==================== design 1
Design 1, metal 4:
(2 px per um)
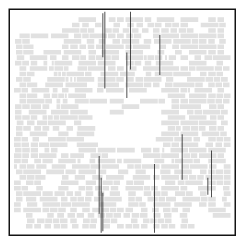

### src/rtl/mem_port_arbiter.sv
// mem_port_arbiter
//   Shares one single-port instruction/data memory between the core's memory
//   port (c_*) and an external loader/debug port (e_*). One access is in
//   flight at a time: an address/write cycle, a fixed read-latency wait, then
//   read-data capture and return to the requester.
//
// Ports
//   clk, res                 clock (rising edge), async active-low reset
//   c_req/c_we/c_addr/c_wdata  core request, held until c_gnt
//   c_gnt, c_rvalid, c_rdata   core grant pulse, read-data pulse, read data
//   e_*                        same set for the external port
//   mem_en/mem_we/mem_addr/mem_wdata  memory strobes, high only in ACCESS
//   mem_rdata                  memory read data, READ_LAT cycles after mem_en
//   busy                       high whenever the arbiter is not IDLE
//
// Build option
//   ARB_RR_EN  defined: ties alternate using a last-grant pointer (core wins
//              the first tie after reset). Undefined: e always beats c.
//
// All outputs come straight from flops.

module mem_port_arbiter #(
  parameter int AW       = 8,
  parameter int DW       = 32,
  parameter int READ_LAT = 2
) (
  input  logic          clk,
  input  logic          res,
  input  logic          c_req,
  input  logic          c_we,
  input  logic [AW-1:0] c_addr,
  input  logic [DW-1:0] c_wdata,
  output logic          c_gnt,
  output logic          c_rvalid,
  output logic [DW-1:0] c_rdata,
  input  logic          e_req,
  input  logic          e_we,
  input  logic [AW-1:0] e_addr,
  input  logic [DW-1:0] e_wdata,
  output logic          e_gnt,
  output logic          e_rvalid,
  output logic [DW-1:0] e_rdata,
  output logic          mem_en,
  output logic          mem_we,
  output logic [AW-1:0] mem_addr,
  output logic [DW-1:0] mem_wdata,
  input  logic [DW-1:0] mem_rdata,
  output logic          busy
);

  // state    | meaning
  // ---------+-----------------------------------------------------------
  // IDLE     | waiting for a request; arbitrates and issues the access
  // ACCESS   | mem_en high; writes finish here, reads start the wait
  // RD_WAIT  | counting down the remaining read latency
  // CAPTURE  | mem_rdata valid; latched into the winner's rdata
  localparam logic [1:0] ST_IDLE    = 2'd0;
  localparam logic [1:0] ST_ACCESS  = 2'd1;
  localparam logic [1:0] ST_RD_WAIT = 2'd2;
  localparam logic [1:0] ST_CAPTURE = 2'd3;

  // ACCESS itself covers the first latency cycle, so RD_WAIT runs READ_LAT-1.
  localparam logic [1:0] CNT_LOAD = 2'(READ_LAT - 1);

  logic [1:0]    state_q, state_d;
  logic [1:0]    cnt_q, cnt_d;
  logic          win_e_q, win_e_d;
  logic          c_gnt_q, c_gnt_d;
  logic          e_gnt_q, e_gnt_d;
  logic          c_rvalid_q, c_rvalid_d;
  logic          e_rvalid_q, e_rvalid_d;
  logic [DW-1:0] c_rdata_q, c_rdata_d;
  logic [DW-1:0] e_rdata_q, e_rdata_d;
  logic          mem_en_q, mem_en_d;
  logic          mem_we_q, mem_we_d;
  logic [AW-1:0] mem_addr_q, mem_addr_d;
  logic [DW-1:0] mem_wdata_q, mem_wdata_d;
  logic          busy_q, busy_d;

  logic pick_e;

`ifdef ARB_RR_EN
  // last_c_q = 1 when the core got the most recent grant; reset value 0
  // means "e was last", so the core wins the first tie.
  logic last_c_q, last_c_d;

  always_comb begin
    pick_e = e_req & (~c_req | last_c_q);
  end

  always_comb begin
    last_c_d = last_c_q;
    if (state_q == ST_IDLE && (c_req || e_req)) begin
      last_c_d = ~pick_e;
    end
  end

  always_ff @(posedge clk or negedge res) begin
    if (!res) begin
      last_c_q <= 1'b0;
    end else begin
      last_c_q <= last_c_d;
    end
  end
`else
  always_comb begin
    pick_e = e_req;
  end
`endif

  always_comb begin
    state_d     = state_q;
    cnt_d       = cnt_q;
    win_e_d     = win_e_q;
    c_gnt_d     = 1'b0;
    e_gnt_d     = 1'b0;
    c_rvalid_d  = 1'b0;
    e_rvalid_d  = 1'b0;
    c_rdata_d   = c_rdata_q;
    e_rdata_d   = e_rdata_q;
    mem_en_d    = 1'b0;
    mem_we_d    = 1'b0;
    mem_addr_d  = mem_addr_q;
    mem_wdata_d = mem_wdata_q;

    case (state_q)
      ST_IDLE: begin
        if (c_req || e_req) begin
          win_e_d     = pick_e;
          mem_en_d    = 1'b1;
          mem_we_d    = pick_e ? e_we : c_we;
          mem_addr_d  = pick_e ? e_addr : c_addr;
          mem_wdata_d = pick_e ? e_wdata : c_wdata;
          c_gnt_d     = ~pick_e;
          e_gnt_d     = pick_e;
          state_d     = ST_ACCESS;
        end
      end
      ST_ACCESS: begin
        if (mem_we_q) begin
          state_d = ST_IDLE;
        end else if (READ_LAT == 1) begin
          state_d = ST_CAPTURE;
        end else begin
          cnt_d   = CNT_LOAD;
          state_d = ST_RD_WAIT;
        end
      end
      ST_RD_WAIT: begin
        cnt_d = cnt_q - 2'd1;
        if (cnt_q == 2'd1) begin
          state_d = ST_CAPTURE;
        end
      end
      ST_CAPTURE: begin
        if (win_e_q) begin
          e_rdata_d  = mem_rdata;
          e_rvalid_d = 1'b1;
        end else begin
          c_rdata_d  = mem_rdata;
          c_rvalid_d = 1'b1;
        end
        state_d = ST_IDLE;
      end
      default: begin
        state_d = ST_IDLE;
      end
    endcase

    busy_d = (state_d != ST_IDLE);
  end

  always_ff @(posedge clk or negedge res) begin
    if (!res) begin
      state_q     <= ST_IDLE;
      cnt_q       <= '0;
      win_e_q     <= 1'b0;
      c_gnt_q     <= 1'b0;
      e_gnt_q     <= 1'b0;
      c_rvalid_q  <= 1'b0;
      e_rvalid_q  <= 1'b0;
      c_rdata_q   <= '0;
      e_rdata_q   <= '0;
      mem_en_q    <= 1'b0;
      mem_we_q    <= 1'b0;
      mem_addr_q  <= '0;
      mem_wdata_q <= '0;
      busy_q      <= 1'b0;
    end else begin
      state_q     <= state_d;
      cnt_q       <= cnt_d;
      win_e_q     <= win_e_d;
      c_gnt_q     <= c_gnt_d;
      e_gnt_q     <= e_gnt_d;
      c_rvalid_q  <= c_rvalid_d;
      e_rvalid_q  <= e_rvalid_d;
      c_rdata_q   <= c_rdata_d;
      e_rdata_q   <= e_rdata_d;
      mem_en_q    <= mem_en_d;
      mem_we_q    <= mem_we_d;
      mem_addr_q  <= mem_addr_d;
      mem_wdata_q <= mem_wdata_d;
      busy_q      <= busy_d;
    end
  end

  assign c_gnt     = c_gnt_q;
  assign e_gnt     = e_gnt_q;
  assign c_rvalid  = c_rvalid_q;
  assign e_rvalid  = e_rvalid_q;
  assign c_rdata   = c_rdata_q;
  assign e_rdata   = e_rdata_q;
  assign mem_en    = mem_en_q;
  assign mem_we    = mem_we_q;
  assign mem_addr  = mem_addr_q;
  assign mem_wdata = mem_wdata_q;
  assign busy      = busy_q;

endmodule

### config.mk
export PLATFORM = sky130hd
export DESIGN_NAME = mem_port_arbiter
export DESIGN_NICKNAME = d
export VERILOG_FILES = /design/src/rtl/mem_port_arbiter.sv
export SDC_FILE = /design/constraint.sdc
export NUM_CORES = 1
export LEC_CHECK = 0
export CORE_MARGIN = 1.5
export CORE_UTILIZATION = 42
export CTS_CLUSTER_DIAMETER = 200
export DETAILED_ROUTE_END_ITERATION = 10
export PLACE_DENSITY = 0.87
export SLEW_MARGIN = 20
export SYNTH_ARGS = -nofsm -noshare
export SYNTH_HDL_FRONTEND = slang
export SYNTH_SLANG_ARGS = --single-unit
### constraint.sdc
create_clock -name clk -period 1.9 [get_ports clk]
set_input_delay 0.285 -clock clk [delete_from_list [all_inputs] [get_ports clk]]
set_output_delay 0.285 -clock clk [all_outputs]
set_load 0.03 [all_outputs]
==================== design 2
===== src/rtl/taus_pkg.sv =====
// Shared constants and step function for the
// combined three-component Tausworthe generator.
package taus_pkg;

    localparam int unsigned C1_Q = 13;
    localparam int unsigned C1_K = 19;
    localparam int unsigned C1_S = 12;
    localparam logic [31:0] C1_MASK = 32'hFFFFFFFE;

    localparam int unsigned C2_Q = 2;
    localparam int unsigned C2_K = 25;
    localparam int unsigned C2_S = 4;
    localparam logic [31:0] C2_MASK = 32'hFFFFFFF8;

    localparam int unsigned C3_Q = 3;
    localparam int unsigned C3_K = 11;
    localparam int unsigned C3_S = 17;
    localparam logic [31:0] C3_MASK = 32'hFFFFFFF0;

    // One Tausworthe component step; shifts truncate to 32 bits.
    function automatic logic [31:0] taus_step(
        input logic [31:0] s,
        input int unsigned q,
        input int unsigned k,
        input int unsigned sh,
        input logic [31:0] mask
    );
        logic [31:0] b;
        b = ((s << q) ^ s) >> k;
        return ((s & mask) << sh) ^ b;
    endfunction

    // Replace a seed whose significant bits are all zero,
    // since such a state would never leave zero.
    function automatic logic [31:0] guard_seed(
        input logic [31:0] seed,
        input logic [31:0] mask,
        input logic [31:0] fallback
    );
        return ((seed & mask) == 32'h0) ? fallback : seed;
    endfunction

endpackage


===== src/rtl/taus_component.sv =====
// One Tausworthe component: state register with
// guarded seed load and single-step advance.
module taus_component
    import taus_pkg::*;
#(
    parameter int unsigned Q = 13,
    parameter int unsigned K = 19,
    parameter int unsigned S = 12,
    parameter logic [31:0] MASK = 32'hFFFFFFFE,
    parameter logic [31:0] SEED = 32'h00000002
) (
    input  logic        clk,
    input  logic        rst,
    input  logic        load,
    input  logic [31:0] seed,
    input  logic        adv,
    output logic [31:0] next
);

    logic [31:0] s_q;
    logic [31:0] s_d;

    // Next state of this component, also feeds the output word.
    always_comb begin
        next = taus_step(s_q, Q, K, S, MASK);
    end

    // Load has priority over advance; otherwise hold.
    always_comb begin
        s_d = s_q;
        if (load) begin
            s_d = guard_seed(seed, MASK, SEED);
        end else if (adv) begin
            s_d = next;
        end
    end

    // State register.
    always_ff @(posedge clk or posedge rst) begin
        if (rst) begin
            s_q <= SEED;
        end else begin
            s_q <= s_d;
        end
    end

endmodule


===== src/rtl/tausworthe_combined.sv =====
// Combined taus88 generator with valid/ready output,
// runtime seed load and delivered-word counter.
module tausworthe_combined
    import taus_pkg::*;
#(
    parameter logic [31:0] SEED1 = 32'h00000002,
    parameter logic [31:0] SEED2 = 32'h00000008,
    parameter logic [31:0] SEED3 = 32'h00000010,
    parameter int unsigned CNT_W = 32
) (
    input  logic             clk,
    input  logic             rst,
    input  logic             en,
    input  logic             seed_load,
    input  logic [31:0]      seed1,
    input  logic [31:0]      seed2,
    input  logic [31:0]      seed3,
    input  logic             out_ready,
    output logic             out_valid,
    output logic [31:0]      out_data,
    output logic [CNT_W-1:0] word_cnt
);

    logic             adv;
    logic             xfer;
    logic [31:0]      n1;
    logic [31:0]      n2;
    logic [31:0]      n3;
    logic [31:0]      result;

    logic             valid_q;
    logic             valid_d;
    logic [31:0]      data_q;
    logic [31:0]      data_d;
    logic [CNT_W-1:0] cnt_q;
    logic [CNT_W-1:0] cnt_d;

    // Advance when enabled and the output slot is free or draining;
    // a seed load suppresses both advance and transfer.
    always_comb begin
        adv    = en & (~valid_q | out_ready) & ~seed_load;
        xfer   = valid_q & out_ready & ~seed_load;
        result = n1 ^ n2 ^ n3;
    end

    taus_component #(
        .Q(C1_Q), .K(C1_K), .S(C1_S),
        .MASK(C1_MASK), .SEED(SEED1)
    ) u_c1 (
        .clk(clk), .rst(rst),
        .load(seed_load), .seed(seed1),
        .adv(adv), .next(n1)
    );

    taus_component #(
        .Q(C2_Q), .K(C2_K), .S(C2_S),
        .MASK(C2_MASK), .SEED(SEED2)
    ) u_c2 (
        .clk(clk), .rst(rst),
        .load(seed_load), .seed(seed2),
        .adv(adv), .next(n2)
    );

    taus_component #(
        .Q(C3_Q), .K(C3_K), .S(C3_S),
        .MASK(C3_MASK), .SEED(SEED3)
    ) u_c3 (
        .clk(clk), .rst(rst),
        .load(seed_load), .seed(seed3),
        .adv(adv), .next(n3)
    );

    // Output slot and counter next-state.
    always_comb begin
        valid_d = valid_q;
        data_d  = data_q;
        cnt_d   = cnt_q;
        if (seed_load) begin
            valid_d = 1'b0;
            data_d  = 32'h0;
            cnt_d   = '0;
        end else begin
            if (xfer) begin
                valid_d = 1'b0;
                cnt_d   = cnt_q + CNT_W'(1);
            end
            if (adv) begin
                valid_d = 1'b1;
                data_d  = result;
            end
        end
    end

    // Output and counter registers.
    always_ff @(posedge clk or posedge rst) begin
        if (rst) begin
            valid_q <= 1'b0;
            data_q  <= 32'h0;
            cnt_q   <= '0;
        end else begin
            valid_q <= valid_d;
            data_q  <= data_d;
            cnt_q   <= cnt_d;
        end
    end

    assign out_valid = valid_q;
    assign out_data  = data_q;
    assign word_cnt  = cnt_q;

endmodule


===== config.mk =====
export PLATFORM = sky130hd
export DESIGN_NAME = tausworthe_combined
export DESIGN_NICKNAME = d
export VERILOG_FILES = /design/src/rtl/taus_pkg.sv /design/src/rtl/taus_component.sv /design/src/rtl/tausworthe_combined.sv
export SDC_FILE = /design/constraint.sdc
export NUM_CORES = 1
export LEC_CHECK = 0
export CORE_AREA = 2 2 125 127
export CTS_CLUSTER_DIAMETER = 30
export DETAILED_ROUTE_END_ITERATION = 16
export DIE_AREA = 0 0 127 129
export HOLD_SLACK_MARGIN = 0.06
export PLACE_DENSITY = 0.8
export SLEW_MARGIN = 10
export SYNTH_ARGS = -nofsm -noshare
export SYNTH_HDL_FRONTEND = slang
export SYNTH_SLANG_ARGS = --single-unit
export TNS_END_PERCENT = 20

===== constraint.sdc =====
create_clock -name clk -period 6.6 [get_ports clk]
set_clock_uncertainty 0.15 [all_clocks]
set_input_delay 1.65 -clock clk [delete_from_list [all_inputs] [get_ports clk]]
set_output_delay 1.65 -clock clk [all_outputs]
set_load 0.01 [all_outputs]

Design 2, signal wires on met2:
(4 px per um)
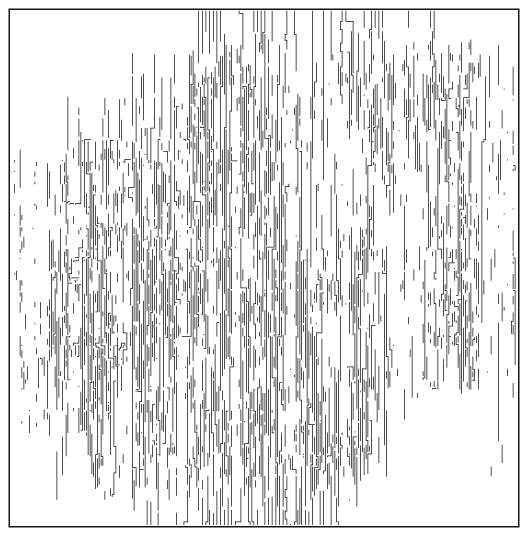
share of all routed wire = 46%
main direction = vertical
longest straight run = 49.3 um
total wire length: 21780 um
met2 usage: 0.4241
via count of the routed design: 6600

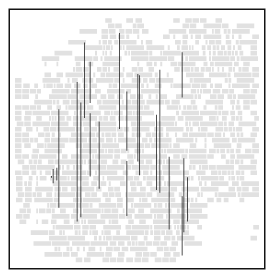
Design 2: metal 4
(2 px per um)
longest straight run = 69.4 um
nets with wire on the layer = 17
share of all routed wire = 3.5%
main direction = vertical

==> results_tabular.tex, design 2 <==
% Auto-generated results table
\begin{tabular}{lr}
\hline
Metric & Value \\
\hline
\multicolumn{2}{l}{\textbf{Global route}} \\
\quad Pin count of the biggest net entering global routing & just under 90 \\
\quad Grt total ovfl & 0 \\
\multicolumn{2}{l}{\textbf{Setup path}} \\
\quad CP Cell Sequence & clkdlybuf4s50\_1 -> or2b\_1 -> a21oi\_4 -> buf\_12 -> a22oi\_1 -> o21ai\_0 \\
\quad Launch instance of the worst register-to-register path & word\_cnt[8] \\
\quad Required time worst endpoint & 6.78 ns \\
\quad Type of element capturing the critical path & register \\
\multicolumn{2}{l}{\textbf{Layout}} \\
\quad Number of inserted filler cells in the final layout & 1165 \\
\quad Finished Core Util & 0.6524 \\
\quad Final-layout clock-cell area share & 0.05903 \\
\quad Signal inverters & 59 \\
\multicolumn{2}{l}{\textbf{CTS}} \\
\quad Clock Pin Slew Worst Setup and Hold Paths & 0.06 ns \\
\quad Buffer type at the clock tree root & clkbuf\_16 \\
\multicolumn{2}{l}{\textbf{Route}} \\
\quad Vias per std cell & 6.203 \\
\quad Remaining design rule violation count & 0 \\
\multicolumn{2}{l}{\textbf{Die}} \\
\quad Top-level port count & 166 \\
\quad Initial cell density of the core & 0.5055 \\
\multicolumn{2}{l}{\textbf{Timing}} \\
\quad Rel. slew slack & 0.3414 \\
\multicolumn{2}{l}{\textbf{Power and ir drop}} \\
\quad Power Density & 278.1 nW/um\^{}2 \\
\multicolumn{2}{l}{\textbf{Outcome}} \\
\quad Run status & finished clean \\
\hline
\end{tabular}
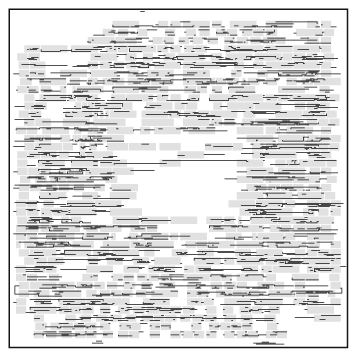
Design 1: signal wires on met1
(3 px per um)
main direction = horizontal
longest straight run = 29.9 um
wire length on this layer = 4790 um
via count of the routed design: 3401
total wire length: 12270 um
met1 Track Usage GR: 0.2329

Notes on 'metal 4' of design 1 above:
wire length on this layer = 293 um
nets with wire on the layer = 11
main direction = vertical
longest straight run = 38.1 um

==> results_tabular.tex, design 1 <==
% Auto-generated results table
\begin{tabular}{lr}
\hline
Metric & Value \\
\hline
\multicolumn{2}{l}{\textbf{Die}} \\
\quad Top-level port count & 229 \\
\quad Floorplan die area & 12600 sq um \\
\quad Initial cell density of the core & 0.4351 \\
\multicolumn{2}{l}{\textbf{Synthesis}} \\
\quad Post-synth tally of flip-flops with integrated enable & 0 \\
\quad Synth unique cells & 24 \\
\multicolumn{2}{l}{\textbf{Route}} \\
\quad Post-route ant nets & 0 \\
\quad Topmost layer with routed signal wires & met4 \\
\quad Remaining design rule violation count & 14 \\
\multicolumn{2}{l}{\textbf{Setup path}} \\
\quad Crit path depth & 1 \\
\quad Launch instance of the worst register-to-register path & state\_q[1] \\
\quad Dominant delay contributor by cell family on the critical path & buffers and inverters \\
\quad CP Cell Sequence & clkdlybuf4s50\_1 \\
\quad Critical path's largest stage delay & 0.71 ns \\
\multicolumn{2}{l}{\textbf{Placement}} \\
\quad Post-detailed-placement cell area & about 7400 sq um \\
\multicolumn{2}{l}{\textbf{CTS}} \\
\quad Clock Pin Slew Worst Setup and Hold Paths & roughly 0.060 ns \\
\quad Buffer type at the clock tree root & clkbuf\_16 \\
\multicolumn{2}{l}{\textbf{Power and ir drop}} \\
\quad Switching part of the total & 0.3669 \\
\quad Leakage power of the design & 0.003467 uW \\
\multicolumn{2}{l}{\textbf{Outcome}} \\
\quad Run status & complete, but fails checks \\
\quad Violated checks & design-rule violations \\
\multicolumn{2}{l}{\textbf{Layout}} \\
\quad Multi-input gate share of total cell area & 0.2362 \\
\hline
\end{tabular}

==> screenshots <==
Track usage over the die.
(a)
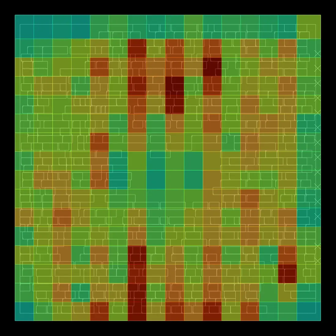
(b)
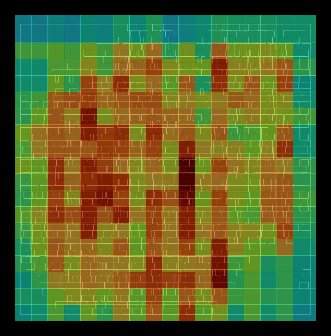
Design 2 is (b).
Design 1 is (a).
The one with the highest track usage is (b).
The one with the most wire per cell is (b).


==================== design 3
## src/rtl/counter_share_pkg.sv

```systemverilog
// Shared types and helpers for the round-robin counter-sharing scheduler.
// Latency: none (declarations and a combinational helper only).
// Backpressure: n/a.
package counter_share_pkg;

    localparam int DEF_WIDTH = 7;
    // Widest requester vector the round-robin helper handles.
    localparam int MAXREQ    = 8;

    typedef enum logic [1:0] {
        IDLE = 2'd0,
        RUN  = 2'd1,
        DONE = 2'd2
    } state_t;

    // Return the first requester with req set, scanning upward from last_ptr+1
    // and wrapping at nreq. The result is don't-care when req is all-zero.
    function automatic logic [2:0] rr_pick(input logic [MAXREQ-1:0] req,
                                           input logic [2:0]        last_ptr,
                                           input int unsigned       nreq);
        logic [2:0]  win;
        logic        found;
        int unsigned idx;
        win   = '0;
        found = 1'b0;
        for (int unsigned k = 1; k <= MAXREQ; k++) begin
            idx = {29'd0, last_ptr} + k;
            if (idx >= nreq) begin
                idx = idx - nreq;
            end
            if ((k <= nreq) && !found && req[idx[2:0]]) begin
                win   = idx[2:0];
                found = 1'b1;
            end
        end
        return win;
    endfunction

endpackage

```

## src/rtl/counter_share_ctrl_if.sv

```systemverilog
// Request/grant bundle between requesters and the counter-sharing scheduler.
// Latency: none (wires only).
// Backpressure: requesters hold req until done or drop it to abort.
interface counter_share_ctrl_if
    import counter_share_pkg::*;
#(
    parameter int NREQ  = 4,
    parameter int WIDTH = DEF_WIDTH
);
    logic [NREQ-1:0]       req;
    logic [NREQ*WIDTH-1:0] len;
    logic [NREQ-1:0]       grant;
    logic                  busy;
    logic [NREQ-1:0]       done;
    logic                  abort;
    logic [WIDTH-1:0]      q;

    // Requester side.
    modport master (
        output req, len,
        input  grant, busy, done, abort, q
    );

    // Scheduler side.
    modport slave (
        input  req, len,
        output grant, busy, done, abort, q
    );
endinterface

```

## src/rtl/share_counter.sv

```systemverilog
// Shared WIDTH-bit up-counter; clear wins over enable.
// Latency: 1 cycle from clr/en to q.
// Backpressure: none; enable and clear are owned by the scheduler FSM.
module share_counter
    import counter_share_pkg::*;
#(
    parameter int WIDTH = DEF_WIDTH
) (
    input  logic             clk,
    input  logic             reset,
    input  logic             clr,
    input  logic             en,
    output logic [WIDTH-1:0] q
);

    // Count up while enabled; clear returns to zero.
    always_ff @(posedge clk or posedge reset) begin
        if (reset) begin
            q <= '0;
        end else if (clr) begin
            q <= '0;
        end else if (en) begin
            q <= q + WIDTH'(1);
        end
    end

endmodule

```

## src/rtl/counter_share_ctrl.sv

```systemverilog
// Round-robin scheduler granting one requester an exclusive window of the shared counter.
// Latency: grant 1 cycle after req seen in IDLE; window of L takes L+2 cycles to next grant.
// Backpressure: requests outside IDLE wait; owner dropping req during RUN aborts the window.
module counter_share_ctrl
    import counter_share_pkg::*;
#(
    parameter int NREQ  = 4,
    parameter int WIDTH = DEF_WIDTH
) (
    input  logic clk,
    input  logic reset,
    counter_share_ctrl_if.slave bus
);

    state_t           state;
    logic [NREQ-1:0]  grant_r;
    logic [2:0]       owner;
    logic [2:0]       last_ptr;
    logic [2:0]       pick;
    logic [WIDTH-1:0] len_l;
    logic [WIDTH-1:0] len_pick;
    logic [WIDTH-1:0] q;
    logic             abort_r;
    logic             owner_req;
    logic             run_last;
    logic             cnt_clr;
    logic             cnt_en;

    // Winner selection, its length slice, and RUN exit conditions.
    always_comb begin
        pick     = rr_pick(MAXREQ'(bus.req), last_ptr, NREQ);
        len_pick = '0;
        for (int i = 0; i < NREQ; i++) begin
            if (pick == i[2:0]) begin
                len_pick = bus.len[i*WIDTH +: WIDTH];
            end
        end
        // len_l is never zero in RUN, so the subtraction cannot underflow there.
        owner_req = |(bus.req & grant_r);
        run_last  = (q == (len_l - WIDTH'(1)));
        cnt_en    = (state == RUN);
        // Counter sits at zero except while a live window is still counting.
        cnt_clr   = (state != RUN) || !owner_req || run_last;
    end

    // Scheduler state machine: arbitrate in IDLE, count in RUN, signal in DONE.
    always_ff @(posedge clk or posedge reset) begin
        if (reset) begin
            state    <= IDLE;
            grant_r  <= '0;
            owner    <= '0;
            last_ptr <= 3'(NREQ - 1);
            len_l    <= '0;
            abort_r  <= 1'b0;
        end else begin
            abort_r <= 1'b0;
            case (state)
                IDLE: begin
                    if (|bus.req) begin
                        owner   <= pick;
                        grant_r <= NREQ'(1) << pick;
                        len_l   <= len_pick;
                        state   <= (len_pick == '0) ? DONE : RUN;
                    end
                end
                RUN: begin
                    // An abort takes precedence even on the final counting cycle.
                    if (!owner_req) begin
                        state    <= IDLE;
                        grant_r  <= '0;
                        abort_r  <= 1'b1;
                        last_ptr <= owner;
                    end else if (run_last) begin
                        state <= DONE;
                    end
                end
                DONE: begin
                    state    <= IDLE;
                    grant_r  <= '0;
                    last_ptr <= owner;
                end
                default: begin
                    state   <= IDLE;
                    grant_r <= '0;
                end
            endcase
        end
    end

    share_counter #(.WIDTH(WIDTH)) u_cnt (
        .clk   (clk),
        .reset (reset),
        .clr   (cnt_clr),
        .en    (cnt_en),
        .q     (q)
    );

    assign bus.grant = grant_r;
    assign bus.busy  = (state == RUN) || (state == DONE);
    assign bus.done  = (state == DONE) ? grant_r : '0;
    assign bus.abort = abort_r;
    assign bus.q     = q;

endmodule
```

## src/flat_wrapper.sv

```systemverilog
// flat-port wrapper written by rule: the top's interface ports become plain ports
module counter_share_ctrl_flat import counter_share_pkg::*;
#(
    parameter int NREQ  = 4,
    parameter int WIDTH = DEF_WIDTH
)
  (clk, reset, bus_req, bus_len, bus_grant, bus_busy, bus_done, bus_abort, bus_q);
  counter_share_ctrl_if #(.NREQ(NREQ), .WIDTH(WIDTH)) bus_i ();
  input  logic clk;
  input  logic reset;
  input wire logic [$bits(bus_i.req)-1:0] bus_req;
  input wire logic [$bits(bus_i.len)-1:0] bus_len;
  output wire logic [$bits(bus_i.grant)-1:0] bus_grant;
  output wire logic [$bits(bus_i.busy)-1:0] bus_busy;
  output wire logic [$bits(bus_i.done)-1:0] bus_done;
  output wire logic [$bits(bus_i.abort)-1:0] bus_abort;
  output wire logic [$bits(bus_i.q)-1:0] bus_q;
  assign bus_i.req = bus_req;
  assign bus_i.len = bus_len;
  assign bus_grant = bus_i.grant;
  assign bus_busy = bus_i.busy;
  assign bus_done = bus_i.done;
  assign bus_abort = bus_i.abort;
  assign bus_q = bus_i.q;
  counter_share_ctrl #(.NREQ(NREQ), .WIDTH(WIDTH)) u_core (.clk(clk), .reset(reset), .bus(bus_i));
endmodule
```

## config.mk

```make
export PLATFORM = sky130hd
export DESIGN_NAME = counter_share_ctrl_flat
export DESIGN_NICKNAME = d
export VERILOG_FILES = /design/src/rtl/counter_share_pkg.sv /design/src/rtl/counter_share_ctrl_if.sv /design/src/rtl/share_counter.sv /design/src/rtl/counter_share_ctrl.sv /design/src/flat_wrapper.sv
export SDC_FILE = /design/constraint.sdc
export NUM_CORES = 1
export LEC_CHECK = 0
export ABC_AREA = 1
export CORE_MARGIN = 4
export CORE_UTILIZATION = 50
export DETAILED_ROUTE_END_ITERATION = 7
export PLACE_DENSITY = 0.87
export SKIP_CTS_REPAIR_TIMING = 1
export SLEW_MARGIN = 15
export SYNTH_ARGS = -nofsm -noshare
export SYNTH_HDL_FRONTEND = slang
export SYNTH_HIERARCHICAL = 1
export SYNTH_SLANG_ARGS = --single-unit
```

## constraint.sdc

```tcl
create_clock -name clk -period 5.6 [get_ports clk]
set_input_delay 0.56 -clock clk [delete_from_list [all_inputs] [get_ports clk]]
set_output_delay 0.56 -clock clk [all_outputs]
set_load 0.02 [all_outputs]
```

==================== design 4
File: config.mk
export PLATFORM = sky130hd
export DESIGN_NAME = dcntr_timer_arb_flat
export DESIGN_NICKNAME = d
export VERILOG_FILES = /design/src/rtl/dcntr_timer_pkg.sv /design/src/rtl/dcntr_timer_arb_if.sv /design/src/rtl/dcntr_load.sv /design/src/rtl/dcntr_timer_arb.sv /design/src/flat_wrapper.sv
export SDC_FILE = /design/constraint.sdc
export NUM_CORES = 1
export LEC_CHECK = 0
export CORE_MARGIN = 8
export CORE_UTILIZATION = 50
export DETAILED_ROUTE_END_ITERATION = 8
export GPL_TIMING_DRIVEN = 0
export PLACE_DENSITY = 0.82
export SYNTH_ARGS = -nofsm -noshare
export SYNTH_HDL_FRONTEND = slang
export SYNTH_HIERARCHICAL = 1
export SYNTH_SLANG_ARGS = --single-unit
File: constraint.sdc
create_clock -name clk -period 4.01 [get_ports clk]
set_clock_uncertainty 0.2 [all_clocks]
set_input_delay 0.802 -clock clk [delete_from_list [all_inputs] [get_ports clk]]
set_output_delay 0.802 -clock clk [all_outputs]
set_load 0.05 [all_outputs]
File: src/rtl/dcntr_timer_pkg.sv
// Shared types and helpers for the round-robin down-counter timer arbiter.
package dcntr_timer_pkg;

  localparam int N_DEF = 4;
  localparam int W_DEF = 4;

  typedef enum logic [1:0] {
    IDLE  = 2'd0,
    COUNT = 2'd1,
    DONE  = 2'd2
  } state_t;

  typedef struct packed {
    logic       valid;
    logic [2:0] idx;
  } pick_t;

  // First set bit of req searching upward from ptr, wrapping modulo n (n <= 8).
  // Walking the offsets from high to low lets the smallest offset win last.
  function automatic pick_t rr_pick(input logic [7:0] req, input logic [2:0] ptr, input int n);
    pick_t p;
    int    j;
    p = '0;
    for (int k = 7; k >= 0; k--) begin
      if (k < n) begin
        j = (int'(ptr) + k) % n;
        if (req[j]) begin
          p.valid = 1'b1;
          p.idx   = 3'(j);
        end
      end
    end
    return p;
  endfunction

endpackage

File: src/rtl/dcntr_timer_arb_if.sv
// Requester-side bundle of the timer arbiter: level requests and lengths in,
// grant / done / busy / counter value out.
interface dcntr_timer_arb_if
  import dcntr_timer_pkg::*;
#(
  parameter int N = N_DEF,
  parameter int W = W_DEF
);
  logic [N-1:0]   req;
  logic [N*W-1:0] len;
  logic [N-1:0]   gnt;
  logic [N-1:0]   done;
  logic           busy;
  logic [W-1:0]   cnt;

  modport master (output req, len, input gnt, done, busy, cnt);
  modport slave  (input req, len, output gnt, done, busy, cnt);
endinterface

File: src/rtl/dcntr_load.sv
// W-bit down-counter: async reset, synchronous clear/load, decrement enable,
// combinational zero flag.
module dcntr_load #(
  parameter int W = 4
) (
  input  logic         clk,
  input  logic         reset,
  input  logic         clr,
  input  logic         load,
  input  logic         dec,
  input  logic [W-1:0] load_val,
  output logic [W-1:0] cnt,
  output logic         zero
);

  // NOTE: state registers use non-blocking assignments so every flop samples
  // the pre-edge values regardless of block ordering.
  always_ff @(posedge clk or posedge reset) begin
    if (reset)     cnt <= '0;
    else if (clr)  cnt <= '0;
    else if (load) cnt <= load_val;
    else if (dec)  cnt <= cnt - W'(1);
  end

  assign zero = (cnt == '0);

endmodule

File: src/rtl/dcntr_timer_arb.sv
// Round-robin arbiter granting one requester at a time the shared down-counter
// and returning a one-cycle done pulse when its interval expires.
module dcntr_timer_arb
  import dcntr_timer_pkg::*;
#(
  parameter int N = N_DEF,
  parameter int W = W_DEF
) (
  input logic              clk,
  input logic              reset,
  dcntr_timer_arb_if.slave bus
);

  state_t       state;
  logic [2:0]   ptr;
  logic [2:0]   owner;
  logic [7:0]   req_ext;
  pick_t        pick;
  logic [W-1:0] len_sel;
  logic [2:0]   ptr_nxt;
  logic         cnt_zero;
  logic         cnt_clr;
  logic         cnt_load;
  logic         cnt_dec;

  function automatic logic [N-1:0] onehot(input logic [2:0] i);
    logic [7:0] t;
    t = 8'd1 << i;
    return t[N-1:0];
  endfunction

  always_comb begin
    req_ext        = '0;
    req_ext[N-1:0] = bus.req;
  end

  assign pick    = rr_pick(req_ext, ptr, N);
  assign len_sel = bus.len[int'(pick.idx)*W +: W];
  assign ptr_nxt = (int'(owner) == N - 1) ? 3'd0 : owner + 3'd1;

  // NOTE: every combinational output gets a default first, so no path through
  // the case statement can leave one unassigned and infer a latch.
  always_comb begin
    cnt_clr  = 1'b0;
    cnt_load = 1'b0;
    cnt_dec  = 1'b0;
    case (state)
      IDLE:  cnt_load = pick.valid;
      COUNT: begin
        if (!req_ext[owner]) cnt_clr = 1'b1;
        else if (!cnt_zero)  cnt_dec = 1'b1;
      end
      default: ;
    endcase
  end

  dcntr_load #(.W(W)) u_cnt (
    .clk      (clk),
    .reset    (reset),
    .clr      (cnt_clr),
    .load     (cnt_load),
    .dec      (cnt_dec),
    .load_val (len_sel),
    .cnt      (bus.cnt),
    .zero     (cnt_zero)
  );

  // Abort is checked before the zero test so a request dropped on the last
  // count cycle never produces a done pulse.
  always_ff @(posedge clk or posedge reset) begin
    if (reset) begin
      state    <= IDLE;
      ptr      <= '0;
      owner    <= '0;
      bus.gnt  <= '0;
      bus.done <= '0;
      bus.busy <= 1'b0;
    end else begin
      case (state)
        IDLE: begin
          if (pick.valid) begin
            state    <= COUNT;
            owner    <= pick.idx;
            bus.gnt  <= onehot(pick.idx);
            bus.busy <= 1'b1;
          end
        end
        COUNT: begin
          if (!req_ext[owner]) begin
            state    <= IDLE;
            ptr      <= ptr_nxt;
            bus.gnt  <= '0;
            bus.busy <= 1'b0;
          end else if (cnt_zero) begin
            state    <= DONE;
            bus.done <= onehot(owner);
          end
        end
        DONE: begin
          state    <= IDLE;
          ptr      <= ptr_nxt;
          bus.gnt  <= '0;
          bus.done <= '0;
          bus.busy <= 1'b0;
        end
        default: begin
          state    <= IDLE;
          bus.gnt  <= '0;
          bus.done <= '0;
          bus.busy <= 1'b0;
        end
      endcase
    end
  end

endmodule

File: src/flat_wrapper.sv
// flat-port wrapper written by rule: the top's interface ports become plain ports
module dcntr_timer_arb_flat import dcntr_timer_pkg::*;
#(
  parameter int N = N_DEF,
  parameter int W = W_DEF
)
  (clk, reset, bus_req, bus_len, bus_gnt, bus_done, bus_busy, bus_cnt);
  dcntr_timer_arb_if #(.N(N), .W(W)) bus_i ();
  input logic clk;
  input logic reset;
  input wire logic [$bits(bus_i.req)-1:0] bus_req;
  input wire logic [$bits(bus_i.len)-1:0] bus_len;
  output wire logic [$bits(bus_i.gnt)-1:0] bus_gnt;
  output wire logic [$bits(bus_i.done)-1:0] bus_done;
  output wire logic [$bits(bus_i.busy)-1:0] bus_busy;
  output wire logic [$bits(bus_i.cnt)-1:0] bus_cnt;
  assign bus_i.req = bus_req;
  assign bus_i.len = bus_len;
  assign bus_gnt = bus_i.gnt;
  assign bus_done = bus_i.done;
  assign bus_busy = bus_i.busy;
  assign bus_cnt = bus_i.cnt;
  dcntr_timer_arb #(.N(N), .W(W)) u_core (.clk(clk), .reset(reset), .bus(bus_i));
endmodule
Design 4, signal wires on met2:
(6 px per um)
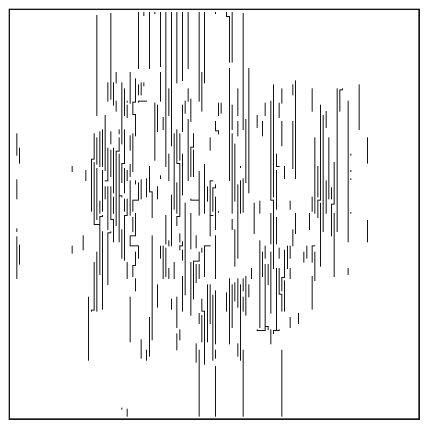
longest straight run = 25.7 um
share of all routed wire = 50%
via count of the routed design: 1212
total wire length: 3197 um
met2 usage: 0.2474

==> results_tabular.tex, design 4 <==
% Auto-generated results table
\begin{tabular}{lr}
\hline
Metric & Value \\
\hline
\multicolumn{2}{l}{\textbf{Outcome}} \\
\quad Run status & finished clean \\
\multicolumn{2}{l}{\textbf{Placement}} \\
\quad Post-Place Cells & 210 \\
\quad Dpl hpwl & 2674 um \\
\multicolumn{2}{l}{\textbf{Synthesis}} \\
\quad Proportion of register bits with asynchronous set or reset after synthesis & 1.000 \\
\quad Instance tally after logic synthesis & 145 \\
\quad Mean area per synthesized cell & 9.345 sq um \\
\multicolumn{2}{l}{\textbf{Setup path}} \\
\quad Arrival time of the worst setup path & 3.00 ns \\
\quad Crit Path Class & input pin to register \\
\multicolumn{2}{l}{\textbf{Timing}} \\
\quad Worst Setup Slack, final & 1.045 ns \\
\multicolumn{2}{l}{\textbf{Route}} \\
\quad Remaining design rule violation count & 0 \\
\multicolumn{2}{l}{\textbf{CTS}} \\
\quad Number of clock sinks & 19 \\
\quad Number of hold-repair buffers added at the cts stage & 0 \\
\multicolumn{2}{l}{\textbf{Layout}} \\
\quad Finished Core Util & 0.6612 \\
\quad Number of inserted filler cells in the final layout & approximately 210 \\
\multicolumn{2}{l}{\textbf{Power and ir drop}} \\
\quad Leakage power of the design & a little under 0.0008 uW \\
\quad Power attributed to combinational cells & 886 uW \\
\multicolumn{2}{l}{\textbf{Min path}} \\
\quad Hold Path Cell Cnt & 1 \\
\hline
\end{tabular}
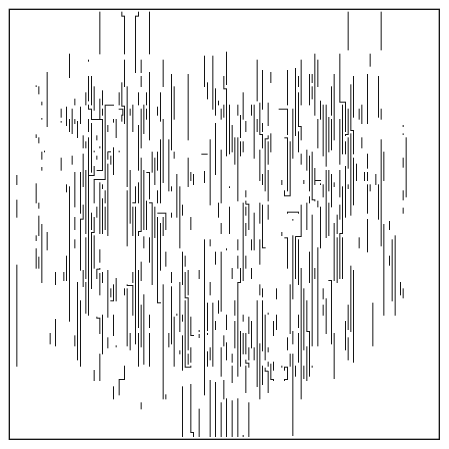
Design 3: signal wires on met2
(6 px per um)
longest straight run = 29.6 um
wire length on this layer = 2240 um
nets with wire on the layer = 313
total wire length: 4832 um
met2 usage: 0.3337
via count of the routed design: 2055

==> results_tabular.tex, design 3 <==
% Auto-generated results table
\begin{tabular}{lr}
\hline
Metric & Value \\
\hline
\multicolumn{2}{l}{\textbf{Global route}} \\
\quad Initial antenna violation count & 0 \\
\quad Routing usage on met3 & 0.04208 \\
\multicolumn{2}{l}{\textbf{CTS}} \\
\quad Number of clock sinks & 27 \\
\quad Clock latency at the later pin of the worst-skew pair & between 0.2 and 0.3 ns \\
\quad Clock tree from TritonCTS & yes \\
\multicolumn{2}{l}{\textbf{Setup path}} \\
\quad Arrival time of the worst setup path & 3.14 ns \\
\quad Cell depth of the worst flop-to-flop path & 17 \\
\quad Required time worst endpoint & 5.77 ns \\
\quad Launch instance of the worst register-to-register path & u\_core/last\_ptr[1] \\
\quad Worst reg2reg path endpoint & u\_core/state[0] \\
\multicolumn{2}{l}{\textbf{Die}} \\
\quad Floorplan die area & 5103 sq um \\
\quad Initial cell density of the core & 0.5335 \\
\multicolumn{2}{l}{\textbf{Timing}} \\
\quad Peak clock frequency supported by timing & about 340 MHz \\
\multicolumn{2}{l}{\textbf{Layout}} \\
\quad Layout sequential cell count & 27 \\
\quad Leading cell type in the layout, fill and taps excluded & nand2\_1 \\
\quad Buffers outside the clock class & 50 \\
\quad Clock buffer instance count of the final layout & 3 \\
\quad Number of inserted filler cells in the final layout & 325 \\
\quad Seq/total area & 0.2613 \\
\multicolumn{2}{l}{\textbf{Synthesis}} \\
\quad Yosys synthesis warning count & 6 \\
\quad Dominant cell by count in the synthesized netlist & nand2\_1 \\
\quad Share of synthesized cell area in and, or, nand and nor gates & 0.3856 \\
\quad Proportion of register bits with asynchronous set or reset after synthesis & 1.000 \\
\quad Synth unique cells & 33 \\
\quad Post-synth top area cell & dfrtp\_1 \\
\multicolumn{2}{l}{\textbf{Route}} \\
\quad Topmost layer with routed signal wires & met4 \\
\multicolumn{2}{l}{\textbf{Placement}} \\
\quad Post-detailed-placement cell area & 2546 sq um \\
\multicolumn{2}{l}{\textbf{Power and ir drop}} \\
\quad Total internal power & 679.4 uW \\
\multicolumn{2}{l}{\textbf{Outcome}} \\
\quad Run status & finished clean \\
\hline
\end{tabular}

## Gallery

Metal 3.
(4 px per um)
image #1
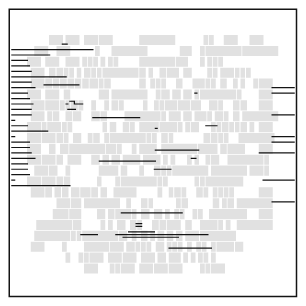
image #2
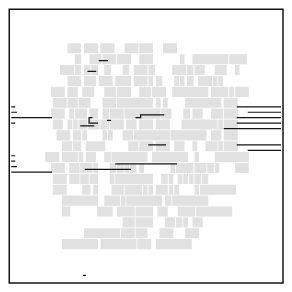
design 4 -> image #2
design 3 -> image #1

Key to image #2:
main direction = horizontal
nets with wire on the layer = 23
longest straight run = 15.2 um


==================== design 5
Design 5, metal 4:
(1 px per um)
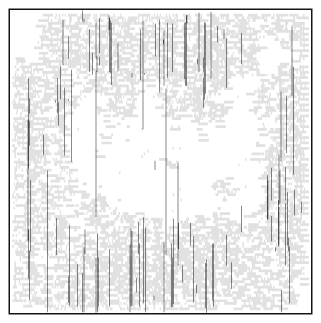

### src/rtl/mp_add_sequencer_if.sv
// Request/response bundle for mp_add_sequencer.
// Carries ovf_o only when MP_ADD_SIGNED_OVF_EN is defined.
interface mp_add_sequencer_if #(
  parameter int NUM_LIMBS = 4
);
  localparam int W = 64 * NUM_LIMBS;

  logic         req_valid_i;
  logic         req_ready_o;
  logic         sub_i;
  logic         carry_i;
  logic [W-1:0] op1_i;
  logic [W-1:0] op2_i;
  logic         resp_valid_o;
  logic         resp_ready_i;
  logic [W-1:0] sum_o;
  logic         carry_o;
  logic         busy_o;
`ifdef MP_ADD_SIGNED_OVF_EN
  logic         ovf_o;
`endif

  modport master (
`ifdef MP_ADD_SIGNED_OVF_EN
    input  ovf_o,
`endif
    output req_valid_i, sub_i, carry_i, op1_i, op2_i, resp_ready_i,
    input  req_ready_o, resp_valid_o, sum_o, carry_o, busy_o
  );

  modport slave (
`ifdef MP_ADD_SIGNED_OVF_EN
    output ovf_o,
`endif
    input  req_valid_i, sub_i, carry_i, op1_i, op2_i, resp_ready_i,
    output req_ready_o, resp_valid_o, sum_o, carry_o, busy_o
  );
endinterface

### src/rtl/mp_add_sequencer.sv
// Multi-precision add/subtract sequencer: one limb per cycle through a shared 64-bit Brent-Kung adder.
// Define MP_ADD_SIGNED_OVF_EN to add the signed-overflow flag ovf_o.
module mp_add_bk64 (
  input  logic [63:0] a,
  input  logic [63:0] b,
  input  logic        cin,
  output logic [63:0] sum,
  output logic        cout
);
  logic [63:0] gen;
  logic [63:0] prop;
  logic [63:0] grp_g;
  logic [63:0] grp_p;

  // Carry-in is folded into bit 0's generate so the prefix tree yields carries directly.
  always_comb begin
    gen      = a & b;
    prop     = a ^ b;
    grp_g    = gen;
    grp_p    = prop;
    grp_g[0] = gen[0] | (prop[0] & cin);
    for (int lvl = 0; lvl < 6; lvl++) begin
      for (int i = (2 << lvl) - 1; i < 64; i += (2 << lvl)) begin
        grp_g[i] = grp_g[i] | (grp_p[i] & grp_g[i - (1 << lvl)]);
        grp_p[i] = grp_p[i] & grp_p[i - (1 << lvl)];
      end
    end
    for (int lvl = 4; lvl >= 0; lvl--) begin
      for (int i = (3 << lvl) - 1; i < 64; i += (2 << lvl)) begin
        grp_g[i] = grp_g[i] | (grp_p[i] & grp_g[i - (1 << lvl)]);
        grp_p[i] = grp_p[i] & grp_p[i - (1 << lvl)];
      end
    end
    sum  = prop ^ {grp_g[62:0], cin};
    cout = grp_g[63];
  end
endmodule

module mp_add_sequencer #(
  parameter int NUM_LIMBS = 4
) (
  input  logic                clk_i,
  input  logic                rst_ni,
  mp_add_sequencer_if.slave   bus
);
  localparam int W     = 64 * NUM_LIMBS;
  localparam int CNT_W = (NUM_LIMBS > 1) ? $clog2(NUM_LIMBS) : 1;

  localparam logic [1:0] IDLE = 2'd0;
  localparam logic [1:0] RUN  = 2'd1;
  localparam logic [1:0] DONE = 2'd2;

  logic [1:0]       state;
  logic [CNT_W-1:0] limb_cnt;
  logic [W-1:0]     op1_q;
  logic [W-1:0]     op2_q;
  logic             sub_q;
  logic             carry_q;
  logic [W-1:0]     sum_q;
  logic             carry_out_q;
  logic [CNT_W+5:0] limb_base;
  logic [63:0]      op_a;
  logic [63:0]      op_b;
  logic [63:0]      add_sum;
  logic             add_cout;
  logic             last_limb;

  assign limb_base = {limb_cnt, 6'd0};
  assign op_a      = op1_q[limb_base +: 64];
  assign op_b      = sub_q ? ~op2_q[limb_base +: 64] : op2_q[limb_base +: 64];
  assign last_limb = (limb_cnt == CNT_W'(NUM_LIMBS - 1));

  mp_add_bk64 u_adder (
    .a    (op_a),
    .b    (op_b),
    .cin  (carry_q),
    .sum  (add_sum),
    .cout (add_cout)
  );

`ifdef MP_ADD_SIGNED_OVF_EN
  logic ovf_q;
  logic carry_in_msb;

  // Carry into bit 63 recovered from the sum bit; XOR with carry out gives signed overflow.
  assign carry_in_msb = add_sum[63] ^ op_a[63] ^ op_b[63];
  assign bus.ovf_o    = ovf_q;

  always_ff @(posedge clk_i or negedge rst_ni) begin
    if (!rst_ni) begin
      ovf_q <= 1'b0;
    end else if (state == IDLE && bus.req_valid_i) begin
      ovf_q <= 1'b0;
    end else if (state == RUN && last_limb) begin
      ovf_q <= carry_in_msb ^ add_cout;
    end
  end
`endif

  // Subtraction runs as op1 + ~op2 + ~borrow, so carry and borrow are complements at both ends.
  always_ff @(posedge clk_i or negedge rst_ni) begin
    if (!rst_ni) begin
      state       <= IDLE;
      limb_cnt    <= '0;
      op1_q       <= '0;
      op2_q       <= '0;
      sub_q       <= 1'b0;
      carry_q     <= 1'b0;
      sum_q       <= '0;
      carry_out_q <= 1'b0;
    end else begin
      case (state)
        IDLE: begin
          if (bus.req_valid_i) begin
            op1_q    <= bus.op1_i;
            op2_q    <= bus.op2_i;
            sub_q    <= bus.sub_i;
            carry_q  <= bus.carry_i ^ bus.sub_i;
            limb_cnt <= '0;
            state    <= RUN;
          end
        end
        RUN: begin
          sum_q[limb_base +: 64] <= add_sum;
          carry_q                <= add_cout;
          if (last_limb) begin
            carry_out_q <= add_cout ^ sub_q;
            state       <= DONE;
          end else begin
            limb_cnt <= limb_cnt + CNT_W'(1);
          end
        end
        DONE: begin
          if (bus.resp_ready_i) begin
            state <= IDLE;
          end
        end
        default: state <= IDLE;
      endcase
    end
  end

  assign bus.req_ready_o  = (state == IDLE);
  assign bus.resp_valid_o = (state == DONE);
  assign bus.busy_o       = (state != IDLE);
  assign bus.sum_o        = sum_q;
  assign bus.carry_o      = carry_out_q;
endmodule

### src/flat_wrapper.sv
// flat-port wrapper written by rule: the top's interface ports become plain ports
module mp_add_sequencer_flat 
#(
  parameter int NUM_LIMBS = 4
)
  (clk_i, rst_ni, bus_req_valid_i, bus_sub_i, bus_carry_i, bus_op1_i, bus_op2_i, bus_resp_ready_i, bus_req_ready_o, bus_resp_valid_o, bus_sum_o, bus_carry_o, bus_busy_o);
  mp_add_sequencer_if #(.NUM_LIMBS(NUM_LIMBS)) bus_i ();
  input  logic clk_i;
  input  logic rst_ni;
  input wire logic [$bits(bus_i.req_valid_i)-1:0] bus_req_valid_i;
  input wire logic [$bits(bus_i.sub_i)-1:0] bus_sub_i;
  input wire logic [$bits(bus_i.carry_i)-1:0] bus_carry_i;
  input wire logic [$bits(bus_i.op1_i)-1:0] bus_op1_i;
  input wire logic [$bits(bus_i.op2_i)-1:0] bus_op2_i;
  input wire logic [$bits(bus_i.resp_ready_i)-1:0] bus_resp_ready_i;
  output wire logic [$bits(bus_i.req_ready_o)-1:0] bus_req_ready_o;
  output wire logic [$bits(bus_i.resp_valid_o)-1:0] bus_resp_valid_o;
  output wire logic [$bits(bus_i.sum_o)-1:0] bus_sum_o;
  output wire logic [$bits(bus_i.carry_o)-1:0] bus_carry_o;
  output wire logic [$bits(bus_i.busy_o)-1:0] bus_busy_o;
  assign bus_i.req_valid_i = bus_req_valid_i;
  assign bus_i.sub_i = bus_sub_i;
  assign bus_i.carry_i = bus_carry_i;
  assign bus_i.op1_i = bus_op1_i;
  assign bus_i.op2_i = bus_op2_i;
  assign bus_i.resp_ready_i = bus_resp_ready_i;
  assign bus_req_ready_o = bus_i.req_ready_o;
  assign bus_resp_valid_o = bus_i.resp_valid_o;
  assign bus_sum_o = bus_i.sum_o;
  assign bus_carry_o = bus_i.carry_o;
  assign bus_busy_o = bus_i.busy_o;
  mp_add_sequencer #(.NUM_LIMBS(NUM_LIMBS)) u_core (.clk_i(clk_i), .rst_ni(rst_ni), .bus(bus_i));
endmodule
### config.mk
export PLATFORM = sky130hd
export DESIGN_NAME = mp_add_sequencer_flat
export DESIGN_NICKNAME = d
export VERILOG_FILES = /design/src/rtl/mp_add_sequencer_if.sv /design/src/rtl/mp_add_sequencer.sv /design/src/flat_wrapper.sv
export SDC_FILE = /design/constraint.sdc
export NUM_CORES = 2
export LEC_CHECK = 0
export ABC_CLOCK_PERIOD_IN_PS = 4800
export CAP_MARGIN = 20
export CORE_AREA = 2 2 299 301
export CTS_CLUSTER_SIZE = 28
export DETAILED_ROUTE_END_ITERATION = 10
export DIE_AREA = 0 0 301 303
export DONT_BUFFER_PORTS = 1
export GPL_TIMING_DRIVEN = 0
export SLEW_MARGIN = 10
export SYNTH_ARGS = -nofsm -noshare
export SYNTH_HDL_FRONTEND = slang
export SYNTH_SLANG_ARGS = --single-unit
### constraint.sdc
create_clock -name clk_i -period 4.8 [get_ports clk_i]
set_clock_uncertainty 0.15 [all_clocks]
set_input_delay 1.2 -clock clk_i [delete_from_list [all_inputs] [get_ports clk_i]]
set_output_delay 1.2 -clock clk_i [all_outputs]
set_load 0.005 [all_outputs]
==================== design 6
**config.mk**
```make
export PLATFORM = sky130hd
export DESIGN_NAME = control_sequencer
export DESIGN_NICKNAME = d
export VERILOG_FILES = /design/src/rtl/cpu_pkg.sv /design/src/rtl/control_decode.sv /design/src/rtl/control_sequencer.sv
export SDC_FILE = /design/constraint.sdc
export NUM_CORES = 1
export LEC_CHECK = 0
export ABC_AREA = 1
export CAP_MARGIN = 30
export CELL_PAD_IN_SITES_DETAIL_PLACEMENT = 1
export CELL_PAD_IN_SITES_GLOBAL_PLACEMENT = 1
export CORE_MARGIN = 2
export CORE_UTILIZATION = 21
export CTS_BUF_LIST = sky130_fd_sc_hd__clkbuf_4 sky130_fd_sc_hd__clkbuf_8
export DETAILED_ROUTE_END_ITERATION = 8
export GPL_TIMING_DRIVEN = 0
export PLACE_DENSITY = 0.79
export SYNTH_ARGS = -nofsm -noshare
export SYNTH_HDL_FRONTEND = slang
export SYNTH_HIERARCHICAL = 1
export SYNTH_SLANG_ARGS = --single-unit
```
**constraint.sdc**
```tcl
create_clock -name clock -period 1.5 [get_ports clock]
set_input_delay 0.3 -clock clock [delete_from_list [all_inputs] [get_ports clock]]
set_output_delay 0.3 -clock clock [all_outputs]
set_load 0.05 [all_outputs]
```
**src/rtl/cpu_pkg.sv**
```systemverilog
// Shared definitions for the hardwired control sequencer: step encodings,
// instruction opcodes, ALU operation codes and the control strobe bundle.
package cpu_pkg;

    // Step encodings, chosen so they can be read directly off the debug port.
    typedef enum logic [3:0] {
        ST_IDLE = 4'b0000,
        ST_T0   = 4'b0111,
        ST_T1   = 4'b1000,
        ST_T2   = 4'b1001,
        ST_T3   = 4'b1010,
        ST_T4   = 4'b1011,
        ST_T5   = 4'b1100,
        ST_T6   = 4'b1101,
        ST_T7   = 4'b1110,
        ST_HALT = 4'b1111
    } state_e;

    // Instruction opcodes (IR[31:27]).
    localparam logic [4:0] OP_LD   = 5'b00000;
    localparam logic [4:0] OP_LDI  = 5'b00001;
    localparam logic [4:0] OP_ST   = 5'b00010;
    localparam logic [4:0] OP_ADD  = 5'b00011;
    localparam logic [4:0] OP_SHL  = 5'b01011;
    localparam logic [4:0] OP_ADDI = 5'b01100;
    localparam logic [4:0] OP_ANDI = 5'b01101;
    localparam logic [4:0] OP_ORI  = 5'b01110;
    localparam logic [4:0] OP_NOP  = 5'b11010;
    localparam logic [4:0] OP_HALT = 5'b11011;

    // ALU operation codes driven on the opcode output.
    localparam logic [4:0] ALU_ADD = 5'b00011;
    localparam logic [4:0] ALU_AND = 5'b00101;
    localparam logic [4:0] ALU_OR  = 5'b00110;

    // Every datapath strobe the sequencer can drive, plus the ALU operation.
    typedef struct packed {
        logic       pcout;
        logic       zhighout;
        logic       zlowout;
        logic       mdrout;
        logic       cout;
        logic       rout;
        logic       baout;
        logic       marin;
        logic       pcin;
        logic       mdrin;
        logic       irin;
        logic       yin;
        logic       zlowin;
        logic       zhighin;
        logic       hiin;
        logic       loin;
        logic       rin;
        logic       conin;
        logic       outportin;
        logic       incpc;
        logic       read;
        logic       write;
        logic       gra;
        logic       grb;
        logic       grc;
        logic [4:0] opcode;
    } ctrl_t;

    // Memory-reference instructions share the base+offset address steps.
    function automatic logic is_mem_ref(input logic [4:0] op);
        return (op == OP_LD) || (op == OP_LDI) || (op == OP_ST);
    endfunction

    function automatic logic is_reg_alu(input logic [4:0] op);
        return (op >= OP_ADD) && (op <= OP_SHL);
    endfunction

    function automatic logic is_imm_alu(input logic [4:0] op);
        return (op >= OP_ADDI) && (op <= OP_ORI);
    endfunction

    // ALU operation used by the immediate forms.
    function automatic logic [4:0] imm_alu_op(input logic [4:0] op);
        case (op)
            OP_ANDI: return ALU_AND;
            OP_ORI:  return ALU_OR;
            default: return ALU_ADD;
        endcase
    endfunction

endpackage

```
**src/rtl/control_decode.sv**
```systemverilog
// Combinational step decoder: maps the current step and instruction opcode to
// the strobe bundle, the step to take next, and whether the step waits on memory.
module control_decode
    import cpu_pkg::*;
(
    input  state_e     state_i,
    input  logic [4:0] op_i,
    output ctrl_t      ctrl_o,
    output state_e     next_o,
    output logic       mem_step_o,
    output logic       bad_o
);

    // Strobes and successor step for each (step, opcode) pair.
    always_comb begin
        ctrl_o     = '0;
        next_o     = state_i;
        mem_step_o = 1'b0;
        bad_o      = 1'b0;
        case (state_i)
            ST_T0: begin
                ctrl_o.pcout  = 1'b1;
                ctrl_o.marin  = 1'b1;
                ctrl_o.incpc  = 1'b1;
                ctrl_o.zlowin = 1'b1;
                next_o        = ST_T1;
            end
            ST_T1: begin
                ctrl_o.zlowout = 1'b1;
                ctrl_o.pcin    = 1'b1;
                ctrl_o.read    = 1'b1;
                ctrl_o.mdrin   = 1'b1;
                mem_step_o     = 1'b1;
                next_o         = ST_T2;
            end
            ST_T2: begin
                ctrl_o.mdrout = 1'b1;
                ctrl_o.irin   = 1'b1;
                if (op_i == OP_NOP) begin
                    next_o = ST_T0;
                end else if (op_i == OP_HALT) begin
                    next_o = ST_HALT;
                end else if (is_mem_ref(op_i) || is_reg_alu(op_i) || is_imm_alu(op_i)) begin
                    next_o = ST_T3;
                end else begin
                    next_o = ST_HALT;
                    bad_o  = 1'b1;
                end
            end
            ST_T3: begin
                ctrl_o.grb = 1'b1;
                ctrl_o.yin = 1'b1;
                next_o     = ST_T4;
                if (is_mem_ref(op_i)) begin
                    ctrl_o.baout = 1'b1;
                end else if (is_reg_alu(op_i) || is_imm_alu(op_i)) begin
                    ctrl_o.rout = 1'b1;
                end else begin
                    ctrl_o = '0;
                    next_o = ST_HALT;
                    bad_o  = 1'b1;
                end
            end
            ST_T4: begin
                ctrl_o.zlowin = 1'b1;
                next_o        = ST_T5;
                if (is_reg_alu(op_i)) begin
                    ctrl_o.grc    = 1'b1;
                    ctrl_o.rout   = 1'b1;
                    ctrl_o.opcode = op_i;
                end else if (is_mem_ref(op_i) || is_imm_alu(op_i)) begin
                    ctrl_o.cout   = 1'b1;
                    ctrl_o.opcode = is_imm_alu(op_i) ? imm_alu_op(op_i) : ALU_ADD;
                end else begin
                    ctrl_o = '0;
                    next_o = ST_HALT;
                    bad_o  = 1'b1;
                end
            end
            ST_T5: begin
                ctrl_o.zlowout = 1'b1;
                if (op_i == OP_LD || op_i == OP_ST) begin
                    ctrl_o.marin = 1'b1;
                    next_o       = ST_T6;
                end else if (op_i == OP_LDI || is_reg_alu(op_i) || is_imm_alu(op_i)) begin
                    ctrl_o.gra = 1'b1;
                    ctrl_o.rin = 1'b1;
                    next_o     = ST_T0;
                end else begin
                    ctrl_o = '0;
                    next_o = ST_HALT;
                    bad_o  = 1'b1;
                end
            end
            ST_T6: begin
                next_o = ST_T7;
                if (op_i == OP_LD) begin
                    ctrl_o.read  = 1'b1;
                    ctrl_o.mdrin = 1'b1;
                    mem_step_o   = 1'b1;
                end else if (op_i == OP_ST) begin
                    ctrl_o.gra   = 1'b1;
                    ctrl_o.rout  = 1'b1;
                    ctrl_o.mdrin = 1'b1;
                end else begin
                    next_o = ST_HALT;
                    bad_o  = 1'b1;
                end
            end
            ST_T7: begin
                next_o = ST_T0;
                if (op_i == OP_LD) begin
                    ctrl_o.mdrout = 1'b1;
                    ctrl_o.gra    = 1'b1;
                    ctrl_o.rin    = 1'b1;
                end else if (op_i == OP_ST) begin
                    ctrl_o.write = 1'b1;
                    mem_step_o   = 1'b1;
                end else begin
                    next_o = ST_HALT;
                    bad_o  = 1'b1;
                end
            end
            ST_HALT: next_o = ST_HALT;
            default: next_o = ST_IDLE;
        endcase
    end

endmodule

```
**src/rtl/control_sequencer.sv**
```systemverilog
// Hardwired control unit for the DataPath: owns the step register, the
// memory-wait timeout counter and the sticky fault flag; strobes are decoded
// combinationally from the registered step and the instruction register.
module control_sequencer
    import cpu_pkg::*;
#(
    parameter int MEM_TIMEOUT = 16,
    parameter int TW          = 5
) (
    input  logic        clock,
    input  logic        clear,
    input  logic        start,
    input  logic [31:0] IR,
    input  logic        mem_ready,
    output logic        PCout,
    output logic        Zhighout,
    output logic        Zlowout,
    output logic        MDRout,
    output logic        Cout,
    output logic        Rout,
    output logic        BAout,
    output logic        MARin,
    output logic        PCin,
    output logic        MDRin,
    output logic        IRin,
    output logic        Yin,
    output logic        ZLowIn,
    output logic        ZHighIn,
    output logic        HIin,
    output logic        LOin,
    output logic        Rin,
    output logic        CONin,
    output logic        OutPortin,
    output logic        IncPC,
    output logic        Read,
    output logic        Write,
    output logic        Gra,
    output logic        Grb,
    output logic        Grc,
    output logic        HIout,
    output logic        LOout,
    output logic        Yout,
    output logic        InPortout,
    output logic [4:0]  opcode,
    output logic [3:0]  step,
    output logic        halted,
    output logic        fault
);

    state_e         state_q, state_d;
    logic [TW-1:0]  cnt_q, cnt_d;
    logic           fault_q, fault_d;

    ctrl_t          ctrl;
    state_e         dec_next;
    logic           dec_mem;
    logic           dec_bad;

    // Only the opcode field steers the sequencer; register fields go to DataPath.
    logic           unused_ir;
    assign unused_ir = ^IR[26:0];

    control_decode u_decode (
        .state_i    (state_q),
        .op_i       (IR[31:27]),
        .ctrl_o     (ctrl),
        .next_o     (dec_next),
        .mem_step_o (dec_mem),
        .bad_o      (dec_bad)
    );

    // Next step: wait for start in IDLE, stall memory steps until ready or timeout.
    always_comb begin
        state_d = state_q;
        cnt_d   = '0;
        fault_d = fault_q;
        if (state_q == ST_IDLE) begin
            if (start) state_d = ST_T0;
        end else if (dec_mem && !mem_ready) begin
            if (cnt_q == TW'(MEM_TIMEOUT - 1)) begin
                state_d = ST_HALT;
                fault_d = 1'b1;
            end else begin
                cnt_d = cnt_q + TW'(1);
            end
        end else begin
            state_d = dec_next;
            if (dec_bad) fault_d = 1'b1;
        end
    end

    // Step register, stall counter and sticky fault; clear aborts immediately.
    always_ff @(posedge clock or negedge clear) begin
        if (!clear) begin
            state_q <= ST_IDLE;
            cnt_q   <= '0;
            fault_q <= 1'b0;
        end else begin
            state_q <= state_d;
            cnt_q   <= cnt_d;
            fault_q <= fault_d;
        end
    end

    assign PCout     = ctrl.pcout;
    assign Zhighout  = ctrl.zhighout;
    assign Zlowout   = ctrl.zlowout;
    assign MDRout    = ctrl.mdrout;
    assign Cout      = ctrl.cout;
    assign Rout      = ctrl.rout;
    assign BAout     = ctrl.baout;
    assign MARin     = ctrl.marin;
    assign PCin      = ctrl.pcin;
    assign MDRin     = ctrl.mdrin;
    assign IRin      = ctrl.irin;
    assign Yin       = ctrl.yin;
    assign ZLowIn    = ctrl.zlowin;
    assign ZHighIn   = ctrl.zhighin;
    assign HIin      = ctrl.hiin;
    assign LOin      = ctrl.loin;
    assign Rin       = ctrl.rin;
    assign CONin     = ctrl.conin;
    assign OutPortin = ctrl.outportin;
    assign IncPC     = ctrl.incpc;
    assign Read      = ctrl.read;
    assign Write     = ctrl.write;
    assign Gra       = ctrl.gra;
    assign Grb       = ctrl.grb;
    assign Grc       = ctrl.grc;
    assign opcode    = ctrl.opcode;
    assign HIout     = 1'b0;
    assign LOout     = 1'b0;
    assign Yout      = 1'b0;
    assign InPortout = 1'b0;
    assign step      = state_q;
    assign halted    = (state_q == ST_HALT);
    assign fault     = fault_q;

endmodule
```

==> notes/layouts.md <==
Pictures saved along the way, in no particular order.

Signal wires on met2.
picture 1
(6 px per um)
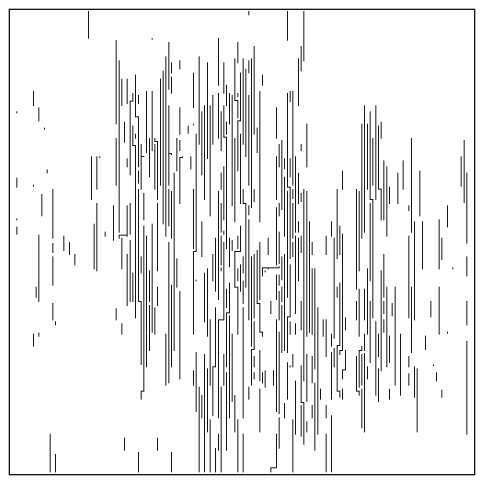
picture 2
(1.5 px per um)
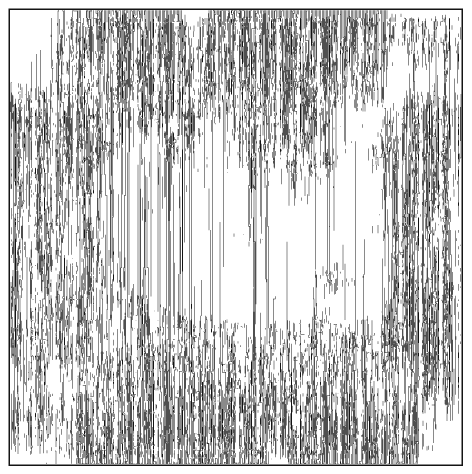
Picture 2 is design 5.
Picture 1 is design 6.
- largest die: picture 2

Key to picture 1:
share of all routed wire = 54%
nets with wire on the layer = 264
wire length on this layer = 2800 um

Design 6, metal 3:
(4 px per um)
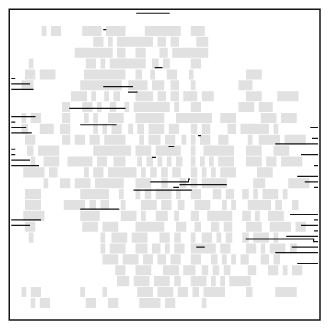
main direction = horizontal
share of all routed wire = 4.4%
total wire length: 5139 um
via count of the routed design: 1565

==> results_tabular.tex, design 6 <==
% Auto-generated results table
\begin{tabular}{lr}
\hline
Metric & Value \\
\hline
\multicolumn{2}{l}{\textbf{Timing}} \\
\quad Final hold slack & around 0.37 ns \\
\quad Worst Setup Slack, final & -0.3634 ns \\
\quad Final-report setup violation count & 36 \\
\multicolumn{2}{l}{\textbf{Setup path}} \\
\quad Highest net fanout along the worst path & 5 \\
\quad Capture point of the worst path & Zlowout \\
\quad Buffer and inverter count on the worst path & 3 \\
\multicolumn{2}{l}{\textbf{CTS}} \\
\quad Number of clock sinks & 10 \\
\quad CTS HTree Levels & 1 \\
\quad Number of gates resized after cts & around 220 \\
\quad Clock latency at the later pin of the worst-skew pair & 0.26 ns \\
\multicolumn{2}{l}{\textbf{Layout}} \\
\quad Seq/total area & 0.1056 \\
\quad Area of all sequential standard cells & 260.3 sq um \\
\quad Share of final-layout standard cells stronger than drive strength 1 & 0.6014 \\
\quad Final-layout clock-cell area share & 0.02235 \\
\quad Layout sequential cell count & 10 \\
\quad Final net count & roughly 310 \\
\quad Leading cell category by total area & combinational gates \\
\quad Footprint of the multi-input gates & 1051 sq um \\
\quad Number of diodes & 0 \\
\quad Area share of buffers outside the clock network & 0.3545 \\
\quad Register bank with the most flops & cnt\_q \\
\multicolumn{2}{l}{\textbf{Global route}} \\
\quad Global routing usage summed across all routing layers & 0.1464 \\
\quad Most used routing layer in global routing & met2 \\
\quad Routing usage on met3 & 0.01647 \\
\multicolumn{2}{l}{\textbf{Outcome}} \\
\quad Violated checks & negative setup slack \\
\quad Run status & complete, but fails checks \\
\multicolumn{2}{l}{\textbf{Die}} \\
\quad Floorplan die area & 5977 sq um \\
\multicolumn{2}{l}{\textbf{Synthesis}} \\
\quad Proportion of register bits with asynchronous set or reset after synthesis & 1.000 \\
\quad Synth unique cells & 26 \\
\quad Area share of and-or/or-and cells after synthesis & 0.09645 \\
\quad Flip-flop cell with the highest count after synthesis & dfrtp\_1 \\
\quad Share of synthesized cell area in and, or, nand and nor gates & 0.4656 \\
\quad Dominant cell by count in the synthesized netlist & nand2\_1 \\
\multicolumn{2}{l}{\textbf{Route}} \\
\quad Topmost layer with routed signal wires & met4 \\
\multicolumn{2}{l}{\textbf{Placement}} \\
\quad Post-detailed-placement cell area & 1787 sq um \\
\hline
\end{tabular}
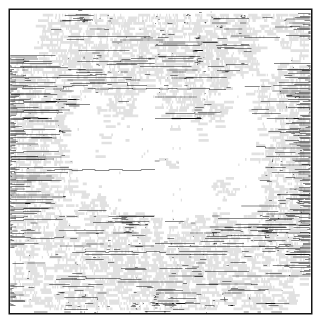
Design 5: metal 3
(1 px per um)
share of all routed wire = 8.1%
longest straight run = 121 um
wire length on this layer = 11200 um
nets with wire on the layer = 646
main direction = horizontal
via count of the routed design: 27169
total wire length: 138100 um

About 'metal 4' of design 5:
wire length on this layer = 5410 um
share of all routed wire = 3.9%

==> results_tabular.tex, design 5 <==
% Auto-generated results table
\begin{tabular}{lr}
\hline
Metric & Value \\
\hline
\multicolumn{2}{l}{\textbf{Layout}} \\
\quad Layout sequential cell count & 775 \\
\quad Share of final-layout standard cells stronger than drive strength 1 & 0.1432 \\
\quad Leading cell type in the layout, fill and taps excluded & nand2\_1 \\
\quad Most used cells in the layout excluding fill and tap cells & 1789 x nand2\_1, 773 x dfrtp\_1, 180 x clkbuf\_1 \\
\quad \#MultiIn Comb & 2529 \\
\quad Number of inserted filler cells in the final layout & 8271 \\
\quad Seq/total area & 0.4659 \\
\multicolumn{2}{l}{\textbf{Placement}} \\
\quad Post-detailed-placement cell area & 36370 sq um \\
\quad Post-Place Cells & 4737 \\
\quad Worst slack at placement & -3.055 ns \\
\multicolumn{2}{l}{\textbf{Outcome}} \\
\quad Run status & complete, but fails checks \\
\quad Violated checks & negative setup slack \\
\multicolumn{2}{l}{\textbf{Synthesis}} \\
\quad Chip Area, Yosys & roughly 35000 sq um \\
\quad Area leader share & 0.5569 \\
\quad Dominant kind of combinational cell & simple AND/OR/NAND/NOR gates \\
\quad Net Count, Synth & 4188 \\
\quad Dominant cell by count in the synthesized netlist & nand2\_1 \\
\quad Multiplexer share of the synthesized area & 0.08307 \\
\quad Synth cell count leaders & 1792 x nand2\_1, 775 x dfrtp\_1, 235 x o21ai\_0 \\
\multicolumn{2}{l}{\textbf{Job}} \\
\quad Number of logged tool warnings & 42 \\
\multicolumn{2}{l}{\textbf{Setup path}} \\
\quad Worst reg2reg path endpoint & u\_core.bus.sum\_o[63] \\
\quad CP dominant cell by count & buf\_12 \\
\quad Cell depth of the worst flop-to-flop path & 20 \\
\quad Launch instance of the worst register-to-register path & u\_core.limb\_cnt[0] \\
\quad Required time worst endpoint & approximately 5.2 ns \\
\multicolumn{2}{l}{\textbf{CTS}} \\
\quad Clock latency at the later pin of the worst-skew pair & $\sim$0.66 ns \\
\quad CTS HTree Levels & 3 \\
\quad Total setup buffers inserted after CTS & 47 \\
\quad Number of gates resized after cts & 364 \\
\multicolumn{2}{l}{\textbf{Timing}} \\
\quad Worst Setup Slack, final & -0.3441 ns \\
\quad Final-report setup violation count & 118 \\
\quad Final worst-path cycle share & 1.072 \\
\multicolumn{2}{l}{\textbf{Route}} \\
\quad Vias per std cell & 5.475 \\
\quad Length of the first detailed-routing pass in iterations & 7 \\
\hline
\end{tabular}

==================== design 7
Design 7, metal 4:
(1 px per um)
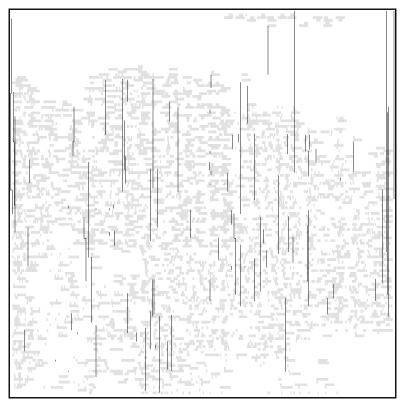

## src/rtl/prepare_ok_eng.sv

```systemverilog
// PrepareOK engine: collects backup acks per op in a ring of vote masks,
// advances the commit number in order on quorum and publishes each change.
package prepare_ok_eng_pkg;
    typedef struct packed {
        logic [31:0] src_ip;
        logic [31:0] dst_ip;
        logic [15:0] src_port;
        logic [15:0] dst_port;
        logic [15:0] data_length;
    } udp_info;
endpackage

module prepare_ok_eng
    import prepare_ok_eng_pkg::*;
#(
    parameter int NOC_DATA_W   = 512,
    parameter int NUM_REPLICAS = 3,
    parameter int WINDOW_DEPTH = 64,
    parameter int REPLICA_W    = 8
) (
    input  logic                  clk,
    input  logic                  rst_n,
    input  logic                  manage_pok_msg_val,
    input  udp_info               manage_pok_pkt_info,
    output logic                  pok_manage_msg_rdy,
    input  logic                  manage_pok_req_val,
    input  logic [NOC_DATA_W-1:0] manage_pok_req,
    input  logic                  manage_pok_req_last,
    output logic                  pok_manage_req_rdy,
    input  logic [63:0]           cur_view,
    input  logic [63:0]           last_prep_op,
    input  logic [REPLICA_W-1:0]  my_idx,
    input  logic                  view_change,
    input  logic [63:0]           commit_load,
    output logic                  pok_commit_val,
    output logic [63:0]           pok_commit_num,
    input  logic                  commit_pok_rdy,
    output logic [63:0]           commit_num,
    output logic [31:0]           drop_cnt
);

    localparam int WIN_W  = $clog2(WINDOW_DEPTH);
    localparam int QUORUM = (NUM_REPLICAS - 1) / 2;

    typedef enum logic [2:0] {
        ST_IDLE   = 3'd0,
        ST_DRAIN  = 3'd1,
        ST_CHECK  = 3'd2,
        ST_SCAN   = 3'd3,
        ST_NOTIFY = 3'd4
    } state_t;

    function automatic int popcount(input logic [NUM_REPLICAS-1:0] m);
        int cnt;
        cnt = 0;
        for (int j = 0; j < NUM_REPLICAS; j++) begin
            cnt = cnt + int'(m[j]);
        end
        return cnt;
    endfunction

    state_t                  r_state;
    state_t                  w_next_state;
    logic [63:0]             r_view;
    logic [63:0]             r_op;
    logic [REPLICA_W-1:0]    r_ridx;
    logic                    r_aborted;
    logic                    r_advanced;
    logic [63:0]             r_commit_num;
    logic                    r_pok_val;
    logic [63:0]             r_pok_num;
    logic [31:0]             r_drop_cnt;
    logic [NUM_REPLICAS-1:0] r_mask [WINDOW_DEPTH];

    logic                    w_capture;
    logic                    w_set_vote;
    logic                    w_drop;
    logic                    w_advance;
    logic                    w_notify_start;
    logic                    w_notify_done;
    logic                    w_abort;
    logic                    w_msg_valid;
    logic                    w_quorate;
    logic [63:0]             w_dist;
    logic [63:0]             w_head;
    logic [WIN_W-1:0]        w_head_slot;
    logic [WIN_W-1:0]        w_op_slot;
    logic                    w_unused;

    // Only the header fields of the first flit and the handshakes carry meaning.
    assign w_unused = ^{manage_pok_pkt_info, manage_pok_req};

    assign w_dist      = r_op - r_commit_num;
    assign w_head      = r_commit_num + 64'd1;
    assign w_head_slot = w_head[WIN_W-1:0];
    assign w_op_slot   = r_op[WIN_W-1:0];

    assign w_msg_valid = (r_view == cur_view) && (r_commit_num < r_op) &&
                         (r_op <= last_prep_op) && (w_dist <= 64'(WINDOW_DEPTH)) &&
                         (r_ridx < REPLICA_W'(NUM_REPLICAS)) && (r_ridx != my_idx);

    assign w_quorate = (popcount(r_mask[w_head_slot]) >= QUORUM) && (w_head <= last_prep_op);

    assign pok_commit_val = r_pok_val;
    assign pok_commit_num = r_pok_num;
    assign commit_num     = r_commit_num;
    assign drop_cnt       = r_drop_cnt;

    // FSM state register.
    always_ff @(posedge clk or negedge rst_n) begin
        if (!rst_n) begin
            r_state <= ST_IDLE;
        end else begin
            r_state <= w_next_state;
        end
    end

    // Next-state decode, handshakes and datapath strobes; view_change overrides all.
    always_comb begin
        w_next_state       = r_state;
        pok_manage_msg_rdy = 1'b0;
        pok_manage_req_rdy = 1'b0;
        w_capture          = 1'b0;
        w_set_vote         = 1'b0;
        w_drop             = 1'b0;
        w_advance          = 1'b0;
        w_notify_start     = 1'b0;
        w_notify_done      = 1'b0;
        w_abort            = 1'b0;
        if (view_change) begin
            // Flits of an interrupted message are still consumed up to last.
            pok_manage_req_rdy = (r_state == ST_DRAIN);
            if ((r_state == ST_DRAIN) && !(manage_pok_req_val && manage_pok_req_last)) begin
                w_next_state = ST_DRAIN;
                w_abort      = 1'b1;
            end else begin
                w_next_state = ST_IDLE;
            end
        end else begin
            case (r_state)
                ST_IDLE: begin
                    if (manage_pok_msg_val && manage_pok_req_val) begin
                        pok_manage_msg_rdy = 1'b1;
                        pok_manage_req_rdy = 1'b1;
                        w_capture          = 1'b1;
                        w_next_state       = manage_pok_req_last ? ST_CHECK : ST_DRAIN;
                    end else begin
                        w_next_state = ST_IDLE;
                    end
                end
                ST_DRAIN: begin
                    pok_manage_req_rdy = 1'b1;
                    if (manage_pok_req_val && manage_pok_req_last) begin
                        w_next_state = r_aborted ? ST_IDLE : ST_CHECK;
                    end else begin
                        w_next_state = ST_DRAIN;
                    end
                end
                ST_CHECK: begin
                    if (w_msg_valid) begin
                        w_set_vote   = 1'b1;
                        w_next_state = ST_SCAN;
                    end else begin
                        w_drop       = 1'b1;
                        w_next_state = ST_IDLE;
                    end
                end
                ST_SCAN: begin
                    if (w_quorate) begin
                        w_advance    = 1'b1;
                        w_next_state = ST_SCAN;
                    end else if (r_advanced) begin
                        w_notify_start = 1'b1;
                        w_next_state   = ST_NOTIFY;
                    end else begin
                        w_next_state = ST_IDLE;
                    end
                end
                ST_NOTIFY: begin
                    if (commit_pok_rdy) begin
                        w_notify_done = 1'b1;
                        w_next_state  = ST_IDLE;
                    end else begin
                        w_next_state = ST_NOTIFY;
                    end
                end
                default: begin
                    w_next_state = ST_IDLE;
                end
            endcase
        end
    end

    // Captured header, commit progress, notification register and drop counter.
    always_ff @(posedge clk or negedge rst_n) begin
        if (!rst_n) begin
            r_view       <= 64'd0;
            r_op         <= 64'd0;
            r_ridx       <= '0;
            r_aborted    <= 1'b0;
            r_advanced   <= 1'b0;
            r_commit_num <= 64'd0;
            r_pok_val    <= 1'b0;
            r_pok_num    <= 64'd0;
            r_drop_cnt   <= 32'd0;
        end else begin
            if (w_capture) begin
                r_view    <= manage_pok_req[NOC_DATA_W-1 -: 64];
                r_op      <= manage_pok_req[NOC_DATA_W-65 -: 64];
                r_ridx    <= manage_pok_req[NOC_DATA_W-129 -: REPLICA_W];
                r_aborted <= 1'b0;
            end
            if (w_abort) begin
                r_aborted <= 1'b1;
            end
            if (view_change) begin
                r_commit_num <= commit_load;
                r_pok_val    <= 1'b0;
                r_advanced   <= 1'b0;
            end else begin
                if (w_set_vote) begin
                    r_advanced <= 1'b0;
                end
                if (w_advance) begin
                    r_commit_num <= w_head;
                    r_advanced   <= 1'b1;
                end
                if (w_notify_start) begin
                    r_pok_val <= 1'b1;
                    r_pok_num <= r_commit_num;
                end
                if (w_notify_done) begin
                    r_pok_val <= 1'b0;
                end
            end
            if (w_drop && (r_drop_cnt != 32'hFFFF_FFFF)) begin
                r_drop_cnt <= r_drop_cnt + 32'd1;
            end
        end
    end

    // Vote ring: set on a valid ack, cleared on commit of that slot or view change.
    always_ff @(posedge clk or negedge rst_n) begin
        if (!rst_n) begin
            for (int s = 0; s < WINDOW_DEPTH; s++) begin
                r_mask[s] <= '0;
            end
        end else begin
            for (int s = 0; s < WINDOW_DEPTH; s++) begin
                for (int j = 0; j < NUM_REPLICAS; j++) begin
                    if (view_change) begin
                        r_mask[s][j] <= 1'b0;
                    end else if (w_set_vote && (w_op_slot == WIN_W'(s)) && (r_ridx == REPLICA_W'(j))) begin
                        r_mask[s][j] <= 1'b1;
                    end else if (w_advance && (w_head_slot == WIN_W'(s))) begin
                        r_mask[s][j] <= 1'b0;
                    end
                end
            end
        end
    end

endmodule

```

## config.mk

```make
export PLATFORM = sky130hd
export DESIGN_NAME = prepare_ok_eng
export DESIGN_NICKNAME = d
export VERILOG_FILES = /design/src/rtl/prepare_ok_eng.sv
export SDC_FILE = /design/constraint.sdc
export NUM_CORES = 2
export LEC_CHECK = 0
export CORE_AREA = 2 2 383 385
export DETAILED_ROUTE_END_ITERATION = 8
export DIE_AREA = 0 0 385 387
export DONT_BUFFER_PORTS = 1
export PLACE_DENSITY = 0.37
export SYNTH_ARGS = -nofsm -noshare
export SYNTH_HDL_FRONTEND = slang
export SYNTH_SLANG_ARGS = --single-unit
```

## constraint.sdc

```tcl
create_clock -name clk -period 9.5 [get_ports clk]
set_input_delay 1.9 -clock clk [delete_from_list [all_inputs] [get_ports clk]]
set_output_delay 1.9 -clock clk [all_outputs]
set_load 0.005 [all_outputs]
```

==================== design 8
## src/rtl/axis_fifo_pkg.sv

```systemverilog
// Shared sizing helpers for the AXI4-Stream FIFO.
package axis_fifo_pkg;

    // Pointers and the occupancy count carry one extra bit so that full and empty differ.
    function automatic int cnt_width(input int depth);
        return $clog2(depth) + 1;
    endfunction

    function automatic bit depth_is_legal(input int depth);
        return (depth >= 2) && ((depth & (depth - 1)) == 0);
    endfunction

endpackage

```

## src/rtl/axis_fifo_mem.sv

```systemverilog
// Entry storage for axis_fifo: one synchronous write port, one asynchronous read port.
module axis_fifo_mem #(
    parameter int WIDTH = 8,
    parameter int DEPTH = 16,
    parameter int AW    = $clog2(DEPTH)
) (
    input  logic             clk_i,
    input  logic             we_i,
    input  logic [AW-1:0]    waddr_i,
    input  logic [WIDTH-1:0] wdata_i,
    input  logic [AW-1:0]    raddr_i,
    output logic [WIDTH-1:0] rdata_o
);

    logic [WIDTH-1:0] mem_q [DEPTH];

    // NOTE: storage is deliberately left out of reset; emptiness is tracked by the pointers alone.
    always_ff @(posedge clk_i) begin
        if (we_i) begin
            mem_q[waddr_i] <= wdata_i;
        end
    end

    assign rdata_o = mem_q[raddr_i];

endmodule

```

## src/rtl/axis_fifo.sv

```systemverilog
// Synchronous first-word-fall-through AXI4-Stream FIFO with registered s_axis_tready and count.
// Define AXIS_FIFO_PACKET_MODE_EN to hold output until a complete tlast-terminated packet is stored.
module axis_fifo
    import axis_fifo_pkg::*;
#(
    parameter int TDATA_BYTES = 4,
    parameter int TID_BITS    = 1,
    parameter int TDEST_BITS  = 1,
    parameter int TUSER_BITS  = 1,
    parameter int DEPTH       = 16
) (
    input  logic                             aclk,
    input  logic                             aresetn,
    input  logic                             s_axis_tvalid,
    output logic                             s_axis_tready,
    input  logic [8*TDATA_BYTES-1:0]         s_axis_tdata,
    input  logic [TDATA_BYTES-1:0]           s_axis_tstrb,
    input  logic [TDATA_BYTES-1:0]           s_axis_tkeep,
    input  logic                             s_axis_tlast,
    input  logic [TID_BITS-1:0]              s_axis_tid,
    input  logic [TDEST_BITS-1:0]            s_axis_tdest,
    input  logic [TUSER_BITS-1:0]            s_axis_tuser,
    output logic                             m_axis_tvalid,
    input  logic                             m_axis_tready,
    output logic [8*TDATA_BYTES-1:0]         m_axis_tdata,
    output logic [TDATA_BYTES-1:0]           m_axis_tstrb,
    output logic [TDATA_BYTES-1:0]           m_axis_tkeep,
    output logic                             m_axis_tlast,
    output logic [TID_BITS-1:0]              m_axis_tid,
    output logic [TDEST_BITS-1:0]            m_axis_tdest,
    output logic [TUSER_BITS-1:0]            m_axis_tuser,
    output logic [cnt_width(DEPTH)-1:0]      count
);

    localparam int CW = cnt_width(DEPTH);
    localparam int AW = $clog2(DEPTH);
    localparam int PW = 8*TDATA_BYTES + 2*TDATA_BYTES + 1 + TID_BITS + TDEST_BITS + TUSER_BITS;

    if (!depth_is_legal(DEPTH)) begin : g_depth_check
        $error("axis_fifo: DEPTH must be a power of two and at least 2");
    end

    logic [CW-1:0] wr_ptr_q, wr_ptr_d;
    logic [CW-1:0] rd_ptr_q, rd_ptr_d;
    logic [CW-1:0] count_q, count_d;
    logic          s_ready_q, s_ready_d;
    logic          m_valid;
    logic          wr_en, rd_en;
    logic [PW-1:0] wr_payload, rd_payload, out_payload;

    function automatic logic is_full(input logic [CW-1:0] w, input logic [CW-1:0] r);
        return (w[CW-1] != r[CW-1]) && (w[CW-2:0] == r[CW-2:0]);
    endfunction

    assign wr_en = s_axis_tvalid && s_ready_q;
    assign rd_en = m_valid && m_axis_tready;

    // NOTE: every variable gets a default first so no path through the block can infer a latch.
    always_comb begin
        wr_ptr_d = wr_ptr_q;
        rd_ptr_d = rd_ptr_q;
        count_d  = count_q;
        if (wr_en) wr_ptr_d = wr_ptr_q + CW'(1);
        if (rd_en) rd_ptr_d = rd_ptr_q + CW'(1);
        unique case ({wr_en, rd_en})
            2'b10:   count_d = count_q + CW'(1);
            2'b01:   count_d = count_q - CW'(1);
            default: count_d = count_q;
        endcase
        // Ready looks at post-update pointers only, so a read from full frees space one cycle later.
        s_ready_d = !is_full(wr_ptr_d, rd_ptr_d);
    end

    // NOTE: sequential state is updated with non-blocking assignments only.
    always_ff @(posedge aclk or negedge aresetn) begin
        if (!aresetn) begin
            wr_ptr_q  <= '0;
            rd_ptr_q  <= '0;
            count_q   <= '0;
            s_ready_q <= 1'b0;
        end else begin
            wr_ptr_q  <= wr_ptr_d;
            rd_ptr_q  <= rd_ptr_d;
            count_q   <= count_d;
            s_ready_q <= s_ready_d;
        end
    end

`ifdef AXIS_FIFO_PACKET_MODE_EN
    localparam int LAST_POS = TID_BITS + TDEST_BITS + TUSER_BITS;

    logic [CW-1:0] pkt_cnt_q, pkt_cnt_d;
    logic          flush_q, flush_d;
    logic          head_last;

    assign head_last = rd_payload[LAST_POS];

    always_comb begin
        pkt_cnt_d = pkt_cnt_q;
        flush_d   = flush_q;
        unique case ({wr_en && s_axis_tlast, rd_en && head_last})
            2'b10:   pkt_cnt_d = pkt_cnt_q + CW'(1);
            2'b01:   pkt_cnt_d = pkt_cnt_q - CW'(1);
            default: pkt_cnt_d = pkt_cnt_q;
        endcase
        // A full FIFO with no tlast stored can never complete a packet; drain it to break the deadlock.
        if (rd_en && head_last) begin
            flush_d = 1'b0;
        end else if (is_full(wr_ptr_q, rd_ptr_q) && (pkt_cnt_q == '0)) begin
            flush_d = 1'b1;
        end
    end

    always_ff @(posedge aclk or negedge aresetn) begin
        if (!aresetn) begin
            pkt_cnt_q <= '0;
            flush_q   <= 1'b0;
        end else begin
            pkt_cnt_q <= pkt_cnt_d;
            flush_q   <= flush_d;
        end
    end

    assign m_valid = (wr_ptr_q != rd_ptr_q) && ((pkt_cnt_q != '0) || flush_q);
`else
    assign m_valid = (wr_ptr_q != rd_ptr_q);
`endif

    assign wr_payload = {s_axis_tdata, s_axis_tstrb, s_axis_tkeep, s_axis_tlast,
                         s_axis_tid, s_axis_tdest, s_axis_tuser};

    axis_fifo_mem #(
        .WIDTH (PW),
        .DEPTH (DEPTH),
        .AW    (AW)
    ) u_mem (
        .clk_i   (aclk),
        .we_i    (wr_en),
        .waddr_i (wr_ptr_q[AW-1:0]),
        .wdata_i (wr_payload),
        .raddr_i (rd_ptr_q[AW-1:0]),
        .rdata_o (rd_payload)
    );

    assign out_payload = m_valid ? rd_payload : '0;
    assign {m_axis_tdata, m_axis_tstrb, m_axis_tkeep, m_axis_tlast,
            m_axis_tid, m_axis_tdest, m_axis_tuser} = out_payload;

    assign m_axis_tvalid = m_valid;
    assign s_axis_tready = s_ready_q;
    assign count         = count_q;

endmodule

```

## config.mk

```make
export PLATFORM = sky130hd
export DESIGN_NAME = axis_fifo
export DESIGN_NICKNAME = d
export VERILOG_FILES = /design/src/rtl/axis_fifo_pkg.sv /design/src/rtl/axis_fifo_mem.sv /design/src/rtl/axis_fifo.sv
export SDC_FILE = /design/constraint.sdc
export NUM_CORES = 1
export LEC_CHECK = 0
export CAP_MARGIN = 10
export CELL_PAD_IN_SITES_DETAIL_PLACEMENT = 1
export CELL_PAD_IN_SITES_GLOBAL_PLACEMENT = 1
export CORE_MARGIN = 3
export CORE_UTILIZATION = 35
export DETAILED_ROUTE_END_ITERATION = 10
export PLACE_DENSITY_LB_ADDON = 0.1
export SLEW_MARGIN = 20
export SYNTH_ARGS = -nofsm -noshare
export SYNTH_HDL_FRONTEND = slang
export SYNTH_SLANG_ARGS = --single-unit
```

## constraint.sdc

```tcl
create_clock -name aclk -period 9.4 [get_ports aclk]
set_input_delay 1.88 -clock aclk [delete_from_list [all_inputs] [get_ports aclk]]
set_output_delay 1.88 -clock aclk [all_outputs]
set_load 0.01 [all_outputs]
```

==================== design 9
--- config.mk ---
export PLATFORM = sky130hd
export DESIGN_NAME = preset_store_flat
export DESIGN_NICKNAME = d
export VERILOG_FILES = /design/src/rtl/midi_pkg.sv /design/src/rtl/preset_store_if.sv /design/src/rtl/midi_msg_serializer.sv /design/src/rtl/preset_store.sv /design/src/flat_wrapper.sv
export SDC_FILE = /design/constraint.sdc
export NUM_CORES = 1
export LEC_CHECK = 0
export ABC_AREA = 1
export CORE_MARGIN = 5
export CORE_UTILIZATION = 61
export CTS_CLUSTER_DIAMETER = 30
export CTS_CLUSTER_SIZE = 10
export DETAILED_ROUTE_END_ITERATION = 8
export HOLD_SLACK_MARGIN = 0.02
export PLACE_DENSITY = 0.82
export SYNTH_ARGS = -nofsm -noshare
export SYNTH_HDL_FRONTEND = slang
export SYNTH_HIERARCHICAL = 1
export SYNTH_SLANG_ARGS = --single-unit
export TNS_END_PERCENT = 20
--- constraint.sdc ---
create_clock -name clk -period 6.8 [get_ports clk]
set_clock_uncertainty 0.1 [all_clocks]
set_input_delay 0.68 -clock clk [delete_from_list [all_inputs] [get_ports clk]]
set_output_delay 0.68 -clock clk [all_outputs]
set_load 0.02 [all_outputs]
--- src/rtl/midi_pkg.sv ---
// Shared MIDI message types and helpers for the preset store and its serializer.
package midi_pkg;

  localparam logic [7:0] STATUS_MIN = 8'h80;
  localparam logic [7:0] STATUS_MAX = 8'hEF;

  typedef struct packed {
    logic [7:0] status;
    logic [7:0] d1;
    logic [7:0] d2;
    logic [1:0] len;
  } midi_msg_t;

  typedef enum logic [1:0] {
    IDLE,
    S_STATUS,
    S_D1,
    S_D2
  } ser_state_t;

  // Program change and channel pressure carry one data byte; the rest carry two.
  function automatic logic [1:0] midi_msg_len(input logic [7:0] status);
    return (status[7:4] == 4'hC || status[7:4] == 4'hD) ? 2'd2 : 2'd3;
  endfunction

endpackage

--- src/rtl/preset_store_if.sv ---
// Button, learn and transmit signals of the preset store, bundled for the top-level port list.
interface preset_store_if #(parameter int SLOTS = 4);

  logic [2:0]       btn_index;
  logic             save_mode;
  logic             learn_valid;
  logic [7:0]       learn_status;
  logic [7:0]       learn_data1;
  logic [7:0]       learn_data2;
  logic             tx_ready;
  logic             tx_valid;
  logic [7:0]       tx_byte;
  logic             busy;
  logic [SLOTS-1:0] slot_valid;
  logic             saved_pulse;

  modport slave (
    input  btn_index, save_mode, learn_valid, learn_status, learn_data1, learn_data2, tx_ready,
    output tx_valid, tx_byte, busy, slot_valid, saved_pulse
  );

  modport master (
    output btn_index, save_mode, learn_valid, learn_status, learn_data1, learn_data2, tx_ready,
    input  tx_valid, tx_byte, busy, slot_valid, saved_pulse
  );

endinterface

--- src/rtl/midi_msg_serializer.sv ---
// Sends a snapshotted MIDI message one byte at a time over a valid/ready handshake.
module midi_msg_serializer
  import midi_pkg::*;
(
  input  logic      clk,
  input  logic      rst,
  input  logic      load,
  input  midi_msg_t msg,
  input  logic      tx_ready,
  output logic      tx_valid,
  output logic [7:0] tx_byte,
  output logic      busy
);

  ser_state_t state, state_next;
  midi_msg_t  msg_q;

  always_ff @(posedge clk) begin
    if (rst) begin
      state <= IDLE;
    end else begin
      state <= state_next;
    end
  end

  // The snapshot decouples an in-flight message from later re-saves of its slot.
  always_ff @(posedge clk) begin
    if (rst) begin
      msg_q <= '0;
    end else if (load && state == IDLE) begin
      msg_q <= msg;
    end
  end

  always_comb begin
    state_next = state;
    case (state)
      IDLE:     if (load) state_next = S_STATUS;
      S_STATUS: if (tx_ready) state_next = S_D1;
      S_D1:     if (tx_ready) state_next = (msg_q.len == 2'd3) ? S_D2 : IDLE;
      S_D2:     if (tx_ready) state_next = IDLE;
      default:  state_next = IDLE;
    endcase
  end

  always_comb begin
    tx_valid = 1'b0;
    tx_byte  = 8'h00;
    busy     = (state != IDLE);
    case (state)
      S_STATUS: begin
        tx_valid = 1'b1;
        tx_byte  = msg_q.status;
      end
      S_D1: begin
        tx_valid = 1'b1;
        tx_byte  = msg_q.d1;
      end
      S_D2: begin
        tx_valid = 1'b1;
        tx_byte  = msg_q.d2;
      end
      default: begin
        tx_valid = 1'b0;
        tx_byte  = 8'h00;
      end
    endcase
  end

endmodule

--- src/rtl/preset_store.sv ---
// Four-slot MIDI preset memory: learns channel messages, saves them to slots on a
// button press and replays a slot to the MIDI transmitter on recall.
module preset_store
  import midi_pkg::*;
#(
  parameter int SLOTS     = 4,
  parameter int MSG_BYTES = 3
)
(
  input  logic clk,
  input  logic rst,
  preset_store_if.slave bus
);

  localparam int IDX_W = (SLOTS > 1) ? $clog2(SLOTS) : 1;

  midi_msg_t        hold_msg;
  logic             hold_valid;
  midi_msg_t        slots [SLOTS];
  logic [SLOTS-1:0] slot_valid_q;
  logic             saved_pulse_q;
  midi_msg_t        learned;
  logic [IDX_W-1:0] slot_idx;
  logic             learn_ok;
  logic             press;
  logic             save_hit;
  logic             recall_hit;
  logic             busy;
  logic             tx_valid;
  logic [7:0]       tx_byte;

  assign learn_ok = bus.learn_valid
                 && bus.learn_status >= STATUS_MIN
                 && bus.learn_status <= STATUS_MAX;

  // Presses arriving while a recall is still being sent are dropped, not queued.
  assign slot_idx   = IDX_W'(bus.btn_index - 3'd1);
  assign press      = !busy && bus.btn_index != 3'd0 && 32'(bus.btn_index) <= SLOTS;
  assign save_hit   = press && bus.save_mode && hold_valid;
  assign recall_hit = press && !bus.save_mode && slot_valid_q[slot_idx];

  always_comb begin
    learned        = '0;
    learned.status = bus.learn_status;
    learned.d1     = bus.learn_data1;
    learned.d2     = bus.learn_data2;
    learned.len    = midi_msg_len(bus.learn_status);
    if (learned.len > 2'(MSG_BYTES)) begin
      learned.len = 2'(MSG_BYTES);
    end
  end

  always_ff @(posedge clk) begin
    if (rst) begin
      hold_msg   <= '0;
      hold_valid <= 1'b0;
    end else if (learn_ok) begin
      hold_msg   <= learned;
      hold_valid <= 1'b1;
    end
  end

  // A save in the same cycle as a learn stores the value held before the learn.
  always_ff @(posedge clk) begin
    if (rst) begin
      for (int i = 0; i < SLOTS; i++) begin
        slots[i] <= '0;
      end
      slot_valid_q  <= '0;
      saved_pulse_q <= 1'b0;
    end else begin
      saved_pulse_q <= save_hit;
      if (save_hit) begin
        slots[slot_idx]        <= hold_msg;
        slot_valid_q[slot_idx] <= 1'b1;
      end
    end
  end

  midi_msg_serializer u_serializer (
    .clk      (clk),
    .rst      (rst),
    .load     (recall_hit),
    .msg      (slots[slot_idx]),
    .tx_ready (bus.tx_ready),
    .tx_valid (tx_valid),
    .tx_byte  (tx_byte),
    .busy     (busy)
  );

  assign bus.tx_valid    = tx_valid;
  assign bus.tx_byte     = tx_byte;
  assign bus.busy        = busy;
  assign bus.slot_valid  = slot_valid_q;
  assign bus.saved_pulse = saved_pulse_q;

endmodule

--- src/flat_wrapper.sv ---
// flat-port wrapper written by rule: the top's interface ports become plain ports
module preset_store_flat import midi_pkg::*;
#(
  parameter int SLOTS     = 4,
  parameter int MSG_BYTES = 3
)
  (clk, rst, bus_btn_index, bus_save_mode, bus_learn_valid, bus_learn_status, bus_learn_data1, bus_learn_data2, bus_tx_ready, bus_tx_valid, bus_tx_byte, bus_busy, bus_slot_valid, bus_saved_pulse);
  preset_store_if #(.SLOTS(SLOTS)) bus_i ();
  input  logic clk;
  input  logic rst;
  input wire logic [$bits(bus_i.btn_index)-1:0] bus_btn_index;
  input wire logic [$bits(bus_i.save_mode)-1:0] bus_save_mode;
  input wire logic [$bits(bus_i.learn_valid)-1:0] bus_learn_valid;
  input wire logic [$bits(bus_i.learn_status)-1:0] bus_learn_status;
  input wire logic [$bits(bus_i.learn_data1)-1:0] bus_learn_data1;
  input wire logic [$bits(bus_i.learn_data2)-1:0] bus_learn_data2;
  input wire logic [$bits(bus_i.tx_ready)-1:0] bus_tx_ready;
  output wire logic [$bits(bus_i.tx_valid)-1:0] bus_tx_valid;
  output wire logic [$bits(bus_i.tx_byte)-1:0] bus_tx_byte;
  output wire logic [$bits(bus_i.busy)-1:0] bus_busy;
  output wire logic [$bits(bus_i.slot_valid)-1:0] bus_slot_valid;
  output wire logic [$bits(bus_i.saved_pulse)-1:0] bus_saved_pulse;
  assign bus_i.btn_index = bus_btn_index;
  assign bus_i.save_mode = bus_save_mode;
  assign bus_i.learn_valid = bus_learn_valid;
  assign bus_i.learn_status = bus_learn_status;
  assign bus_i.learn_data1 = bus_learn_data1;
  assign bus_i.learn_data2 = bus_learn_data2;
  assign bus_i.tx_ready = bus_tx_ready;
  assign bus_tx_valid = bus_i.tx_valid;
  assign bus_tx_byte = bus_i.tx_byte;
  assign bus_busy = bus_i.busy;
  assign bus_slot_valid = bus_i.slot_valid;
  assign bus_saved_pulse = bus_i.saved_pulse;
  preset_store #(.SLOTS(SLOTS), .MSG_BYTES(MSG_BYTES)) u_core (.clk(clk), .rst(rst), .bus(bus_i));
endmodule
==================== design 10
`config.mk`:
```
export PLATFORM = sky130hd
export DESIGN_NAME = i_mem_loader
export DESIGN_NICKNAME = d
export VERILOG_FILES = /design/src/rtl/i_mem_loader.sv
export SDC_FILE = /design/constraint.sdc
export NUM_CORES = 1
export LEC_CHECK = 0
export ABC_AREA = 1
export CORE_ASPECT_RATIO = 1.2
export CORE_MARGIN = 2
export CORE_UTILIZATION = 48
export DETAILED_ROUTE_END_ITERATION = 10
export GPL_ROUTABILITY_DRIVEN = 0
export PLACE_DENSITY_LB_ADDON = 0.15
export SYNTH_ARGS = -nofsm -noshare
export SYNTH_HDL_FRONTEND = slang
export SYNTH_SLANG_ARGS = --single-unit
export TNS_END_PERCENT = 50
```
`constraint.sdc`:
```
create_clock -name clk -period 2.3 [get_ports clk]
set_input_delay 0.46 -clock clk [delete_from_list [all_inputs] [get_ports clk]]
set_output_delay 0.46 -clock clk [all_outputs]
set_load 0.01 [all_outputs]
```
`src/rtl/i_mem_loader.sv`:
```
// Instruction-memory loader: assembles a little-endian byte stream into words and
// writes them from BASE_ADDR upward while stalling the core.
module i_mem_loader #(
  parameter int unsigned          BUS_WIDTH   = 32,
  parameter int unsigned          DEPTH_WORDS = 1024,
  parameter logic [BUS_WIDTH-1:0] BASE_ADDR   = {BUS_WIDTH{1'b0}}
) (
  input  logic                 clk,
  input  logic                 rst,
  input  logic                 load_start,
  input  logic [15:0]          load_len,
  input  logic [7:0]           byte_in,
  input  logic                 byte_valid,
  output logic                 byte_ready,
  input  logic [BUS_WIDTH-1:0] cpu_pc,
  output logic                 cpu_stall,
  output logic [BUS_WIDTH-1:0] i_mem_address,
  output logic                 i_mem_wr_en,
  output logic [BUS_WIDTH-1:0] i_mem_wr_data,
  output logic                 busy,
  output logic                 load_done,
  output logic                 load_err
);

  typedef enum logic [1:0] {
    IDLE  = 2'd0,
    RECV  = 2'd1,
    WRITE = 2'd2,
    DONE  = 2'd3
  } state_t;

  state_t               state_r;
  state_t               state_s;
  logic [15:0]          len_r;
  logic [15:0]          word_cnt_r;
  logic [1:0]           byte_cnt_r;
  logic [31:0]          word_r;
  logic                 load_err_r;
  logic                 req_ok_s;
  logic [BUS_WIDTH-1:0] wr_addr_s;

  // Zero length and lengths beyond the memory depth are rejected.
  assign req_ok_s  = (load_len != 16'd0) && (32'(load_len) <= DEPTH_WORDS);
  assign wr_addr_s = BASE_ADDR + BUS_WIDTH'({word_cnt_r, 2'b00});
  assign load_err  = load_err_r;

  // State register.
  always_ff @(posedge clk or negedge rst) begin
    if (!rst) begin
      state_r <= IDLE;
    end else begin
      state_r <= state_s;
    end
  end

  // Next-state and output decode; the core keeps the memory address only in IDLE.
  always_comb begin
    state_s       = state_r;
    busy          = 1'b1;
    cpu_stall     = 1'b1;
    byte_ready    = 1'b0;
    i_mem_wr_en   = 1'b0;
    i_mem_wr_data = {BUS_WIDTH{1'b0}};
    i_mem_address = wr_addr_s;
    load_done     = 1'b0;
    case (state_r)
      IDLE: begin
        busy          = 1'b0;
        cpu_stall     = 1'b0;
        i_mem_address = cpu_pc;
        if (load_start && req_ok_s) begin
          state_s = RECV;
        end else begin
          state_s = IDLE;
        end
      end
      RECV: begin
        byte_ready = 1'b1;
        if (byte_valid && (byte_cnt_r == 2'd3)) begin
          state_s = WRITE;
        end else begin
          state_s = RECV;
        end
      end
      WRITE: begin
        i_mem_wr_en   = 1'b1;
        i_mem_wr_data = BUS_WIDTH'(word_r);
        if ((word_cnt_r + 16'd1) == len_r) begin
          state_s = DONE;
        end else begin
          state_s = RECV;
        end
      end
      DONE: begin
        load_done = 1'b1;
        state_s   = IDLE;
      end
      default: begin
        busy          = 1'b0;
        cpu_stall     = 1'b0;
        i_mem_address = cpu_pc;
        state_s       = IDLE;
      end
    endcase
  end

  // Request latching, byte-lane assembly and word counting.
  always_ff @(posedge clk or negedge rst) begin
    if (!rst) begin
      len_r      <= 16'd0;
      word_cnt_r <= 16'd0;
      byte_cnt_r <= 2'd0;
      word_r     <= 32'd0;
      load_err_r <= 1'b0;
    end else begin
      case (state_r)
        IDLE: begin
          if (load_start) begin
            if (req_ok_s) begin
              load_err_r <= 1'b0;
              len_r      <= load_len;
              word_cnt_r <= 16'd0;
              byte_cnt_r <= 2'd0;
              word_r     <= 32'd0;
            end else begin
              load_err_r <= 1'b1;
            end
          end
        end
        RECV: begin
          if (byte_valid) begin
            word_r[{byte_cnt_r, 3'b000} +: 8] <= byte_in;
            byte_cnt_r                        <= byte_cnt_r + 2'd1;
          end
        end
        WRITE: begin
          word_cnt_r <= word_cnt_r + 16'd1;
          word_r     <= 32'd0;
        end
        default: begin
          len_r <= len_r;
        end
      endcase
    end
  end

endmodule

```
Design 9, signal wires on met1:
(3 px per um)
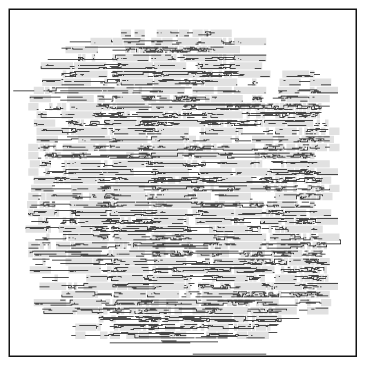
wire length on this layer = 6410 um
nets with wire on the layer = 697
longest straight run = 47.4 um
share of all routed wire = 43%
main direction = horizontal
via count of the routed design: 4863
total wire length: 14990 um
met1 Track Usage GR: 0.3372

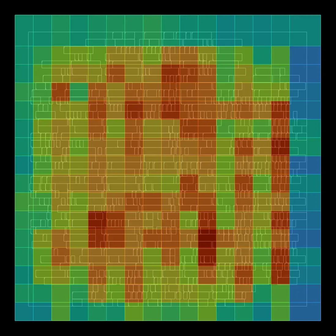
Design 9: track usage over the die
global routing usage summed across all routing layers: 0.2395
met2 usage: 0.3700
Finished Core Util: 0.7171

==> results_tabular.tex, design 9 <==
% Auto-generated results table
\begin{tabular}{lr}
\hline
Metric & Value \\
\hline
\multicolumn{2}{l}{\textbf{Outcome}} \\
\quad Run status & finished clean \\
\multicolumn{2}{l}{\textbf{Die}} \\
\quad Floorplan row count & 38 \\
\quad Number of tapcells & between 100 and 150 \\
\multicolumn{2}{l}{\textbf{Setup path}} \\
\quad Dominant delay contributor by cell family on the critical path & simple AND/OR/NAND/NOR gates \\
\quad Highest net fanout along the worst path & 33 \\
\quad Worst reg2reg path endpoint & u\_core/slots[0][20] \\
\quad Worst R2R Setup Slack & 3.96 ns \\
\quad Arrival time of the worst setup path & 4.17 ns \\
\quad Buffer and inverter count on the worst path & 3 \\
\multicolumn{2}{l}{\textbf{CTS}} \\
\quad Total setup buffers inserted after CTS & 0 \\
\quad Number of gates resized after cts & 0 \\
\quad Number of buffers on the longest clock path & 2 \\
\multicolumn{2}{l}{\textbf{Synthesis}} \\
\quad Multiplexer share of the synthesized area & 0 \\
\quad Synth unique cells & 28 \\
\multicolumn{2}{l}{\textbf{Power and ir drop}} \\
\quad Peak ir drop on the vdd network & between 0.0002 and 0.00025 V \\
\quad Clock Power Share & 0.422 \\
\multicolumn{2}{l}{\textbf{Layout}} \\
\quad Buffers outside the clock class & between 50 and 60 \\
\quad Number of inserted filler cells in the final layout & around 740 \\
\quad Footprint of the multi-input gates & 2027 sq um \\
\multicolumn{2}{l}{\textbf{Timing}} \\
\quad Final hold violation count & 0 \\
\quad Max-slew violations & 0 \\
\quad Final-report setup violation count & 0 \\
\multicolumn{2}{l}{\textbf{Global route}} \\
\quad Global-route wire length before repair & $\sim$24000 um \\
\multicolumn{2}{l}{\textbf{Min path}} \\
\quad Hold path endpoint & u\_core/u\_serializer/msg\_q[0] \\
\multicolumn{2}{l}{\textbf{Route}} \\
\quad Topmost layer with routed signal wires & met4 \\
\multicolumn{2}{l}{\textbf{Job}} \\
\quad Number of logged tool warnings & 29 \\
\hline
\end{tabular}
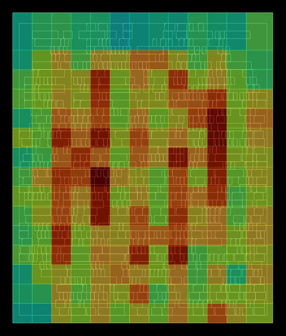
Design 10: track usage over the die
met2 usage: 0.4648
routed wirelength normalized by instance count: 13.67 um

==> results_tabular.tex, design 10 <==
% Auto-generated results table
\begin{tabular}{lr}
\hline
Metric & Value \\
\hline
\multicolumn{2}{l}{\textbf{Die}} \\
\quad Die span in x & 92.20 um \\
\quad Area of the core & 9081 sq um \\
\quad Number of tapcells & 120 \\
\quad Floorplan row count & 38 \\
\multicolumn{2}{l}{\textbf{Layout}} \\
\quad Number of inserted filler cells in the final layout & a little under 800 \\
\quad Number of flip-flops under the largest register name & 32 \\
\quad Signal inverters & 104 \\
\quad Leading cell category by total area & combinational gates \\
\quad Post-layout instance count excluding filler cells & 928 \\
\quad Final net count & 869 \\
\quad Area of all sequential standard cells & 1728 sq um \\
\multicolumn{2}{l}{\textbf{Synthesis}} \\
\quad Post-synth top area cell & dfrtp\_1 \\
\quad Chip Area, Yosys & 4481 sq um \\
\quad Proportion of register bits with asynchronous set or reset after synthesis & 1.000 \\
\quad Area share of and-or/or-and cells after synthesis & 0.04412 \\
\quad Share of synthesized cell area in and, or, nand and nor gates & 0.4158 \\
\quad Multiplexer share of the synthesized area & 0 \\
\quad Synth flops & 69 \\
\multicolumn{2}{l}{\textbf{Route}} \\
\quad Routed wl met2 & $\sim$6400 um \\
\quad Length of the first detailed-routing pass in iterations & 6 \\
\multicolumn{2}{l}{\textbf{Power and ir drop}} \\
\quad Group drawing the most power & combinational logic \\
\quad Peak ir drop on the vdd network & between 0.0004 and 0.0005 V \\
\quad Clock Power Share & 0.296 \\
\multicolumn{2}{l}{\textbf{Min path}} \\
\quad Hold Path Cell Cnt & 2 \\
\quad Classification of the worst-slack hold path & register to register \\
\multicolumn{2}{l}{\textbf{Global route}} \\
\quad Vias in the first global route & about 4500 \\
\quad Most used routing layer in global routing & met2 \\
\multicolumn{2}{l}{\textbf{Setup path}} \\
\quad Crit Path Class & register to output port \\
\quad Launch instance of the worst register-to-register path & word\_cnt\_r[0] \\
\quad Critical-path top delay cell & clkdlybuf4s50\_1 \\
\multicolumn{2}{l}{\textbf{Placement}} \\
\quad Worst slack at placement & 0.002520 ns \\
\quad Port buffer count & roughly 130 \\
\quad Dpl hpwl & 9406 um \\
\multicolumn{2}{l}{\textbf{Outcome}} \\
\quad Run status & finished clean \\
\multicolumn{2}{l}{\textbf{Timing}} \\
\quad Final hold slack & 0.4734 ns \\
\quad Setup TNS & 0 ns \\
\quad Final clock skew & 0.01299 ns \\
\multicolumn{2}{l}{\textbf{CTS}} \\
\quad Clock latency at the later pin of the worst-skew pair & roughly 0.36 ns \\
\hline
\end{tabular}
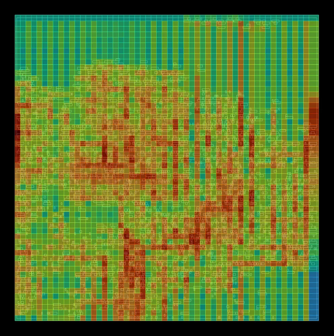
Design 7: track usage over the die
most used routing layer in global routing: met2
routing usage on met3: 0.07425

About 'metal 4' of design 7:
share of all routed wire = 2.8%
longest straight run = 241 um
wire length on this layer = 4230 um
main direction = vertical
nets with wire on the layer = 60
via count of the routed design: 27415
total wire length: 153000 um

==> results_tabular.tex, design 7 <==
% Auto-generated results table
\begin{tabular}{lr}
\hline
Metric & Value \\
\hline
\multicolumn{2}{l}{\textbf{Synthesis}} \\
\quad Multiplexer share of the synthesized area & 0.06785 \\
\quad Part of the Yosys area used for sequential elements & 0.3884 \\
\multicolumn{2}{l}{\textbf{Route}} \\
\quad Routed wl met2 & 70680 um \\
\quad Length of the first detailed-routing pass in iterations & 8 \\
\quad Topmost layer with routed signal wires & met5 \\
\multicolumn{2}{l}{\textbf{Timing}} \\
\quad Worst Tran Pin Value & 1.238 ns \\
\quad Peak clock frequency supported by timing & 120.8 MHz \\
\quad Final-report setup violation count & 0 \\
\quad Final hold violation count & 0 \\
\multicolumn{2}{l}{\textbf{Setup path}} \\
\quad Worst Setup SP & commit\_num[9] \\
\quad Type of element capturing the critical path & register \\
\quad Kind of launch point of the worst setup path & register \\
\quad Critical-path top delay cell & nor4\_1 \\
\quad Required time worst endpoint & 10.05 ns \\
\multicolumn{2}{l}{\textbf{Power and ir drop}} \\
\quad PnR Total Power & 7506 uW \\
\quad Portion of total power attributed to sequential cells & 0.343 \\
\quad Peak ir drop on the vdd network & about 0.00011 V \\
\quad Leakage power of the design & between 0.015 and 0.02 uW \\
\multicolumn{2}{l}{\textbf{Global route}} \\
\quad Grt total ovfl & 0 \\
\quad Global routing usage summed across all routing layers & 0.2016 \\
\quad Initial antenna violation count & 34 \\
\multicolumn{2}{l}{\textbf{Die}} \\
\quad Top-level port count & 994 \\
\multicolumn{2}{l}{\textbf{Layout}} \\
\quad Layout sequential cell count & roughly 490 \\
\multicolumn{2}{l}{\textbf{Job}} \\
\quad Number of max-cap violations & 0 \\
\multicolumn{2}{l}{\textbf{CTS}} \\
\quad Clock buffer count from CTS & 70 \\
\quad Number of gates resized after cts & 0 \\
\multicolumn{2}{l}{\textbf{Outcome}} \\
\quad Run status & finished clean \\
\hline
\end{tabular}
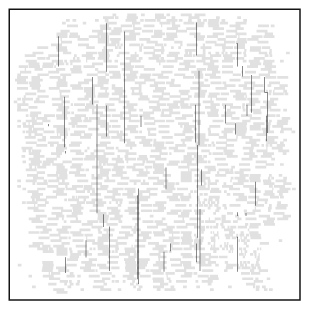
Design 8: metal 4
(1 px per um)
share of all routed wire = 1.9%
nets with wire on the layer = 17
main direction = vertical
longest straight run = 112 um
wire length on this layer = 1330 um
via count of the routed design: 12985
total wire length: 68510 um

==> results_tabular.tex, design 8 <==
% Auto-generated results table
\begin{tabular}{lr}
\hline
Metric & Value \\
\hline
\multicolumn{2}{l}{\textbf{Synthesis}} \\
\quad Flip-flop cell with the highest count after synthesis & edfxtp\_1 \\
\quad Mean area per synthesized cell & about 22 sq um \\
\quad Post-synth tally of flip-flops with integrated enable & between 700 and 800 \\
\quad Part of the Yosys area used for sequential elements & 0.7676 \\
\quad \# Cells Yosys & between 1000 and 1500 \\
\multicolumn{2}{l}{\textbf{Setup path}} \\
\quad Arrival time of the worst setup path & 4.37 ns \\
\multicolumn{2}{l}{\textbf{Power and ir drop}} \\
\quad Power attributed to combinational cells & approximately 3300 uW \\
\multicolumn{2}{l}{\textbf{Outcome}} \\
\quad Run status & finished clean \\
\multicolumn{2}{l}{\textbf{Global route}} \\
\quad Pin count of the biggest net entering global routing & 107 \\
\multicolumn{2}{l}{\textbf{Timing}} \\
\quad Worst Setup Slack, final & between 3 and 4 ns \\
\quad Peak clock frequency supported by timing & 159.9 MHz \\
\quad Final clock skew & 0.01881 ns \\
\multicolumn{2}{l}{\textbf{Route}} \\
\quad Routed wirelength normalized by instance count & 27.55 um \\
\multicolumn{2}{l}{\textbf{Min path}} \\
\quad Hold Path Cell Cnt & 1 \\
\multicolumn{2}{l}{\textbf{Layout}} \\
\quad Leading cell type in the layout, fill and taps excluded & edfxtp\_1 \\
\multicolumn{2}{l}{\textbf{CTS}} \\
\quad Clock buffer count from CTS & 79 \\
\quad Buffer type at the clock tree root & clkbuf\_16 \\
\hline
\end{tabular}

==> layout pictures side by side <==
Signal wires on met2.
Plate I
(4 px per um)
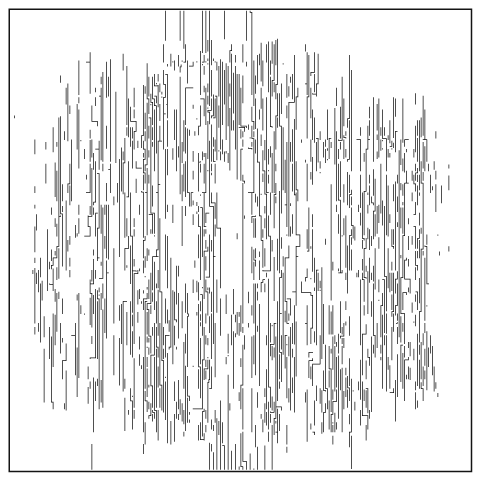
Plate II
(1 px per um)
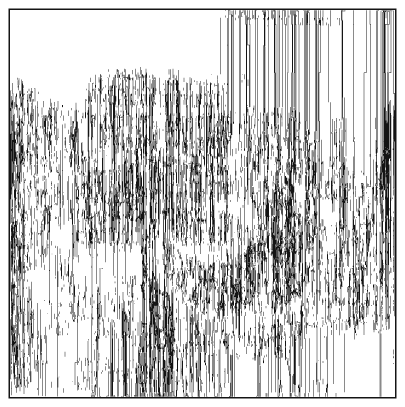
Plate III
(1.5 px per um)
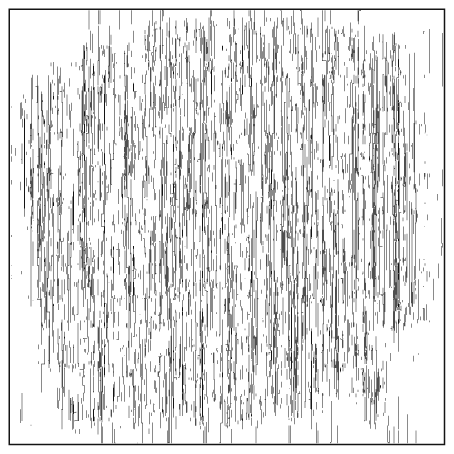
Plate IV
(4 px per um)
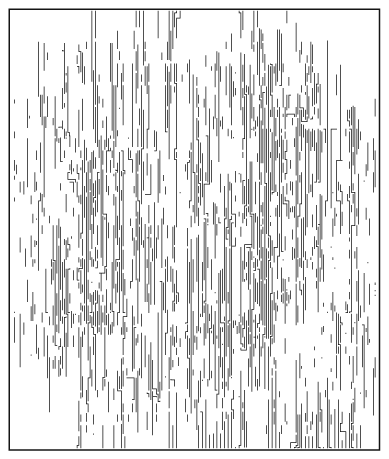
- smallest die: Plate IV
- largest die: Plate II
Plate I -> design 9
Plate III -> design 8
Plate II -> design 7
Plate IV -> design 10

Key to Plate I:
main direction = vertical
share of all routed wire = 47%


==================== design 11
Design 11, signal wires on met2:
(8 px per um)
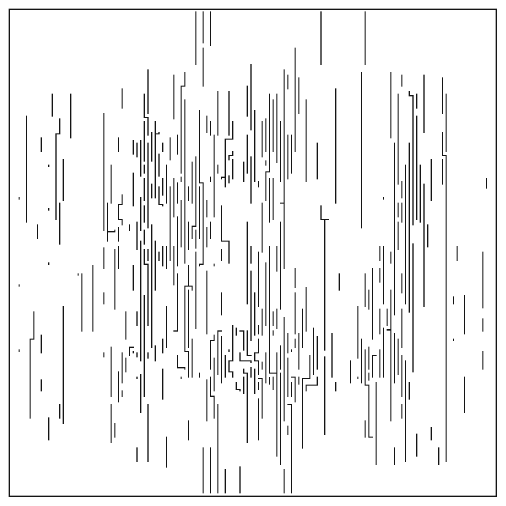

$ cat src/rtl/vga_timing_gen.sv
// vga_timing_gen: pixel-clock divider plus horizontal/vertical raster counters
// with registered sync and visible-window decodes.
// The decodes are computed from the next counter values, so hSync, vSync and
// bright change on the same clock as hCount/vCount with no skew.
// Optional feature macro: VGA_SYNC_DELAY_EN. When it is defined, hSync, vSync
// and bright are delayed by one extra pixel period. This lines them up with a
// pixel source whose lookup has one cycle of latency.
module vga_timing_gen #(
  parameter int CLK_DIV     = 4,
  parameter int H_TOTAL     = 800,
  parameter int H_SYNC      = 96,
  parameter int H_ACT_START = 144,
  parameter int H_ACT_END   = 784,
  parameter int V_TOTAL     = 525,
  parameter int V_SYNC      = 2,
  parameter int V_ACT_START = 35,
  parameter int V_ACT_END   = 515
) (
  input  logic       clk,
  input  logic       rst,
  input  logic       en,
  output logic       pix_tick,
  output logic [9:0] hCount,
  output logic [9:0] vCount,
  output logic       hSync,
  output logic       vSync,
  output logic       bright,
  output logic       frame_start
);

  localparam logic [3:0] DIV_LAST = 4'(CLK_DIV - 1);
  localparam logic [9:0] H_LAST   = 10'(H_TOTAL - 1);
  localparam logic [9:0] V_LAST   = 10'(V_TOTAL - 1);
  localparam logic [9:0] H_SYNC_L = 10'(H_SYNC);
  localparam logic [9:0] V_SYNC_L = 10'(V_SYNC);
  localparam logic [9:0] H_ACT_S  = 10'(H_ACT_START);
  localparam logic [9:0] H_ACT_E  = 10'(H_ACT_END);
  localparam logic [9:0] V_ACT_S  = 10'(V_ACT_START);
  localparam logic [9:0] V_ACT_E  = 10'(V_ACT_END);

  logic [3:0] div_q, div_d;
  logic [9:0] h_q, h_d;
  logic [9:0] v_q, v_d;
  logic       hsync_q, hsync_d;
  logic       vsync_q, vsync_d;
  logic       bright_q, bright_d;
  logic       fstart_q, fstart_d;
  logic       tick;

  // Next state: advance the divider, step the raster on a tick, and decode the next position.
  always_comb begin
    // NOTE: every signal written here gets a default first, so no path can infer a latch.
    tick     = en && (div_q == DIV_LAST);
    div_d    = div_q;
    h_d      = h_q;
    v_d      = v_q;
    fstart_d = 1'b0;

    if (en) begin
      div_d = tick ? 4'd0 : div_q + 4'd1;
    end

    if (tick) begin
      if (h_q == H_LAST) begin
        h_d      = 10'd0;
        v_d      = (v_q == V_LAST) ? 10'd0 : v_q + 10'd1;
        fstart_d = (v_q == V_LAST);
      end else begin
        h_d = h_q + 10'd1;
      end
    end

    hsync_d  = (h_d >= H_SYNC_L);
    vsync_d  = (v_d >= V_SYNC_L);
    bright_d = (h_d >= H_ACT_S) && (h_d < H_ACT_E) &&
               (v_d >= V_ACT_S) && (v_d < V_ACT_E);
  end

  // Divider, counters and decodes. Reset aborts the raster immediately and returns it to (0,0).
  always_ff @(posedge clk or negedge rst) begin
    if (!rst) begin
      div_q    <= 4'd0;
      h_q      <= 10'd0;
      v_q      <= 10'd0;
      hsync_q  <= 1'b0;
      vsync_q  <= 1'b0;
      bright_q <= 1'b0;
      fstart_q <= 1'b0;
    end else begin
      // NOTE: sequential state uses non-blocking assignments so every flop samples pre-edge values.
      div_q    <= div_d;
      h_q      <= h_d;
      v_q      <= v_d;
      hsync_q  <= hsync_d;
      vsync_q  <= vsync_d;
      bright_q <= bright_d;
      fstart_q <= fstart_d;
    end
  end

`ifdef VGA_SYNC_DELAY_EN
  logic hsync_dly_q;
  logic vsync_dly_q;
  logic bright_dly_q;

  // One-pixel delay of the decodes. It advances only on pixel ticks.
  always_ff @(posedge clk or negedge rst) begin
    if (!rst) begin
      hsync_dly_q  <= 1'b0;
      vsync_dly_q  <= 1'b0;
      bright_dly_q <= 1'b0;
    end else if (tick) begin
      hsync_dly_q  <= hsync_q;
      vsync_dly_q  <= vsync_q;
      bright_dly_q <= bright_q;
    end
  end

  assign hSync  = hsync_dly_q;
  assign vSync  = vsync_dly_q;
  assign bright = bright_dly_q;
`else
  assign hSync  = hsync_q;
  assign vSync  = vsync_q;
  assign bright = bright_q;
`endif

  assign pix_tick    = tick;
  assign hCount      = h_q;
  assign vCount      = v_q;
  // The flop clears itself on the next edge. Gating with en keeps the pulse quiet while frozen.
  assign frame_start = fstart_q & en;

endmodule

$ cat config.mk
export PLATFORM = sky130hd
export DESIGN_NAME = vga_timing_gen
export DESIGN_NICKNAME = d
export VERILOG_FILES = /design/src/rtl/vga_timing_gen.sv
export SDC_FILE = /design/constraint.sdc
export NUM_CORES = 1
export LEC_CHECK = 0
export CAP_MARGIN = 25
export CORE_UTILIZATION = 45
export CTS_CLUSTER_DIAMETER = 60
export DETAILED_ROUTE_END_ITERATION = 16
export PLACE_DENSITY = 0.7
export REMOVE_ABC_BUFFERS = 1
export SYNTH_ARGS = -nofsm -noshare
export SYNTH_HDL_FRONTEND = slang
export SYNTH_SLANG_ARGS = --single-unit
$ cat constraint.sdc
create_clock -name clk -period 4.4 [get_ports clk]
set_input_delay 0.88 -clock clk [delete_from_list [all_inputs] [get_ports clk]]
set_output_delay 0.88 -clock clk [all_outputs]
set_load 0.02 [all_outputs]
==================== design 12
--- src/rtl/argmax_pkg.sv ---
// Shared types and compare helpers for the streaming argmax block.
package argmax_pkg;

    typedef enum logic {
        S_ACC = 1'b0,
        S_OUT = 1'b1
    } state_t;

    localparam int MAX_W = 64;

    // Operands are left-aligned so the sign bit of a w-bit value lands on bit 63.
    function automatic logic gt(input logic [MAX_W-1:0] a,
                                input logic [MAX_W-1:0] b,
                                input logic             signed_mode,
                                input int               w = MAX_W);
        logic [MAX_W-1:0] a_al;
        logic [MAX_W-1:0] b_al;
        logic             res;
        a_al = a << (MAX_W - w);
        b_al = b << (MAX_W - w);
        if (signed_mode) begin
            res = $signed(a_al) > $signed(b_al);
        end else begin
            res = a_al > b_al;
        end
        return res;
    endfunction

    function automatic logic [MAX_W-1:0] min_val(input int w, input logic signed_mode);
        logic [MAX_W-1:0] v;
        v = {MAX_W{1'b0}};
        if (signed_mode) begin
            v[w-1] = 1'b1;
        end else begin
            v = {MAX_W{1'b0}};
        end
        return v;
    endfunction

endpackage

--- src/rtl/argmax_cmp_upd.sv ---
// Combinational compare/update cell: keeps the current best or takes the beat.
module argmax_cmp_upd
    import argmax_pkg::*;
#(
    parameter int DATA_W     = 16,
    parameter int IDX_W      = 4,
    parameter bit SIGNED_CMP = 1'b0
) (
    input  logic [DATA_W-1:0] cur_val,
    input  logic [IDX_W-1:0]  cur_idx,
    input  logic [DATA_W-1:0] beat_val,
    input  logic [IDX_W-1:0]  beat_idx,
    input  logic              load,
    output logic [DATA_W-1:0] nxt_val,
    output logic [IDX_W-1:0]  nxt_idx,
    output logic              take
);

    // Strict compare keeps the earliest index on ties.
    always_comb begin
        take = load | gt(MAX_W'(beat_val), MAX_W'(cur_val), SIGNED_CMP, DATA_W);
        if (take) begin
            nxt_val = beat_val;
            nxt_idx = beat_idx;
        end else begin
            nxt_val = cur_val;
            nxt_idx = cur_idx;
        end
    end

endmodule

--- src/rtl/argmax_stream.sv ---
// Streaming argmax over N_CLASS scores per frame with a registered result handshake.
// Define ARGMAX_TOP2_EN to also report the second-highest score and its index.
module argmax_stream
    import argmax_pkg::*;
#(
    parameter int   N_CLASS    = 10,
    parameter int   DATA_W     = 16,
    parameter bit   SIGNED_CMP = 1'b0,
    localparam int  IDX_W      = $clog2(N_CLASS)
) (
    input  logic              clk,
    input  logic              rst,
    input  logic              in_valid,
    output logic              in_ready,
    input  logic [DATA_W-1:0] in_data,
    input  logic              in_last,
    output logic              out_valid,
    input  logic              out_ready,
    output logic [DATA_W-1:0] out_value,
    output logic [IDX_W-1:0]  out_index,
`ifdef ARGMAX_TOP2_EN
    output logic [DATA_W-1:0] out_value2,
    output logic [IDX_W-1:0]  out_index2,
`endif
    output logic              out_err
);

    state_t              state_r;
    state_t              state_nxt_s;
    logic [IDX_W-1:0]    cnt_r;
    logic [DATA_W-1:0]   max_r;
    logic [IDX_W-1:0]    idx_r;
    logic [DATA_W-1:0]   max_nxt_s;
    logic [IDX_W-1:0]    idx_nxt_s;
    logic                max_take_s;
    logic                accept_s;
    logic                last_beat_s;
    logic                frame_end_s;
    logic                hs_s;

    assign in_ready    = !rst && (state_r == S_ACC);
    assign accept_s    = in_valid && in_ready;
    assign last_beat_s = (cnt_r == IDX_W'(N_CLASS - 1));
    assign frame_end_s = accept_s && (in_last || last_beat_s);
    assign hs_s        = out_valid && out_ready;

    argmax_cmp_upd #(.DATA_W(DATA_W), .IDX_W(IDX_W), .SIGNED_CMP(SIGNED_CMP)) u_max (
        .cur_val  (max_r),
        .cur_idx  (idx_r),
        .beat_val (in_data),
        .beat_idx (cnt_r),
        .load     (cnt_r == {IDX_W{1'b0}}),
        .nxt_val  (max_nxt_s),
        .nxt_idx  (idx_nxt_s),
        .take     (max_take_s)
    );

`ifdef ARGMAX_TOP2_EN
    logic [DATA_W-1:0] max2_r;
    logic [IDX_W-1:0]  idx2_r;
    logic [DATA_W-1:0] sec_cmp_val_s;
    logic [IDX_W-1:0]  sec_cmp_idx_s;
    logic              sec_take_s;
    logic [DATA_W-1:0] sec_nxt_val_s;
    logic [IDX_W-1:0]  sec_nxt_idx_s;

    argmax_cmp_upd #(.DATA_W(DATA_W), .IDX_W(IDX_W), .SIGNED_CMP(SIGNED_CMP)) u_sec (
        .cur_val  (max2_r),
        .cur_idx  (idx2_r),
        .beat_val (in_data),
        .beat_idx (cnt_r),
        .load     (1'b0),
        .nxt_val  (sec_cmp_val_s),
        .nxt_idx  (sec_cmp_idx_s),
        .take     (sec_take_s)
    );

    // A displaced maximum becomes the runner-up; otherwise the runner-up competes on its own.
    always_comb begin
        if (cnt_r == {IDX_W{1'b0}}) begin
            sec_nxt_val_s = DATA_W'(min_val(DATA_W, SIGNED_CMP));
            sec_nxt_idx_s = {IDX_W{1'b0}};
        end else if (max_take_s) begin
            sec_nxt_val_s = max_r;
            sec_nxt_idx_s = idx_r;
        end else if (sec_take_s) begin
            sec_nxt_val_s = sec_cmp_val_s;
            sec_nxt_idx_s = sec_cmp_idx_s;
        end else begin
            sec_nxt_val_s = max2_r;
            sec_nxt_idx_s = idx2_r;
        end
    end
`endif

    // State register.
    always_ff @(posedge clk) begin
        if (rst) begin
            state_r <= S_ACC;
        end else begin
            state_r <= state_nxt_s;
        end
    end

    // Next-state logic.
    always_comb begin
        state_nxt_s = state_r;
        case (state_r)
            S_ACC: begin
                if (frame_end_s) begin
                    state_nxt_s = S_OUT;
                end else begin
                    state_nxt_s = S_ACC;
                end
            end
            S_OUT: begin
                if (hs_s) begin
                    state_nxt_s = S_ACC;
                end else begin
                    state_nxt_s = S_OUT;
                end
            end
            default: state_nxt_s = S_ACC;
        endcase
    end

    // Running best, beat counter and the registered result.
    always_ff @(posedge clk) begin
        if (rst) begin
            cnt_r      <= {IDX_W{1'b0}};
            max_r      <= {DATA_W{1'b0}};
            idx_r      <= {IDX_W{1'b0}};
            out_valid  <= 1'b0;
            out_value  <= {DATA_W{1'b0}};
            out_index  <= {IDX_W{1'b0}};
            out_err    <= 1'b0;
`ifdef ARGMAX_TOP2_EN
            max2_r     <= {DATA_W{1'b0}};
            idx2_r     <= {IDX_W{1'b0}};
            out_value2 <= {DATA_W{1'b0}};
            out_index2 <= {IDX_W{1'b0}};
`endif
        end else if (accept_s) begin
            cnt_r <= cnt_r + IDX_W'(1);
            max_r <= max_nxt_s;
            idx_r <= idx_nxt_s;
`ifdef ARGMAX_TOP2_EN
            max2_r <= sec_nxt_val_s;
            idx2_r <= sec_nxt_idx_s;
`endif
            if (frame_end_s) begin
                out_valid <= 1'b1;
                out_value <= max_nxt_s;
                out_index <= idx_nxt_s;
                out_err   <= in_last ^ last_beat_s;
`ifdef ARGMAX_TOP2_EN
                out_value2 <= sec_nxt_val_s;
                out_index2 <= sec_nxt_idx_s;
`endif
            end else begin
                out_valid <= out_valid;
            end
        end else if (hs_s) begin
            out_valid <= 1'b0;
            cnt_r     <= {IDX_W{1'b0}};
        end else begin
            out_valid <= out_valid;
        end
    end

endmodule

--- config.mk ---
export PLATFORM = sky130hd
export DESIGN_NAME = argmax_stream
export DESIGN_NICKNAME = d
export VERILOG_FILES = /design/src/rtl/argmax_pkg.sv /design/src/rtl/argmax_cmp_upd.sv /design/src/rtl/argmax_stream.sv
export SDC_FILE = /design/constraint.sdc
export NUM_CORES = 1
export LEC_CHECK = 0
export ABC_AREA = 1
export CORE_ASPECT_RATIO = 0.75
export CORE_MARGIN = 2
export CORE_UTILIZATION = 55
export CTS_BUF_LIST = sky130_fd_sc_hd__clkbuf_8
export DETAILED_ROUTE_END_ITERATION = 8
export PLACE_DENSITY_LB_ADDON = 0.1
export SLEW_MARGIN = 15
export SYNTH_ARGS = -nofsm -noshare
export SYNTH_HDL_FRONTEND = slang
export SYNTH_SLANG_ARGS = --single-unit
--- constraint.sdc ---
create_clock -name clk -period 1.98 [get_ports clk]
set_input_delay 0.198 -clock clk [delete_from_list [all_inputs] [get_ports clk]]
set_output_delay 0.198 -clock clk [all_outputs]
set_load 0.005 [all_outputs]
==================== design 13
### config.mk
export PLATFORM = sky130hd
export DESIGN_NAME = dram_word_bridge
export DESIGN_NICKNAME = d
export VERILOG_FILES = /design/src/rtl/dram_word_bridge.sv
export SDC_FILE = /design/constraint.sdc
export NUM_CORES = 1
export LEC_CHECK = 0
export CAP_MARGIN = 15
export CORE_AREA = 2 2 183 185
export DETAILED_ROUTE_END_ITERATION = 6
export DIE_AREA = 0 0 185 187
export PLACE_DENSITY = 0.86
export SLEW_MARGIN = 20
export SYNTH_ARGS = -nofsm -noshare
export SYNTH_HDL_FRONTEND = slang
export SYNTH_SLANG_ARGS = --single-unit
### constraint.sdc
create_clock -name clk -period 1.99 [get_ports clk]
set_input_delay 0.398 -clock clk [delete_from_list [all_inputs] [get_ports clk]]
set_output_delay 0.398 -clock clk [all_outputs]
set_load 0.05 [all_outputs]
### src/rtl/dram_word_bridge.sv
// Bridges 32-bit word requests onto the 128-bit DRAM application port, with a
// single-line read buffer that is kept coherent by write-through updates.
module dram_word_bridge #(
  parameter int unsigned APP_ADDR_WIDTH = 28,
  parameter int unsigned APP_DATA_WIDTH = 128,
  parameter int unsigned APP_MASK_WIDTH = 16
) (
  input  logic                      clk,
  input  logic                      i_rst,
  input  logic                      i_req_valid,
  input  logic                      i_req_we,
  input  logic [APP_ADDR_WIDTH-1:0] i_req_addr,
  input  logic [31:0]               i_req_wdata,
  input  logic [3:0]                i_req_be,
  output logic                      o_req_ready,
  output logic                      o_rsp_valid,
  output logic [31:0]               o_rsp_rdata,
  output logic                      o_dram_ren,
  output logic                      o_dram_wen,
  output logic [APP_ADDR_WIDTH-2:0] o_dram_addr,
  output logic [APP_DATA_WIDTH-1:0] o_dram_data,
  output logic [APP_MASK_WIDTH-1:0] o_dram_mask,
  input  logic                      i_dram_busy,
  input  logic                      i_dram_calib,
  input  logic [APP_DATA_WIDTH-1:0] i_dram_data,
  input  logic                      i_dram_valid,
  output logic                      o_dram_busy
);

  typedef enum logic [1:0] {StIdle, StRreq, StRwait, StWreq} state_e;

  state_e                      state_q, state_d;
  logic [APP_ADDR_WIDTH-1:2]   req_addr_q, req_addr_d;
  logic [31:0]                 req_wdata_q, req_wdata_d;
  logic [3:0]                  req_be_q, req_be_d;
  logic                        req_we_q, req_we_d;
  logic [APP_DATA_WIDTH-1:0]   line_q, line_d;
  logic [APP_ADDR_WIDTH-5:0]   tag_q, tag_d;
  logic                        lvalid_q, lvalid_d;
  logic                        rsp_valid_q, rsp_valid_d;
  logic [31:0]                 rsp_rdata_q, rsp_rdata_d;
  logic [APP_MASK_WIDTH-1:0]   wmask;
  logic [6:0]                  in_off, req_off;
  logic                        accept, hit, line_match;
  logic                        unused_addr_lsb;

  // Word offset is ignored below 32-bit granularity.
  assign unused_addr_lsb = ^i_req_addr[1:0];

  assign in_off     = {i_req_addr[3:2], 5'd0};
  assign req_off    = {req_addr_q[3:2], 5'd0};
  assign o_req_ready = (state_q == StIdle) && i_dram_calib && !i_rst;
  assign accept     = i_req_valid && o_req_ready;
  assign hit        = lvalid_q && (tag_q == i_req_addr[APP_ADDR_WIDTH-1:4]);
  assign line_match = lvalid_q && (tag_q == req_addr_q[APP_ADDR_WIDTH-1:4]);

  assign o_dram_ren  = (state_q == StRreq) && !i_dram_busy && !i_rst;
  assign o_dram_wen  = (state_q == StWreq) && !i_dram_busy && !i_rst;
  assign o_dram_addr = {req_addr_q[APP_ADDR_WIDTH-1:4], 3'b000};
  assign o_dram_data = {4{req_wdata_q}};
  assign o_dram_mask = (state_q == StWreq) ? wmask : '0;
  assign o_dram_busy = 1'b0;
  assign o_rsp_valid = rsp_valid_q;
  assign o_rsp_rdata = rsp_rdata_q;

  // Mask bit 0 means the byte is written.
  always_comb begin
    wmask = '1;
    for (int k = 0; k < 4; k++) begin
      if (req_be_q[k]) wmask[{req_addr_q[3:2], 2'(k)}] = 1'b0;
    end
  end

  always_comb begin
    state_d     = state_q;
    req_addr_d  = req_addr_q;
    req_wdata_d = req_wdata_q;
    req_be_d    = req_be_q;
    req_we_d    = req_we_q;
    line_d      = line_q;
    tag_d       = tag_q;
    lvalid_d    = lvalid_q;
    rsp_valid_d = 1'b0;
    rsp_rdata_d = '0;
    case (state_q)
      StIdle: begin
        if (accept) begin
          req_addr_d  = i_req_addr[APP_ADDR_WIDTH-1:2];
          req_wdata_d = i_req_wdata;
          req_be_d    = i_req_be;
          req_we_d    = i_req_we;
          if (!i_req_we) begin
            if (hit) begin
              rsp_valid_d = 1'b1;
              rsp_rdata_d = line_q[in_off +: 32];
            end else begin
              state_d = StRreq;
            end
          end else if (i_req_be == 4'b0000) begin
            rsp_valid_d = 1'b1;
          end else begin
            state_d = StWreq;
          end
        end
      end
      StRreq: begin
        if (o_dram_ren) state_d = StRwait;
      end
      StRwait: begin
        if (i_dram_valid) begin
          line_d      = i_dram_data;
          tag_d       = req_addr_q[APP_ADDR_WIDTH-1:4];
          lvalid_d    = 1'b1;
          rsp_valid_d = 1'b1;
          rsp_rdata_d = i_dram_data[req_off +: 32];
          state_d     = StIdle;
        end
      end
      StWreq: begin
        if (o_dram_wen) begin
          state_d     = StIdle;
          rsp_valid_d = 1'b1;
          // Write-through keeps the buffered line from serving stale hits.
          if (line_match) begin
            for (int b = 0; b < APP_MASK_WIDTH; b++) begin
              if (!wmask[b]) line_d[b*8 +: 8] = o_dram_data[b*8 +: 8];
            end
          end
        end
      end
      default: state_d = StIdle;
    endcase
  end

  always_ff @(posedge clk) begin
    if (i_rst) begin
      state_q     <= StIdle;
      req_addr_q  <= '0;
      req_wdata_q <= '0;
      req_be_q    <= '0;
      req_we_q    <= 1'b0;
      line_q      <= '0;
      tag_q       <= '0;
      lvalid_q    <= 1'b0;
      rsp_valid_q <= 1'b0;
      rsp_rdata_q <= '0;
    end else begin
      state_q     <= state_d;
      req_addr_q  <= req_addr_d;
      req_wdata_q <= req_wdata_d;
      req_be_q    <= req_be_d;
      req_we_q    <= req_we_d;
      line_q      <= line_d;
      tag_q       <= tag_d;
      lvalid_q    <= lvalid_d;
      rsp_valid_q <= rsp_valid_d;
      rsp_rdata_q <= rsp_rdata_d;
    end
  end

endmodule
==================== design 14
===== src/rtl/instr_fetch.sv =====
// ---------------------------------------------------------------------------
// instr_fetch
//   Instruction fetch stage. Issues word addresses to a synchronous
//   instruction ROM (one-cycle read latency) and presents the fetched
//   (pc, instr) pairs to decode through a valid/ready handshake.
//   Entries move through three places:
//     - one ROM read in flight (req_valid / req_pc)
//     - an output register (out_valid / out_instr / out_pc)
//     - a one-entry skid register (skid_valid / skid_instr / skid_pc)
//   A read is only issued when there is guaranteed room for its data, so the
//   returning word always has a home and nothing is dropped or repeated.
//
// Parameters
//   RESET_PC        word-aligned PC fetched first after reset
// Ports
//   clk_in          clock, rising edge
//   rst_in          asynchronous active-high reset
//   redirect_in     branch/jump redirect strobe (pulse or level)
//   redirect_pc_in  redirect target; bits [1:0] are ignored
//   rom_addr_out    byte address to the ROM (4 KiB window, word aligned)
//   rom_instr_in    ROM data, one edge after rom_addr_out was sampled
//   instr_valid_out instr_out/pc_out hold a fetched instruction
//   instr_out       fetched instruction word
//   pc_out          full 32-bit PC of instr_out
//   dec_ready_in    decode accepts the current instruction this edge
// ---------------------------------------------------------------------------
module instr_fetch #(
  parameter logic [31:0] RESET_PC = 32'h0000_0000
) (
  input  logic        clk_in,
  input  logic        rst_in,
  input  logic        redirect_in,
  input  logic [31:0] redirect_pc_in,
  output logic [11:0] rom_addr_out,
  input  logic [31:0] rom_instr_in,
  output logic        instr_valid_out,
  output logic [31:0] instr_out,
  output logic [31:0] pc_out,
  input  logic        dec_ready_in
);

  logic [31:0] pc;
  logic        req_valid;
  logic [31:0] req_pc;
  logic        out_valid;
  logic [31:0] out_instr;
  logic [31:0] out_pc;
  logic        skid_valid;
  logic [31:0] skid_instr;
  logic [31:0] skid_pc;

  logic [31:0] target_pc;
  logic [31:0] issue_pc;
  logic        consume;
  logic [1:0]  occupancy;
  logic        issue_en;

  assign target_pc    = redirect_pc_in & ~32'h3;
  assign issue_pc     = redirect_in ? target_pc : pc;
  assign rom_addr_out = issue_pc[11:0] & ~12'h3;
  assign consume      = out_valid & dec_ready_in;

  // Entries that will still be held after this edge. At most three of
  // out/skid/req can be set, so two bits suffice, and consume implies
  // out_valid so the subtraction never underflows. A new read is only
  // issued while fewer than two entries remain, which keeps
  // out + skid + in-flight <= 2 at all times.
  assign occupancy = {1'b0, out_valid} + {1'b0, skid_valid}
                   + {1'b0, req_valid} - {1'b0, consume};
  assign issue_en  = redirect_in | (occupancy < 2'd2);

  assign instr_valid_out = out_valid;
  assign instr_out       = out_instr;
  assign pc_out          = out_pc;

  always_ff @(posedge clk_in or posedge rst_in) begin
    if (rst_in) begin
      pc         <= RESET_PC;
      req_valid  <= 1'b0;
      req_pc     <= 32'h0;
      out_valid  <= 1'b0;
      out_instr  <= 32'h0;
      out_pc     <= 32'h0;
      skid_valid <= 1'b0;
      skid_instr <= 32'h0;
      skid_pc    <= 32'h0;
    end else begin
      if (issue_en) begin
        req_valid <= 1'b1;
        req_pc    <= issue_pc;
        pc        <= issue_pc + 32'd4;
      end else begin
        req_valid <= 1'b0;
      end

      // A redirect squashes everything still queued. A transfer on the same
      // edge has already happened from decode's point of view, and the
      // word returning from the old read is simply not captured.
      if (redirect_in) begin
        out_valid  <= 1'b0;
        skid_valid <= 1'b0;
      end else if (consume || !out_valid) begin
        if (skid_valid) begin
          out_valid  <= 1'b1;
          out_instr  <= skid_instr;
          out_pc     <= skid_pc;
          skid_valid <= req_valid;
          if (req_valid) begin
            skid_instr <= rom_instr_in;
            skid_pc    <= req_pc;
          end
        end else begin
          out_valid <= req_valid;
          if (req_valid) begin
            out_instr <= rom_instr_in;
            out_pc    <= req_pc;
          end
        end
      end else if (req_valid) begin
        // Output is stalled and must stay stable: park the returning word.
        skid_valid <= 1'b1;
        skid_instr <= rom_instr_in;
        skid_pc    <= req_pc;
      end
    end
  end

endmodule

===== config.mk =====
export PLATFORM = sky130hd
export DESIGN_NAME = instr_fetch
export DESIGN_NICKNAME = d
export VERILOG_FILES = /design/src/rtl/instr_fetch.sv
export SDC_FILE = /design/constraint.sdc
export NUM_CORES = 1
export LEC_CHECK = 0
export ABC_AREA = 1
export CORE_MARGIN = 10
export CORE_UTILIZATION = 54
export DETAILED_ROUTE_END_ITERATION = 12
export PLACE_DENSITY = 0.81
export SLEW_MARGIN = 20
export SYNTH_ARGS = -nofsm -noshare
export SYNTH_HDL_FRONTEND = slang
export SYNTH_SLANG_ARGS = --single-unit

===== constraint.sdc =====
create_clock -name clk_in -period 6.76 [get_ports clk_in]
set_input_delay 1.014 -clock clk_in [delete_from_list [all_inputs] [get_ports clk_in]]
set_output_delay 1.014 -clock clk_in [all_outputs]
set_load 0.05 [all_outputs]

==================== design 15
### src/rtl/clkgate_ctrl.sv
// Multi-channel auto clock-gate controller: per-channel idle countdown, OFF, and timed wake.
// Enable takes effect on the clk_in edge after en_q updates; a low-phase latch keeps clk_out glitch-free.
module clkgate_ctrl #(
    parameter int NUM_CH   = 4,
    parameter int IDLE_W   = 8,
    parameter int WAKE_CYC = 2
) (
    input  logic              clk_in,
    input  logic              rst_n,
    input  logic              test_en,
    input  logic [IDLE_W-1:0] idle_thresh,
    input  logic [NUM_CH-1:0] ch_req,
    input  logic [NUM_CH-1:0] ch_busy,
    input  logic [NUM_CH-1:0] force_on,
    output logic [NUM_CH-1:0] clk_out,
    output logic [NUM_CH-1:0] ch_ready,
    output logic [NUM_CH-1:0] gated_stat
);
    localparam int WW = $clog2(WAKE_CYC + 1);

    typedef enum logic [1:0] {ST_ON, ST_CNTDN, ST_OFF, ST_WAKE} state_t;

    for (genvar g = 0; g < NUM_CH; g++) begin : g_ch
        state_t            state_q;
        logic [IDLE_W-1:0] idle_q;
        logic [WW-1:0]     wake_q;
        logic              en_q;
        logic              rdy_q;
        logic              gated_q;
        logic              en_lat;
        logic              act;

        assign act = ch_req[g] | ch_busy[g] | force_on[g];

        always_ff @(posedge clk_in) begin
            if (!rst_n) begin
                state_q <= ST_ON;
                idle_q  <= '0;
                wake_q  <= '0;
                en_q    <= 1'b1;
                rdy_q   <= 1'b1;
                gated_q <= 1'b0;
            end else begin
                case (state_q)
                    ST_ON: begin
                        if (!act && idle_thresh != '0) begin
                            state_q <= ST_CNTDN;
                            idle_q  <= IDLE_W'(1);
                        end
                    end
                    ST_CNTDN: begin
                        // Activity beats the terminal count; >= covers a threshold lowered mid-count.
                        if (act || idle_thresh == '0) begin
                            state_q <= ST_ON;
                            idle_q  <= '0;
                        end else if (idle_q >= idle_thresh) begin
                            state_q <= ST_OFF;
                            idle_q  <= '0;
                            en_q    <= 1'b0;
                            rdy_q   <= 1'b0;
                            gated_q <= 1'b1;
                        end else if (idle_q != '1) begin
                            idle_q  <= idle_q + 1'b1;
                        end
                    end
                    ST_OFF: begin
                        if (act) begin
                            state_q <= ST_WAKE;
                            wake_q  <= WW'(1);
                            en_q    <= 1'b1;
                            gated_q <= 1'b0;
                        end
                    end
                    default: begin
                        if (wake_q == WW'(WAKE_CYC)) begin
                            state_q <= ST_ON;
                            wake_q  <= '0;
                            rdy_q   <= 1'b1;
                        end else begin
                            wake_q  <= wake_q + 1'b1;
                        end
                    end
                endcase
            end
        end

        // Enable can only change while clk_in is low, so the AND never chops a high pulse.
        always_latch begin
            if (!clk_in) en_lat = en_q | test_en;
        end

        assign clk_out[g]    = en_lat & clk_in;
        assign ch_ready[g]   = rdy_q;
        assign gated_stat[g] = gated_q;
    end
endmodule

### config.mk
export PLATFORM = sky130hd
export DESIGN_NAME = clkgate_ctrl
export DESIGN_NICKNAME = d
export VERILOG_FILES = /design/src/rtl/clkgate_ctrl.sv
export SDC_FILE = /design/constraint.sdc
export NUM_CORES = 1
export LEC_CHECK = 0
export ABC_AREA = 0
export CORE_MARGIN = 8
export CORE_UTILIZATION = 63
export DETAILED_ROUTE_END_ITERATION = 16
export GPL_TIMING_DRIVEN = 0
export PLACE_DENSITY = 0.95
export RECOVER_POWER = 25
export SYNTH_ARGS = -nofsm -noshare
export SYNTH_HDL_FRONTEND = slang
export SYNTH_SLANG_ARGS = --single-unit
### constraint.sdc
create_clock -name clk_in -period 4.2 [get_ports clk_in]
set_input_delay 0.63 -clock clk_in [delete_from_list [all_inputs] [get_ports clk_in]]
set_output_delay 0.63 -clock clk_in [all_outputs]
set_load 0.02 [all_outputs]
Design 15, metal 3:
(3 px per um)
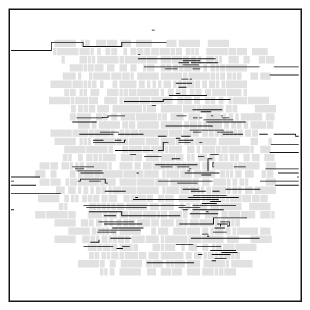
wire length on this layer = 1060 um
nets with wire on the layer = 96
main direction = horizontal
routing usage on met3: 0.08535
via count of the routed design: 4146
total wire length: 10900 um

==> results_tabular.tex, design 15 <==
% Auto-generated results table
\begin{tabular}{lr}
\hline
Metric & Value \\
\hline
\multicolumn{2}{l}{\textbf{Synthesis}} \\
\quad Net Count, Synth & about 560 \\
\quad Area leader share & 0.2919 \\
\quad Synth Cell Area & 4115 sq um \\
\quad Synth unique cells & around 71 \\
\quad Synth flops & 64 \\
\quad Area share of and-or/or-and cells after synthesis & 0.2764 \\
\quad Adder share & 0.1186 \\
\quad Post-synth tally of flip-flops with integrated enable & 0 \\
\multicolumn{2}{l}{\textbf{Global route}} \\
\quad Global-route wire length before repair & 18490 um \\
\quad Pin count of the biggest net entering global routing & 12 \\
\quad Initial antenna violation count & 0 \\
\multicolumn{2}{l}{\textbf{Route}} \\
\quad Routed metal-1 wire length & 4185 um \\
\quad Remaining design rule violation count & 0 \\
\quad Drt first-iter violations & 323 \\
\multicolumn{2}{l}{\textbf{Setup path}} \\
\quad Required time worst endpoint & 3.57 ns \\
\quad Worst reg2reg path endpoint & g\_ch[2].en\_lat \\
\quad CP Cell Sequence & and2\_1 -> dlygate4sd2\_1 \\
\quad Launch instance of the worst register-to-register path & g\_ch[2].en\_q \\
\quad Crit path depth & 2 \\
\quad Highest net fanout along the worst path & 1 \\
\quad Dominant delay contributor by cell family on the critical path & latches \\
\quad Capture point of the worst path & clk\_out[0] \\
\quad Critical path's largest stage delay & 0.38 ns \\
\multicolumn{2}{l}{\textbf{Power and ir drop}} \\
\quad Portion of total power attributed to sequential cells & 0.401 \\
\quad Power attributed to combinational cells & approximately 200 uW \\
\quad Switching part of the total & 0.3191 \\
\multicolumn{2}{l}{\textbf{Die}} \\
\quad Chip Height & 96.82 um \\
\quad Area of the core & 6350 sq um \\
\quad Floorplan die area & 9374 sq um \\
\multicolumn{2}{l}{\textbf{Timing}} \\
\quad Setup repair after global routing missed its margin & no \\
\quad Rel. slew slack & 0.4539 \\
\quad Worst Setup Slack, final & 0.1560 ns \\
\multicolumn{2}{l}{\textbf{Placement}} \\
\quad Port buffer count & 33 \\
\quad Worst slack at placement & 0.3706 ns \\
\quad Post-detailed-placement cell area & between 4000 and 5000 sq um \\
\multicolumn{2}{l}{\textbf{Layout}} \\
\quad Design area & 4758 sq um \\
\quad Multi-input gate share of total cell area & 0.5485 \\
\quad Layout sequential cell count & 64 \\
\quad Register bank with the most flops & g\_ch.idle\_q \\
\quad Most used cells in the layout excluding fill and tap cells & 60 x dfxtp\_1, 45 x nand2\_1, 39 x ha\_1 \\
\multicolumn{2}{l}{\textbf{Min path}} \\
\quad Classification of the worst-slack hold path & register to register \\
\multicolumn{2}{l}{\textbf{CTS}} \\
\quad Number of hold-repair buffers added at the cts stage & 0 \\
\quad Clock latency at the later pin of the worst-skew pair & 0.46 ns \\
\multicolumn{2}{l}{\textbf{Outcome}} \\
\quad Run status & finished clean \\
\hline
\end{tabular}
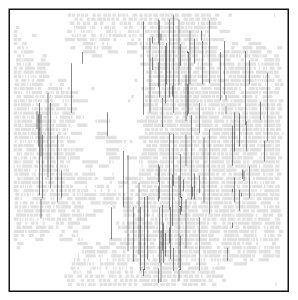
Design 13: metal 4
(1.5 px per um)
wire length on this layer = 2650 um
longest straight run = 64.6 um
main direction = vertical
share of all routed wire = 4.7%
via count of the routed design: 14512
total wire length: 56830 um

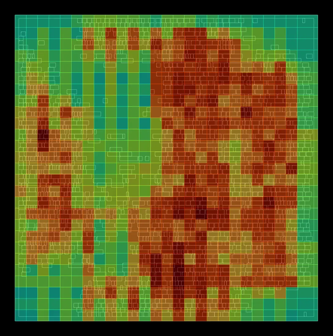
Design 13: track usage over the die
routed wirelength normalized by instance count: 24.15 um
global routing usage summed across all routing layers: 0.3014
met1 Track Usage GR: 0.3765
Finished Core Util: 0.6383
routing usage on met3: 0.07847

==> results_tabular.tex, design 13 <==
% Auto-generated results table
\begin{tabular}{lr}
\hline
Metric & Value \\
\hline
\multicolumn{2}{l}{\textbf{Outcome}} \\
\quad Run status & complete, but fails checks \\
\quad Violated checks & negative setup slack \\
\multicolumn{2}{l}{\textbf{Setup path}} \\
\quad Kind of launch point of the worst setup path & register \\
\quad Arrival time of the worst setup path & approximately 2.5 ns \\
\quad Critical-path top delay cell & dfxtp\_1 \\
\multicolumn{2}{l}{\textbf{Layout}} \\
\quad Layout sequential cell count & 250 \\
\quad Final net count & 2083 \\
\quad Leading cell type in the layout, fill and taps excluded & buf\_4 \\
\quad Buffers outside the clock class & 592 \\
\multicolumn{2}{l}{\textbf{Job}} \\
\quad Number of max-cap violations & 0 \\
\multicolumn{2}{l}{\textbf{Min path}} \\
\quad Worst Min Path Start & i\_req\_addr[2] \\
\quad Classification of the worst-slack hold path & input pin to register \\
\quad Hold Path Cell Cnt & 4 \\
\multicolumn{2}{l}{\textbf{CTS}} \\
\quad Number of buffers on the longest clock path & 3 \\
\quad Clock latency at the later pin of the worst-skew pair & roughly 0.58 ns \\
\multicolumn{2}{l}{\textbf{Timing}} \\
\quad Worst Setup Slack, final & -0.08759 ns \\
\quad Final-report setup violation count & 73 \\
\multicolumn{2}{l}{\textbf{Placement}} \\
\quad Dpl hpwl & 36660 um \\
\quad Post-Place Cells & between 2000 and 2500 \\
\multicolumn{2}{l}{\textbf{Synthesis}} \\
\quad Adder share & 0 \\
\quad Dominant cell by count in the synthesized netlist & dfxtp\_1 \\
\multicolumn{2}{l}{\textbf{Global route}} \\
\quad Global-route wire length before repair & roughly 82000 um \\
\multicolumn{2}{l}{\textbf{Route}} \\
\quad Routed wl met2 & 26760 um \\
\hline
\end{tabular}
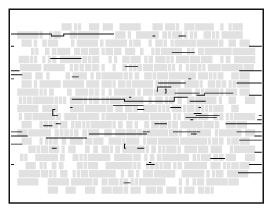
Design 12: metal 3
(3 px per um)
nets with wire on the layer = 46
main direction = horizontal
wire length on this layer = 342 um
longest straight run = 19.1 um
routing usage on met3: 0.05556
via count of the routed design: 2733
total wire length: 7544 um

==> results_tabular.tex, design 12 <==
% Auto-generated results table
\begin{tabular}{lr}
\hline
Metric & Value \\
\hline
\multicolumn{2}{l}{\textbf{Outcome}} \\
\quad Run status & complete, but fails checks \\
\quad Violated checks & negative setup slack \\
\multicolumn{2}{l}{\textbf{Layout}} \\
\quad Finished Core Util & 0.8219 \\
\multicolumn{2}{l}{\textbf{Placement}} \\
\quad Worst slack at placement & -0.2100 ns \\
\multicolumn{2}{l}{\textbf{Synthesis}} \\
\quad Share of synthesized cell area in and, or, nand and nor gates & 0.3179 \\
\quad Synth cell count leaders & 92 x nand2\_1, 67 x nand3\_1, 63 x inv\_1 \\
\quad Area leader share & 0.3552 \\
\multicolumn{2}{l}{\textbf{Setup path}} \\
\quad Capture point of the worst path & idx\_r[2] \\
\quad Type of element capturing the critical path & register \\
\multicolumn{2}{l}{\textbf{Global route}} \\
\quad Global routing usage summed across all routing layers & 0.2448 \\
\multicolumn{2}{l}{\textbf{Timing}} \\
\quad Setup repair after global routing missed its margin & yes \\
\quad Final hold slack & 0.3716 ns \\
\quad Final-report setup violation count & roughly 40 \\
\quad Worst Setup Slack, final & -0.1270 ns \\
\multicolumn{2}{l}{\textbf{CTS}} \\
\quad CTS HTree Levels & 2 \\
\multicolumn{2}{l}{\textbf{Route}} \\
\quad Routed metal-1 wire length & 3360 um \\
\hline
\end{tabular}
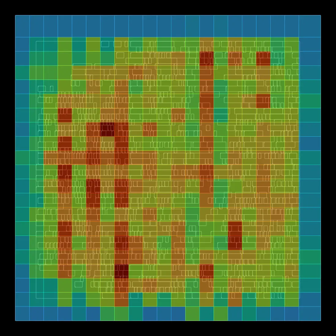
Design 14: track usage over the die
most used routing layer in global routing: met2
met2 usage: 0.2777

==> results_tabular.tex, design 14 <==
% Auto-generated results table
\begin{tabular}{lr}
\hline
Metric & Value \\
\hline
\multicolumn{2}{l}{\textbf{Timing}} \\
\quad Setup repair after global routing missed its margin & no \\
\quad Worst Tran Pin Value & 1.060 ns \\
\quad Final clock skew & 0.01094 ns \\
\quad Max-slew violations & 0 \\
\multicolumn{2}{l}{\textbf{Power and ir drop}} \\
\quad Leakage power of the design & around 0.0052 uW \\
\quad Net switching power & just over 2000 uW \\
\multicolumn{2}{l}{\textbf{Route}} \\
\quad Routed wl met2 & slightly above 9000 um \\
\quad Drt first-iter violations & 582 \\
\multicolumn{2}{l}{\textbf{Layout}} \\
\quad Leading cell category by total area & sequential cells \\
\quad Area of all sequential standard cells & 4679 sq um \\
\quad Number of diodes & 0 \\
\quad \#MultiIn Comb & 751 \\
\multicolumn{2}{l}{\textbf{Setup path}} \\
\quad Capture point of the worst path & rom\_addr\_out[9] \\
\quad Kind of launch point of the worst setup path & input pin \\
\quad Worst R2R Setup Slack & 4.05 ns \\
\quad Dominant delay contributor by cell family on the critical path & buffers and inverters \\
\quad CP Cell Sequence & clkdlybuf4s50\_1 -> buf\_4 -> inv\_6 -> nand2\_2 -> nand2\_4 -> clkdlybuf4s50\_1 \\
\multicolumn{2}{l}{\textbf{Min path}} \\
\quad Hold Path Cell Cnt & 2 \\
\quad Classification of the worst-slack hold path & register to register \\
\multicolumn{2}{l}{\textbf{Die}} \\
\quad Area of the core & around 16000 sq um \\
\multicolumn{2}{l}{\textbf{Synthesis}} \\
\quad Synth Cell Area & 8939 sq um \\
\multicolumn{2}{l}{\textbf{CTS}} \\
\quad Buffer type at the clock tree root & clkbuf\_16 \\
\quad Total setup buffers inserted after CTS & 0 \\
\multicolumn{2}{l}{\textbf{Global route}} \\
\quad Vias in the first global route & 6787 \\
\multicolumn{2}{l}{\textbf{Placement}} \\
\quad Worst slack at placement & 2.730 ns \\
\multicolumn{2}{l}{\textbf{Outcome}} \\
\quad Run status & finished clean \\
\hline
\end{tabular}
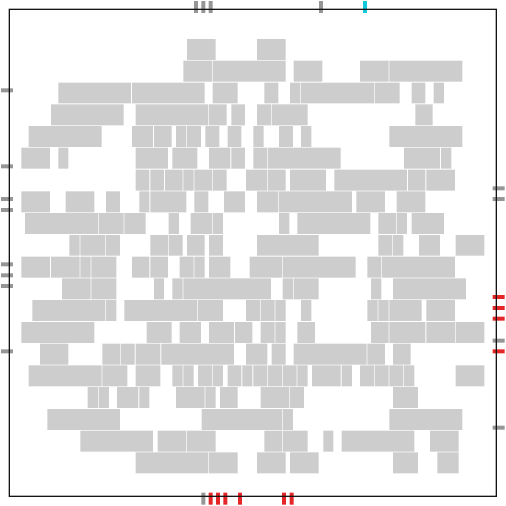
Design 11: ports around the boundary
(8 px per um) Pins as bars across the die edge, other pins in gray.
hCount -> red  # pins 10, direction output, edge 6 south, 4 east
frame_start -> cyan  # pins 1, direction output, edge north
all pins by edge = 8 west, 8 east, 7 south, 5 north
port buffer count: 27
die span in x: 60.70 um
Chip Height: 60.70 um

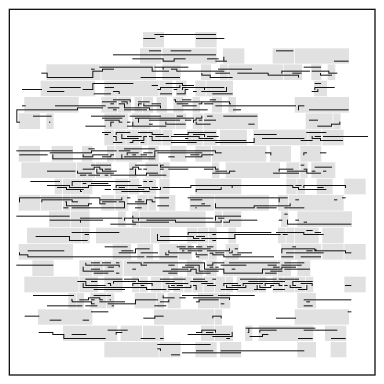
Design 11: signal wires on met1
(6 px per um)
main direction = horizontal
nets with wire on the layer = 176
met1 Track Usage GR: 0.2951
total wire length: 3483 um
via count of the routed design: 1372

Notes on 'signal wires on met2' of design 11 above:
wire length on this layer = 1600 um
nets with wire on the layer = 172
main direction = vertical
longest straight run = 38.2 um
met2 usage: 0.3422

==> results_tabular.tex, design 11 <==
% Auto-generated results table
\begin{tabular}{lr}
\hline
Metric & Value \\
\hline
\multicolumn{2}{l}{\textbf{Outcome}} \\
\quad Run status & finished clean \\
\multicolumn{2}{l}{\textbf{Setup path}} \\
\quad Critical path's largest stage delay & approximately 0.63 ns \\
\quad Worst reg2reg path endpoint & bright \\
\quad CP dominant cell by count & clkdlybuf4s50\_1 \\
\quad Highest net fanout along the worst path & 10 \\
\quad Launch instance of the worst register-to-register path & hCount[0] \\
\quad Required time worst endpoint & 3.52 ns \\
\multicolumn{2}{l}{\textbf{Die}} \\
\quad Floorplan row count & 20 \\
\quad Initial cell density of the core & 0.4917 \\
\quad Area of the core & 3153 sq um \\
\quad Floorplan die area & 3684 sq um \\
\multicolumn{2}{l}{\textbf{Synthesis}} \\
\quad Part of the Yosys area used for sequential elements & 0.4520 \\
\quad Area fraction in xor and xnor cells & 0.06780 \\
\quad Flip-flop cell with the highest count after synthesis & dfrtp\_1 \\
\quad Synth flops & 28 \\
\quad Post-synth tally of flip-flops with integrated enable & 0 \\
\quad Instance tally after logic synthesis & 163 \\
\multicolumn{2}{l}{\textbf{Placement}} \\
\quad Dpl hpwl & 2592 um \\
\quad Post-Place Cells & around 230 \\
\multicolumn{2}{l}{\textbf{CTS}} \\
\quad CTS HTree Levels & 1 \\
\multicolumn{2}{l}{\textbf{Route}} \\
\quad Drt first-iter violations & approximately 58 \\
\quad Remaining design rule violation count & 0 \\
\multicolumn{2}{l}{\textbf{Min path}} \\
\quad Hold Path Cell Cnt & 1 \\
\multicolumn{2}{l}{\textbf{Global route}} \\
\quad Routing usage on met3 & 0.04051 \\
\quad Vias in the first global route & 1255 \\
\multicolumn{2}{l}{\textbf{Layout}} \\
\quad Number of inserted filler cells in the final layout & $\sim$290 \\
\multicolumn{2}{l}{\textbf{Power and ir drop}} \\
\quad Power attributed to combinational cells & 122 uW \\
\hline
\end{tabular}

==================== design 16
Design 16, metal 3:
(4 px per um)
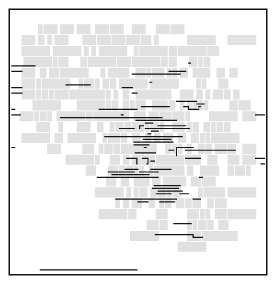

===== src/rtl/lcd_instruction_transmitter_if.sv =====
// Handshake and LCD pin bundle between the configure FSM, the instruction
// transmitter and the character LCD 4-bit bus.
interface lcd_instruction_transmitter_if;
    logic       next_instruction;
    logic [9:0] db;
    logic       done;
    logic       busy;
    logic       lcd_e;
    logic       lcd_rs;
    logic       lcd_rw;
    logic [3:0] sf_d;

    // Upstream side: issues words, observes completion and the LCD pins.
    modport master (
        output next_instruction,
        output db,
        input  done,
        input  busy,
        input  lcd_e,
        input  lcd_rs,
        input  lcd_rw,
        input  sf_d
    );

    // Transmitter side.
    modport slave (
        input  next_instruction,
        input  db,
        output done,
        output busy,
        output lcd_e,
        output lcd_rs,
        output lcd_rw,
        output sf_d
    );
endinterface


===== src/rtl/lcd_instruction_transmitter.sv =====
// Sends one 10-bit LCD word {RS, RW, D[7:0]} over the 4-bit character LCD bus
// as upper then lower nibble, with setup / enable / hold / gap / settle timing
// driven by a single shared 12-bit down-counter. Pulses done when finished.
module lcd_instruction_transmitter #(
    parameter int unsigned SETUP_CYCLES  = 2,
    parameter int unsigned E_HIGH_CYCLES = 12,
    parameter int unsigned HOLD_CYCLES   = 1,
    parameter int unsigned GAP_CYCLES    = 50,
    parameter int unsigned CMD_WAIT      = 2000
) (
    input  logic                          clk,
    input  logic                          reset,
    lcd_instruction_transmitter_if.slave  bus
);

    // Phase reload values: each phase loads N-1 and advances on zero.
    localparam logic [11:0] LD_SETUP = 12'(SETUP_CYCLES  - 1);
    localparam logic [11:0] LD_E     = 12'(E_HIGH_CYCLES - 1);
    localparam logic [11:0] LD_HOLD  = 12'(HOLD_CYCLES   - 1);
    localparam logic [11:0] LD_GAP   = 12'(GAP_CYCLES    - 1);
    localparam logic [11:0] LD_WAIT  = 12'(CMD_WAIT      - 1);

    typedef enum logic [3:0] {
        IDLE    = 4'd0,
        LATCH   = 4'd1,
        U_SETUP = 4'd2,
        U_PULSE = 4'd3,
        U_HOLD  = 4'd4,
        GAP     = 4'd5,
        L_SETUP = 4'd6,
        L_PULSE = 4'd7,
        L_HOLD  = 4'd8,
        WAIT    = 4'd9
    } state_t;

    state_t      state_r, state_s;
    logic [11:0] cnt_r, cnt_s;
    logic [9:0]  word_r, word_s;
    logic        done_r, done_s;
    logic        busy_r, busy_s;
    logic        lcd_e_r, lcd_e_s;
    logic        lcd_rs_r, lcd_rs_s;
    logic        lcd_rw_r, lcd_rw_s;
    logic [3:0]  sf_d_r, sf_d_s;
    logic        cnt_zero_s;

    assign cnt_zero_s = (cnt_r == 12'd0);

    // Next-state, counter and registered-output values for every phase.
    always_comb begin
        state_s  = state_r;
        cnt_s    = cnt_r;
        word_s   = word_r;
        done_s   = 1'b0;
        lcd_rs_s = lcd_rs_r;
        lcd_rw_s = lcd_rw_r;
        sf_d_s   = sf_d_r;

        case (state_r)
            IDLE: begin
                if (bus.next_instruction) begin
                    state_s = LATCH;
                end else begin
                    state_s = IDLE;
                end
            end
            LATCH: begin
                // db becomes valid one cycle after the request, so capture here.
                word_s   = bus.db;
                lcd_rs_s = bus.db[9];
                lcd_rw_s = bus.db[8];
                sf_d_s   = bus.db[7:4];
                cnt_s    = LD_SETUP;
                state_s  = U_SETUP;
            end
            U_SETUP: begin
                if (cnt_zero_s) begin
                    state_s = U_PULSE;
                    cnt_s   = LD_E;
                end else begin
                    cnt_s   = cnt_r - 12'd1;
                end
            end
            U_PULSE: begin
                if (cnt_zero_s) begin
                    state_s = U_HOLD;
                    cnt_s   = LD_HOLD;
                end else begin
                    cnt_s   = cnt_r - 12'd1;
                end
            end
            U_HOLD: begin
                if (cnt_zero_s) begin
                    state_s = GAP;
                    cnt_s   = LD_GAP;
                end else begin
                    cnt_s   = cnt_r - 12'd1;
                end
            end
            GAP: begin
                if (cnt_zero_s) begin
                    state_s = L_SETUP;
                    cnt_s   = LD_SETUP;
                    sf_d_s  = word_r[3:0];
                end else begin
                    cnt_s   = cnt_r - 12'd1;
                end
            end
            L_SETUP: begin
                if (cnt_zero_s) begin
                    state_s = L_PULSE;
                    cnt_s   = LD_E;
                end else begin
                    cnt_s   = cnt_r - 12'd1;
                end
            end
            L_PULSE: begin
                if (cnt_zero_s) begin
                    state_s = L_HOLD;
                    cnt_s   = LD_HOLD;
                end else begin
                    cnt_s   = cnt_r - 12'd1;
                end
            end
            L_HOLD: begin
                if (cnt_zero_s) begin
                    state_s = WAIT;
                    cnt_s   = LD_WAIT;
                end else begin
                    cnt_s   = cnt_r - 12'd1;
                end
            end
            WAIT: begin
                if (cnt_zero_s) begin
                    state_s = IDLE;
                    done_s  = 1'b1;
                end else begin
                    cnt_s   = cnt_r - 12'd1;
                end
            end
            default: begin
                state_s = IDLE;
                cnt_s   = 12'd0;
            end
        endcase

        // Outputs are registered, so they follow the state being entered.
        busy_s  = (state_s != IDLE);
        lcd_e_s = (state_s == U_PULSE) || (state_s == L_PULSE);
    end

    // State, counter, captured word and output registers with synchronous reset.
    always_ff @(posedge clk) begin
        if (!reset) begin
            state_r  <= IDLE;
            cnt_r    <= 12'd0;
            word_r   <= 10'd0;
            done_r   <= 1'b0;
            busy_r   <= 1'b0;
            lcd_e_r  <= 1'b0;
            lcd_rs_r <= 1'b0;
            lcd_rw_r <= 1'b0;
            sf_d_r   <= 4'd0;
        end else begin
            state_r  <= state_s;
            cnt_r    <= cnt_s;
            word_r   <= word_s;
            done_r   <= done_s;
            busy_r   <= busy_s;
            lcd_e_r  <= lcd_e_s;
            lcd_rs_r <= lcd_rs_s;
            lcd_rw_r <= lcd_rw_s;
            sf_d_r   <= sf_d_s;
        end
    end

    assign bus.done   = done_r;
    assign bus.busy   = busy_r;
    assign bus.lcd_e  = lcd_e_r;
    assign bus.lcd_rs = lcd_rs_r;
    assign bus.lcd_rw = lcd_rw_r;
    assign bus.sf_d   = sf_d_r;

endmodule


===== src/flat_wrapper.sv =====
// flat-port wrapper written by rule: the top's interface ports become plain ports
module lcd_instruction_transmitter_flat 
#(
    parameter int unsigned SETUP_CYCLES  = 2,
    parameter int unsigned E_HIGH_CYCLES = 12,
    parameter int unsigned HOLD_CYCLES   = 1,
    parameter int unsigned GAP_CYCLES    = 50,
    parameter int unsigned CMD_WAIT      = 2000
)
  (clk, reset, bus_next_instruction, bus_db, bus_done, bus_busy, bus_lcd_e, bus_lcd_rs, bus_lcd_rw, bus_sf_d);
  lcd_instruction_transmitter_if bus_i ();
  input  logic clk;
  input  logic reset;
  input wire logic [$bits(bus_i.next_instruction)-1:0] bus_next_instruction;
  input wire logic [$bits(bus_i.db)-1:0] bus_db;
  output wire logic [$bits(bus_i.done)-1:0] bus_done;
  output wire logic [$bits(bus_i.busy)-1:0] bus_busy;
  output wire logic [$bits(bus_i.lcd_e)-1:0] bus_lcd_e;
  output wire logic [$bits(bus_i.lcd_rs)-1:0] bus_lcd_rs;
  output wire logic [$bits(bus_i.lcd_rw)-1:0] bus_lcd_rw;
  output wire logic [$bits(bus_i.sf_d)-1:0] bus_sf_d;
  assign bus_i.next_instruction = bus_next_instruction;
  assign bus_i.db = bus_db;
  assign bus_done = bus_i.done;
  assign bus_busy = bus_i.busy;
  assign bus_lcd_e = bus_i.lcd_e;
  assign bus_lcd_rs = bus_i.lcd_rs;
  assign bus_lcd_rw = bus_i.lcd_rw;
  assign bus_sf_d = bus_i.sf_d;
  lcd_instruction_transmitter #(.SETUP_CYCLES(SETUP_CYCLES), .E_HIGH_CYCLES(E_HIGH_CYCLES), .HOLD_CYCLES(HOLD_CYCLES), .GAP_CYCLES(GAP_CYCLES), .CMD_WAIT(CMD_WAIT)) u_core (.clk(clk), .reset(reset), .bus(bus_i));
endmodule

===== config.mk =====
export PLATFORM = sky130hd
export DESIGN_NAME = lcd_instruction_transmitter_flat
export DESIGN_NICKNAME = d
export VERILOG_FILES = /design/src/rtl/lcd_instruction_transmitter_if.sv /design/src/rtl/lcd_instruction_transmitter.sv /design/src/flat_wrapper.sv
export SDC_FILE = /design/constraint.sdc
export NUM_CORES = 1
export LEC_CHECK = 0
export ABC_AREA = 0
export CAP_MARGIN = 20
export CORE_AREA = 2 2 62 64
export CTS_BUF_LIST = sky130_fd_sc_hd__clkbuf_16
export DETAILED_ROUTE_END_ITERATION = 12
export DIE_AREA = 0 0 64 66
export PLACE_DENSITY = 0.83
export SYNTH_ARGS = -nofsm -noshare
export SYNTH_HDL_FRONTEND = slang
export SYNTH_SLANG_ARGS = --single-unit

===== constraint.sdc =====
create_clock -name clk -period 4.5 [get_ports clk]
set_input_delay 0.9 -clock clk [delete_from_list [all_inputs] [get_ports clk]]
set_output_delay 0.9 -clock clk [all_outputs]
set_load 0.005 [all_outputs]

==================== design 17
### src/rtl/updown_count_monitor.sv
// rtl/updown_count_monitor.sv - receive-side step classifier for an up/down counter bus
// Decodes each valid sample as up/down/hold/load, flags illegal jumps and counts wraps.
module updown_count_monitor #(
  parameter int WIDTH  = 5,
  parameter int WRAP_W = 8
) (
  input  logic              clk,
  input  logic              reset,
  input  logic [WIDTH-1:0]  count_in,
  input  logic              valid,
  output logic              dir_up,
  output logic              dir_dn,
  output logic              hold,
  output logic              load_p,
  output logic              wrap_up_p,
  output logic              wrap_dn_p,
  output logic              err,
  output logic [WRAP_W-1:0] up_wraps,
  output logic [WRAP_W-1:0] dn_wraps,
  output logic [WIDTH-1:0]  last_count
);

  typedef enum logic [2:0] {S_EMPTY, S_HOLD, S_UP, S_DN, S_ERR} state_t;

  localparam logic [WIDTH-1:0]  ONE   = WIDTH'(1);
  localparam logic [WIDTH-1:0]  ZERO  = '0;
  localparam logic [WIDTH-1:0]  ALL1  = '1;
  localparam logic [WRAP_W-1:0] W_ONE = WRAP_W'(1);
  localparam logic [WRAP_W-1:0] W_MAX = '1;

  state_t           state;
  logic [WIDTH-1:0] last_inc;
  logic [WIDTH-1:0] last_dec;

  // Modulo neighbours of the last sample; carry/borrow is dropped on purpose.
  assign last_inc = last_count + ONE;
  assign last_dec = last_count - ONE;

  always_ff @(posedge clk) begin
    if (reset) begin
      state      <= S_EMPTY;
      dir_up     <= 1'b0;
      dir_dn     <= 1'b0;
      hold       <= 1'b0;
      load_p     <= 1'b0;
      wrap_up_p  <= 1'b0;
      wrap_dn_p  <= 1'b0;
      err        <= 1'b0;
      up_wraps   <= '0;
      dn_wraps   <= '0;
      last_count <= '0;
    end else begin
      load_p    <= 1'b0;
      wrap_up_p <= 1'b0;
      wrap_dn_p <= 1'b0;
      if (valid) begin
        case (state)
          S_EMPTY: begin
            last_count <= count_in;
            state      <= S_HOLD;
            hold       <= 1'b1;
          end
          S_ERR: begin
            last_count <= count_in;
          end
          default: begin
            if (count_in == last_inc) begin
              last_count <= count_in;
              state      <= S_UP;
              dir_up     <= 1'b1;
              dir_dn     <= 1'b0;
              hold       <= 1'b0;
              if (last_count == ALL1) begin
                wrap_up_p <= 1'b1;
                if (up_wraps != W_MAX) up_wraps <= up_wraps + W_ONE;
              end
            end else if (count_in == last_dec) begin
              last_count <= count_in;
              state      <= S_DN;
              dir_up     <= 1'b0;
              dir_dn     <= 1'b1;
              hold       <= 1'b0;
              if (last_count == ZERO) begin
                wrap_dn_p <= 1'b1;
                if (dn_wraps != W_MAX) dn_wraps <= dn_wraps + W_ONE;
              end
            end else if (count_in == last_count) begin
              last_count <= count_in;
              state      <= S_HOLD;
              dir_up     <= 1'b0;
              dir_dn     <= 1'b0;
              hold       <= 1'b1;
            end else if (count_in == ZERO || count_in == ALL1) begin
              last_count <= count_in;
              state      <= S_HOLD;
              dir_up     <= 1'b0;
              dir_dn     <= 1'b0;
              hold       <= 1'b1;
              load_p     <= 1'b1;
            end else begin
              // Illegal jump: last_count keeps the pre-error value on this sample.
              state  <= S_ERR;
              dir_up <= 1'b0;
              dir_dn <= 1'b0;
              hold   <= 1'b0;
              err    <= 1'b1;
            end
          end
        endcase
      end
    end
  end

endmodule

### config.mk
export PLATFORM = sky130hd
export DESIGN_NAME = updown_count_monitor
export DESIGN_NICKNAME = d
export VERILOG_FILES = /design/src/rtl/updown_count_monitor.sv
export SDC_FILE = /design/constraint.sdc
export NUM_CORES = 1
export LEC_CHECK = 0
export CAP_MARGIN = 20
export CORE_ASPECT_RATIO = 1.5
export CORE_MARGIN = 5
export CORE_UTILIZATION = 41
export DETAILED_ROUTE_END_ITERATION = 10
export PLACE_DENSITY_LB_ADDON = 0.3
export SLEW_MARGIN = 20
export SYNTH_ARGS = -nofsm -noshare
export SYNTH_HDL_FRONTEND = slang
export SYNTH_SLANG_ARGS = --single-unit
### constraint.sdc
create_clock -name clk -period 3.25 [get_ports clk]
set_input_delay 0.4875 -clock clk [delete_from_list [all_inputs] [get_ports clk]]
set_output_delay 0.4875 -clock clk [all_outputs]
set_load 0.05 [all_outputs]

## Gallery

Signal wires on met2.
shot_01.png
(8 px per um)
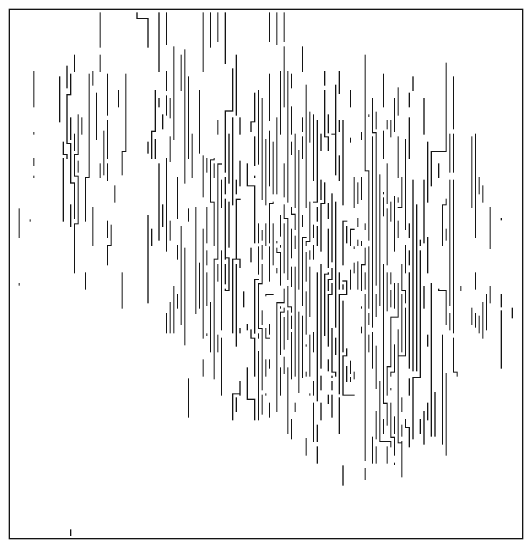
shot_02.png
(4 px per um)
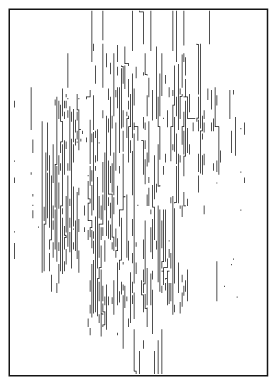
shot_01.png comes from design 16.
shot_02.png comes from design 17.
The one with the largest die is shot_02.png.

Key to shot_02.png:
share of all routed wire = 51%
main direction = vertical
longest straight run = 37.7 um

Design 16, metal 4:
(4 px per um)
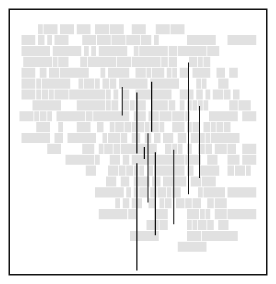
nets with wire on the layer = 9
longest straight run = 32.6 um
main direction = vertical
share of all routed wire = 3.8%
via count of the routed design: 1749
total wire length: 4407 um

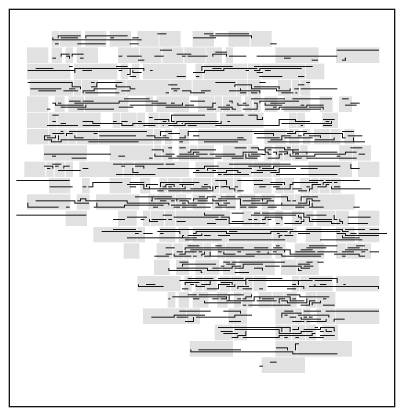
Design 16: signal wires on met1
(6 px per um)
wire length on this layer = 1900 um
share of all routed wire = 43%
main direction = horizontal
longest straight run = 30.8 um
nets with wire on the layer = 232
met1 Track Usage GR: 0.2889

## Picture notes: 'metal 3' of design 16
nets with wire on the layer = 45
longest straight run = 25.3 um
wire length on this layer = 347 um
main direction = horizontal
routing usage on met3: 0.04429

==> results_tabular.tex, design 16 <==
% Auto-generated results table
\begin{tabular}{lr}
\hline
Metric & Value \\
\hline
\multicolumn{2}{l}{\textbf{Outcome}} \\
\quad Run status & finished clean \\
\multicolumn{2}{l}{\textbf{Power and ir drop}} \\
\quad Switching part of the total & 0.4724 \\
\quad Power attributed to combinational cells & 941 uW \\
\quad Power Density & 810.1 nW/um\^{}2 \\
\quad Seq. pwr & about 420 uW \\
\quad Reported clock group power & 332 uW \\
\multicolumn{2}{l}{\textbf{CTS}} \\
\quad Number of gates resized after cts & 0 \\
\quad Number of hold-repair buffers added at the cts stage & 0 \\
\quad Clock buffer count from CTS & 5 \\
\quad Total setup buffers inserted after CTS & 0 \\
\multicolumn{2}{l}{\textbf{Die}} \\
\quad Chip Height & approximately 66 um \\
\quad Top-level port count & 22 \\
\multicolumn{2}{l}{\textbf{Timing}} \\
\quad Final worst-path cycle share & 0.5784 \\
\multicolumn{2}{l}{\textbf{Placement}} \\
\quad Post-Place Cells & 276 \\
\quad Worst slack at placement & 1.893 ns \\
\quad Port buffer count & 21 \\
\quad Dpl hpwl & 2958 um \\
\multicolumn{2}{l}{\textbf{Synthesis}} \\
\quad Post-synth tally of flip-flops with integrated enable & 0 \\
\quad Dominant cell by count in the synthesized netlist & nand2\_1 \\
\quad Multiplexer share of the synthesized area & 0.02324 \\
\quad Proportion of register bits with asynchronous set or reset after synthesis & 0 \\
\quad Chip Area, Yosys & 1723 sq um \\
\quad Adder share & 0.007262 \\
\multicolumn{2}{l}{\textbf{Setup path}} \\
\quad Buffer and inverter count on the worst path & 0 \\
\quad Worst reg2reg path endpoint & u\_core.cnt\_r[5] \\
\multicolumn{2}{l}{\textbf{Route}} \\
\quad Post-route ant nets & 0 \\
\multicolumn{2}{l}{\textbf{Layout}} \\
\quad Number of inserted filler cells in the final layout & 308 \\
\quad Multi-input gate share of total cell area & 0.5081 \\
\quad Number of flip-flops under the largest register name & 12 \\
\quad Signal inverters & 5 \\
\quad Area of all sequential standard cells & between 500 and 600 sq um \\
\multicolumn{2}{l}{\textbf{Min path}} \\
\quad Worst Min Path Start & u\_core.word\_r[0] \\
\quad Hold path endpoint & u\_core.word\_r[0] \\
\hline
\end{tabular}
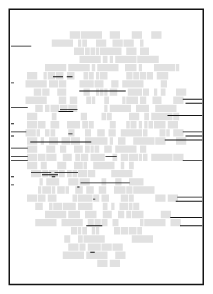
Design 17: metal 3
(3 px per um)
nets with wire on the layer = 32
longest straight run = 20.0 um
main direction = horizontal
wire length on this layer = 220 um
share of all routed wire = 4.9%
via count of the routed design: 1744
total wire length: 4515 um
routing usage on met3: 0.03580

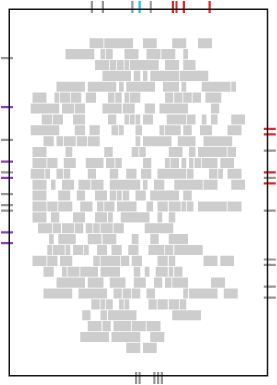
Design 17: ports around the boundary
(4 px per um) Pins as bars across the die edge, other pins in gray.
up_wraps -> red  # pins 8, direction output, edge 4 north, 4 east
last_count -> purple  # pins 5, direction output, edge west
valid -> cyan  # pins 1, direction input, edge north
Chip Height: 91.28 um
port buffer count: 35
die span in x: 64.18 um

==> results_tabular.tex, design 17 <==
% Auto-generated results table
\begin{tabular}{lr}
\hline
Metric & Value \\
\hline
\multicolumn{2}{l}{\textbf{Outcome}} \\
\quad Run status & finished clean \\
\multicolumn{2}{l}{\textbf{Power and ir drop}} \\
\quad Group drawing the most power & registers \\
\quad Net switching power & around 280 uW \\
\quad Portion of total power attributed to sequential cells & 0.446 \\
\quad PnR Total Power & 909.0 uW \\
\quad Clock Power Share & 0.331 \\
\multicolumn{2}{l}{\textbf{Layout}} \\
\quad Final-layout clock-cell area share & 0.03782 \\
\quad Most used cells in the layout excluding fill and tap cells & 35 x clkdlybuf4s50\_1, 31 x dfxtp\_1, 17 x nor2\_1 \\
\quad Footprint of the multi-input gates & $\sim$1100 sq um \\
\quad Buffers outside the clock class & roughly 44 \\
\quad Largest regs & dn\_wraps: 8 flops, up\_wraps: 8 flops, last\_count: 5 flops \\
\quad Leading cell type in the layout, fill and taps excluded & clkdlybuf4s50\_1 \\
\quad Design area & $\sim$2300 sq um \\
\quad Layout sequential cell count & 31 \\
\quad Post-layout instance count excluding filler cells & 300 \\
\quad Finished Core Util & 0.5455 \\
\quad Final net count & about 270 \\
\multicolumn{2}{l}{\textbf{Die}} \\
\quad Floorplan row count & 29 \\
\quad Top-level port count & 36 \\
\multicolumn{2}{l}{\textbf{Route}} \\
\quad Routed wl met3 & 219 um \\
\quad Length of the first detailed-routing pass in iterations & 4 \\
\multicolumn{2}{l}{\textbf{Timing}} \\
\quad Worst Tran Pin Value & 1.002 ns \\
\quad Final-report setup violation count & 0 \\
\quad Peak clock frequency supported by timing & 351.4 MHz \\
\quad Min cycle time layout & 2.846 ns \\
\quad Setup repair after global routing missed its margin & no \\
\quad Final clock skew & 0.006118 ns \\
\quad Final hold slack & 0.4485 ns \\
\quad Max-slew violations & 0 \\
\multicolumn{2}{l}{\textbf{Synthesis}} \\
\quad Dominant kind of combinational cell & simple AND/OR/NAND/NOR gates \\
\quad Synth Cell Area & 1805 sq um \\
\quad Post-synth tally of flip-flops with integrated enable & 0 \\
\quad Area share of and-or/or-and cells after synthesis & 0.1441 \\
\quad Dominant cells by area after synthesis & dfxtp\_1 34\%, mux2\_2 5.0\%, xnor2\_1 3.9\% \\
\quad Part of the Yosys area used for sequential elements & 0.3437 \\
\quad Adder share & 0.03465 \\
\multicolumn{2}{l}{\textbf{Setup path}} \\
\quad Required time worst endpoint & between 3 and 4 ns \\
\quad Crit Path Class & register to register \\
\quad Launch instance of the worst register-to-register path & last\_count[0] \\
\quad Worst reg2reg path endpoint & up\_wraps[3] \\
\quad Critical path's largest stage delay & 0.57 ns \\
\multicolumn{2}{l}{\textbf{Min path}} \\
\quad Worst Min Path Start & err \\
\multicolumn{2}{l}{\textbf{Global route}} \\
\quad Initial antenna violation count & 0 \\
\quad Global-route wire length before repair & 7507 um \\
\multicolumn{2}{l}{\textbf{CTS}} \\
\quad Clock buffer count from CTS & 5 \\
\hline
\end{tabular}


==> notes/layouts.md <==
Pictures saved along the way, in no particular order.

Ports around the boundary.
(6 px per um) Pins as bars across the die edge, other pins in gray.
panel A
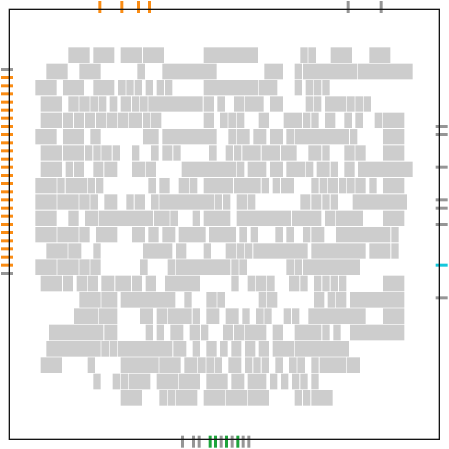
panel B
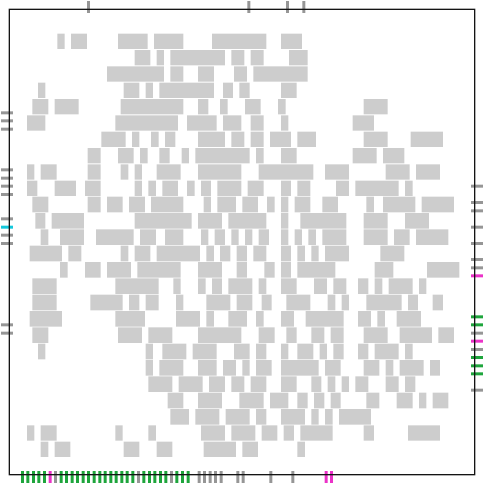
panel C
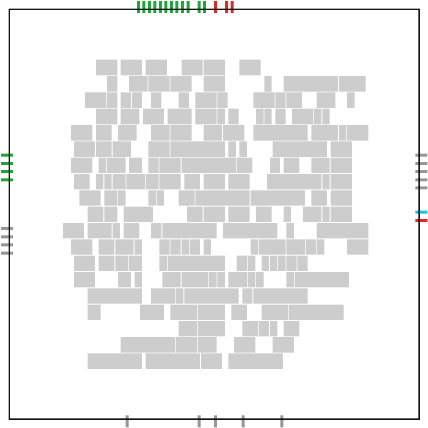
Panel B is design 6.
Panel C is design 4.
Panel A is design 3.

Key to panel A:
bus_busy -> cyan  # pins 1, direction output, edge east
bus_len -> orange  # pins 28, direction input, edge 24 west, 4 north
bus_req -> green  # pins 4, direction input, edge south
all pins by edge = 26 west, 11 south, 8 east, 6 north


==> notes/layouts.md <==
Pictures saved along the way, in no particular order.

Metal 3.
Plate I
(2 px per um)
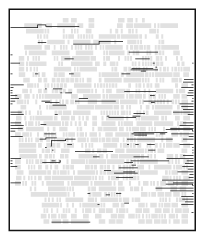
Plate II
(2 px per um)
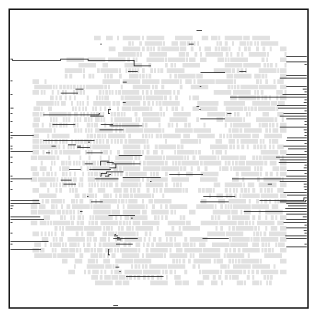
Plate III
(2 px per um)
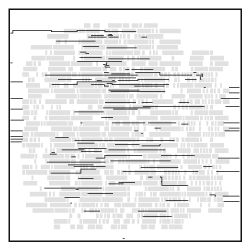
Plate IV
(2 px per um)
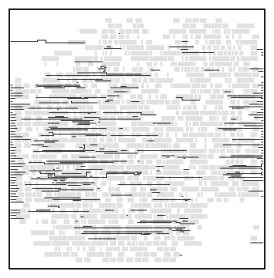
Plate V
(1 px per um)
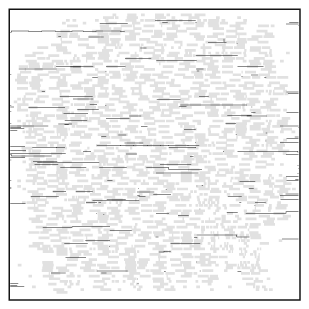
Plate VI
(1.5 px per um)
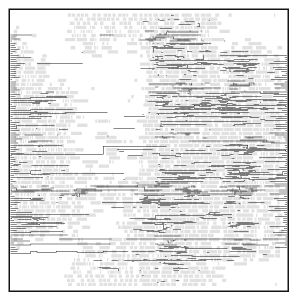
Plate I comes from design 10.
Plate V comes from design 8.
Plate III comes from design 9.
Plate VI comes from design 13.
Plate II comes from design 14.
Plate IV comes from design 2.
- smallest die: Plate I

Key to Plate V:
main direction = horizontal
longest straight run = 66.5 um

No activity file was given, so power comes from the tool's default toggle rates.
